=== design 1 ===
design_1/clk_routes.png
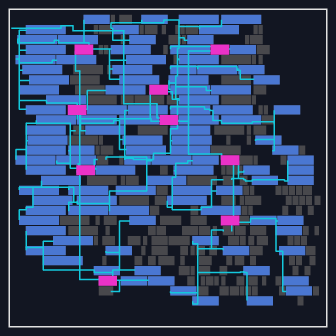

$ cat src/rtl/alu_driver_if.sv
// +--------------------------------------------------------------------+
// | alu_driver_if                                                      |
// | Request and response valid/ready channels of the ALU sequencer.    |
// | master: request source / result sink.  slave: alu_driver.          |
// | Rev 1.0 - initial release                                          |
// +--------------------------------------------------------------------+
`default_nettype none

interface alu_driver_if;
  // request channel
  logic       in_valid;
  logic       in_ready;
  logic [7:0] in_x;
  logic [7:0] in_y;
  logic       in_judge;
  // response channel
  logic       out_valid;
  logic       out_ready;
  logic [7:0] out_result;
  logic       out_overflow;
  logic       out_zero;

  modport master (
    output in_valid, in_x, in_y, in_judge, out_ready,
    input  in_ready, out_valid, out_result, out_overflow, out_zero
  );

  modport slave (
    input  in_valid, in_x, in_y, in_judge, out_ready,
    output in_ready, out_valid, out_result, out_overflow, out_zero
  );
endinterface

`default_nettype wire

$ cat src/rtl/alu_driver.sv
// +--------------------------------------------------------------------+
// | alu_driver                                                         |
// | Sequencing front end for an 8-bit combinational add/sub ALU.       |
// | Requests are queued in a DEPTH-entry FIFO, driven onto the ALU for |
// | SETTLE cycles, then result/overflow are captured and offered on a  |
// | valid/ready output channel.                                        |
// | Optional build macro: ALU_CHECK_EN adds a reference model with the |
// | mismatch_o / err_count_o ports.                                    |
// | Rev 1.0 - initial release                                          |
// +--------------------------------------------------------------------+
`default_nettype none

module alu_driver #(
  parameter int DEPTH  = 4,   // power of two, 2..16
  parameter int SETTLE = 1    // 1..15
) (
  input  wire logic       clk,
  input  wire logic       rst_n,
  alu_driver_if.slave     bus,
  output logic [7:0]      alu_x_o,
  output logic [7:0]      alu_y_o,
  output logic            alu_judge_o,
  input  wire logic [7:0] alu_result_i,
  input  wire logic       alu_overflow_i,
`ifdef ALU_CHECK_EN
  output logic            mismatch_o,
  output logic [7:0]      err_count_o,
`endif
  output logic            busy_o
);

  localparam int              AW        = $clog2(DEPTH);
  localparam logic [AW:0]     c_ptr_one = {{AW{1'b0}}, 1'b1};
  localparam logic [AW:0]     c_ptr_zero = '0;
  localparam logic [3:0]      c_settle  = 4'(SETTLE);

  typedef enum logic [1:0] {
    S_IDLE  = 2'd0,
    S_DRIVE = 2'd1,
    S_HOLD  = 2'd2
  } state_t;

  // ------------------------------------------------------------------
  // Request FIFO: pointers carry one extra bit to tell full from empty
  // ------------------------------------------------------------------
  logic [AW:0]  wr_ptr_q, wr_ptr_d;
  logic [AW:0]  rd_ptr_q, rd_ptr_d;
  logic [16:0]  mem_q [DEPTH];

  logic         w_empty;
  logic         w_full;
  logic         w_push;
  logic         w_pop;
  logic [16:0]  w_head;

  // FSM / datapath registers
  state_t       state_q;
  logic [3:0]   cnt_q;
  logic [7:0]   drv_x_q;
  logic [7:0]   drv_y_q;
  logic         drv_judge_q;
  logic         out_valid_q;
  logic [7:0]   out_result_q;
  logic         out_overflow_q;

  logic         w_hs_out;
  logic         w_capture;

  assign w_empty = (wr_ptr_q == rd_ptr_q);
  assign w_full  = (wr_ptr_q[AW] != rd_ptr_q[AW]) &&
                   (wr_ptr_q[AW-1:0] == rd_ptr_q[AW-1:0]);

  // in_ready is held low while reset is asserted so nothing is accepted
  assign bus.in_ready = rst_n && !w_full;
  assign w_push       = bus.in_valid && bus.in_ready;

  assign w_hs_out  = out_valid_q && bus.out_ready;
  assign w_capture = (state_q == S_DRIVE) && (cnt_q == 4'd1);

  // A pop happens when the FSM is free to take a new operation: idle, or
  // a result is being handed off in HOLD. No same-cycle bypass of a push.
  assign w_pop = !w_empty &&
                 ((state_q == S_IDLE) || ((state_q == S_HOLD) && w_hs_out));

  assign w_head = mem_q[rd_ptr_q[AW-1:0]];

  // Next-state pointer arithmetic; simultaneous push and pop both advance
  always_comb begin
    wr_ptr_d = wr_ptr_q + (w_push ? c_ptr_one : c_ptr_zero);
    rd_ptr_d = rd_ptr_q + (w_pop  ? c_ptr_one : c_ptr_zero);
  end

  // Pointer registers; reset empties the FIFO and drops queued requests
  always_ff @(posedge clk) begin
    if (!rst_n) begin
      wr_ptr_q <= '0;
      rd_ptr_q <= '0;
    end else begin
      wr_ptr_q <= wr_ptr_d;
      rd_ptr_q <= rd_ptr_d;
    end
  end

  // FIFO storage write; contents need no reset since pointers gate reads
  always_ff @(posedge clk) begin
    if (w_push) begin
      mem_q[wr_ptr_q[AW-1:0]] <= {bus.in_x, bus.in_y, bus.in_judge};
    end
  end

  // Sequencer FSM: IDLE -> DRIVE (settle) -> HOLD (await handoff)
  always_ff @(posedge clk) begin
    if (!rst_n) begin
      state_q        <= S_IDLE;
      cnt_q          <= 4'd0;
      drv_x_q        <= 8'h00;
      drv_y_q        <= 8'h00;
      drv_judge_q    <= 1'b0;
      out_valid_q    <= 1'b0;
      out_result_q   <= 8'h00;
      out_overflow_q <= 1'b0;
    end else begin
      case (state_q)
        S_IDLE: begin
          if (w_pop) begin
            drv_x_q     <= w_head[16:9];
            drv_y_q     <= w_head[8:1];
            drv_judge_q <= w_head[0];
            cnt_q       <= c_settle;
            state_q     <= S_DRIVE;
          end
        end
        S_DRIVE: begin
          cnt_q <= cnt_q - 4'd1;
          if (cnt_q == 4'd1) begin
            out_result_q   <= alu_result_i;
            out_overflow_q <= alu_overflow_i;
            out_valid_q    <= 1'b1;
            state_q        <= S_HOLD;
          end
        end
        S_HOLD: begin
          // out_* and the drive registers stay frozen until handoff
          if (w_hs_out) begin
            out_valid_q <= 1'b0;
            if (w_pop) begin
              drv_x_q     <= w_head[16:9];
              drv_y_q     <= w_head[8:1];
              drv_judge_q <= w_head[0];
              cnt_q       <= c_settle;
              state_q     <= S_DRIVE;
            end else begin
              state_q     <= S_IDLE;
            end
          end
        end
        default: begin
          state_q <= S_IDLE;
        end
      endcase
    end
  end

  // ALU operands come straight from the drive registers, which only change
  // on a pop, so they hold their last value outside DRIVE
  assign alu_x_o     = drv_x_q;
  assign alu_y_o     = drv_y_q;
  assign alu_judge_o = drv_judge_q;

  assign bus.out_valid    = out_valid_q;
  assign bus.out_result   = out_result_q;
  assign bus.out_overflow = out_overflow_q;
  assign bus.out_zero     = (out_result_q == 8'h00);

  assign busy_o = (state_q != S_IDLE) || !w_empty;

`ifdef ALU_CHECK_EN
  // ------------------------------------------------------------------
  // Reference model of the add/sub unit, evaluated on the drive registers
  // ------------------------------------------------------------------
  logic [7:0] w_ref_y;
  logic [7:0] w_ref_sum;
  logic       w_ref_ovf;
  logic       w_mis;
  logic       mismatch_q;
  logic [7:0] err_count_q;

  // Subtract is x + ~y + 1. With the effective (possibly inverted) y, both
  // the add and sub overflow rules reduce to: same-sign operands, and the
  // result sign differs from x.
  always_comb begin
    w_ref_y   = drv_judge_q ? ~drv_y_q : drv_y_q;
    w_ref_sum = drv_x_q + w_ref_y + {7'd0, drv_judge_q};
    w_ref_ovf = (drv_x_q[7] == w_ref_y[7]) && (w_ref_sum[7] != drv_x_q[7]);
    w_mis     = (alu_result_i != w_ref_sum) || (alu_overflow_i != w_ref_ovf);
  end

  // Mismatch flag tracks the presented result; error counter saturates
  always_ff @(posedge clk) begin
    if (!rst_n) begin
      mismatch_q  <= 1'b0;
      err_count_q <= 8'h00;
    end else if (w_capture) begin
      mismatch_q <= w_mis;
      if (w_mis && (err_count_q != 8'hFF)) begin
        err_count_q <= err_count_q + 8'd1;
      end
    end else if (w_hs_out) begin
      mismatch_q <= 1'b0;
    end
  end

  assign mismatch_o  = mismatch_q;
  assign err_count_o = err_count_q;
`endif

endmodule

`default_nettype wire
$ cat src/flat_wrapper.sv
// flat-port wrapper written by rule: the top's interface ports become plain ports
module alu_driver_flat 
#(
  parameter int DEPTH  = 4,                         
  parameter int SETTLE = 1            
)
  (clk, rst_n, alu_x_o, alu_y_o, alu_judge_o, alu_result_i, alu_overflow_i, busy_o, bus_in_valid, bus_in_x, bus_in_y, bus_in_judge, bus_out_ready, bus_in_ready, bus_out_valid, bus_out_result, bus_out_overflow, bus_out_zero);
  alu_driver_if bus_i ();
  input  wire logic clk;
  input  wire logic rst_n;
  output logic [7:0] alu_x_o;
  output logic [7:0] alu_y_o;
  output logic alu_judge_o;
  input  wire logic [7:0] alu_result_i;
  input  wire logic alu_overflow_i;
  output logic busy_o;
  input wire logic [$bits(bus_i.in_valid)-1:0] bus_in_valid;
  input wire logic [$bits(bus_i.in_x)-1:0] bus_in_x;
  input wire logic [$bits(bus_i.in_y)-1:0] bus_in_y;
  input wire logic [$bits(bus_i.in_judge)-1:0] bus_in_judge;
  input wire logic [$bits(bus_i.out_ready)-1:0] bus_out_ready;
  output wire logic [$bits(bus_i.in_ready)-1:0] bus_in_ready;
  output wire logic [$bits(bus_i.out_valid)-1:0] bus_out_valid;
  output wire logic [$bits(bus_i.out_result)-1:0] bus_out_result;
  output wire logic [$bits(bus_i.out_overflow)-1:0] bus_out_overflow;
  output wire logic [$bits(bus_i.out_zero)-1:0] bus_out_zero;
  assign bus_i.in_valid = bus_in_valid;
  assign bus_i.in_x = bus_in_x;
  assign bus_i.in_y = bus_in_y;
  assign bus_i.in_judge = bus_in_judge;
  assign bus_i.out_ready = bus_out_ready;
  assign bus_in_ready = bus_i.in_ready;
  assign bus_out_valid = bus_i.out_valid;
  assign bus_out_result = bus_i.out_result;
  assign bus_out_overflow = bus_i.out_overflow;
  assign bus_out_zero = bus_i.out_zero;
  alu_driver #(.DEPTH(DEPTH), .SETTLE(SETTLE)) u_core (.clk(clk), .rst_n(rst_n), .bus(bus_i), .alu_x_o(alu_x_o), .alu_y_o(alu_y_o), .alu_judge_o(alu_judge_o), .alu_result_i(alu_result_i), .alu_overflow_i(alu_overflow_i), .busy_o(busy_o));
endmodule
$ cat config.mk
export PLATFORM = sky130hd
export DESIGN_NAME = alu_driver_flat
export DESIGN_NICKNAME = d
export VERILOG_FILES = /design/src/rtl/alu_driver_if.sv /design/src/rtl/alu_driver.sv /design/src/flat_wrapper.sv
export SDC_FILE = /design/constraint.sdc
export NUM_CORES = 1
export LEC_CHECK = 0
export CAP_MARGIN = 5
export CORE_UTILIZATION = 60
export CTS_CLUSTER_DIAMETER = 120
export DETAILED_ROUTE_END_ITERATION = 7
export DONT_BUFFER_PORTS = 1
export PLACE_DENSITY = 0.85
export REMOVE_ABC_BUFFERS = 1
export SLEW_MARGIN = 25
export SYNTH_ARGS = -nofsm -noshare
export SYNTH_HDL_FRONTEND = slang
export SYNTH_SLANG_ARGS = --single-unit
export TNS_END_PERCENT = 5
$ cat constraint.sdc
create_clock -name clk -period 4.9 [get_ports clk]
set_input_delay 0.98 -clock clk [delete_from_list [all_inputs] [get_ports clk]]
set_output_delay 0.98 -clock clk [all_outputs]
set_load 0.01 [all_outputs]
=== design 2 ===
--- config.mk ---
export PLATFORM = sky130hd
export DESIGN_NAME = bec_operand_loader
export DESIGN_NICKNAME = d
export VERILOG_FILES = /design/src/rtl/bec_operand_loader.sv
export SDC_FILE = /design/constraint.sdc
export NUM_CORES = 1
export LEC_CHECK = 0
export ABC_CLOCK_PERIOD_IN_PS = 3000
export CAP_MARGIN = 20
export CORE_MARGIN = 2
export CORE_UTILIZATION = 53
export DETAILED_ROUTE_END_ITERATION = 12
export GPL_TIMING_DRIVEN = 0
export PLACE_DENSITY = 0.81
export SLEW_MARGIN = 20
export SYNTH_ARGS = -nofsm -noshare
export SYNTH_HDL_FRONTEND = slang
export SYNTH_SLANG_ARGS = --single-unit
--- constraint.sdc ---
create_clock -name wb_clk_i -period 3 [get_ports wb_clk_i]
set_clock_uncertainty 0.15 [all_clocks]
set_input_delay 0.9 -clock wb_clk_i [delete_from_list [all_inputs] [get_ports wb_clk_i]]
set_output_delay 0.9 -clock wb_clk_i [all_outputs]
set_load 0.1 [all_outputs]
--- src/rtl/bec_operand_loader.sv ---
// Host-side operand/key loader for a binary Edwards curve core.
// Assembles NUM_OPS operands and one key from BUS_W-wide host words (LSW first),
// pushes each operand to the core with a load/trig handshake, streams the key
// MSB-first on ki while the core runs, and optionally reads the result back.
// Optional feature: define BEC_LOADER_READBACK_EN to include the READ state
// and the rd_* result path; otherwise rd_valid/rd_data are tied to 0.
// Ports:
//   wb_clk_i, wb_rst_ni             clock, async active-low reset
//   bus_valid/bus_ready/bus_data    host word input
//   abort                           return to IDLE, discard partial data
//   core_data/core_load/core_trig   operand push handshake, load_status = index
//   core_ena/next_key/ki            run control and serial key bit
//   core_done/core_result           completion and result from the core
//   rd_valid/rd_ready/rd_data       result readback words
//   busy                            FSM not IDLE
module bec_operand_loader #(
    parameter int unsigned DATA_W  = 163,
    parameter int unsigned BUS_W   = 32,
    parameter int unsigned NUM_OPS = 4
) (
    input  logic                               wb_clk_i,
    input  logic                               wb_rst_ni,
    input  logic                               bus_valid,
    output logic                               bus_ready,
    input  logic [BUS_W-1:0]                   bus_data,
    input  logic                               abort,
    output logic [DATA_W-1:0]                  core_data,
    output logic                               core_load,
    input  logic                               core_trig,
    output logic [$clog2(NUM_OPS+1)-1:0]       load_status,
    output logic                               core_ena,
    input  logic                               next_key,
    output logic                               ki,
    input  logic                               core_done,
    input  logic [DATA_W-1:0]                  core_result,
    output logic                               rd_valid,
    input  logic                               rd_ready,
    output logic [BUS_W-1:0]                   rd_data,
    output logic                               busy
);
    localparam int unsigned WORDS = (DATA_W + BUS_W - 1) / BUS_W;
    localparam int unsigned PW    = WORDS * BUS_W;
    localparam int unsigned CNT_W = (WORDS > 1) ? $clog2(WORDS) : 1;
    localparam int unsigned LS_W  = $clog2(NUM_OPS + 1);

    typedef enum logic [2:0] {IDLE, LOAD, PUSH, KEY, RUN, READ} state_t;

    state_t            state_q, state_d;
    logic [CNT_W-1:0]  cnt_q, cnt_d;
    logic [LS_W-1:0]   ops_q, ops_d;
    logic [PW-1:0]     asm_q, asm_d, asm_shift;
    logic [DATA_W-1:0] op_q, op_d;
    logic [DATA_W-1:0] key_q, key_d;
    logic              core_load_q, core_load_d;
    logic              core_ena_q, core_ena_d;
    logic              bus_ready_q, bus_ready_d;
    logic              busy_q, busy_d;
    logic              accept, word_last;
`ifdef BEC_LOADER_READBACK_EN
    logic [PW-1:0]     res_q, res_d;
    logic              rd_valid_q, rd_valid_d;
`else
    logic              unused_readback;
    assign unused_readback = ^{core_result, rd_ready};
`endif

    // New word enters at the top; after WORDS words word 0 sits at the bottom.
    assign asm_shift = (asm_q >> BUS_W) | (PW'(bus_data) << ((WORDS - 1) * BUS_W));
    assign accept    = bus_valid & bus_ready_q;
    assign word_last = (cnt_q == CNT_W'(WORDS - 1));

    // Next-state and output logic.
    always_comb begin
        state_d     = state_q;
        cnt_d       = cnt_q;
        ops_d       = ops_q;
        asm_d       = asm_q;
        op_d        = op_q;
        key_d       = key_q;
        core_load_d = core_load_q;
        core_ena_d  = core_ena_q;
`ifdef BEC_LOADER_READBACK_EN
        res_d       = res_q;
        rd_valid_d  = rd_valid_q;
`endif
        unique case (state_q)
            IDLE, LOAD: begin
                if (accept) begin
                    asm_d = asm_shift;
                    if (word_last) begin
                        cnt_d       = '0;
                        op_d        = asm_shift[DATA_W-1:0];
                        core_load_d = 1'b1;
                        state_d     = PUSH;
                    end else begin
                        cnt_d   = cnt_q + CNT_W'(1);
                        state_d = LOAD;
                    end
                end
            end
            PUSH: begin
                if (core_trig) begin
                    core_load_d = 1'b0;
                    ops_d       = ops_q + LS_W'(1);
                    state_d     = (ops_q == LS_W'(NUM_OPS - 1)) ? KEY : LOAD;
                end
            end
            KEY: begin
                if (accept) begin
                    asm_d = asm_shift;
                    if (word_last) begin
                        cnt_d      = '0;
                        key_d      = asm_shift[DATA_W-1:0];
                        core_ena_d = 1'b1;
                        state_d    = RUN;
                    end else begin
                        cnt_d = cnt_q + CNT_W'(1);
                    end
                end
            end
            RUN: begin
                if (next_key) key_d = key_q << 1;
                if (core_done) begin
                    core_ena_d = 1'b0;
                    ops_d      = '0;
`ifdef BEC_LOADER_READBACK_EN
                    res_d      = PW'(core_result);
                    rd_valid_d = 1'b1;
                    state_d    = READ;
`else
                    state_d    = IDLE;
`endif
                end
            end
`ifdef BEC_LOADER_READBACK_EN
            READ: begin
                if (rd_ready) begin
                    res_d = res_q >> BUS_W;
                    if (word_last) begin
                        cnt_d      = '0;
                        rd_valid_d = 1'b0;
                        state_d    = IDLE;
                    end else begin
                        cnt_d = cnt_q + CNT_W'(1);
                    end
                end
            end
`endif
            default: state_d = IDLE;
        endcase

        // Abort overrides every other event this cycle.
        if (abort) begin
            state_d     = IDLE;
            cnt_d       = '0;
            ops_d       = '0;
            asm_d       = '0;
            core_load_d = 1'b0;
            core_ena_d  = 1'b0;
`ifdef BEC_LOADER_READBACK_EN
            res_d       = '0;
            rd_valid_d  = 1'b0;
`endif
        end

        bus_ready_d = (state_d == IDLE) || (state_d == LOAD) || (state_d == KEY);
        busy_d      = (state_d != IDLE);
    end

    // State and output registers.
    always_ff @(posedge wb_clk_i or negedge wb_rst_ni) begin
        if (!wb_rst_ni) begin
            state_q     <= IDLE;
            cnt_q       <= '0;
            ops_q       <= '0;
            asm_q       <= '0;
            op_q        <= '0;
            key_q       <= '0;
            core_load_q <= 1'b0;
            core_ena_q  <= 1'b0;
            bus_ready_q <= 1'b1;
            busy_q      <= 1'b0;
`ifdef BEC_LOADER_READBACK_EN
            res_q       <= '0;
            rd_valid_q  <= 1'b0;
`endif
        end else begin
            state_q     <= state_d;
            cnt_q       <= cnt_d;
            ops_q       <= ops_d;
            asm_q       <= asm_d;
            op_q        <= op_d;
            key_q       <= key_d;
            core_load_q <= core_load_d;
            core_ena_q  <= core_ena_d;
            bus_ready_q <= bus_ready_d;
            busy_q      <= busy_d;
`ifdef BEC_LOADER_READBACK_EN
            res_q       <= res_d;
            rd_valid_q  <= rd_valid_d;
`endif
        end
    end

    assign bus_ready   = bus_ready_q;
    assign core_data   = op_q;
    assign core_load   = core_load_q;
    assign load_status = ops_q;
    assign core_ena    = core_ena_q;
    assign ki          = key_q[DATA_W-1];
    assign busy        = busy_q;
`ifdef BEC_LOADER_READBACK_EN
    assign rd_valid    = rd_valid_q;
    assign rd_data     = res_q[BUS_W-1:0];
`else
    assign rd_valid    = 1'b0;
    assign rd_data     = '0;
`endif

endmodule

=== design 3 ===
`config.mk`:
```
export PLATFORM = sky130hd
export DESIGN_NAME = gcd_stein
export DESIGN_NICKNAME = d
export VERILOG_FILES = /design/src/rtl/gcd_stein.sv
export SDC_FILE = /design/constraint.sdc
export NUM_CORES = 1
export LEC_CHECK = 0
export ABC_AREA = 0
export CAP_MARGIN = 20
export CORE_MARGIN = 1.5
export CORE_UTILIZATION = 58
export CTS_BUF_LIST = sky130_fd_sc_hd__clkbuf_16
export DETAILED_ROUTE_END_ITERATION = 6
export PLACE_DENSITY_LB_ADDON = 0.3
export SYNTH_ARGS = -nofsm -noshare
export SYNTH_HDL_FRONTEND = slang
export SYNTH_SLANG_ARGS = --single-unit
```
`constraint.sdc`:
```
create_clock -name clk -period 3.79 [get_ports clk]
set_input_delay 0.5685 -clock clk [delete_from_list [all_inputs] [get_ports clk]]
set_output_delay 0.5685 -clock clk [all_outputs]
set_load 0.005 [all_outputs]
```
`src/rtl/gcd_stein.sv`:
```
// Binary (Stein) GCD engine with ld/rdy handshake, busy/drop status and a
// per-operation cycle count.
module gcd_stein #(
   parameter int WIDTH = 8,
   parameter int CNTW  = 8
) (
   input  logic             clk,
   input  logic             reset,
   input  logic [WIDTH-1:0] a,
   input  logic [WIDTH-1:0] b,
   input  logic             ld,
   output logic [WIDTH-1:0] q,
   output logic             rdy,
   output logic             busy,
   output logic             drop,
   output logic [CNTW-1:0]  cycles
);

   localparam int KW = $clog2(WIDTH + 1);

   typedef enum logic [1:0] {IDLE, STRIP, REDUCE} state_t;

   state_t           state_q, state_d;
   logic [WIDTH-1:0] x_q, x_d, y_q, y_d, q_q, q_d;
   logic [KW-1:0]    k_q, k_d;
   logic [CNTW-1:0]  cnt_q, cnt_d, cycles_q, cycles_d, cnt_inc;
   logic             rdy_q, rdy_d, drop_q, drop_d;

   assign busy    = (state_q != IDLE);
   assign q       = q_q;
   assign rdy     = rdy_q;
   assign drop    = drop_q;
   assign cycles  = cycles_q;
   assign cnt_inc = (cnt_q == '1) ? cnt_q : cnt_q + 1'b1;

   always_comb begin
      state_d  = state_q;
      x_d      = x_q;
      y_d      = y_q;
      k_d      = k_q;
      cnt_d    = cnt_q;
      q_d      = q_q;
      cycles_d = cycles_q;
      rdy_d    = 1'b0;
      drop_d   = ld && busy;
      case (state_q)
         IDLE: begin
            if (ld) begin
               // A zero operand makes the answer the other operand; skip the datapath.
               if (a == '0 || b == '0) begin
                  q_d      = a | b;
                  rdy_d    = 1'b1;
                  cycles_d = '0;
               end else begin
                  x_d     = a;
                  y_d     = b;
                  k_d     = '0;
                  cnt_d   = '0;
                  state_d = STRIP;
               end
            end
         end
         STRIP: begin
            cnt_d = cnt_inc;
            if (!x_q[0] && !y_q[0]) begin
               x_d = x_q >> 1;
               y_d = y_q >> 1;
               k_d = k_q + 1'b1;
            end else begin
               state_d = REDUCE;
            end
         end
         REDUCE: begin
            cnt_d = cnt_inc;
            if (x_q == y_q) begin
               q_d      = x_q << k_q;
               rdy_d    = 1'b1;
               cycles_d = cnt_inc;
               state_d  = IDLE;
            end else if (!x_q[0]) begin
               x_d = x_q >> 1;
            end else if (!y_q[0]) begin
               y_d = y_q >> 1;
            end else if (x_q > y_q) begin
               x_d = (x_q - y_q) >> 1;
            end else begin
               y_d = (y_q - x_q) >> 1;
            end
         end
         default: state_d = IDLE;
      endcase
   end

   always_ff @(posedge clk or negedge reset) begin
      if (!reset) begin
         state_q  <= IDLE;
         x_q      <= '0;
         y_q      <= '0;
         k_q      <= '0;
         cnt_q    <= '0;
         q_q      <= '0;
         cycles_q <= '0;
         rdy_q    <= 1'b0;
         drop_q   <= 1'b0;
      end else begin
         state_q  <= state_d;
         x_q      <= x_d;
         y_q      <= y_d;
         k_q      <= k_d;
         cnt_q    <= cnt_d;
         q_q      <= q_d;
         cycles_q <= cycles_d;
         rdy_q    <= rdy_d;
         drop_q   <= drop_d;
      end
   end

endmodule

```
design_1/placement_by_type.png
Fill, decap, tap and diode cells in gray.
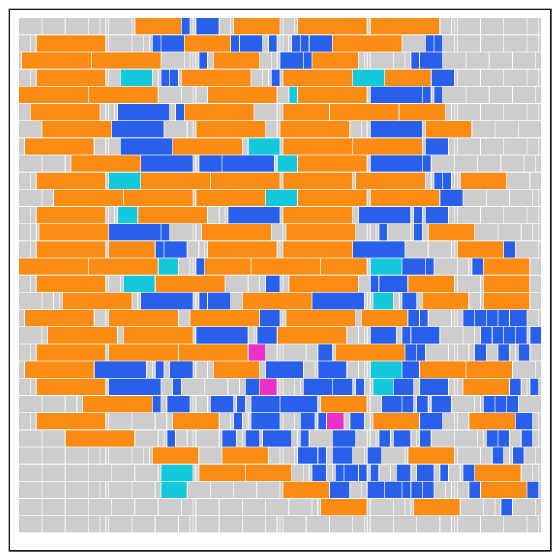
- other buffers and delay cells: magenta (cells 3)
- combinational and other logic: blue (cells 158)
- clock drivers and dummy loads: cyan (cells 16)
- flops: orange (cells 107)
Finished Cell Area: 4410 um^2
FP Rows: 30
Core Area: 6760 um^2
Seq/total area: 0.641

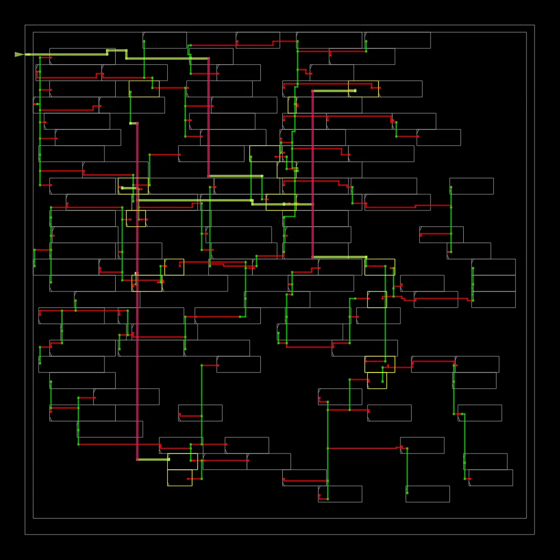
design_1/clocks.png
clk_skew: 0.0142 ns
Num CTS Buffers: 9
Power Clock: 508 uW
Clock buffer cells: 10

Notes on design_1/clk_routes.png above:
- flip-flops: blue (count 107)
- clock drivers: magenta (count 9)
- clock wires: cyan (length 1050 um)
- flops lie: spread over the die
- routed clock nets: 10
Clock power frac: 0.232
Insertion Delay late pin: 0.37 ns

==> results_dict.tcl, design 1 <==
# yosys + openroad results
set metrics [dict create \
    outcome "complete, no violations" \
    pg_seq_mw 1.19 \
    tns_ns 0 \
    portBuffers 0 \
    final_cells 364 \
    fp_util 0.620 \
    place.gp.congestion 0.716 \
    met2WireLength_mm 3.32 \
    top_area_frac 0.488 \
    grt_util_met3 0.0616 \
    reg2reg_depth 3 \
    startpoint "u_core.rd_ptr_q[1]" \
    clockRootBuffer "clkbuf_8" \
    p_per_area_nw_per_um2 496 \
    required_ns 3.92 \
    synthArstFlopShare 0 \
    lay_top_count "edfxtp_1" \
]
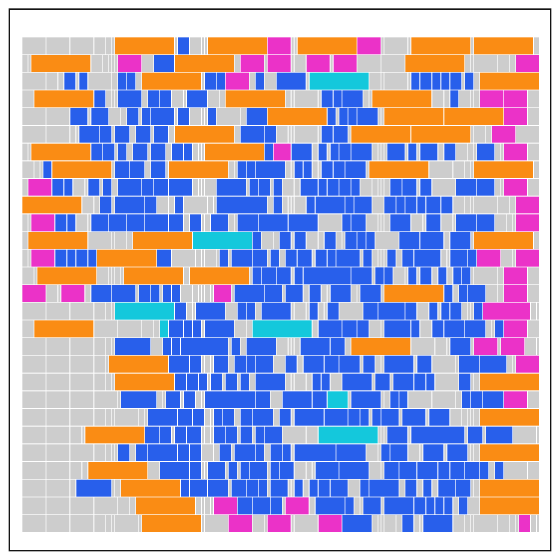
design_3/placement_by_type.png
Fill, decap, tap and diode cells in gray.
- clock drivers and dummy loads: cyan (cells 7)
- combinational and other logic: blue (cells 365)
- flops: orange (cells 48)
- other buffers and delay cells: magenta (cells 40)
Core Area: 6060 um^2
Seq/total area: 0.284

==> results_dict.tcl, design 3 <==
# yosys + openroad results
set metrics [dict create \
    fmax_ghz 0.297 \
    outcome "complete, no violations" \
    syn-instance-count 433 \
    inv_count 28 \
    pre_cts_ws_ns 0.504 \
    postSynthSeqShare 0.323 \
    met1_usage 0.393 \
    maxPowerGroup "registers" \
    hold_viol 0 \
    worstSkewPairLatency_ns 0.29 \
    simple_gate_area_frac 0.196 \
    yosys.area_share.aoi 0.256 \
    rr_endpoint "y_q[3]" \
    yosys-stat-area_um2 3710 \
    tns_ns 0 \
    hold_slack_ns 0.119 \
    path_buffers 1 \
    pwr-share-clk 0.438 \
    chipArea_um2 6890 \
    maxUsedRoutingLayer "met4" \
    top_area_cell "dfrtp_1" \
    comb_share 0.541 \
    seqPwrFrac 0.516 \
    required_ns 3.97 \
    nonClkBufAreaFrac 0.0948 \
    min_period_ns 3.37 \
]
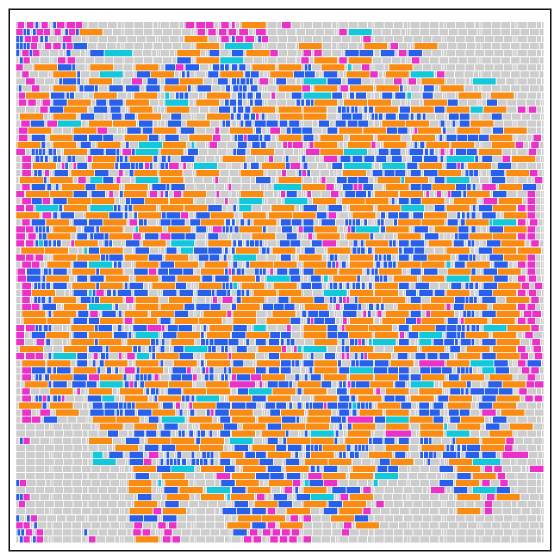
design_2/placement_by_type.png
Fill, decap, tap and diode cells in gray.
- other buffers and delay cells: magenta (cells 360)
- clock drivers and dummy loads: cyan (cells 91)
- flops: orange (cells 499)
- combinational and other logic: blue (cells 1062)
Core Area: 41000 um^2
Seq/total area: 0.467
Finished Cell Area: 26700 um^2
Final Util: 0.652
FP Rows: 74

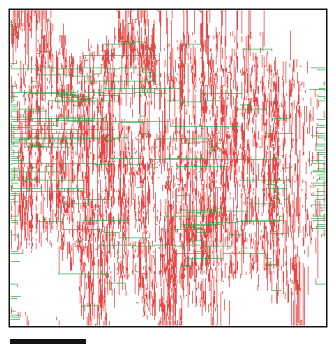
design_2/wires.png
Bar = 50 um. Only two layers are drawn.
- metal 2: red (wire length 25.4 mm)
- metal 3: green (wire length 3340 um)
DR vias: 13.8k
mean routed wirelength per cell: 20.7 um
GRT Util Overall: 0.246

==> results_dict.tcl, design 2 <==
# yosys + openroad results
set metrics [dict create \
    outcome "complete, no violations" \
    irDropWorstVdd_mv 0.526 \
    n_all_buffers 360 \
    layout.area.seq_um2 12500 \
    crit_arrival_ns 1.89 \
    grt_pass1_wl_mm 83.5 \
    m1WireLength_mm 22.1 \
    tns_ns 0 \
    synth_area_um2 22200 \
    synthArstFlopShare 1.00 \
    slowest_stage "dlygate4sd2_1" \
    rrSetupSlack_ns 0.30 \
    hold_slack_ns 0.187 \
    crit_path_end_kind "primary output" \
    mi_logic_area_um2 8830 \
    nNetsFinal 2179 \
    antenna_cells 1 \
    clockRootBuffer "clkbuf_16" \
    p_per_area_nw_per_um2 544 \
    setup_slack_ns 0.0584 \
    dp_cells 2451 \
    clock-sinks 499 \
    nonClkBufAreaFrac 0.112 \
    seqPwrFrac 0.474 \
    busiest_layer "met2" \
    ff_type "dfrtp_1" \
    finalSetupViolCount 0 \
    inv_count 4 \
    drc 0 \
    path_class "reg -> out" \
]

=== design 4 ===
design_4/power_grid.png
Bar = 50 um. Pins as bars on the die edge.
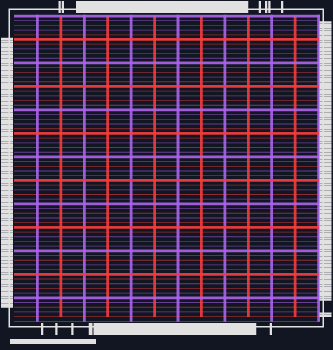

`src/rtl/axil_decoder.sv`:
```
// axil_decoder: AXI-Lite 1:N address decoder with independent single-outstanding read and write paths.
module axil_decoder #(
  parameter int N_SLAVES = 2,
  parameter int WIN_W    = 8,
  parameter int ADDR_W   = 32
) (
  input  logic                             aclk,
  input  logic                             aresetn,
  input  logic [ADDR_W-1:0]                s_awaddr,
  input  logic [2:0]                       s_awprot,
  input  logic                             s_awvalid,
  output logic                             s_awready,
  input  logic [31:0]                      s_wdata,
  input  logic [3:0]                       s_wstrb,
  input  logic                             s_wvalid,
  output logic                             s_wready,
  output logic [1:0]                       s_bresp,
  output logic                             s_bvalid,
  input  logic                             s_bready,
  input  logic [ADDR_W-1:0]                s_araddr,
  input  logic [2:0]                       s_arprot,
  input  logic                             s_arvalid,
  output logic                             s_arready,
  output logic [31:0]                      s_rdata,
  output logic [1:0]                       s_rresp,
  output logic                             s_rvalid,
  input  logic                             s_rready,
  output logic [N_SLAVES-1:0][ADDR_W-1:0]  m_awaddr,
  output logic [N_SLAVES-1:0][2:0]         m_awprot,
  output logic [N_SLAVES-1:0]              m_awvalid,
  input  logic [N_SLAVES-1:0]              m_awready,
  output logic [N_SLAVES-1:0][31:0]        m_wdata,
  output logic [N_SLAVES-1:0][3:0]         m_wstrb,
  output logic [N_SLAVES-1:0]              m_wvalid,
  input  logic [N_SLAVES-1:0]              m_wready,
  input  logic [N_SLAVES-1:0][1:0]         m_bresp,
  input  logic [N_SLAVES-1:0]              m_bvalid,
  output logic [N_SLAVES-1:0]              m_bready,
  output logic [N_SLAVES-1:0][ADDR_W-1:0]  m_araddr,
  output logic [N_SLAVES-1:0][2:0]         m_arprot,
  output logic [N_SLAVES-1:0]              m_arvalid,
  input  logic [N_SLAVES-1:0]              m_arready,
  input  logic [N_SLAVES-1:0][31:0]        m_rdata,
  input  logic [N_SLAVES-1:0][1:0]         m_rresp,
  input  logic [N_SLAVES-1:0]              m_rvalid,
  output logic [N_SLAVES-1:0]              m_rready
);
  localparam int IW = N_SLAVES > 1 ? $clog2(N_SLAVES) : 1;
  localparam logic [ADDR_W-1:0] WMASK = {ADDR_W{1'b1}} >> (ADDR_W - WIN_W);
  if (ADDR_W < WIN_W + $clog2(N_SLAVES)) begin : g_bad_addr_w
    $error("axil_decoder: ADDR_W too small for WIN_W and N_SLAVES");
  end
  // Everything above the window offset, read as one number, must be a valid slave index.
  function automatic logic mapped(input logic [ADDR_W-1:0] a);
    return (a >> WIN_W) < ADDR_W'(N_SLAVES);
  endfunction
  function automatic logic [IW-1:0] idx_of(input logic [ADDR_W-1:0] a);
    return IW'(a >> WIN_W);
  endfunction
  function automatic logic [N_SLAVES-1:0] oh(input logic [IW-1:0] i);
    return N_SLAVES'(1) << i;
  endfunction
  typedef enum logic [1:0] {W_IDLE, W_FWD, W_WAITB, W_RESP} wst_t;
  typedef enum logic [1:0] {R_IDLE, R_FWD, R_WAITR, R_RESP} rst_t;
  wst_t wst;
  rst_t rst;
  logic got_aw, got_w, w_map;
  logic [IW-1:0] widx, ridx;
  logic [ADDR_W-1:0] aw_addr, ar_addr;
  logic [2:0] aw_prot, ar_prot;
  logic [31:0] w_data;
  logic [3:0] w_strb;
  logic aw_fire, w_fire, ar_fire, aw_have, w_have, cur_wmap;
  logic [IW-1:0] cur_widx;
  assign aw_fire  = s_awvalid & s_awready;
  assign w_fire   = s_wvalid & s_wready;
  assign ar_fire  = s_arvalid & s_arready;
  assign aw_have  = got_aw | aw_fire;
  assign w_have   = got_w | w_fire;
  assign cur_wmap = aw_fire ? mapped(s_awaddr) : w_map;
  assign cur_widx = aw_fire ? idx_of(s_awaddr) : widx;
  // Payload is broadcast; only the selected port ever sees a valid.
  always_comb begin
    for (int i = 0; i < N_SLAVES; i++) begin
      m_awaddr[i] = aw_addr;
      m_awprot[i] = aw_prot;
      m_wdata[i]  = w_data;
      m_wstrb[i]  = w_strb;
      m_araddr[i] = ar_addr;
      m_arprot[i] = ar_prot;
    end
  end
  always_ff @(posedge aclk or negedge aresetn) begin
    if (!aresetn) begin
      wst       <= W_IDLE;
      got_aw    <= 1'b0;
      got_w     <= 1'b0;
      w_map     <= 1'b0;
      widx      <= '0;
      aw_addr   <= '0;
      aw_prot   <= '0;
      w_data    <= '0;
      w_strb    <= '0;
      s_awready <= 1'b0;
      s_wready  <= 1'b0;
      s_bvalid  <= 1'b0;
      s_bresp   <= '0;
      m_awvalid <= '0;
      m_wvalid  <= '0;
      m_bready  <= '0;
    end else begin
      case (wst)
        W_IDLE: begin
          if (aw_fire) begin
            aw_addr <= s_awaddr & WMASK;
            aw_prot <= s_awprot;
            w_map   <= mapped(s_awaddr);
            widx    <= idx_of(s_awaddr);
          end
          if (w_fire) begin
            w_data <= s_wdata;
            w_strb <= s_wstrb;
          end
          if (aw_have && w_have) begin
            got_aw    <= 1'b0;
            got_w     <= 1'b0;
            s_awready <= 1'b0;
            s_wready  <= 1'b0;
            if (cur_wmap) begin
              m_awvalid <= oh(cur_widx);
              m_wvalid  <= oh(cur_widx);
              wst       <= W_FWD;
            end else begin
              s_bresp  <= 2'b11;
              s_bvalid <= 1'b1;
              wst      <= W_RESP;
            end
          end else begin
            got_aw    <= aw_have;
            got_w     <= w_have;
            s_awready <= !aw_have;
            s_wready  <= !w_have;
          end
        end
        W_FWD: begin
          m_awvalid <= m_awvalid & ~m_awready;
          m_wvalid  <= m_wvalid & ~m_wready;
          if (!(|(m_awvalid & ~m_awready)) && !(|(m_wvalid & ~m_wready))) begin
            m_bready <= oh(widx);
            wst      <= W_WAITB;
          end
        end
        W_WAITB: if (|(m_bready & m_bvalid)) begin
          s_bresp  <= m_bresp[widx];
          s_bvalid <= 1'b1;
          m_bready <= '0;
          wst      <= W_RESP;
        end
        W_RESP: if (s_bready) begin
          s_bvalid  <= 1'b0;
          s_awready <= 1'b1;
          s_wready  <= 1'b1;
          wst       <= W_IDLE;
        end
        default: wst <= W_IDLE;
      endcase
    end
  end
  always_ff @(posedge aclk or negedge aresetn) begin
    if (!aresetn) begin
      rst       <= R_IDLE;
      ridx      <= '0;
      ar_addr   <= '0;
      ar_prot   <= '0;
      s_arready <= 1'b0;
      s_rvalid  <= 1'b0;
      s_rdata   <= '0;
      s_rresp   <= '0;
      m_arvalid <= '0;
      m_rready  <= '0;
    end else begin
      case (rst)
        R_IDLE: begin
          s_arready <= !ar_fire;
          if (ar_fire) begin
            ar_addr <= s_araddr & WMASK;
            ar_prot <= s_arprot;
            ridx    <= idx_of(s_araddr);
            if (mapped(s_araddr)) begin
              m_arvalid <= oh(idx_of(s_araddr));
              rst       <= R_FWD;
            end else begin
              s_rdata  <= '0;
              s_rresp  <= 2'b11;
              s_rvalid <= 1'b1;
              rst      <= R_RESP;
            end
          end
        end
        R_FWD: if (|(m_arvalid & m_arready)) begin
          m_arvalid <= '0;
          m_rready  <= oh(ridx);
          rst       <= R_WAITR;
        end
        R_WAITR: if (|(m_rready & m_rvalid)) begin
          s_rdata  <= m_rdata[ridx];
          s_rresp  <= m_rresp[ridx];
          s_rvalid <= 1'b1;
          m_rready <= '0;
          rst      <= R_RESP;
        end
        R_RESP: if (s_rready) begin
          s_rvalid  <= 1'b0;
          s_arready <= 1'b1;
          rst       <= R_IDLE;
        end
        default: rst <= R_IDLE;
      endcase
    end
  end
endmodule

```
`config.mk`:
```
export PLATFORM = sky130hd
export DESIGN_NAME = axil_decoder
export DESIGN_NICKNAME = d
export VERILOG_FILES = /design/src/rtl/axil_decoder.sv
export SDC_FILE = /design/constraint.sdc
export NUM_CORES = 1
export LEC_CHECK = 0
export CORE_AREA = 2 2 179 181
export CTS_CLUSTER_SIZE = 14
export DETAILED_ROUTE_END_ITERATION = 16
export DIE_AREA = 0 0 181 183
export GPL_ROUTABILITY_DRIVEN = 0
export PLACE_DENSITY = 0.56
export SETUP_SLACK_MARGIN = 0.4
export SLEW_MARGIN = 20
export SYNTH_ARGS = -nofsm -noshare
export SYNTH_HDL_FRONTEND = slang
export SYNTH_SLANG_ARGS = --single-unit
```
`constraint.sdc`:
```
create_clock -name aclk -period 4.3 [get_ports aclk]
set_input_delay 0.86 -clock aclk [delete_from_list [all_inputs] [get_ports aclk]]
set_output_delay 0.86 -clock aclk [all_outputs]
set_load 0.02 [all_outputs]
```
=== design 5 ===
## config.mk

```make
export PLATFORM = sky130hd
export DESIGN_NAME = multu_unit
export DESIGN_NICKNAME = d
export VERILOG_FILES = /design/src/rtl/multu_unit_pkg.sv /design/src/rtl/multu_unit.sv
export SDC_FILE = /design/constraint.sdc
export NUM_CORES = 1
export LEC_CHECK = 0
export ABC_AREA = 1
export CAP_MARGIN = 20
export CORE_MARGIN = 5
export CORE_UTILIZATION = 30
export CTS_BUF_LIST = sky130_fd_sc_hd__clkbuf_2 sky130_fd_sc_hd__clkbuf_4 sky130_fd_sc_hd__clkbuf_8
export DETAILED_ROUTE_END_ITERATION = 10
export SETUP_SLACK_MARGIN = 0.2
export SYNTH_ARGS = -nofsm -noshare
export SYNTH_HDL_FRONTEND = slang
export SYNTH_SLANG_ARGS = --single-unit
```

## constraint.sdc

```tcl
create_clock -name clk -period 4.6 [get_ports clk]
set_input_delay 0.46 -clock clk [delete_from_list [all_inputs] [get_ports clk]]
set_output_delay 0.46 -clock clk [all_outputs]
set_load 0.01 [all_outputs]
```

## src/rtl/multu_unit_pkg.sv

```systemverilog
// Shared definitions for the iterative MULTU unit: FSM state encoding and
// HI/LO select values used by the MFHI/MFLO read mux.
package multu_unit_pkg;

   typedef enum logic [1:0] {
      MU_IDLE = 2'd0,
      MU_RUN  = 2'd1,
      MU_DONE = 2'd2
   } mu_state_t;

   localparam logic HILO_SEL_LO = 1'b0;
   localparam logic HILO_SEL_HI = 1'b1;

endpackage

```

## src/rtl/multu_unit.sv

```systemverilog
// EX-stage shift-add unsigned multiplier owning the HI/LO pair; retires one
// multiplier bit per cycle and holds the pipeline via stall until HI/LO commit.
module multu_unit
   import multu_unit_pkg::*;
#(
   parameter int WIDTH = 32,
   parameter int CNT_W = 6
) (
   input  logic             clk,
   input  logic             rst,
   input  logic             start,
   input  logic             flush,
   input  logic [WIDTH-1:0] a,
   input  logic [WIDTH-1:0] b,
   input  logic             hilo_sel,
   output logic [WIDTH-1:0] hilo_out,
   output logic             stall,
   output logic             busy,
   output logic             done
);

   localparam logic [CNT_W-1:0] CNT_LAST = CNT_W'(WIDTH - 1);

   mu_state_t          state_reg;
   logic [CNT_W-1:0]   cnt_reg;
   logic [WIDTH-1:0]   mcand_reg;
   logic [2*WIDTH-1:0] acc_reg;
   logic [WIDTH-1:0]   hi_reg;
   logic [WIDTH-1:0]   lo_reg;
   logic               busy_reg;
   logic               done_reg;

   logic [WIDTH:0]     upper_sum;
   logic [2*WIDTH-1:0] acc_next;

   // The carry out of the upper half is kept and shifted in as the new MSB.
   always_comb begin
      upper_sum = {1'b0, acc_reg[2*WIDTH-1:WIDTH]} + {1'b0, mcand_reg};
      if (acc_reg[0])
         acc_next = {upper_sum, acc_reg[WIDTH-1:1]};
      else
         acc_next = {1'b0, acc_reg[2*WIDTH-1:1]};
   end

   always_ff @(posedge clk or negedge rst) begin
      if (!rst) begin
         state_reg <= MU_IDLE;
         cnt_reg   <= '0;
         mcand_reg <= '0;
         acc_reg   <= '0;
         hi_reg    <= '0;
         lo_reg    <= '0;
         busy_reg  <= 1'b0;
         done_reg  <= 1'b0;
      end else if (flush) begin
         // Squash: abandon any in-flight product, HI/LO untouched.
         state_reg <= MU_IDLE;
         busy_reg  <= 1'b0;
         done_reg  <= 1'b0;
      end else begin
         case (state_reg)
            MU_IDLE: begin
               done_reg <= 1'b0;
               if (start) begin
                  mcand_reg <= a;
                  acc_reg   <= {{WIDTH{1'b0}}, b};
                  cnt_reg   <= '0;
                  busy_reg  <= 1'b1;
                  state_reg <= MU_RUN;
               end
            end
            MU_RUN: begin
               acc_reg <= acc_next;
               cnt_reg <= cnt_reg + CNT_W'(1);
               if (cnt_reg == CNT_LAST) begin
                  hi_reg    <= acc_next[2*WIDTH-1:WIDTH];
                  lo_reg    <= acc_next[WIDTH-1:0];
                  done_reg  <= 1'b1;
                  busy_reg  <= 1'b0;
                  state_reg <= MU_DONE;
               end
            end
            MU_DONE: begin
               // start here still belongs to the instruction just retired.
               done_reg  <= 1'b0;
               state_reg <= MU_IDLE;
            end
            default: begin
               busy_reg  <= 1'b0;
               done_reg  <= 1'b0;
               state_reg <= MU_IDLE;
            end
         endcase
      end
   end

   assign stall    = ((state_reg == MU_IDLE) && start) || (state_reg == MU_RUN);
   assign hilo_out = (hilo_sel == HILO_SEL_HI) ? hi_reg : lo_reg;
   assign busy     = busy_reg;
   assign done     = done_reg;

endmodule

```

=== design 6 ===
<file path="config.mk">
export PLATFORM = sky130hd
export DESIGN_NAME = load_store_unit
export DESIGN_NICKNAME = d
export VERILOG_FILES = /design/src/rtl/load_store_unit.sv
export SDC_FILE = /design/constraint.sdc
export NUM_CORES = 1
export LEC_CHECK = 0
export CELL_PAD_IN_SITES_DETAIL_PLACEMENT = 0
export CELL_PAD_IN_SITES_GLOBAL_PLACEMENT = 1
export CORE_AREA = 2 2 140 129
export CTS_CLUSTER_SIZE = 14
export DETAILED_ROUTE_END_ITERATION = 10
export DIE_AREA = 0 0 142 131
export GPL_TIMING_DRIVEN = 0
export HOLD_SLACK_MARGIN = 0.12
export PLACE_DENSITY = 0.84
export SLEW_MARGIN = 40
export SYNTH_ARGS = -nofsm -noshare
export SYNTH_HDL_FRONTEND = slang
export SYNTH_SLANG_ARGS = --single-unit
</file>
<file path="constraint.sdc">
create_clock -name clk -period 4.3 [get_ports clk]
set_clock_uncertainty 0.15 [all_clocks]
set_input_delay 0.645 -clock clk [delete_from_list [all_inputs] [get_ports clk]]
set_output_delay 0.645 -clock clk [all_outputs]
set_load 0.02 [all_outputs]
</file>
<file path="src/rtl/load_store_unit.sv">
// load_store_unit
//
// Bridges the execute stage to a word-wide data memory. It handles byte,
// halfword and word loads and stores:
//   - Loads return the selected lane, sign- or zero-extended.
//   - Sub-word stores are a two-cycle read-modify-write, because the memory
//     only writes whole words.
//   - Misaligned requests finish with a done+fault pulse and never access
//     memory.
//
// Optional feature (compile-time macro LSU_RANGE_CHECK_EN):
//   defined   - any set bit in addr[31:ADDR_W+2] also faults.
//   undefined - the upper address bits are ignored, so accesses wrap.
//
// Ports
//   clk, rst          clock; asynchronous active-high reset
//   req               request strobe, sampled only while idle
//   we                1 = store, 0 = load
//   size              00 byte, 01 half, 10/11 word
//   unsigned_ld       1 = zero-extend loads
//   addr              byte address
//   wdata             store data, sub-word value in the low bits
//   busy              high whenever the FSM is not idle
//   done, fault       one-cycle completion pulse / rejected-request pulse
//   rdata             last completed load result
//   dm_ena/dm_w/dm_r  memory strobes
//   dm_addr           memory word index
//   dm_wdata          memory write data
//   dm_rdata          combinational memory read data
module load_store_unit #(
  parameter int ADDR_W = 10
) (
  input  logic        clk,
  input  logic        rst,
  input  logic        req,
  input  logic        we,
  input  logic [1:0]  size,
  input  logic        unsigned_ld,
  input  logic [31:0] addr,
  input  logic [31:0] wdata,
  output logic        busy,
  output logic        done,
  output logic        fault,
  output logic [31:0] rdata,
  output logic        dm_ena,
  output logic        dm_w,
  output logic        dm_r,
  output logic [31:0] dm_addr,
  output logic [31:0] dm_wdata,
  input  logic [31:0] dm_rdata
);

  typedef enum logic [2:0] {
    S_IDLE,
    S_LOAD,
    S_STORE,
    S_RMW_RD,
    S_RMW_WR,
    S_FIN
  } state_t;

  state_t      state_q, state_d;
  logic [1:0]  size_q, size_d;
  logic        uns_q, uns_d;
  logic [1:0]  lane_q, lane_d;    // only the low address bits matter after acceptance
  logic [15:0] wdata_q, wdata_d;  // only the sub-word part is merged later
  logic [31:0] rdata_q, rdata_d;
  logic [31:0] dm_addr_q, dm_addr_d;
  logic [31:0] dm_wdata_q, dm_wdata_d;  // also serves as the RMW merge register
  logic        busy_q, busy_d;
  logic        done_q, done_d;
  logic        fault_q, fault_d;
  logic        dm_ena_q, dm_ena_d;
  logic        dm_w_q, dm_w_d;
  logic        dm_r_q, dm_r_d;

  logic        misaligned;
  logic        addr_hi_nz;
  logic        range_fault;
  logic [31:0] word_idx;
  logic [31:0] byte_shifted;
  logic [7:0]  ld_byte;
  logic [15:0] ld_half;
  logic [31:0] ld_ext;
  logic [31:0] merged;

  // Request checks are done on the live inputs at acceptance.
  assign misaligned = (size == 2'b01 && addr[0]) || (size[1] && addr[1:0] != 2'b00);
  assign addr_hi_nz = |addr[31:ADDR_W+2];
  assign word_idx   = {{(32-ADDR_W){1'b0}}, addr[ADDR_W+1:2]};

`ifdef LSU_RANGE_CHECK_EN
  assign range_fault = addr_hi_nz;
`else
  // Upper bits are deliberately ignored; the address wraps.
  logic unused_addr_hi;
  assign range_fault    = 1'b0;
  assign unused_addr_hi = addr_hi_nz;
`endif

  // Load lane extraction from the memory word, little-endian.
  assign byte_shifted = dm_rdata >> {lane_q, 3'b000};
  assign ld_byte      = byte_shifted[7:0];
  assign ld_half      = lane_q[1] ? dm_rdata[31:16] : dm_rdata[15:0];

  always_comb begin
    case (size_q)
      2'b00:   ld_ext = {{24{~uns_q & ld_byte[7]}}, ld_byte};
      2'b01:   ld_ext = {{16{~uns_q & ld_half[15]}}, ld_half};
      default: ld_ext = dm_rdata;
    endcase
  end

  // Store merge: replace the selected lane of the word just read.
  always_comb begin
    merged = dm_rdata;
    if (size_q == 2'b00) begin
      merged[{lane_q, 3'b000} +: 8] = wdata_q[7:0];
    end else if (lane_q[1]) begin
      merged[31:16] = wdata_q;
    end else begin
      merged[15:0] = wdata_q;
    end
  end

  always_comb begin
    state_d    = state_q;
    size_d     = size_q;
    uns_d      = uns_q;
    lane_d     = lane_q;
    wdata_d    = wdata_q;
    rdata_d    = rdata_q;
    dm_addr_d  = dm_addr_q;
    dm_wdata_d = dm_wdata_q;
    fault_d    = 1'b0;
    dm_ena_d   = 1'b0;
    dm_w_d     = 1'b0;
    dm_r_d     = 1'b0;

    case (state_q)
      S_IDLE: begin
        if (req) begin
          size_d  = size;
          uns_d   = unsigned_ld;
          lane_d  = addr[1:0];
          wdata_d = wdata[15:0];
          if (misaligned || range_fault) begin
            // Rejected requests skip memory entirely.
            state_d = S_FIN;
            fault_d = 1'b1;
          end else if (!we) begin
            state_d   = S_LOAD;
            dm_addr_d = word_idx;
            dm_ena_d  = 1'b1;
            dm_r_d    = 1'b1;
          end else if (size[1]) begin
            state_d    = S_STORE;
            dm_addr_d  = word_idx;
            dm_wdata_d = wdata;
            dm_ena_d   = 1'b1;
            dm_w_d     = 1'b1;
          end else begin
            state_d   = S_RMW_RD;
            dm_addr_d = word_idx;
            dm_ena_d  = 1'b1;
            dm_r_d    = 1'b1;
          end
        end
      end
      S_LOAD: begin
        rdata_d = ld_ext;
        state_d = S_FIN;
      end
      S_STORE: begin
        state_d = S_FIN;
      end
      S_RMW_RD: begin
        dm_wdata_d = merged;
        dm_ena_d   = 1'b1;
        dm_w_d     = 1'b1;
        state_d    = S_RMW_WR;
      end
      S_RMW_WR: begin
        state_d = S_FIN;
      end
      S_FIN: begin
        state_d = S_IDLE;
      end
      default: begin
        state_d = S_IDLE;
      end
    endcase

    // Outputs are registered, so they are derived from the next state.
    done_d = (state_d == S_FIN);
    busy_d = (state_d != S_IDLE);
  end

  // An asynchronous reset drops the write strobe immediately, so an aborted
  // RMW can never write.
  always_ff @(posedge clk or posedge rst) begin
    if (rst) begin
      state_q    <= S_IDLE;
      size_q     <= 2'b00;
      uns_q      <= 1'b0;
      lane_q     <= 2'b00;
      wdata_q    <= 16'h0000;
      rdata_q    <= 32'h0;
      dm_addr_q  <= 32'h0;
      dm_wdata_q <= 32'h0;
      busy_q     <= 1'b0;
      done_q     <= 1'b0;
      fault_q    <= 1'b0;
      dm_ena_q   <= 1'b0;
      dm_w_q     <= 1'b0;
      dm_r_q     <= 1'b0;
    end else begin
      state_q    <= state_d;
      size_q     <= size_d;
      uns_q      <= uns_d;
      lane_q     <= lane_d;
      wdata_q    <= wdata_d;
      rdata_q    <= rdata_d;
      dm_addr_q  <= dm_addr_d;
      dm_wdata_q <= dm_wdata_d;
      busy_q     <= busy_d;
      done_q     <= done_d;
      fault_q    <= fault_d;
      dm_ena_q   <= dm_ena_d;
      dm_w_q     <= dm_w_d;
      dm_r_q     <= dm_r_d;
    end
  end

  assign busy     = busy_q;
  assign done     = done_q;
  assign fault    = fault_q;
  assign rdata    = rdata_q;
  assign dm_ena   = dm_ena_q;
  assign dm_w     = dm_w_q;
  assign dm_r     = dm_r_q;
  assign dm_addr  = dm_addr_q;
  assign dm_wdata = dm_wdata_q;

endmodule

</file>
=== design 7 ===
File: src/rtl/adder_pkg.sv
// Shared types and helpers for the multi-cycle chunked adder (adder_seq).
package adder_pkg;

   typedef enum logic [1:0] {
      IDLE = 2'd0,
      RUN  = 2'd1,
      DONE = 2'd2
   } adder_state_t;

   // Index counter width: clog2 of the chunk count, never narrower than one bit.
   function automatic int idx_width(input int n);
      return (n <= 1) ? 1 : $clog2(n);
   endfunction

endpackage

File: src/rtl/adder_chunk.sv
// Combinational CHUNK-bit ripple adder built as an explicit full-adder chain.
module adder_chunk #(
   parameter int CHUNK = 4
) (
   input  logic [CHUNK-1:0] a,
   input  logic [CHUNK-1:0] b,
   input  logic             c,
   output logic [CHUNK-1:0] s,
   output logic             cout
);

   logic carry;

   // NOTE: every variable written here gets a default first, so no latch is inferred.
   always_comb begin
      s     = '0;
      carry = c;
      for (int i = 0; i < CHUNK; i++) begin
         s[i]  = a[i] ^ b[i] ^ carry;
         carry = (a[i] & b[i]) | (carry & (a[i] ^ b[i]));
      end
      cout = carry;
   end

endmodule

File: src/rtl/adder_seq.sv
// Multi-cycle ripple adder: WIDTH bits added CHUNK bits per cycle behind valid/ready.
// Optional subtract mode is enabled by defining ADDER_SEQ_SUB_EN (adds the sub input).
module adder_seq
   import adder_pkg::*;
#(
   parameter int WIDTH = 16,
   parameter int CHUNK = 4
) (
   input  logic             clk,
   input  logic             rst_n,
   input  logic             in_valid,
   output logic             in_ready,
   input  logic [WIDTH-1:0] a,
   input  logic [WIDTH-1:0] b,
   input  logic             c,
`ifdef ADDER_SEQ_SUB_EN
   input  logic             sub,
`endif
   output logic             out_valid,
   input  logic             out_ready,
   output logic [WIDTH-1:0] s,
   output logic             cout
);

   localparam int N  = WIDTH / CHUNK;
   localparam int IW = idx_width(N);
   localparam logic [IW-1:0] LAST_IDX = IW'(N - 1);

   if (WIDTH < 1 || CHUNK < 1 || (WIDTH % CHUNK) != 0) begin : g_param_check
      $error("adder_seq: WIDTH must be a positive multiple of CHUNK");
   end

   adder_state_t     state_q, state_d;
   logic [WIDTH-1:0] a_q, a_d;
   logic [WIDTH-1:0] b_q, b_d;
   logic [WIDTH-1:0] sum_q, sum_d;
   logic [WIDTH-1:0] s_q, s_d;
   logic             carry_q, carry_d;
   logic             cout_q, cout_d;
   logic [IW-1:0]    idx_q, idx_d;

   logic             sub_op;
   logic [31:0]      base;
   logic [CHUNK-1:0] chunk_s;
   logic             chunk_cout;

`ifdef ADDER_SEQ_SUB_EN
   assign sub_op = sub;
`else
   assign sub_op = 1'b0;
`endif

   assign base = 32'(idx_q) * 32'(CHUNK);

   // One shared chunk adder; the active chunk is selected by the index counter.
   adder_chunk #(.CHUNK(CHUNK)) u_chunk (
      .a    (a_q[base +: CHUNK]),
      .b    (b_q[base +: CHUNK]),
      .c    (carry_q),
      .s    (chunk_s),
      .cout (chunk_cout)
   );

   // NOTE: state is updated with non-blocking assignments only; all next values come from the comb blocks.
   always_ff @(posedge clk or negedge rst_n) begin
      if (!rst_n) begin
         state_q <= IDLE;
         a_q     <= '0;
         b_q     <= '0;
         sum_q   <= '0;
         s_q     <= '0;
         carry_q <= 1'b0;
         cout_q  <= 1'b0;
         idx_q   <= '0;
      end else begin
         state_q <= state_d;
         a_q     <= a_d;
         b_q     <= b_d;
         sum_q   <= sum_d;
         s_q     <= s_d;
         carry_q <= carry_d;
         cout_q  <= cout_d;
         idx_q   <= idx_d;
      end
   end

   always_comb begin
      state_d = state_q;
      case (state_q)
         IDLE:    if (in_valid)            state_d = RUN;
         RUN:     if (idx_q == LAST_IDX)   state_d = DONE;
         DONE:    if (out_ready)           state_d = IDLE;
         default:                          state_d = IDLE;
      endcase
   end

   // Working sum is built chunk by chunk; the visible s/cout only move on the last chunk.
   always_comb begin
      a_d     = a_q;
      b_d     = b_q;
      sum_d   = sum_q;
      s_d     = s_q;
      carry_d = carry_q;
      cout_d  = cout_q;
      idx_d   = idx_q;
      case (state_q)
         IDLE: begin
            if (in_valid) begin
               a_d     = a;
               b_d     = sub_op ? ~b : b;
               carry_d = sub_op ? 1'b1 : c;
               idx_d   = '0;
            end
         end
         RUN: begin
            sum_d[base +: CHUNK] = chunk_s;
            carry_d              = chunk_cout;
            if (idx_q == LAST_IDX) begin
               s_d    = sum_d;
               cout_d = chunk_cout;
               idx_d  = '0;
            end else begin
               idx_d = idx_q + IW'(1);
            end
         end
         default: ;
      endcase
   end

   always_comb begin
      in_ready  = (state_q == IDLE);
      out_valid = (state_q == DONE);
      s         = s_q;
      cout      = cout_q;
   end

endmodule

File: config.mk
export PLATFORM = sky130hd
export DESIGN_NAME = adder_seq
export DESIGN_NICKNAME = d
export VERILOG_FILES = /design/src/rtl/adder_pkg.sv /design/src/rtl/adder_chunk.sv /design/src/rtl/adder_seq.sv
export SDC_FILE = /design/constraint.sdc
export NUM_CORES = 1
export LEC_CHECK = 0
export ABC_AREA = 1
export CORE_MARGIN = 1.5
export CORE_UTILIZATION = 25
export CTS_CLUSTER_DIAMETER = 200
export CTS_CLUSTER_SIZE = 10
export DETAILED_ROUTE_END_ITERATION = 10
export SYNTH_ARGS = -nofsm -noshare
export SYNTH_HDL_FRONTEND = slang
export SYNTH_SLANG_ARGS = --single-unit
File: constraint.sdc
create_clock -name clk -period 4 [get_ports clk]
set_input_delay 0.8 -clock clk [delete_from_list [all_inputs] [get_ports clk]]
set_output_delay 0.8 -clock clk [all_outputs]
set_load 0.05 [all_outputs]
design_4/clk_routes.png
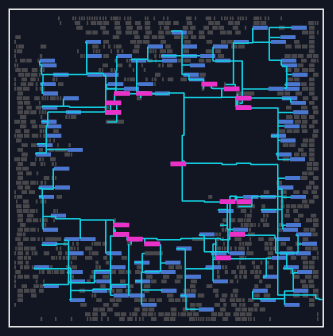
- clock wires: cyan (length 2160 um)
- flip-flops: blue (count 118)
- clock drivers: magenta (count 17)
- routed clock nets: 18
Power Clock: 1.51 mW
clk_skew: 0.0152 ns
Clock power frac: 0.193
Insertion Delay late pin: 0.41 ns

About design_4/power_grid.png:
- VSS: purple
- VDD: red
- rows: 65
- met4 straps: 13
- signal pins: 458
Peak supply drop: 0.260 mV
die span in x: 181 um
Core Area: 31200 um^2

==> results_dict.tcl, design 4 <==
# yosys + openroad results
set metrics [dict create \
    pin_count 458 \
    cts_resized 0 \
    ys_cells 643 \
    cp-start-kind "primary input" \
    antenna_left 0 \
    timing.final.crit_share 0.635 \
    post_cts_buffers 0 \
    fin_area_um2 10500 \
    dp_cells 1327 \
    rr_endpoint "m_arvalid[1]" \
    clockRootBuffer "clkbuf_16" \
    drive_above_1_share 0.138 \
    path_class "in -> reg" \
    power_frac_comb 0.548 \
    ys_sh_adder 0.0150 \
    fmax_ghz 0.366 \
    inv_count 16 \
    tool_warnings 32 \
    biggestCellCategory "buffers" \
    syn-instance-count 643 \
    startpoint "s_araddr[28]" \
    outcome "complete, no violations" \
    comb_share 0.260 \
    common_cells "buf_4, dfrtp_1, mux2_2" \
]
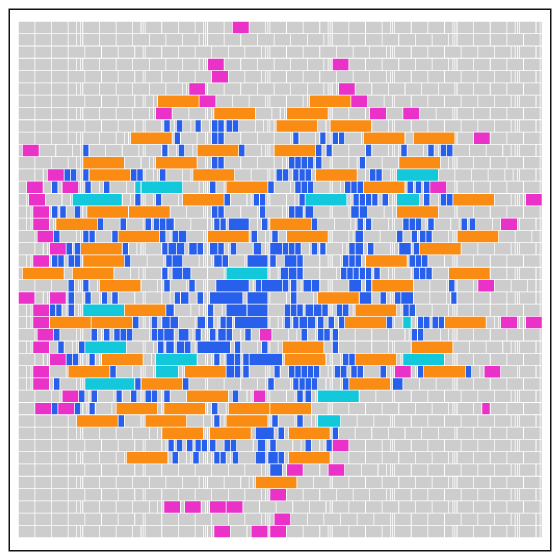
design_7/placement_by_type.png
Fill, decap, tap and diode cells in gray.
- flops: orange (cells 70)
- combinational and other logic: blue (cells 352)
- other buffers and delay cells: magenta (cells 57)
- clock drivers and dummy loads: cyan (cells 16)
Finished Cell Area: 4420 um^2
Seq/total area: 0.397

==> results_dict.tcl, design 7 <==
# yosys + openroad results
set metrics [dict create \
    seqPwrFrac 0.306 \
    logic_gate_count 325 \
    cts_tree "built" \
    switching_power_mw 1.71 \
    tightest_slew_ns 0.798 \
    pin_count 56 \
    skew_ns 0.00848 \
    wl_met3_um 412 \
    path_common_cell "fa_1" \
    grt_pass1_vias 2970 \
    biggestCellCategory "flip-flops and latches" \
    ys_cells 437 \
    hold_end "s[2]" \
    top_area_frac 0.516 \
    yosys-stat-area_um2 3390 \
    met1_usage 0.161 \
    pg_seq_mw 1.20 \
    drive_above_1_share 0.0525 \
    wl_mm 8.28 \
    p_leak_nw 2.28 \
    outcome "complete, no violations" \
    power_combinational_mw 1.82 \
    ys_sh_adder 0.0457 \
    track_usage 0.127 \
    rsz0062_at_grt "no" \
    synth_area_um2 3390 \
    antenna_cells 0 \
    numCtsBuffers 9 \
    path_buffers 4 \
    rr_startpoint "idx_q[1]" \
    busiest_layer "met2" \
    pre_cts_ws_ns 0.786 \
    required_ns 4.23 \
    met2WireLength_mm 3.95 \
    hpwl_mm 5.86 \
    final_cell_mix "nand2_1, dfrtp_1, clkdlybuf4s50_1, nand3_1, inv_1" \
    drc 0 \
    yosys.area_share.aoi 0.0391 \
    portBuffers 55 \
    nonClkBufAreaFrac 0.127 \
    hold_viol 0 \
]
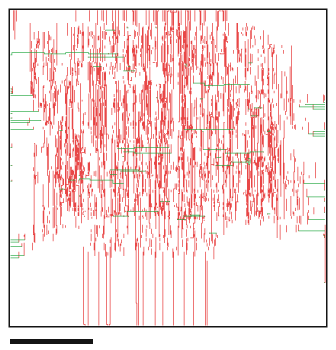
design_5/wires.png
Bar = 50 um. Only two layers are drawn.
- metal 3: green (wire length 677 um)
- metal 2: red (wire length 13600 um)
mean routed wirelength per cell: 14.3 um
DR vias: 8676
GRT Util Overall: 0.153

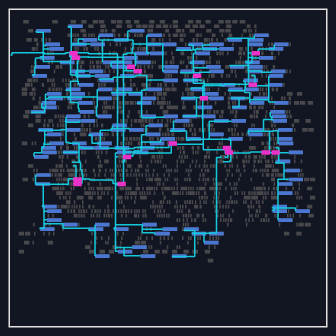
design_5/clk_routes.png
- flip-flops: blue (count 170)
- clock wires: cyan (length 2270 um)
- clock drivers: magenta (count 17)
- routed clock nets: 18
Clock power frac: 0.175
Insertion Delay late pin: 0.46 ns
Power Clock: 1.02 mW
clk_skew: 0.0127 ns

==> results_dict.tcl, design 5 <==
# yosys + openroad results
set metrics [dict create \
    p_leak_nw 5.90 \
    hpwl_mm 20.7 \
    logic_gate_count 956 \
    syn-instance-count 1382 \
    hold_slack_ns -0.000505 \
    hold_viol 1 \
    violations "negative hold slack" \
    ys_sh_adder 0.0442 \
    nNetsFinal 1565 \
    post_cts_buffers 0 \
    ff_type "dfrtp_1" \
    switching_power_mw 2.43 \
    ys_warn_count 0 \
    outcome "finished with violations" \
    clockRootBuffer "clkbuf_8" \
    min_path_type "in -> async" \
    rrSetupSlack_ns 2.07 \
    fp.dieH_um 191 \
    rr_startpoint "mcand_reg[0]" \
    min_period_ns 2.65 \
    wl_met3_um 677 \
    overflow 0 \
    rows 66 \
    grt_pass1_wl_mm 44.3 \
    crit_path_end "hilo_out[16]" \
    vias_per_cell 4.53 \
    grt_util_met3 0.0251 \
]
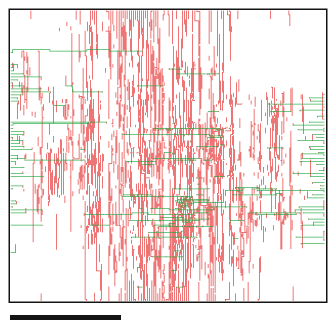
design_6/wires.png
Bar = 50 um. Only two layers are drawn.
- metal 3: green (wire length 1440 um)
- metal 2: red (wire length 8730 um)
mean routed wirelength per cell: 20.1 um
GRT Util Overall: 0.216
Routed WL: 19.7 mm
DR vias: 5303

==> results_dict.tcl, design 6 <==
# yosys + openroad results
set metrics [dict create \
    slowest_stage "ha_1" \
    top_area_frac 0.455 \
    grt_pass1_wl_mm 30.2 \
    overflow 0 \
    edf_count 0 \
    grt_util_met3 0.0470 \
    mux_share 0.127 \
    cpPeakStageDelay_ns 0.49 \
    grt_use_met2 0.323 \
    power_frac_comb 0.561 \
    crit_arrival_ns 3.53 \
    crit_fanout 11 \
    slew_headroom 0.502 \
    outcome "complete, no violations" \
    comb_share 0.352 \
    portBuffers 162 \
    maxUsedRoutingLayer "met4" \
    top_cell "dfrtp_1" \
    logic_gate_count 401 \
    vias_per_cell 5.42 \
    clkTransAtPathRegs_ns 0.07 \
    min_period_ns 3.38 \
    max_cap_viol_count 0 \
    area_leaders "dfrtp_1, mux2i_1, mux2_2" \
    power_combinational_mw 3.26 \
    seqPwrFrac 0.304 \
    pre_cts_ws_ns 1.07 \
    logic_family "AND-OR/OR-AND gates" \
    tool_warnings 50 \
    placed_area_um2 7730 \
    nClkBuffers 9 \
    synth.distinct_cells 46 \
    ys_cells 563 \
    ys_ff 104 \
    htreeDepth 3 \
    required_ns 4.44 \
    antenna_left 0 \
]

=== design 8 ===
design_8/placement_by_type.png
Fill, decap, tap and diode cells in gray.
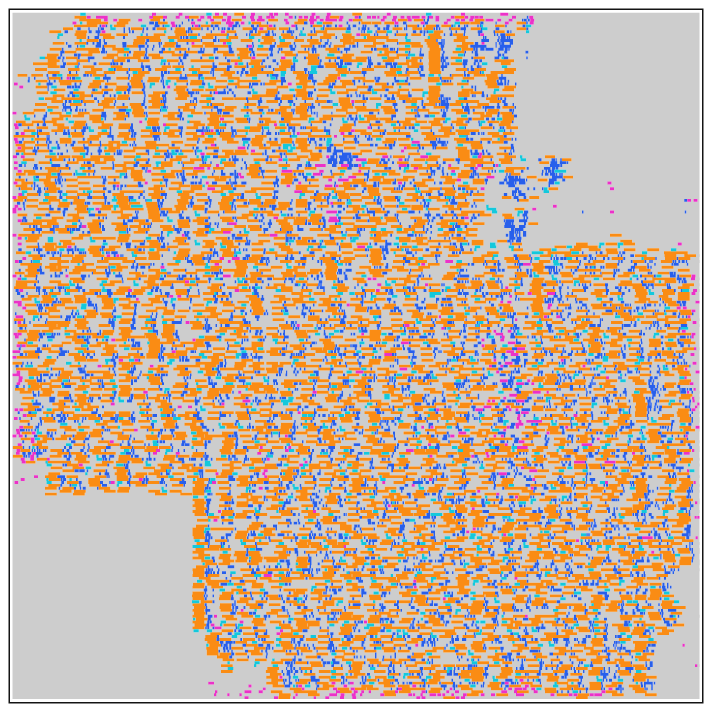

`config.mk`:
```
export PLATFORM = sky130hd
export DESIGN_NAME = spmv_pe_mem_port
export DESIGN_NICKNAME = d
export VERILOG_FILES = /design/src/rtl/spmv_pe_mem_port.sv
export SDC_FILE = /design/constraint.sdc
export NUM_CORES = 2
export LEC_CHECK = 0
export ABC_AREA = 1
export CAP_MARGIN = 20
export CORE_MARGIN = 2
export CORE_UTILIZATION = 40
export CTS_BUF_LIST = sky130_fd_sc_hd__clkbuf_8
export CTS_CLUSTER_SIZE = 20
export DETAILED_ROUTE_END_ITERATION = 8
export PLACE_DENSITY_LB_ADDON = 0.15
export SLEW_MARGIN = 30
export SYNTH_ARGS = -nofsm -noshare
export SYNTH_HDL_FRONTEND = slang
export SYNTH_SLANG_ARGS = --single-unit
```
`constraint.sdc`:
```
create_clock -name clk -period 8.62 [get_ports clk]
set_clock_uncertainty 0.15 [all_clocks]
set_input_delay 2.586 -clock clk [delete_from_list [all_inputs] [get_ports clk]]
set_output_delay 2.586 -clock clk [all_outputs]
set_load 0.02 [all_outputs]
```
`src/rtl/spmv_pe_mem_port.sv`:
```
// ---------------------------------------------------------------------------
// spmv_pe_mem_port
//
// Memory-side responder for one spmv_pe memory port. Load/store requests from
// the PE are queued in a request FIFO and issued in strict order onto one
// Convey MC port. Load data coming back from the MC (in any order) is queued
// in a response FIFO and handed to the PE through a registered output stage.
// Outstanding-load credits cap in-flight loads at RSP_DEPTH so the response
// FIFO can never overflow. A small RUN/DRAIN/DONE FSM implements the flush
// handshake used by control logic to confirm all PE traffic has drained.
//
// Parameters
//   REQ_DEPTH  request FIFO entries (power of two, >= 8)
//   RSP_DEPTH  response FIFO entries (power of two) and max outstanding loads
//
// Ports
//   clk, rst_n                    clock, asynchronous active-low reset
//   req_mem_ld/st/addr/d_or_tag   PE request (tag in d_or_tag[2:0] for loads)
//   req_mem_stall                 back-pressure to the PE
//   rsp_mem_push/tag/q            load data to the PE
//   rsp_mem_stall                 PE cannot accept a response
//   mc_req_ld/st/vadr/wrd_rdctl   registered MC request
//   mc_rd_rq_stall/wr_rq_stall    MC request back-pressure
//   mc_rsp_push/wr/rdctl/data     MC response (write completion or read data)
//   mc_rsp_stall                  back-pressure to the MC (response FIFO full)
//   flush_req/flush_done          drain handshake
//   busy                          some request or response still pending
//   err_overflow                  sticky: request dropped or ld+st together
//
// Optional feature macro: SPMV_MEM_PORT_STATS_EN adds 32-bit wrapping counters
// stat_ld, stat_st (issued loads/stores) and stat_stall (cycles stalled).
// ---------------------------------------------------------------------------
module spmv_pe_mem_port #(
    parameter int REQ_DEPTH = 16,
    parameter int RSP_DEPTH = 32
) (
    input  logic        clk,
    input  logic        rst_n,
    input  logic        req_mem_ld,
    input  logic        req_mem_st,
    input  logic [47:0] req_mem_addr,
    input  logic [63:0] req_mem_d_or_tag,
    output logic        req_mem_stall,
    output logic        rsp_mem_push,
    output logic [2:0]  rsp_mem_tag,
    output logic [63:0] rsp_mem_q,
    input  logic        rsp_mem_stall,
    output logic        mc_req_ld,
    output logic        mc_req_st,
    output logic [47:0] mc_req_vadr,
    output logic [63:0] mc_req_wrd_rdctl,
    input  logic        mc_rd_rq_stall,
    input  logic        mc_wr_rq_stall,
    input  logic        mc_rsp_push,
    input  logic        mc_rsp_wr,
    input  logic [2:0]  mc_rsp_rdctl,
    input  logic [63:0] mc_rsp_data,
    output logic        mc_rsp_stall,
    input  logic        flush_req,
    output logic        flush_done,
    output logic        busy,
`ifdef SPMV_MEM_PORT_STATS_EN
    output logic [31:0] stat_ld,
    output logic [31:0] stat_st,
    output logic [31:0] stat_stall,
`endif
    output logic        err_overflow
);

    localparam int RQAW = $clog2(REQ_DEPTH);
    localparam int RSAW = $clog2(RSP_DEPTH);
    localparam int RQCW = RQAW + 1;
    localparam int RSCW = RSAW + 1;
    localparam logic [RQCW-1:0] REQ_FULL_LVL  = RQCW'(REQ_DEPTH);
    // Margin of 3 covers the PE's 2-cycle pop-to-request pipeline plus slack.
    localparam logic [RQCW-1:0] REQ_STALL_LVL = RQCW'(REQ_DEPTH - 3);
    localparam logic [RSCW-1:0] RSP_FULL_LVL  = RSCW'(RSP_DEPTH);

    typedef enum logic [1:0] {ST_RUN, ST_DRAIN, ST_DONE} state_e;

    state_e            state_q, state_d;
    logic [112:0]      req_fifo [REQ_DEPTH];
    logic [RQAW-1:0]   req_wptr_q, req_rptr_q;
    logic [RQCW-1:0]   req_cnt_q, req_cnt_d;
    logic [66:0]       rsp_fifo [RSP_DEPTH];
    logic [RSAW-1:0]   rsp_wptr_q, rsp_rptr_q;
    logic [RSCW-1:0]   rsp_cnt_q, rsp_cnt_d;
    logic [RSCW-1:0]   ld_out_q, ld_out_d, st_out_q, st_out_d;
    logic              rsp_push_q;
    logic [2:0]        rsp_tag_q;
    logic [63:0]       rsp_q_q;
    logic              mc_ld_q, mc_st_q;
    logic [47:0]       mc_vadr_q;
    logic [63:0]       mc_wrd_q;
    logic              err_q;

    logic              req_in, req_full, req_empty, req_push, req_pop;
    logic              ld_issue, st_issue, head_st;
    logic [112:0]      head;
    logic              rsp_full, rsp_empty, rsp_push, rsp_pop, wr_ack, drained;

    assign req_in    = req_mem_ld | req_mem_st;
    assign req_full  = (req_cnt_q == REQ_FULL_LVL);
    assign req_empty = (req_cnt_q == '0);
    assign req_push  = req_in && !req_full;
    assign head      = req_fifo[req_rptr_q];
    assign head_st   = head[112];
    // A load needs a free credit so its read data always has a response slot.
    assign ld_issue  = !req_empty && !head_st && !mc_rd_rq_stall && (ld_out_q < RSP_FULL_LVL);
    assign st_issue  = !req_empty && head_st && !mc_wr_rq_stall;
    assign req_pop   = ld_issue | st_issue;

    assign rsp_full  = (rsp_cnt_q == RSP_FULL_LVL);
    assign rsp_empty = (rsp_cnt_q == '0);
    assign rsp_push  = mc_rsp_push && !mc_rsp_wr && !rsp_full;
    assign rsp_pop   = !rsp_empty && !rsp_mem_stall;
    assign wr_ack    = mc_rsp_push && mc_rsp_wr;
    assign drained   = req_empty && (ld_out_q == '0) && (st_out_q == '0) && rsp_empty && !rsp_push_q;

    assign req_mem_stall    = (req_cnt_q >= REQ_STALL_LVL) || (state_q != ST_RUN);
    assign flush_done       = (state_q == ST_DONE);
    assign busy             = !drained;
    assign mc_rsp_stall     = rsp_full;
    assign rsp_mem_push     = rsp_push_q;
    assign rsp_mem_tag      = rsp_tag_q;
    assign rsp_mem_q        = rsp_q_q;
    assign mc_req_ld        = mc_ld_q;
    assign mc_req_st        = mc_st_q;
    assign mc_req_vadr      = mc_vadr_q;
    assign mc_req_wrd_rdctl = mc_wrd_q;
    assign err_overflow     = err_q;

    // Occupancy and outstanding counters; simultaneous inc/dec cancel out.
    always_comb begin
        req_cnt_d = req_cnt_q;
        rsp_cnt_d = rsp_cnt_q;
        ld_out_d  = ld_out_q;
        st_out_d  = st_out_q;
        if (req_push && !req_pop)      req_cnt_d = req_cnt_q + RQCW'(1);
        else if (!req_push && req_pop) req_cnt_d = req_cnt_q - RQCW'(1);
        if (rsp_push && !rsp_pop)      rsp_cnt_d = rsp_cnt_q + RSCW'(1);
        else if (!rsp_push && rsp_pop) rsp_cnt_d = rsp_cnt_q - RSCW'(1);
        if (ld_issue && !rsp_pop)      ld_out_d  = ld_out_q + RSCW'(1);
        else if (!ld_issue && rsp_pop) ld_out_d  = ld_out_q - RSCW'(1);
        if (st_issue && !wr_ack)       st_out_d  = st_out_q + RSCW'(1);
        else if (!st_issue && wr_ack)  st_out_d  = st_out_q - RSCW'(1);
    end

    // Flush FSM next-state.
    always_comb begin
        state_d = state_q;
        case (state_q)
            ST_RUN:   if (flush_req)  state_d = ST_DRAIN;
            ST_DRAIN: if (drained)    state_d = ST_DONE;
            ST_DONE:  if (!flush_req) state_d = ST_RUN;
            default:                  state_d = ST_RUN;
        endcase
    end

    // FIFO storage needs no reset; pointers and counts define validity.
    always_ff @(posedge clk) begin
        if (req_push) req_fifo[req_wptr_q] <= {req_mem_st, req_mem_addr, req_mem_d_or_tag};
        if (rsp_push) rsp_fifo[rsp_wptr_q] <= {mc_rsp_rdctl, mc_rsp_data};
    end

    always_ff @(posedge clk or negedge rst_n) begin
        if (!rst_n) begin
            state_q    <= ST_RUN;
            req_wptr_q <= '0;
            req_rptr_q <= '0;
            req_cnt_q  <= '0;
            rsp_wptr_q <= '0;
            rsp_rptr_q <= '0;
            rsp_cnt_q  <= '0;
            ld_out_q   <= '0;
            st_out_q   <= '0;
            rsp_push_q <= 1'b0;
            rsp_tag_q  <= '0;
            rsp_q_q    <= '0;
            mc_ld_q    <= 1'b0;
            mc_st_q    <= 1'b0;
            mc_vadr_q  <= '0;
            mc_wrd_q   <= '0;
            err_q      <= 1'b0;
        end else begin
            state_q    <= state_d;
            req_cnt_q  <= req_cnt_d;
            rsp_cnt_q  <= rsp_cnt_d;
            ld_out_q   <= ld_out_d;
            st_out_q   <= st_out_d;
            if (req_push) req_wptr_q <= req_wptr_q + RQAW'(1);
            if (req_pop)  req_rptr_q <= req_rptr_q + RQAW'(1);
            if (rsp_push) rsp_wptr_q <= rsp_wptr_q + RSAW'(1);
            if (rsp_pop)  rsp_rptr_q <= rsp_rptr_q + RSAW'(1);
            rsp_push_q <= rsp_pop;
            if (rsp_pop) begin
                rsp_tag_q <= rsp_fifo[rsp_rptr_q][66:64];
                rsp_q_q   <= rsp_fifo[rsp_rptr_q][63:0];
            end
            mc_ld_q <= ld_issue;
            mc_st_q <= st_issue;
            if (req_pop) begin
                mc_vadr_q <= head[111:64];
                mc_wrd_q  <= head_st ? head[63:0] : {61'b0, head[2:0]};
            end
            if ((req_mem_ld && req_mem_st) || (req_in && req_full)) err_q <= 1'b1;
        end
    end

`ifdef SPMV_MEM_PORT_STATS_EN
    logic [31:0] stat_ld_q, stat_st_q, stat_stall_q;

    always_ff @(posedge clk or negedge rst_n) begin
        if (!rst_n) begin
            stat_ld_q    <= '0;
            stat_st_q    <= '0;
            stat_stall_q <= '0;
        end else begin
            if (ld_issue)      stat_ld_q    <= stat_ld_q + 32'd1;
            if (st_issue)      stat_st_q    <= stat_st_q + 32'd1;
            if (req_mem_stall) stat_stall_q <= stat_stall_q + 32'd1;
        end
    end

    assign stat_ld    = stat_ld_q;
    assign stat_st    = stat_st_q;
    assign stat_stall = stat_stall_q;
`endif

endmodule

```
=== design 9 ===
File: src/rtl/rriot_multi_timer.sv
// Multi-channel RRIOT-style interval timer: per-channel prescaled down-counters
// with sticky underflow flags, interrupt enables, auto-reload and stop control.
module rriot_multi_timer #(
    parameter int unsigned CHANNELS = 2,
    parameter int unsigned WIDTH    = 8,
    localparam int unsigned CH_BITS = (CHANNELS > 1) ? $clog2(CHANNELS) : 1
) (
    input  logic                 clk,
    input  logic                 rst,
    input  logic                 cs,
    input  logic                 we_n,
    input  logic [CH_BITS+3:0]   A,
    input  logic [WIDTH-1:0]     DI,
    output logic [WIDTH-1:0]     DO,
    output logic                 OE,
    output logic [CHANNELS-1:0]  irq_vec,
    output logic                 irq_n
);
    localparam int unsigned PW = 10;

    typedef struct packed {
        logic [WIDTH-1:0] count;
        logic [WIDTH-1:0] reload;
        logic [PW-1:0]    pc;
        logic [PW-1:0]    div;
        logic             flag;
        logic             ie;
        logic             auto_rl;
        logic             stop;
    } chan_t;

    localparam chan_t CH_RST = '{count: '0, reload: '0, pc: '0, div: '0,
                                 flag: 1'b0, ie: 1'b0, auto_rl: 1'b0, stop: 1'b1};

    chan_t                ch_q [CHANNELS];
    chan_t                ch_d [CHANNELS];
    logic [CH_BITS-1:0]   sel;
    logic [3:0]           reg_off;
    logic                 wr;
    logic                 rd;
    logic [CHANNELS-1:0]  hit;
    logic [CHANNELS-1:0]  irq_d;
    logic [WIDTH-1:0]     do_d;
    logic                 oe_d;

    assign sel     = A[CH_BITS+3:4];
    assign reg_off = A[3:0];
    assign wr      = cs & ~we_n;
    assign rd      = cs & we_n;

    // Channel decode; indices at or above CHANNELS match nothing.
    always_comb begin
        hit = '0;
        for (int c = 0; c < CHANNELS; c++) begin
            hit[c] = (sel == CH_BITS'(c));
        end
    end

    // Per-channel next state: read clear, then counting (so a set wins), then writes.
    always_comb begin
        irq_d = '0;
        for (int c = 0; c < CHANNELS; c++) begin
            ch_d[c] = ch_q[c];

            if (rd && hit[c] && !reg_off[3] && !reg_off[0]) begin
                ch_d[c].flag = 1'b0;
                ch_d[c].ie   = reg_off[2];
            end

            if (!ch_q[c].stop) begin
                if (ch_q[c].pc != ch_q[c].div) begin
                    ch_d[c].pc = ch_q[c].pc + PW'(1);
                end else begin
                    ch_d[c].pc = '0;
                    if (ch_q[c].count != '0) begin
                        ch_d[c].count = ch_q[c].count - WIDTH'(1);
                    end else begin
                        ch_d[c].flag = 1'b1;
                        if (ch_q[c].auto_rl) begin
                            ch_d[c].count = ch_q[c].reload;
                        end else begin
                            ch_d[c].count = '1;
                            ch_d[c].div   = '0;
                        end
                    end
                end
            end

            if (wr && hit[c] && reg_off[3] && !reg_off[0]) begin
                ch_d[c].auto_rl = DI[0];
                ch_d[c].stop    = DI[1];
            end

            if (wr && hit[c] && !reg_off[3]) begin
                ch_d[c].count  = DI;
                ch_d[c].reload = DI;
                ch_d[c].pc     = '0;
                ch_d[c].flag   = 1'b0;
                ch_d[c].ie     = reg_off[2];
                ch_d[c].stop   = 1'b0;
                case (reg_off[1:0])
                    2'd0:    ch_d[c].div = PW'(0);
                    2'd1:    ch_d[c].div = PW'(7);
                    2'd2:    ch_d[c].div = PW'(63);
                    default: ch_d[c].div = PW'(1023);
                endcase
            end

            irq_d[c] = ch_d[c].flag & ch_d[c].ie;
        end
    end

    // Read data mux; unmapped channels read back as zero.
    always_comb begin
        do_d = DO;
        oe_d = 1'b0;
        if (rd) begin
            do_d = '0;
            oe_d = 1'b1;
            for (int c = 0; c < CHANNELS; c++) begin
                if (hit[c]) begin
                    if (reg_off[0]) begin
                        do_d          = '0;
                        do_d[WIDTH-1] = ch_q[c].flag;
                        do_d[1]       = ch_q[c].stop;
                        do_d[0]       = ch_q[c].auto_rl;
                    end else if (reg_off[3]) begin
                        do_d = ch_q[c].reload;
                    end else begin
                        do_d = ch_q[c].count;
                    end
                end
            end
        end
    end

    always_ff @(posedge clk) begin
        if (rst) begin
            for (int c = 0; c < CHANNELS; c++) begin
                ch_q[c] <= CH_RST;
            end
            DO      <= '0;
            OE      <= 1'b0;
            irq_vec <= '0;
            irq_n   <= 1'b1;
        end else begin
            for (int c = 0; c < CHANNELS; c++) begin
                ch_q[c] <= ch_d[c];
            end
            DO      <= do_d;
            OE      <= oe_d;
            irq_vec <= irq_d;
            irq_n   <= ~|irq_d;
        end
    end

endmodule

File: config.mk
export PLATFORM = sky130hd
export DESIGN_NAME = rriot_multi_timer
export DESIGN_NICKNAME = d
export VERILOG_FILES = /design/src/rtl/rriot_multi_timer.sv
export SDC_FILE = /design/constraint.sdc
export NUM_CORES = 1
export LEC_CHECK = 0
export ABC_AREA = 1
export CORE_MARGIN = 3
export CORE_UTILIZATION = 60
export DETAILED_ROUTE_END_ITERATION = 8
export PLACE_DENSITY_LB_ADDON = 0.12
export SYNTH_ARGS = -nofsm -noshare
export SYNTH_HDL_FRONTEND = slang
export SYNTH_SLANG_ARGS = --single-unit
File: constraint.sdc
create_clock -name clk -period 4.2 [get_ports clk]
set_clock_uncertainty 0.15 [all_clocks]
set_input_delay 0.84 -clock clk [delete_from_list [all_inputs] [get_ports clk]]
set_output_delay 0.84 -clock clk [all_outputs]
set_load 0.02 [all_outputs]

## Gallery

Clock routing.
picture 1
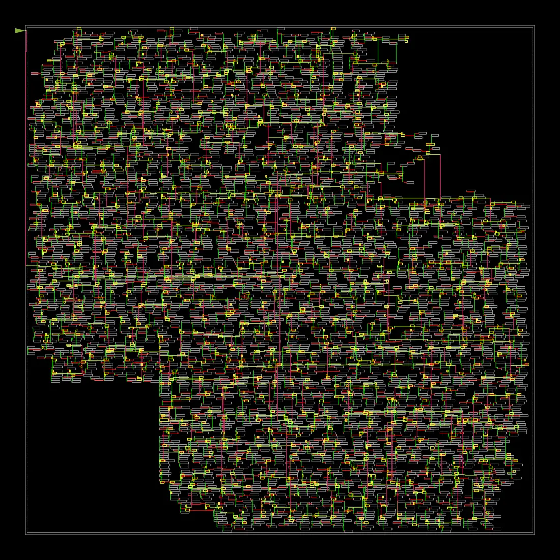
picture 2
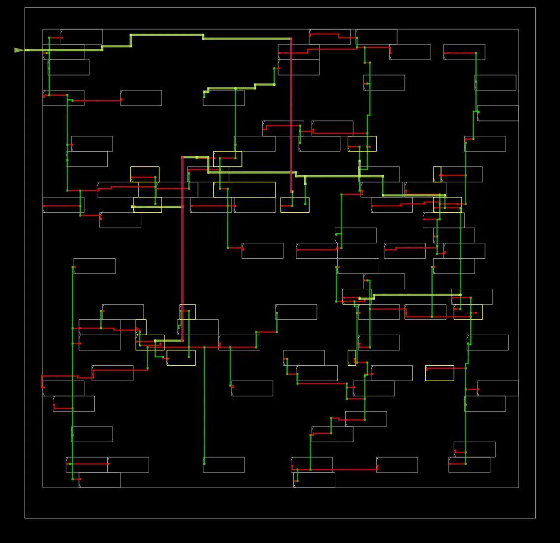
For design 9, see picture 2.
For design 8, see picture 1.

design_9/clk_routes.png
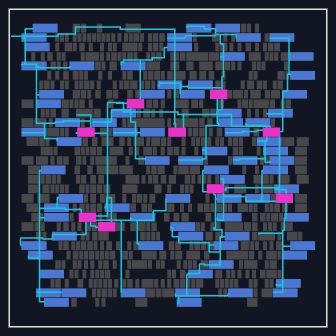
- flip-flops: blue (count 78)
- clock wires: cyan (length 983 um)
- clock drivers: magenta (count 9)
- routed clock nets: 10
Clock power frac: 0.332
Power Clock: 583 uW
Insertion Delay late pin: 0.35 ns

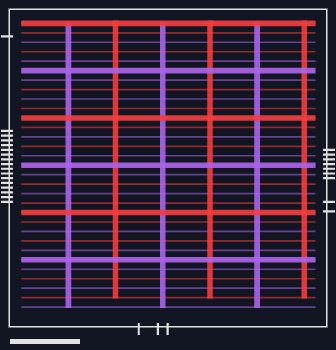
design_9/power_grid.png
Bar = 20 um. Pins as bars on the die edge.
- VDD: red
- VSS: purple
- signal pins: 29
- met1 rails: 31
- met4 straps: 6
die span in x: 90.9 um
Peak supply drop: 0.301 mV
die height: 90.9 um
Core Area: 6910 um^2

==> results_dict.tcl, design 9 <==
# yosys + openroad results
set metrics [dict create \
    switching_power_uw 552 \
    cts_tree "built" \
    crit_cells 7 \
    required_ns 4.33 \
    reg2reg_depth 11 \
    ys_cells 641 \
    grt_max_degree 43 \
    synthArstFlopShare 0 \
    p_per_area_nw_per_um2 364 \
    grt_pass1_wl_mm 18.0 \
    path_cells "clkdlybuf4s50_1 > inv_2 > nand3_4 > inv_2 > nor2_2 > inv_1 > nor4b_2" \
    drive_above_1_share 0.0897 \
    edf_count 0 \
    power_combinational_uw 378 \
    postSynthSeqShare 0.361 \
    final-clk-cell-share 0.0417 \
    p_int_mw 1.21 \
    met2WireLength_mm 4.83 \
    min_path_cells 2 \
    antenna_found_initial 0 \
    outcome "complete, no violations" \
    area_leaders "dfxtp_1, nand2_1, nor2_1" \
    portBuffers 28 \
    p_leak_nw 2.04 \
    tns_ns 0 \
]
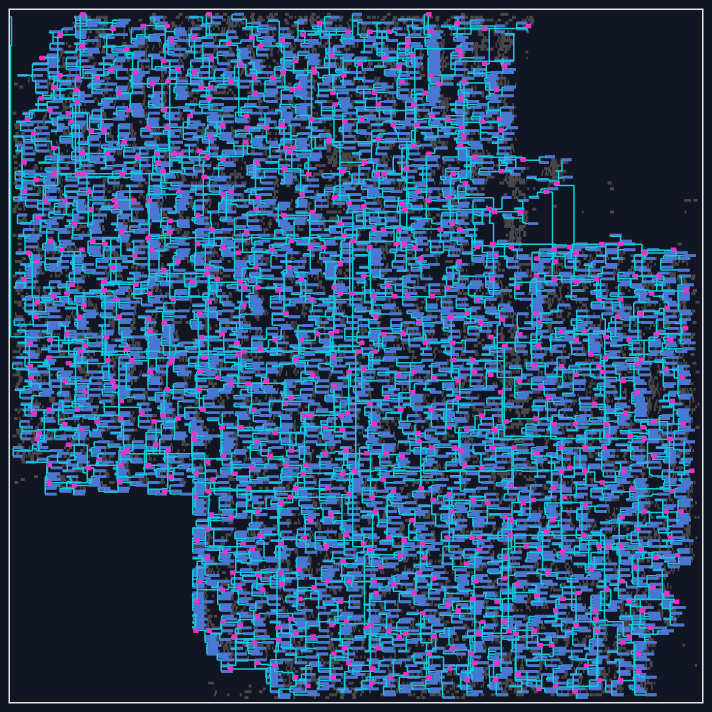
design_8/clk_routes.png
- flip-flops: blue (count 4178)
- clock drivers: magenta (count 694)
- clock wires: cyan (length 53.2 mm)
- flops lie: spread over the die
- routed clock nets: 695
Insertion Delay late pin: 1.22 ns
Power Clock: 16.1 mW
Clock power frac: 0.255

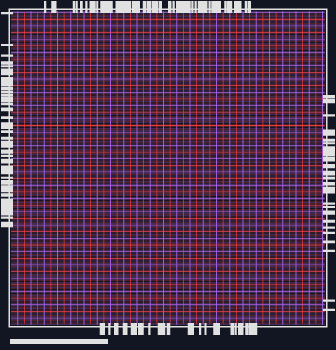
design_8/power_grid.png
Bar = 200 um. Pins as bars on the die edge.
- VSS: purple
- VDD: red
- signal pins: 376
- met1 rails: 237
Core Area: 413000 um^2
Peak supply drop: 0.291 mV
die height: 647 um
die span in x: 647 um

Notes on design_8/placement_by_type.png above:
- other buffers and delay cells: magenta (cells 604)
- combinational and other logic: blue (cells 8262)
- flops: orange (cells 4178)
- clock drivers and dummy loads: cyan (cells 1266)
Seq/total area: 0.662
Final Util: 0.456
FP Rows: 236

==> results_dict.tcl, design 8 <==
# yosys + openroad results
set metrics [dict create \
    min_from "err_overflow" \
    max_cap_viol_count 0 \
    busiest_layer "met2" \
    postSynthSeqShare 0.751 \
    maxUsedRoutingLayer "met5" \
    ff_type "edfxtp_1" \
    clockBufferDepth 4 \
    switching_power_mw 24.8 \
    lay_top_count "edfxtp_1" \
    p_leak_nw 64.4 \
    pre_cts_ws_ns 1.95 \
    tool_warnings 79 \
    met1_usage 0.318 \
    biggestCellCategory "flip-flops and latches" \
    largest_register_ffs 2144 \
    nNetsFinal 14000 \
    switching_share 0.393 \
    clock-sinks 4178 \
    power_frac_comb 0.343 \
    hold_slack_ns 0.326 \
    antenna_left 0 \
    setup_slack_ns 2.89 \
    cts_resized 0 \
    hold_end "err_overflow" \
    finalSetupViolCount 0 \
    p_per_area_nw_per_um2 336 \
    grt_max_degree 202 \
    htreeDepth 6 \
    outcome "complete, no violations" \
    maxPowerGroup "registers" \
    fmax_ghz 0.174 \
    n_all_buffers 604 \
    post_cts_buffers 0 \
    syn-instance-count 13300 \
    path_class "reg -> out" \
    regMostFlops "rsp_fifo" \
    synth_area_um2 166000 \
    tns_ns 0 \
    min_path_type "reg -> reg" \
    min_path_cells 2 \
    logic_family "simple AND/OR/NAND/NOR gates" \
    overflow 0 \
    drive_above_1_share 0.0835 \
    yosys.area_share.aoi 0.0850 \
    place.gp.congestion 0.831 \
    tap_cells 5474 \
    drc 0 \
    yosys-stat-area_um2 166000 \
    synth.distinct_cells 34 \
    power.total_mw 63.2 \
    ys_warn_count 0 \
    slew_viol_final 0 \
]

=== design 10 ===
[src/rtl/mem_port_arbiter_if.sv]
// rtl/mem_port_arbiter_if.sv - request/response and main memory port signal bundle for mem_port_arbiter
//
// Purpose: groups the two requester ports, the shared response, the status
// outputs and the main memory port into one bundle.
// Modports:
//   slave  - the arbiter: samples requests and memory status, drives acks,
//            response, grant/busy and the memory command outputs.
//   master - the surrounding environment (opcode units plus memory).
// Signals:
//   req{0,1}_valid/write/address/width/wdata  requester commands
//   req{0,1}_ack, resp_data, resp_err           completion
//   grant_id, busy                              status
//   address_main, width_main, read_request_main,
//   write_request_main, write_data_main         to memory
//   data_main, busy_main                        from memory

interface mem_port_arbiter_if #(
    parameter int XLEN       = 32,
    parameter int WIDTH_BITS = 2
);
    logic                  req0_valid;
    logic                  req0_write;
    logic [XLEN-1:0]       req0_address;
    logic [WIDTH_BITS-1:0] req0_width;
    logic [XLEN-1:0]       req0_wdata;
    logic                  req1_valid;
    logic                  req1_write;
    logic [XLEN-1:0]       req1_address;
    logic [WIDTH_BITS-1:0] req1_width;
    logic [XLEN-1:0]       req1_wdata;

    logic                  req0_ack;
    logic                  req1_ack;
    logic [XLEN-1:0]       resp_data;
    logic                  resp_err;
    logic                  grant_id;
    logic                  busy;

    logic [XLEN-1:0]       address_main;
    logic [WIDTH_BITS-1:0] width_main;
    logic                  read_request_main;
    logic                  write_request_main;
    logic [XLEN-1:0]       write_data_main;
    logic [XLEN-1:0]       data_main;
    logic                  busy_main;

    modport slave (
        input  req0_valid, req0_write, req0_address, req0_width, req0_wdata,
        input  req1_valid, req1_write, req1_address, req1_width, req1_wdata,
        output req0_ack, req1_ack, resp_data, resp_err, grant_id, busy,
        output address_main, width_main, read_request_main, write_request_main,
        output write_data_main,
        input  data_main, busy_main
    );

    modport master (
        output req0_valid, req0_write, req0_address, req0_width, req0_wdata,
        output req1_valid, req1_write, req1_address, req1_width, req1_wdata,
        input  req0_ack, req1_ack, resp_data, resp_err, grant_id, busy,
        input  address_main, width_main, read_request_main, write_request_main,
        input  write_data_main,
        output data_main, busy_main
    );
endinterface

[src/rtl/mem_port_arbiter.sv]
// rtl/mem_port_arbiter.sv - two-port round-robin arbiter for the single main memory port
//
// Purpose: grants the load unit (port 0) or the store unit (port 1) access to
// main memory, issues a one-cycle read/write pulse, follows busy_main to
// completion (with a timeout), and returns data/error with a one-cycle ack.
// Ports:
//   clk      - rising-edge clock
//   reset_n  - asynchronous active-low reset
//   bus      - mem_port_arbiter_if.slave: requests, response, status, memory port
// All outputs are registered.

module mem_port_arbiter #(
    parameter int XLEN       = 32,
    parameter int WIDTH_BITS = 2,
    parameter int TIMEOUT    = 64
) (
    input  logic              clk,
    input  logic              reset_n,
    mem_port_arbiter_if.slave bus
);

    localparam int                    CNT_W      = $clog2(TIMEOUT);
    localparam logic [WIDTH_BITS-1:0] WIDTH_RSVD = WIDTH_BITS'(3);
    localparam logic [CNT_W-1:0]      WAIT_LAST  = CNT_W'(TIMEOUT - 1);

    typedef enum logic [1:0] {
        S_IDLE  = 2'd0,
        S_ISSUE = 2'd1,
        S_WAIT  = 2'd2,
        S_DONE  = 2'd3
    } state_t;

    state_t                state_q, state_d;
    logic                  last_grant_q, last_grant_d;
    logic                  grant_id_q, grant_id_d;
    logic                  cmd_write_q, cmd_write_d;
    logic [CNT_W-1:0]      wait_cnt_q, wait_cnt_d;
    logic [XLEN-1:0]       address_q, address_d;
    logic [WIDTH_BITS-1:0] width_q, width_d;
    logic [XLEN-1:0]       wdata_q, wdata_d;
    logic                  rd_req_q, rd_req_d;
    logic                  wr_req_q, wr_req_d;
    logic                  ack0_q, ack0_d;
    logic                  ack1_q, ack1_d;
    logic [XLEN-1:0]       resp_data_q, resp_data_d;
    logic                  resp_err_q, resp_err_d;
    logic                  busy_q, busy_d;

    // Arbitration: a lone requester wins outright; on a tie the port that
    // did not win last time gets the memory.
    logic                  any_req;
    logic                  pick1;
    logic                  win_write;
    logic [XLEN-1:0]       win_address;
    logic [WIDTH_BITS-1:0] win_width;
    logic [XLEN-1:0]       win_wdata;
    logic                  win_rsvd;

    always_comb begin
        any_req = bus.req0_valid | bus.req1_valid;
        if (bus.req0_valid && bus.req1_valid) begin
            pick1 = ~last_grant_q;
        end else begin
            pick1 = bus.req1_valid;
        end
        win_write   = pick1 ? bus.req1_write   : bus.req0_write;
        win_address = pick1 ? bus.req1_address : bus.req0_address;
        win_width   = pick1 ? bus.req1_width   : bus.req0_width;
        win_wdata   = pick1 ? bus.req1_wdata   : bus.req0_wdata;
        win_rsvd    = (win_width == WIDTH_RSVD);
    end

    // WAIT exit conditions. A low busy_main in the first WAIT cycle means the
    // memory has not started yet, so completion needs wait_cnt >= 1.
    logic wait_timeout;
    logic wait_exit;

    always_comb begin
        wait_timeout = bus.busy_main && (wait_cnt_q == WAIT_LAST);
        wait_exit    = wait_timeout || (!bus.busy_main && (wait_cnt_q != '0));
    end

    // State register and all output/datapath registers.
    always_ff @(posedge clk or negedge reset_n) begin
        if (!reset_n) begin
            state_q      <= S_IDLE;
            last_grant_q <= 1'b1;
            grant_id_q   <= 1'b0;
            cmd_write_q  <= 1'b0;
            wait_cnt_q   <= '0;
            address_q    <= '0;
            width_q      <= '0;
            wdata_q      <= '0;
            rd_req_q     <= 1'b0;
            wr_req_q     <= 1'b0;
            ack0_q       <= 1'b0;
            ack1_q       <= 1'b0;
            resp_data_q  <= '0;
            resp_err_q   <= 1'b0;
            busy_q       <= 1'b0;
        end else begin
            state_q      <= state_d;
            last_grant_q <= last_grant_d;
            grant_id_q   <= grant_id_d;
            cmd_write_q  <= cmd_write_d;
            wait_cnt_q   <= wait_cnt_d;
            address_q    <= address_d;
            width_q      <= width_d;
            wdata_q      <= wdata_d;
            rd_req_q     <= rd_req_d;
            wr_req_q     <= wr_req_d;
            ack0_q       <= ack0_d;
            ack1_q       <= ack1_d;
            resp_data_q  <= resp_data_d;
            resp_err_q   <= resp_err_d;
            busy_q       <= busy_d;
        end
    end

    // Next-state logic.
    always_comb begin
        state_d = state_q;
        unique case (state_q)
            S_IDLE: begin
                if (any_req) begin
                    state_d = win_rsvd ? S_DONE : S_ISSUE;
                end
            end
            S_ISSUE: state_d = S_WAIT;
            S_WAIT: begin
                if (wait_exit) begin
                    state_d = S_DONE;
                end
            end
            S_DONE:  state_d = S_IDLE;
            default: state_d = S_IDLE;
        endcase
    end

    // Output logic. Outputs are registered, so each value is prepared on the
    // transition into the state in which it must be visible.
    always_comb begin
        last_grant_d = last_grant_q;
        grant_id_d   = grant_id_q;
        cmd_write_d  = cmd_write_q;
        wait_cnt_d   = wait_cnt_q;
        address_d    = address_q;
        width_d      = width_q;
        wdata_d      = wdata_q;
        rd_req_d     = 1'b0;
        wr_req_d     = 1'b0;
        ack0_d       = 1'b0;
        ack1_d       = 1'b0;
        resp_data_d  = '0;
        resp_err_d   = 1'b0;
        busy_d       = (state_d != S_IDLE);

        unique case (state_q)
            S_IDLE: begin
                wait_cnt_d = '0;
                if (any_req) begin
                    grant_id_d   = pick1;
                    last_grant_d = pick1;
                    cmd_write_d  = win_write;
                    if (win_rsvd) begin
                        // Reserved size: complete with an error, memory untouched.
                        ack0_d     = ~pick1;
                        ack1_d     = pick1;
                        resp_err_d = 1'b1;
                    end else begin
                        address_d = win_address;
                        width_d   = win_width;
                        wdata_d   = win_write ? win_wdata : '0;
                        rd_req_d  = ~win_write;
                        wr_req_d  = win_write;
                    end
                end
            end
            S_ISSUE: begin
                wait_cnt_d = '0;
            end
            S_WAIT: begin
                if (wait_exit) begin
                    address_d = '0;
                    width_d   = '0;
                    wdata_d   = '0;
                    ack0_d    = ~grant_id_q;
                    ack1_d    = grant_id_q;
                    if (wait_timeout) begin
                        resp_err_d = 1'b1;
                    end else if (!cmd_write_q) begin
                        resp_data_d = bus.data_main;
                    end
                end else begin
                    wait_cnt_d = wait_cnt_q + CNT_W'(1);
                end
            end
            S_DONE: begin
                address_d = '0;
                width_d   = '0;
                wdata_d   = '0;
            end
            default: begin
                address_d = '0;
                width_d   = '0;
                wdata_d   = '0;
            end
        endcase
    end

    assign bus.req0_ack           = ack0_q;
    assign bus.req1_ack           = ack1_q;
    assign bus.resp_data          = resp_data_q;
    assign bus.resp_err           = resp_err_q;
    assign bus.grant_id           = grant_id_q;
    assign bus.busy               = busy_q;
    assign bus.address_main       = address_q;
    assign bus.width_main         = width_q;
    assign bus.read_request_main  = rd_req_q;
    assign bus.write_request_main = wr_req_q;
    assign bus.write_data_main    = wdata_q;

endmodule

[src/flat_wrapper.sv]
// flat-port wrapper written by rule: the top's interface ports become plain ports
module mem_port_arbiter_flat 
#(
    parameter int XLEN       = 32,
    parameter int WIDTH_BITS = 2,
    parameter int TIMEOUT    = 64
)
  (clk, reset_n, bus_req0_valid, bus_req0_write, bus_req0_address, bus_req0_width, bus_req0_wdata, bus_req1_valid, bus_req1_write, bus_req1_address, bus_req1_width, bus_req1_wdata, bus_req0_ack, bus_req1_ack, bus_resp_data, bus_resp_err, bus_grant_id, bus_busy, bus_address_main, bus_width_main, bus_read_request_main, bus_write_request_main, bus_write_data_main, bus_data_main, bus_busy_main);
  mem_port_arbiter_if #(.XLEN(XLEN), .WIDTH_BITS(WIDTH_BITS)) bus_i ();
  input  logic clk;
  input  logic reset_n;
  input wire logic [$bits(bus_i.req0_valid)-1:0] bus_req0_valid;
  input wire logic [$bits(bus_i.req0_write)-1:0] bus_req0_write;
  input wire logic [$bits(bus_i.req0_address)-1:0] bus_req0_address;
  input wire logic [$bits(bus_i.req0_width)-1:0] bus_req0_width;
  input wire logic [$bits(bus_i.req0_wdata)-1:0] bus_req0_wdata;
  input wire logic [$bits(bus_i.req1_valid)-1:0] bus_req1_valid;
  input wire logic [$bits(bus_i.req1_write)-1:0] bus_req1_write;
  input wire logic [$bits(bus_i.req1_address)-1:0] bus_req1_address;
  input wire logic [$bits(bus_i.req1_width)-1:0] bus_req1_width;
  input wire logic [$bits(bus_i.req1_wdata)-1:0] bus_req1_wdata;
  output wire logic [$bits(bus_i.req0_ack)-1:0] bus_req0_ack;
  output wire logic [$bits(bus_i.req1_ack)-1:0] bus_req1_ack;
  output wire logic [$bits(bus_i.resp_data)-1:0] bus_resp_data;
  output wire logic [$bits(bus_i.resp_err)-1:0] bus_resp_err;
  output wire logic [$bits(bus_i.grant_id)-1:0] bus_grant_id;
  output wire logic [$bits(bus_i.busy)-1:0] bus_busy;
  output wire logic [$bits(bus_i.address_main)-1:0] bus_address_main;
  output wire logic [$bits(bus_i.width_main)-1:0] bus_width_main;
  output wire logic [$bits(bus_i.read_request_main)-1:0] bus_read_request_main;
  output wire logic [$bits(bus_i.write_request_main)-1:0] bus_write_request_main;
  output wire logic [$bits(bus_i.write_data_main)-1:0] bus_write_data_main;
  input wire logic [$bits(bus_i.data_main)-1:0] bus_data_main;
  input wire logic [$bits(bus_i.busy_main)-1:0] bus_busy_main;
  assign bus_i.req0_valid = bus_req0_valid;
  assign bus_i.req0_write = bus_req0_write;
  assign bus_i.req0_address = bus_req0_address;
  assign bus_i.req0_width = bus_req0_width;
  assign bus_i.req0_wdata = bus_req0_wdata;
  assign bus_i.req1_valid = bus_req1_valid;
  assign bus_i.req1_write = bus_req1_write;
  assign bus_i.req1_address = bus_req1_address;
  assign bus_i.req1_width = bus_req1_width;
  assign bus_i.req1_wdata = bus_req1_wdata;
  assign bus_req0_ack = bus_i.req0_ack;
  assign bus_req1_ack = bus_i.req1_ack;
  assign bus_resp_data = bus_i.resp_data;
  assign bus_resp_err = bus_i.resp_err;
  assign bus_grant_id = bus_i.grant_id;
  assign bus_busy = bus_i.busy;
  assign bus_address_main = bus_i.address_main;
  assign bus_width_main = bus_i.width_main;
  assign bus_read_request_main = bus_i.read_request_main;
  assign bus_write_request_main = bus_i.write_request_main;
  assign bus_write_data_main = bus_i.write_data_main;
  assign bus_i.data_main = bus_data_main;
  assign bus_i.busy_main = bus_busy_main;
  mem_port_arbiter #(.XLEN(XLEN), .WIDTH_BITS(WIDTH_BITS), .TIMEOUT(TIMEOUT)) u_core (.clk(clk), .reset_n(reset_n), .bus(bus_i));
endmodule
[config.mk]
export PLATFORM = sky130hd
export DESIGN_NAME = mem_port_arbiter_flat
export DESIGN_NICKNAME = d
export VERILOG_FILES = /design/src/rtl/mem_port_arbiter_if.sv /design/src/rtl/mem_port_arbiter.sv /design/src/flat_wrapper.sv
export SDC_FILE = /design/constraint.sdc
export NUM_CORES = 1
export LEC_CHECK = 0
export CAP_MARGIN = 10
export CORE_MARGIN = 3
export CORE_UTILIZATION = 35
export DETAILED_ROUTE_END_ITERATION = 10
export PLACE_DENSITY = 0.76
export SYNTH_ARGS = -nofsm -noshare
export SYNTH_HDL_FRONTEND = slang
export SYNTH_SLANG_ARGS = --single-unit
[constraint.sdc]
create_clock -name clk -period 2.7 [get_ports clk]
set_clock_uncertainty 0.2 [all_clocks]
set_input_delay 0.27 -clock clk [delete_from_list [all_inputs] [get_ports clk]]
set_output_delay 0.27 -clock clk [all_outputs]
set_load 0.05 [all_outputs]
=== design 11 ===
<file path="config.mk">
export PLATFORM = sky130hd
export DESIGN_NAME = div_32_23_recon
export DESIGN_NICKNAME = d
export VERILOG_FILES = /design/src/rtl/div_32_23_recon.sv
export SDC_FILE = /design/constraint.sdc
export NUM_CORES = 1
export LEC_CHECK = 0
export CAP_MARGIN = 15
export CORE_MARGIN = 8
export CORE_UTILIZATION = 60
export DETAILED_ROUTE_END_ITERATION = 12
export HOLD_SLACK_MARGIN = 0.03
export PLACE_DENSITY = 0.84
export SYNTH_ARGS = -nofsm -noshare
export SYNTH_HDL_FRONTEND = slang
export SYNTH_SLANG_ARGS = --single-unit
</file>
<file path="constraint.sdc">
create_clock -name clk -period 7.9 [get_ports clk]
set_clock_uncertainty 0.2 [all_clocks]
set_input_delay 1.185 -clock clk [delete_from_list [all_inputs] [get_ports clk]]
set_output_delay 1.185 -clock clk [all_outputs]
set_load 0.01 [all_outputs]
</file>
<file path="src/rtl/div_32_23_recon.sv">
// Rebuilds a dividend X = Q*D + R from a quotient/remainder pair by shift-adding
// Q over the bits of the constant D, one bit per cycle, behind valid/ready handshakes.
module div_32_23_recon #(
  parameter int X_W = 32,
  parameter int Q_W = 28,
  parameter int R_W = 5,
  parameter int D   = 23
) (
  input  logic           clk,
  input  logic           rst,
  input  logic           in_valid,
  output logic           in_ready,
  input  logic [Q_W-1:0] Q_in,
  input  logic [R_W-1:0] R_in,
  output logic           out_valid,
  input  logic           out_ready,
  output logic [X_W-1:0] X_out,
  output logic           err_rem,
  output logic           err_ovf
);

  localparam int ACC_W = X_W + 2;
  localparam int K_W   = (R_W > 1) ? $clog2(R_W) : 1;
  localparam logic [R_W-1:0] D_BITS = R_W'(D);
  localparam logic [K_W-1:0] K_INIT = K_W'(R_W - 1);

  typedef enum logic [1:0] {
    IDLE = 2'd0,
    BUSY = 2'd1,
    DONE = 2'd2
  } state_t;

  state_t           state_r;
  logic [Q_W-1:0]   q_r;
  logic [ACC_W-1:0] acc_r;
  logic [K_W-1:0]   k_r;
  logic [ACC_W-1:0] q_ext_s;
  logic [ACC_W-1:0] acc_next_s;

  assign q_ext_s = {{(ACC_W-Q_W){1'b0}}, q_r};

  // Accumulator value after this cycle's conditional shift-add of Q.
  always_comb begin
    acc_next_s = acc_r;
    if (D_BITS[k_r]) begin
      acc_next_s = acc_r + (q_ext_s << k_r);
    end else begin
      acc_next_s = acc_r;
    end
  end

  // Handshake FSM, bit-serial datapath and registered outputs.
  always_ff @(posedge clk) begin
    if (rst) begin
      state_r   <= IDLE;
      in_ready  <= 1'b1;
      out_valid <= 1'b0;
      X_out     <= '0;
      err_rem   <= 1'b0;
      err_ovf   <= 1'b0;
      q_r       <= '0;
      acc_r     <= '0;
      k_r       <= K_INIT;
    end else begin
      case (state_r)
        IDLE: begin
          if (in_valid) begin
            q_r      <= Q_in;
            acc_r    <= {{(ACC_W-R_W){1'b0}}, R_in};
            err_rem  <= (R_in >= D_BITS);
            k_r      <= K_INIT;
            in_ready <= 1'b0;
            state_r  <= BUSY;
          end
        end
        BUSY: begin
          acc_r <= acc_next_s;
          if (k_r == {K_W{1'b0}}) begin
            // Last bit of D consumed: any carry above X_W means X does not fit.
            X_out     <= acc_next_s[X_W-1:0];
            err_ovf   <= |acc_next_s[ACC_W-1:X_W];
            out_valid <= 1'b1;
            state_r   <= DONE;
          end else begin
            k_r <= k_r - {{(K_W-1){1'b0}}, 1'b1};
          end
        end
        DONE: begin
          if (out_ready) begin
            out_valid <= 1'b0;
            in_ready  <= 1'b1;
            state_r   <= IDLE;
          end
        end
        default: begin
          out_valid <= 1'b0;
          in_ready  <= 1'b1;
          state_r   <= IDLE;
        end
      endcase
    end
  end

endmodule
</file>
=== design 12 ===
### src/rtl/mem_arbiter.sv
// Byte-serial arbiter sharing the 8-bit RAM/IO port among instruction fetch,
// load buffer and ROB store commit. Priority is store > load > ifetch.
module mem_arbiter #(
  parameter int unsigned ADDR_W = 32
) (
  input  logic              clk,
  input  logic              rst,
  input  logic              rdy,
  input  logic [7:0]        mem_din,
  output logic [7:0]        mem_dout,
  output logic [ADDR_W-1:0] mem_a,
  output logic              mem_wr,
  input  logic              io_buffer_full,
  input  logic              in_misbranch,
  input  logic              in_if_req,
  input  logic [ADDR_W-1:0] in_if_addr,
  output logic              out_if_done,
  input  logic              in_ld_req,
  input  logic [ADDR_W-1:0] in_ld_addr,
  input  logic [2:0]        in_ld_size,
  input  logic              in_ld_signed,
  output logic              out_ld_done,
  input  logic              in_st_req,
  input  logic [ADDR_W-1:0] in_st_addr,
  input  logic [2:0]        in_st_size,
  input  logic [31:0]       in_st_data,
  output logic              out_st_done,
  output logic [31:0]       out_data,
  output logic              out_busy
);

  typedef enum logic [1:0] {IDLE, READ, IO_WAIT, WRITE} state_t;
  typedef enum logic [1:0] {SRC_IF, SRC_LD, SRC_ST} src_t;

  state_t            state_q, state_d;
  src_t              src_q, src_d;
  logic [ADDR_W-1:0] addr_q, addr_d;
  logic [2:0]        len_q, len_d;
  logic              sgn_q, sgn_d;
  logic [31:0]       buf_q, buf_d;
  logic [2:0]        iss_q, iss_d;
  logic [2:0]        cap_idx_q, cap_idx_d;
  logic              iss_v_q, iss_v_d;
  logic              cap_v_q, cap_v_d;
  logic [ADDR_W-1:0] mem_a_q, mem_a_d;
  logic [7:0]        mem_dout_q, mem_dout_d;
  logic              mem_wr_q, mem_wr_d;
  logic              if_done_q, if_done_d;
  logic              ld_done_q, ld_done_d;
  logic              st_done_q, st_done_d;
  logic [31:0]       out_data_q, out_data_d;

  logic st_ok, ld_ok, if_ok, st_is_io, last_cap;

  function automatic logic [2:0] size_len(input logic [2:0] sz);
    if (sz == 3'd1) return 3'd1;
    if (sz == 3'd2) return 3'd2;
    return 3'd4;
  endfunction

  function automatic logic [31:0] extend(input logic [31:0] w, input logic [2:0] len,
                                         input logic sgn);
    if (len == 3'd1) return {{24{sgn & w[7]}}, w[7:0]};
    if (len == 3'd2) return {{16{sgn & w[15]}}, w[15:0]};
    return w;
  endfunction

  assign st_ok    = in_st_req && !st_done_q;
  assign ld_ok    = in_ld_req && !ld_done_q && !in_misbranch;
  assign if_ok    = in_if_req && !if_done_q && !in_misbranch;
  assign st_is_io = (in_st_addr[17:16] == 2'b11);
  assign last_cap = cap_v_q && (cap_idx_q == 3'(len_q - 3'd1));

  always_ff @(posedge clk or posedge rst) begin
    if (rst) state_q <= IDLE;
    else     state_q <= state_d;
  end

  always_comb begin
    state_d = state_q;
    if (rdy) begin
      unique case (state_q)
        IDLE: begin
          if (st_ok)               state_d = st_is_io ? IO_WAIT : WRITE;
          else if (ld_ok || if_ok) state_d = READ;
        end
        READ:    if (in_misbranch || last_cap) state_d = IDLE;
        IO_WAIT: if (!io_buffer_full)          state_d = WRITE;
        WRITE:   if (iss_q == len_q)           state_d = IDLE;
        default: state_d = IDLE;
      endcase
    end
  end

  always_comb begin
    src_d      = src_q;
    addr_d     = addr_q;
    len_d      = len_q;
    sgn_d      = sgn_q;
    buf_d      = buf_q;
    iss_d      = iss_q;
    cap_idx_d  = cap_idx_q;
    iss_v_d    = iss_v_q;
    cap_v_d    = cap_v_q;
    mem_a_d    = mem_a_q;
    mem_dout_d = mem_dout_q;
    mem_wr_d   = mem_wr_q;
    if_done_d  = if_done_q;
    ld_done_d  = ld_done_q;
    st_done_d  = st_done_q;
    out_data_d = out_data_q;
    if (!rdy) begin
      // The byte in flight is lost while stalled; point the port at the first
      // uncaptured byte so the resume cycle itself is its re-issue.
      if (state_q == READ) begin
        mem_a_d = addr_q + ADDR_W'(cap_idx_q);
        iss_d   = 3'(cap_idx_q + 3'd1);
        iss_v_d = 1'b1;
        cap_v_d = 1'b0;
      end
    end else begin
      mem_a_d    = '0;
      mem_dout_d = '0;
      mem_wr_d   = 1'b0;
      if_done_d  = 1'b0;
      ld_done_d  = 1'b0;
      st_done_d  = 1'b0;
      out_data_d = '0;
      iss_v_d    = 1'b0;
      cap_v_d    = 1'b0;
      unique case (state_q)
        IDLE: begin
          if (st_ok) begin
            src_d  = SRC_ST;
            addr_d = in_st_addr;
            len_d  = size_len(in_st_size);
            sgn_d  = 1'b0;
            buf_d  = in_st_data;
            iss_d  = '0;
            if (!st_is_io) begin
              mem_a_d    = in_st_addr;
              mem_dout_d = in_st_data[7:0];
              mem_wr_d   = 1'b1;
              iss_d      = 3'd1;
              st_done_d  = (size_len(in_st_size) == 3'd1);
            end
          end else if (ld_ok || if_ok) begin
            src_d     = ld_ok ? SRC_LD : SRC_IF;
            addr_d    = ld_ok ? in_ld_addr : in_if_addr;
            len_d     = ld_ok ? size_len(in_ld_size) : 3'd4;
            sgn_d     = ld_ok && in_ld_signed;
            buf_d     = '0;
            mem_a_d   = ld_ok ? in_ld_addr : in_if_addr;
            iss_d     = 3'd1;
            iss_v_d   = 1'b1;
            cap_idx_d = '0;
          end
        end
        READ: begin
          if (!in_misbranch) begin
            cap_v_d = iss_v_q;
            if (iss_q < len_q) begin
              mem_a_d = addr_q + ADDR_W'(iss_q);
              iss_d   = 3'(iss_q + 3'd1);
              iss_v_d = 1'b1;
            end
            if (cap_v_q) begin
              buf_d[{cap_idx_q[1:0], 3'b000} +: 8] = mem_din;
              cap_idx_d = 3'(cap_idx_q + 3'd1);
              if (last_cap) begin
                out_data_d = extend(buf_d, len_q, sgn_q);
                if_done_d  = (src_q == SRC_IF);
                ld_done_d  = (src_q == SRC_LD);
                mem_a_d    = '0;
                iss_v_d    = 1'b0;
                cap_v_d    = 1'b0;
              end
            end
          end
        end
        IO_WAIT: begin
          if (!io_buffer_full) begin
            mem_a_d    = addr_q;
            mem_dout_d = buf_q[7:0];
            mem_wr_d   = 1'b1;
            iss_d      = 3'd1;
            st_done_d  = (len_q == 3'd1);
          end
        end
        WRITE: begin
          if (iss_q < len_q) begin
            mem_a_d    = addr_q + ADDR_W'(iss_q);
            mem_dout_d = buf_q[{iss_q[1:0], 3'b000} +: 8];
            mem_wr_d   = 1'b1;
            iss_d      = 3'(iss_q + 3'd1);
            st_done_d  = (3'(iss_q + 3'd1) == len_q);
          end
        end
        default: ;
      endcase
    end
  end

  always_ff @(posedge clk or posedge rst) begin
    if (rst) begin
      src_q      <= SRC_IF;
      addr_q     <= '0;
      len_q      <= '0;
      sgn_q      <= 1'b0;
      buf_q      <= '0;
      iss_q      <= '0;
      cap_idx_q  <= '0;
      iss_v_q    <= 1'b0;
      cap_v_q    <= 1'b0;
      mem_a_q    <= '0;
      mem_dout_q <= '0;
      mem_wr_q   <= 1'b0;
      if_done_q  <= 1'b0;
      ld_done_q  <= 1'b0;
      st_done_q  <= 1'b0;
      out_data_q <= '0;
    end else begin
      src_q      <= src_d;
      addr_q     <= addr_d;
      len_q      <= len_d;
      sgn_q      <= sgn_d;
      buf_q      <= buf_d;
      iss_q      <= iss_d;
      cap_idx_q  <= cap_idx_d;
      iss_v_q    <= iss_v_d;
      cap_v_q    <= cap_v_d;
      mem_a_q    <= mem_a_d;
      mem_dout_q <= mem_dout_d;
      mem_wr_q   <= mem_wr_d;
      if_done_q  <= if_done_d;
      ld_done_q  <= ld_done_d;
      st_done_q  <= st_done_d;
      out_data_q <= out_data_d;
    end
  end

  always_comb begin
    mem_a       = mem_a_q;
    mem_dout    = mem_dout_q;
    mem_wr      = mem_wr_q & rdy;
    out_if_done = if_done_q;
    out_ld_done = ld_done_q;
    out_st_done = st_done_q;
    out_data    = out_data_q;
    out_busy    = (state_q != IDLE);
  end

endmodule
### config.mk
export PLATFORM = sky130hd
export DESIGN_NAME = mem_arbiter
export DESIGN_NICKNAME = d
export VERILOG_FILES = /design/src/rtl/mem_arbiter.sv
export SDC_FILE = /design/constraint.sdc
export NUM_CORES = 1
export LEC_CHECK = 0
export CAP_MARGIN = 5
export CORE_MARGIN = 4
export CORE_UTILIZATION = 56
export CTS_CLUSTER_SIZE = 12
export DETAILED_ROUTE_END_ITERATION = 7
export GPL_TIMING_DRIVEN = 1
export HOLD_SLACK_MARGIN = 0.15
export PLACE_DENSITY = 0.87
export SETUP_SLACK_MARGIN = 0.1
export SLEW_MARGIN = 0
export SYNTH_ARGS = -nofsm -noshare
export SYNTH_HDL_FRONTEND = slang
export SYNTH_SLANG_ARGS = --single-unit
### constraint.sdc
create_clock -name clk -period 10.6 [get_ports clk]
set_input_delay 1.06 -clock clk [delete_from_list [all_inputs] [get_ports clk]]
set_output_delay 1.06 -clock clk [all_outputs]
set_load 0.01 [all_outputs]
=== design 13 ===
--- config.mk ---
export PLATFORM = sky130hd
export DESIGN_NAME = frame_stream_out
export DESIGN_NICKNAME = d
export VERILOG_FILES = /design/src/rtl/frame_stream_pkg.sv /design/src/rtl/pix_fifo2.sv /design/src/rtl/frame_stream_out.sv
export SDC_FILE = /design/constraint.sdc
export NUM_CORES = 1
export LEC_CHECK = 0
export ABC_CLOCK_PERIOD_IN_PS = 3800
export CORE_ASPECT_RATIO = 0.9
export CORE_UTILIZATION = 55
export CTS_CLUSTER_DIAMETER = 120
export DETAILED_ROUTE_END_ITERATION = 10
export PLACE_DENSITY = 0.85
export SYNTH_ARGS = -nofsm -noshare
export SYNTH_HDL_FRONTEND = slang
export SYNTH_HIERARCHICAL = 1
export SYNTH_SLANG_ARGS = --single-unit
--- constraint.sdc ---
create_clock -name clk -period 3.8 [get_ports clk]
set_input_delay 0.76 -clock clk [delete_from_list [all_inputs] [get_ports clk]]
set_output_delay 0.76 -clock clk [all_outputs]
set_load 0.01 [all_outputs]
--- src/rtl/frame_stream_pkg.sv ---
`default_nettype none
// ============================================================================
//  Module      : frame_stream_pkg
//  Description : Shared defaults for the decimated frame geometry, pixel and
//                frame-buffer address widths, and the streaming FSM state
//                encoding. Shared by the decimation stage and the streamer.
//  Ports       : none (package)
//  Revision    : 1.0 - initial release
// ============================================================================
package frame_stream_pkg;

  localparam int DEF_IMG_W  = 40;  // decimated image width in pixels
  localparam int DEF_IMG_H  = 30;  // decimated image height in pixels
  localparam int DEF_PIX_W  = 8;   // pixel width in bits
  localparam int DEF_ADDR_W = 11;  // frame-buffer address width

  // Number of side-band flag bits carried with each pixel: sof, eol, eof.
  localparam int FLAG_W = 3;

  typedef enum logic [1:0] {
    ST_IDLE  = 2'd0,
    ST_RUN   = 2'd1,
    ST_FLUSH = 2'd2
  } fs_state_t;

endpackage
`default_nettype wire

--- src/rtl/pix_fifo2.sv ---
`default_nettype none
// ============================================================================
//  Module      : pix_fifo2
//  Description : Two-entry FIFO with fall-through. A word pushed into an
//                empty FIFO is visible on the output in the same cycle, so
//                the one-cycle frame-buffer read latency adds no extra delay.
//  Ports       : clk, rst_n          - clock, async active-low reset
//                push, push_data     - write strobe / word (pixel + flags)
//                pop                 - consume head (only when out_valid)
//                out_valid, out_data - head word valid / head word
//                count               - number of stored entries (0..2)
//  Revision    : 1.0 - initial release
// ============================================================================
module pix_fifo2 #(
  parameter int W = 11
) (
  input  logic         clk,
  input  logic         rst_n,
  input  logic         push,
  input  logic [W-1:0] push_data,
  input  logic         pop,
  output logic         out_valid,
  output logic [W-1:0] out_data,
  output logic [1:0]   count
);

  logic [W-1:0] store [2];
  logic         wr_ptr;
  logic         rd_ptr;
  logic         bypass;
  logic         wr_en;
  logic         rd_en;

  // An empty FIFO receiving a word that is consumed in the same cycle never
  // stores it. The producer guarantees push never hits a full FIFO.
  assign bypass    = push && pop && (count == 2'd0);
  assign wr_en     = push && !bypass;
  assign rd_en     = pop && (count != 2'd0);

  assign out_valid = (count != 2'd0) || push;
  assign out_data  = (count != 2'd0) ? store[rd_ptr] : push_data;

  always_ff @(posedge clk or negedge rst_n) begin
    if (!rst_n) begin
      store[0] <= '0;
      store[1] <= '0;
      wr_ptr   <= 1'b0;
      rd_ptr   <= 1'b0;
      count    <= 2'd0;
    end else begin
      if (wr_en) begin
        store[wr_ptr] <= push_data;
        wr_ptr        <= ~wr_ptr;
      end
      if (rd_en) begin
        rd_ptr <= ~rd_ptr;
      end
      count <= count + {1'b0, wr_en} - {1'b0, rd_en};
    end
  end

endmodule
`default_nettype wire

--- src/rtl/frame_stream_out.sv ---
`default_nettype none
// ============================================================================
//  Module      : frame_stream_out
//  Description : Reads one decimated frame from the frame buffer in raster
//                order and streams it out on a valid/ready interface with
//                start-of-frame, end-of-line and end-of-frame flags.
//  Ports       : clk, rst_n               - clock, async active-low reset
//                start                    - pulse: stream one frame
//                mem_addr, mem_rd         - frame-buffer read address / enable
//                mem_rdata                - read data, 1 cycle after mem_rd
//                m_valid, m_ready, m_data - output pixel stream
//                m_sof, m_eol, m_eof      - frame / row / frame-end flags
//                busy, done               - frame in progress / end pulse
//  Revision    : 1.0 - initial release
// ============================================================================
module frame_stream_out
  import frame_stream_pkg::*;
#(
  parameter int IMG_W  = DEF_IMG_W,
  parameter int IMG_H  = DEF_IMG_H,
  parameter int PIX_W  = DEF_PIX_W,
  parameter int ADDR_W = DEF_ADDR_W
) (
  input  logic              clk,
  input  logic              rst_n,
  input  logic              start,
  output logic [ADDR_W-1:0] mem_addr,
  output logic              mem_rd,
  input  logic [PIX_W-1:0]  mem_rdata,
  output logic              m_valid,
  input  logic              m_ready,
  output logic [PIX_W-1:0]  m_data,
  output logic              m_sof,
  output logic              m_eol,
  output logic              m_eof,
  output logic              busy,
  output logic              done
);

  localparam int CW = (IMG_W > 1) ? $clog2(IMG_W) : 1;
  localparam int RW = (IMG_H > 1) ? $clog2(IMG_H) : 1;
  localparam int FW = PIX_W + FLAG_W;
  localparam logic [CW-1:0] COL_LAST = CW'(IMG_W - 1);
  localparam logic [RW-1:0] ROW_LAST = RW'(IMG_H - 1);

  fs_state_t         state;
  fs_state_t         state_nx;
  logic [CW-1:0]     col;
  logic [RW-1:0]     row;
  logic              rd_q;      // a read is in flight this cycle
  logic [FLAG_W-1:0] flags_q;   // {sof, eol, eof} of the in-flight read
  logic              last_issue;
  logic              pop;
  logic [2:0]        level;
  logic              f_valid;
  logic [FW-1:0]     f_data;
  logic [1:0]        f_count;

  assign last_issue = (col == COL_LAST) && (row == ROW_LAST);
  assign pop        = f_valid && m_ready;

  // Entries that remain after this cycle's pop plus the read landing now.
  // Issuing a new read only while this is below 2 keeps every returning
  // datum within the FIFO while still sustaining one pixel per cycle.
  assign level = {1'b0, f_count} + {2'b00, rd_q} - {2'b00, pop};

  always_ff @(posedge clk or negedge rst_n) begin
    if (!rst_n) begin
      state <= ST_IDLE;
    end else begin
      state <= state_nx;
    end
  end

  always_comb begin
    state_nx = state;
    mem_rd   = 1'b0;
    case (state)
      ST_IDLE: begin
        if (start) state_nx = ST_RUN;
      end
      ST_RUN: begin
        mem_rd = (level < 3'd2);
        if (mem_rd && last_issue) state_nx = ST_FLUSH;
      end
      ST_FLUSH: begin
        // f_data[0] is the eof flag of the head pixel.
        if (pop && f_data[0]) state_nx = ST_IDLE;
      end
      default: state_nx = ST_IDLE;
    endcase
  end

  always_ff @(posedge clk or negedge rst_n) begin
    if (!rst_n) begin
      col      <= '0;
      row      <= '0;
      mem_addr <= '0;
      rd_q     <= 1'b0;
      flags_q  <= '0;
      done     <= 1'b0;
    end else begin
      rd_q <= mem_rd;
      done <= pop && f_data[0];
      if (mem_rd) begin
        flags_q <= {(col == '0) && (row == '0), col == COL_LAST, last_issue};
        if (last_issue) begin
          // Counters return to the origin, ready for the next frame.
          col      <= '0;
          row      <= '0;
          mem_addr <= '0;
        end else begin
          mem_addr <= mem_addr + 1'b1;
          if (col == COL_LAST) begin
            col <= '0;
            row <= row + 1'b1;
          end else begin
            col <= col + 1'b1;
          end
        end
      end
    end
  end

  pix_fifo2 #(
    .W(FW)
  ) u_fifo (
    .clk       (clk),
    .rst_n     (rst_n),
    .push      (rd_q),
    .push_data ({mem_rdata, flags_q}),
    .pop       (pop),
    .out_valid (f_valid),
    .out_data  (f_data),
    .count     (f_count)
  );

  assign busy    = (state != ST_IDLE);
  assign m_valid = f_valid;
  // Payload is forced to zero whenever nothing valid is presented.
  assign {m_data, m_sof, m_eol, m_eof} = f_valid ? f_data : '0;

endmodule
`default_nettype wire
design_11/power_grid.png
Bar = 20 um. Pins as bars on the die edge.
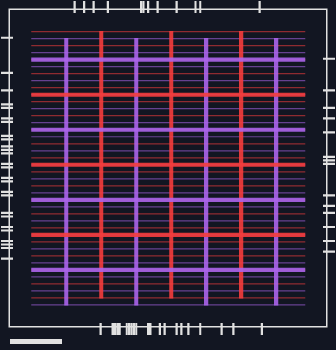
- VDD: red
- VSS: purple
- met1 rails: 40
- signal pins: 73
- met4 straps: 7
die span in x: 123 um
Core Area: 11300 um^2
Peak supply drop: 0.226 mV
die height: 123 um

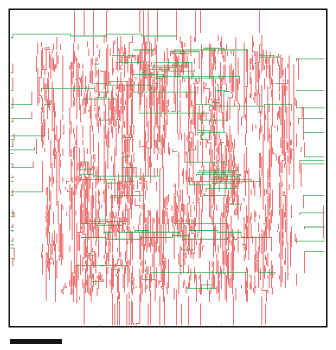
design_11/wires.png
Bar = 20 um. Only two layers are drawn.
- metal 3: green (wire length 1230 um)
- metal 2: red (wire length 8540 um)
DR vias: 6342
GRT Util Overall: 0.258

==> results_dict.tcl, design 11 <==
# yosys + openroad results
set metrics [dict create \
    outcome "complete, no violations" \
    antenna_cells 0 \
    finalSetupViolCount 0 \
    nClkBuffers 9 \
    cts_hold_buf 0 \
    placed_area_um2 7580 \
    dp_cells 1005 \
    overflow 0 \
    hold_viol 0 \
    edf_count 0 \
    power_combinational_uw 537 \
    slew_headroom 0.350 \
    clockRootBuffer "clkbuf_16" \
    antenna_found_initial 0 \
    n_all_buffers 84 \
    required_ns 7.96 \
    rrSetupSlack_ns 3.77 \
    rr_endpoint "X_out[26]" \
    fmax_ghz 0.242 \
    rows 39 \
    portBuffers 72 \
    cts_tree "built" \
    max_cap_viol_count 0 \
    crit_fanout 37 \
    tool_warnings 27 \
    yosys.area_share.xor_xnor 0.0411 \
    drt-initial-drc-count 564 \
    antenna_left 0 \
    simple_gate_area_frac 0.180 \
    area_delta_synth_final_pct 15.3 \
    p_leak_nw 3.16 \
    min_path_type "reg -> reg" \
]
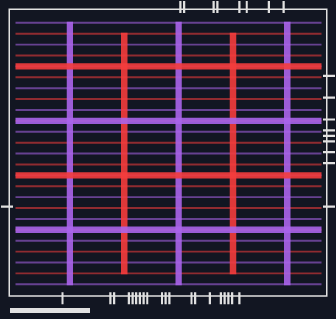
design_13/power_grid.png
Bar = 20 um. Pins as bars on the die edge.
- VSS: purple
- VDD: red
- signal pins: 38
- met1 rails: 25
- met5 straps: 4
- met4 straps: 5
die span in x: 78.9 um
die height: 71.2 um

==> results_dict.tcl, design 13 <==
# yosys + openroad results
set metrics [dict create \
    outcome "complete, no violations" \
    logic_family "simple AND/OR/NAND/NOR gates" \
    final-clk-cell-share 0.0293 \
    irDropWorstVdd_mv 0.378 \
    crit_path_end "mem_rd" \
    pg_seq_uw 970 \
    antenna_cells 0 \
    clockBufferDepth 2 \
    rr_startpoint "u_fifo/count[1]" \
    crit_path_end_kind "primary output" \
    n_all_buffers 48 \
    maxPowerGroup "combinational cells" \
    power_frac_comb 0.519 \
    ys_sh_adder 0.0410 \
    layout.area.seq_um2 1380 \
    finalSetupViolCount 0 \
    area_delta_synth_final_pct 19.6 \
    worstSkewPairLatency_ns 0.31 \
    p_clk_uw 375 \
    reg2reg_depth 10 \
    power.total_mw 2.80 \
    busiest_layer "met2" \
    synth.distinct_cells 50 \
    via_count 2144 \
    common_cells "dfrtp_1, nand2_1, mux2_4" \
    placed_area_um2 3400 \
    fin_area_um2 3500 \
    nNetsFinal 334 \
    rr_endpoint "mem_addr[5]" \
    yosys.area_share.aoi 0.0778 \
    path_buffers 3 \
    ys_ff 55 \
    core_um2 4980 \
    pre_cts_ws_ns 0.00310 \
    rrSetupSlack_ns 0.83 \
    synthArstFlopShare 1.00 \
    postSynthSeqShare 0.470 \
]
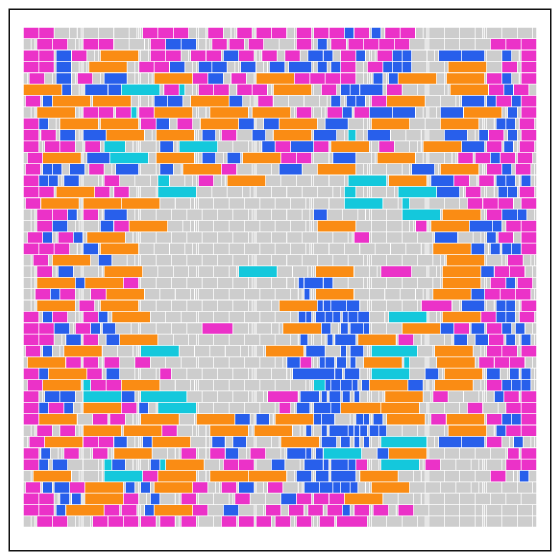
design_10/placement_by_type.png
Fill, decap, tap and diode cells in gray.
- clock drivers and dummy loads: cyan (cells 32)
- combinational and other logic: blue (cells 275)
- other buffers and delay cells: magenta (cells 286)
- flops: orange (cells 115)
Final Util: 0.601
Core Area: 14700 um^2
Seq/total area: 0.326
Finished Cell Area: 8840 um^2
FP Rows: 44

==> results_dict.tcl, design 10 <==
# yosys + openroad results
set metrics [dict create \
    power_frac_comb 0.513 \
    top_area_cell "dfrtp_1" \
    place.gp.congestion 0.763 \
    wl_mm 16.3 \
    max_cap_viol_count 0 \
    switching_share 0.438 \
    synth_area_per_cell_um2 12.5 \
    portBuffers 275 \
    crit_path_end "u_core.bus.address_main[9]" \
    antenna_left 0 \
    cts_resized 0 \
    grt_max_degree 71 \
    lay_top_count "clkdlybuf4s50_1" \
    hold_slack_ns 0.209 \
    post_cts_buffers 0 \
    area_delta_synth_final_pct 66.2 \
    ys_sh_adder 0.0141 \
    met1_usage 0.216 \
    final_cell_mix "clkdlybuf4s50_1, dfrtp_1, mux2i_1, o2bb2ai_1, a31oi_1" \
    grt_pass1_wl_mm 25.1 \
    yosys.area_share.aoi 0.217 \
    logic_gate_count 269 \
    inv_count 6 \
    p_per_area_nw_per_um2 1120 \
    edf_count 0 \
    ys_cells 427 \
    tool_warnings 30 \
    setup_slack_ns 0.347 \
    ys_warn_count 0 \
    comb_share 0.251 \
    slew_headroom 0.396 \
    min_period_ns 2.35 \
    pin_count 276 \
    synth_area_um2 5320 \
    path_cells "inv_1 > ha_1 > or4b_4 > o32ai_4 > or2b_2 > buf_12 > o2bb2ai_1" \
    grt_util_met3 0.0853 \
    irDropWorstVdd_mv 0.647 \
    synth_nets 604 \
    hpwl_mm 12.1 \
    path_class "reg -> reg" \
    grt_pass1_vias 4818 \
    reg2reg_depth 7 \
    tns_ns 0 \
    crit_cells 7 \
    rr_startpoint "u_core.wait_cnt_q[0]" \
    crit_arrival_ns 2.48 \
    path_buffers 2 \
    wl_per_cell_um 18.3 \
    clkTransAtPathRegs_ns 0.05 \
    fill_cells 1190 \
    tightest_slew_ns 0.903 \
    nClkBuffers 22 \
    required_ns 2.83 \
    crit_fanout 45 \
    mux_share 0.0696 \
    met2WireLength_mm 8.05 \
    mi_logic_area_um2 2220 \
    final-clk-cell-share 0.0664 \
    vias_per_cell 5.10 \
    clock-sinks 115 \
    pg_seq_mw 2.61 \
    drive_above_1_share 0.113 \
    cts_tree "built" \
    nonClkBufAreaFrac 0.328 \
    outcome "complete, no violations" \
    ff_type "dfrtp_1" \
    numCtsBuffers 17 \
]
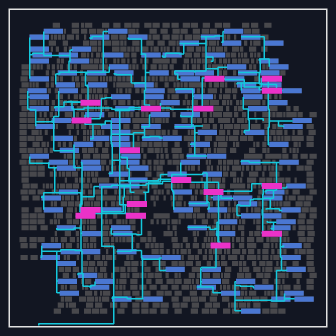
design_12/clk_routes.png
- clock drivers: magenta (count 17)
- flip-flops: blue (count 156)
- clock wires: cyan (length 2040 um)
- routed clock nets: 18
Insertion Delay late pin: 0.44 ns
Power Clock: 630 uW
Clock power frac: 0.203
clk_skew: 0.0121 ns

==> results_dict.tcl, design 12 <==
# yosys + openroad results
set metrics [dict create \
    outcome "complete, no violations" \
    seq_share 0.294 \
    layout.area.seq_um2 3900 \
    drt-initial-drc-count 1599 \
    antenna_found_initial 0 \
    met2WireLength_mm 16.2 \
    area_delta_synth_final_pct 27.5 \
    m1WireLength_mm 14.4 \
    slowest_stage "dfrtp_1" \
    setup_slack_ns 6.98 \
    hold_end "buf_q[30]" \
    n_all_buffers 242 \
    final_cells 1622 \
    nonClkBufAreaFrac 0.180 \
    path_class "reg -> reg" \
    cp-start-kind "flop" \
    logic_gate_count 917 \
    rr_startpoint "iss_q[0]" \
    htreeDepth 4 \
    slew_viol_final 0 \
    place.gp.congestion 0.939 \
    top_cell "dfrtp_1" \
    wl_mm 36.1 \
    grt_pass1_wl_mm 55.9 \
    ff_type "dfrtp_1" \
    ys_cells 1228 \
    pre_cts_ws_ns 6.88 \
    clock-sinks 156 \
    max_cap_viol_count 0 \
    top_area_cell "dfrtp_1" \
    p_per_area_nw_per_um2 234 \
]


==> screenshots <==
Floorplan with the power grid.
Plate I
Bar = 20 um. Pins as bars on the die edge.
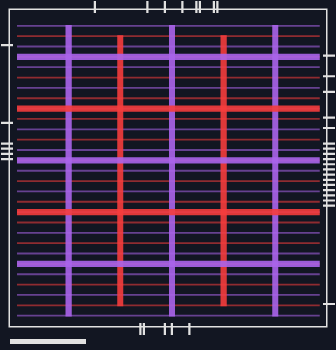
Plate II
Bar = 50 um. Pins as bars on the die edge.
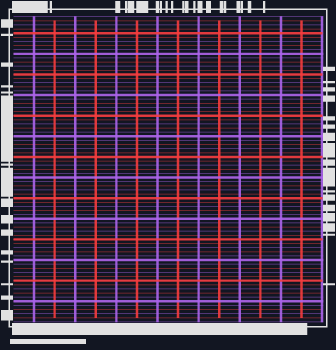
Plate III
Bar = 20 um. Pins as bars on the die edge.
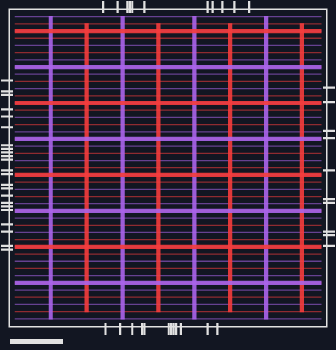
Plate IV
Bar = 20 um. Pins as bars on the die edge.
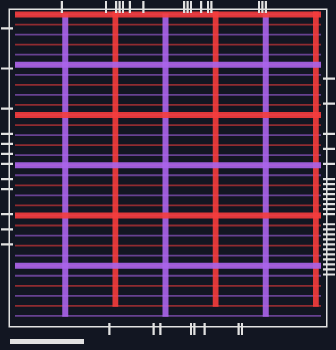
Plate V
Bar = 50 um. Pins as bars on the die edge.
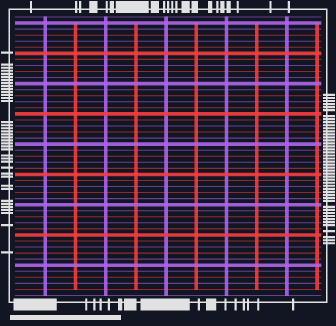
Plate VI
Bar = 50 um. Pins as bars on the die edge.
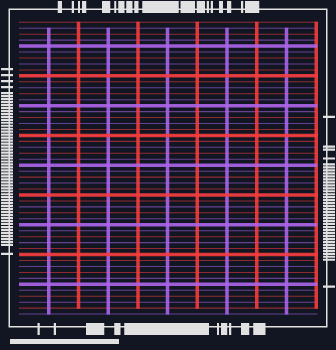
For design 6, see Plate V.
For design 7, see Plate III.
For design 1, see Plate IV.
For design 2, see Plate II.
For design 12, see Plate VI.
For design 3, see Plate I.
- fewest pins: Plate I

Key to Plate IV:
- VSS: purple
- VDD: red
- rows: 30
- met4 straps: 6
- met1 rails: 31


==> layout pictures side by side <==
Routed clock nets over the placement.
(a)
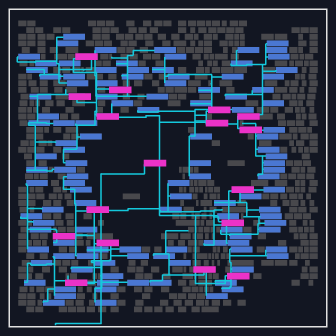
(b)
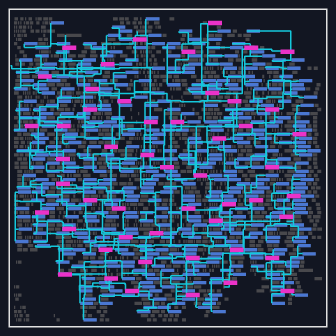
(c)
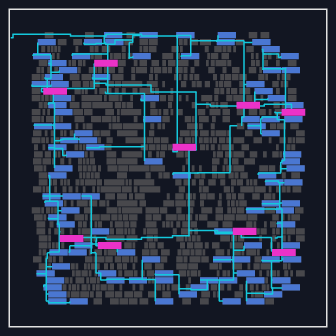
(d)
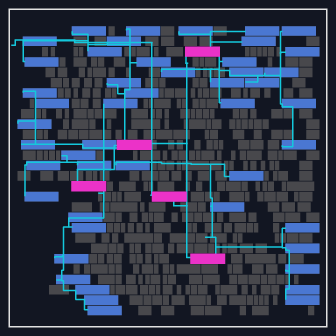
(e)
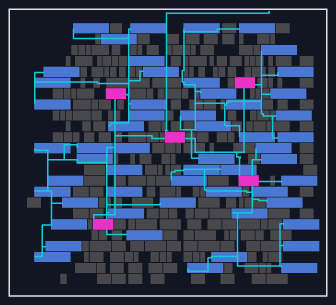
(f)
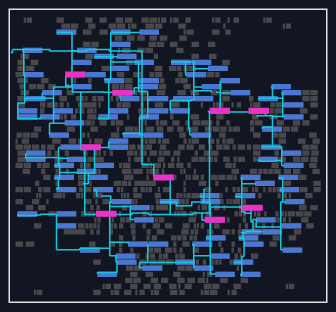
The one with the most sequential cells is (b).
| picture | from |
|---|---|
| (b) | design 2 |
| (f) | design 6 |
| (c) | design 11 |
| (a) | design 10 |
| (d) | design 3 |
| (e) | design 13 |

Key to (d):
- clock drivers: magenta (count 5)
- clock wires: cyan (length 678 um)
- flip-flops: blue (count 48)
- flops lie: spread over the die
- routed clock nets: 6

No activity file was given, so power comes from the tool's default toggle rates.
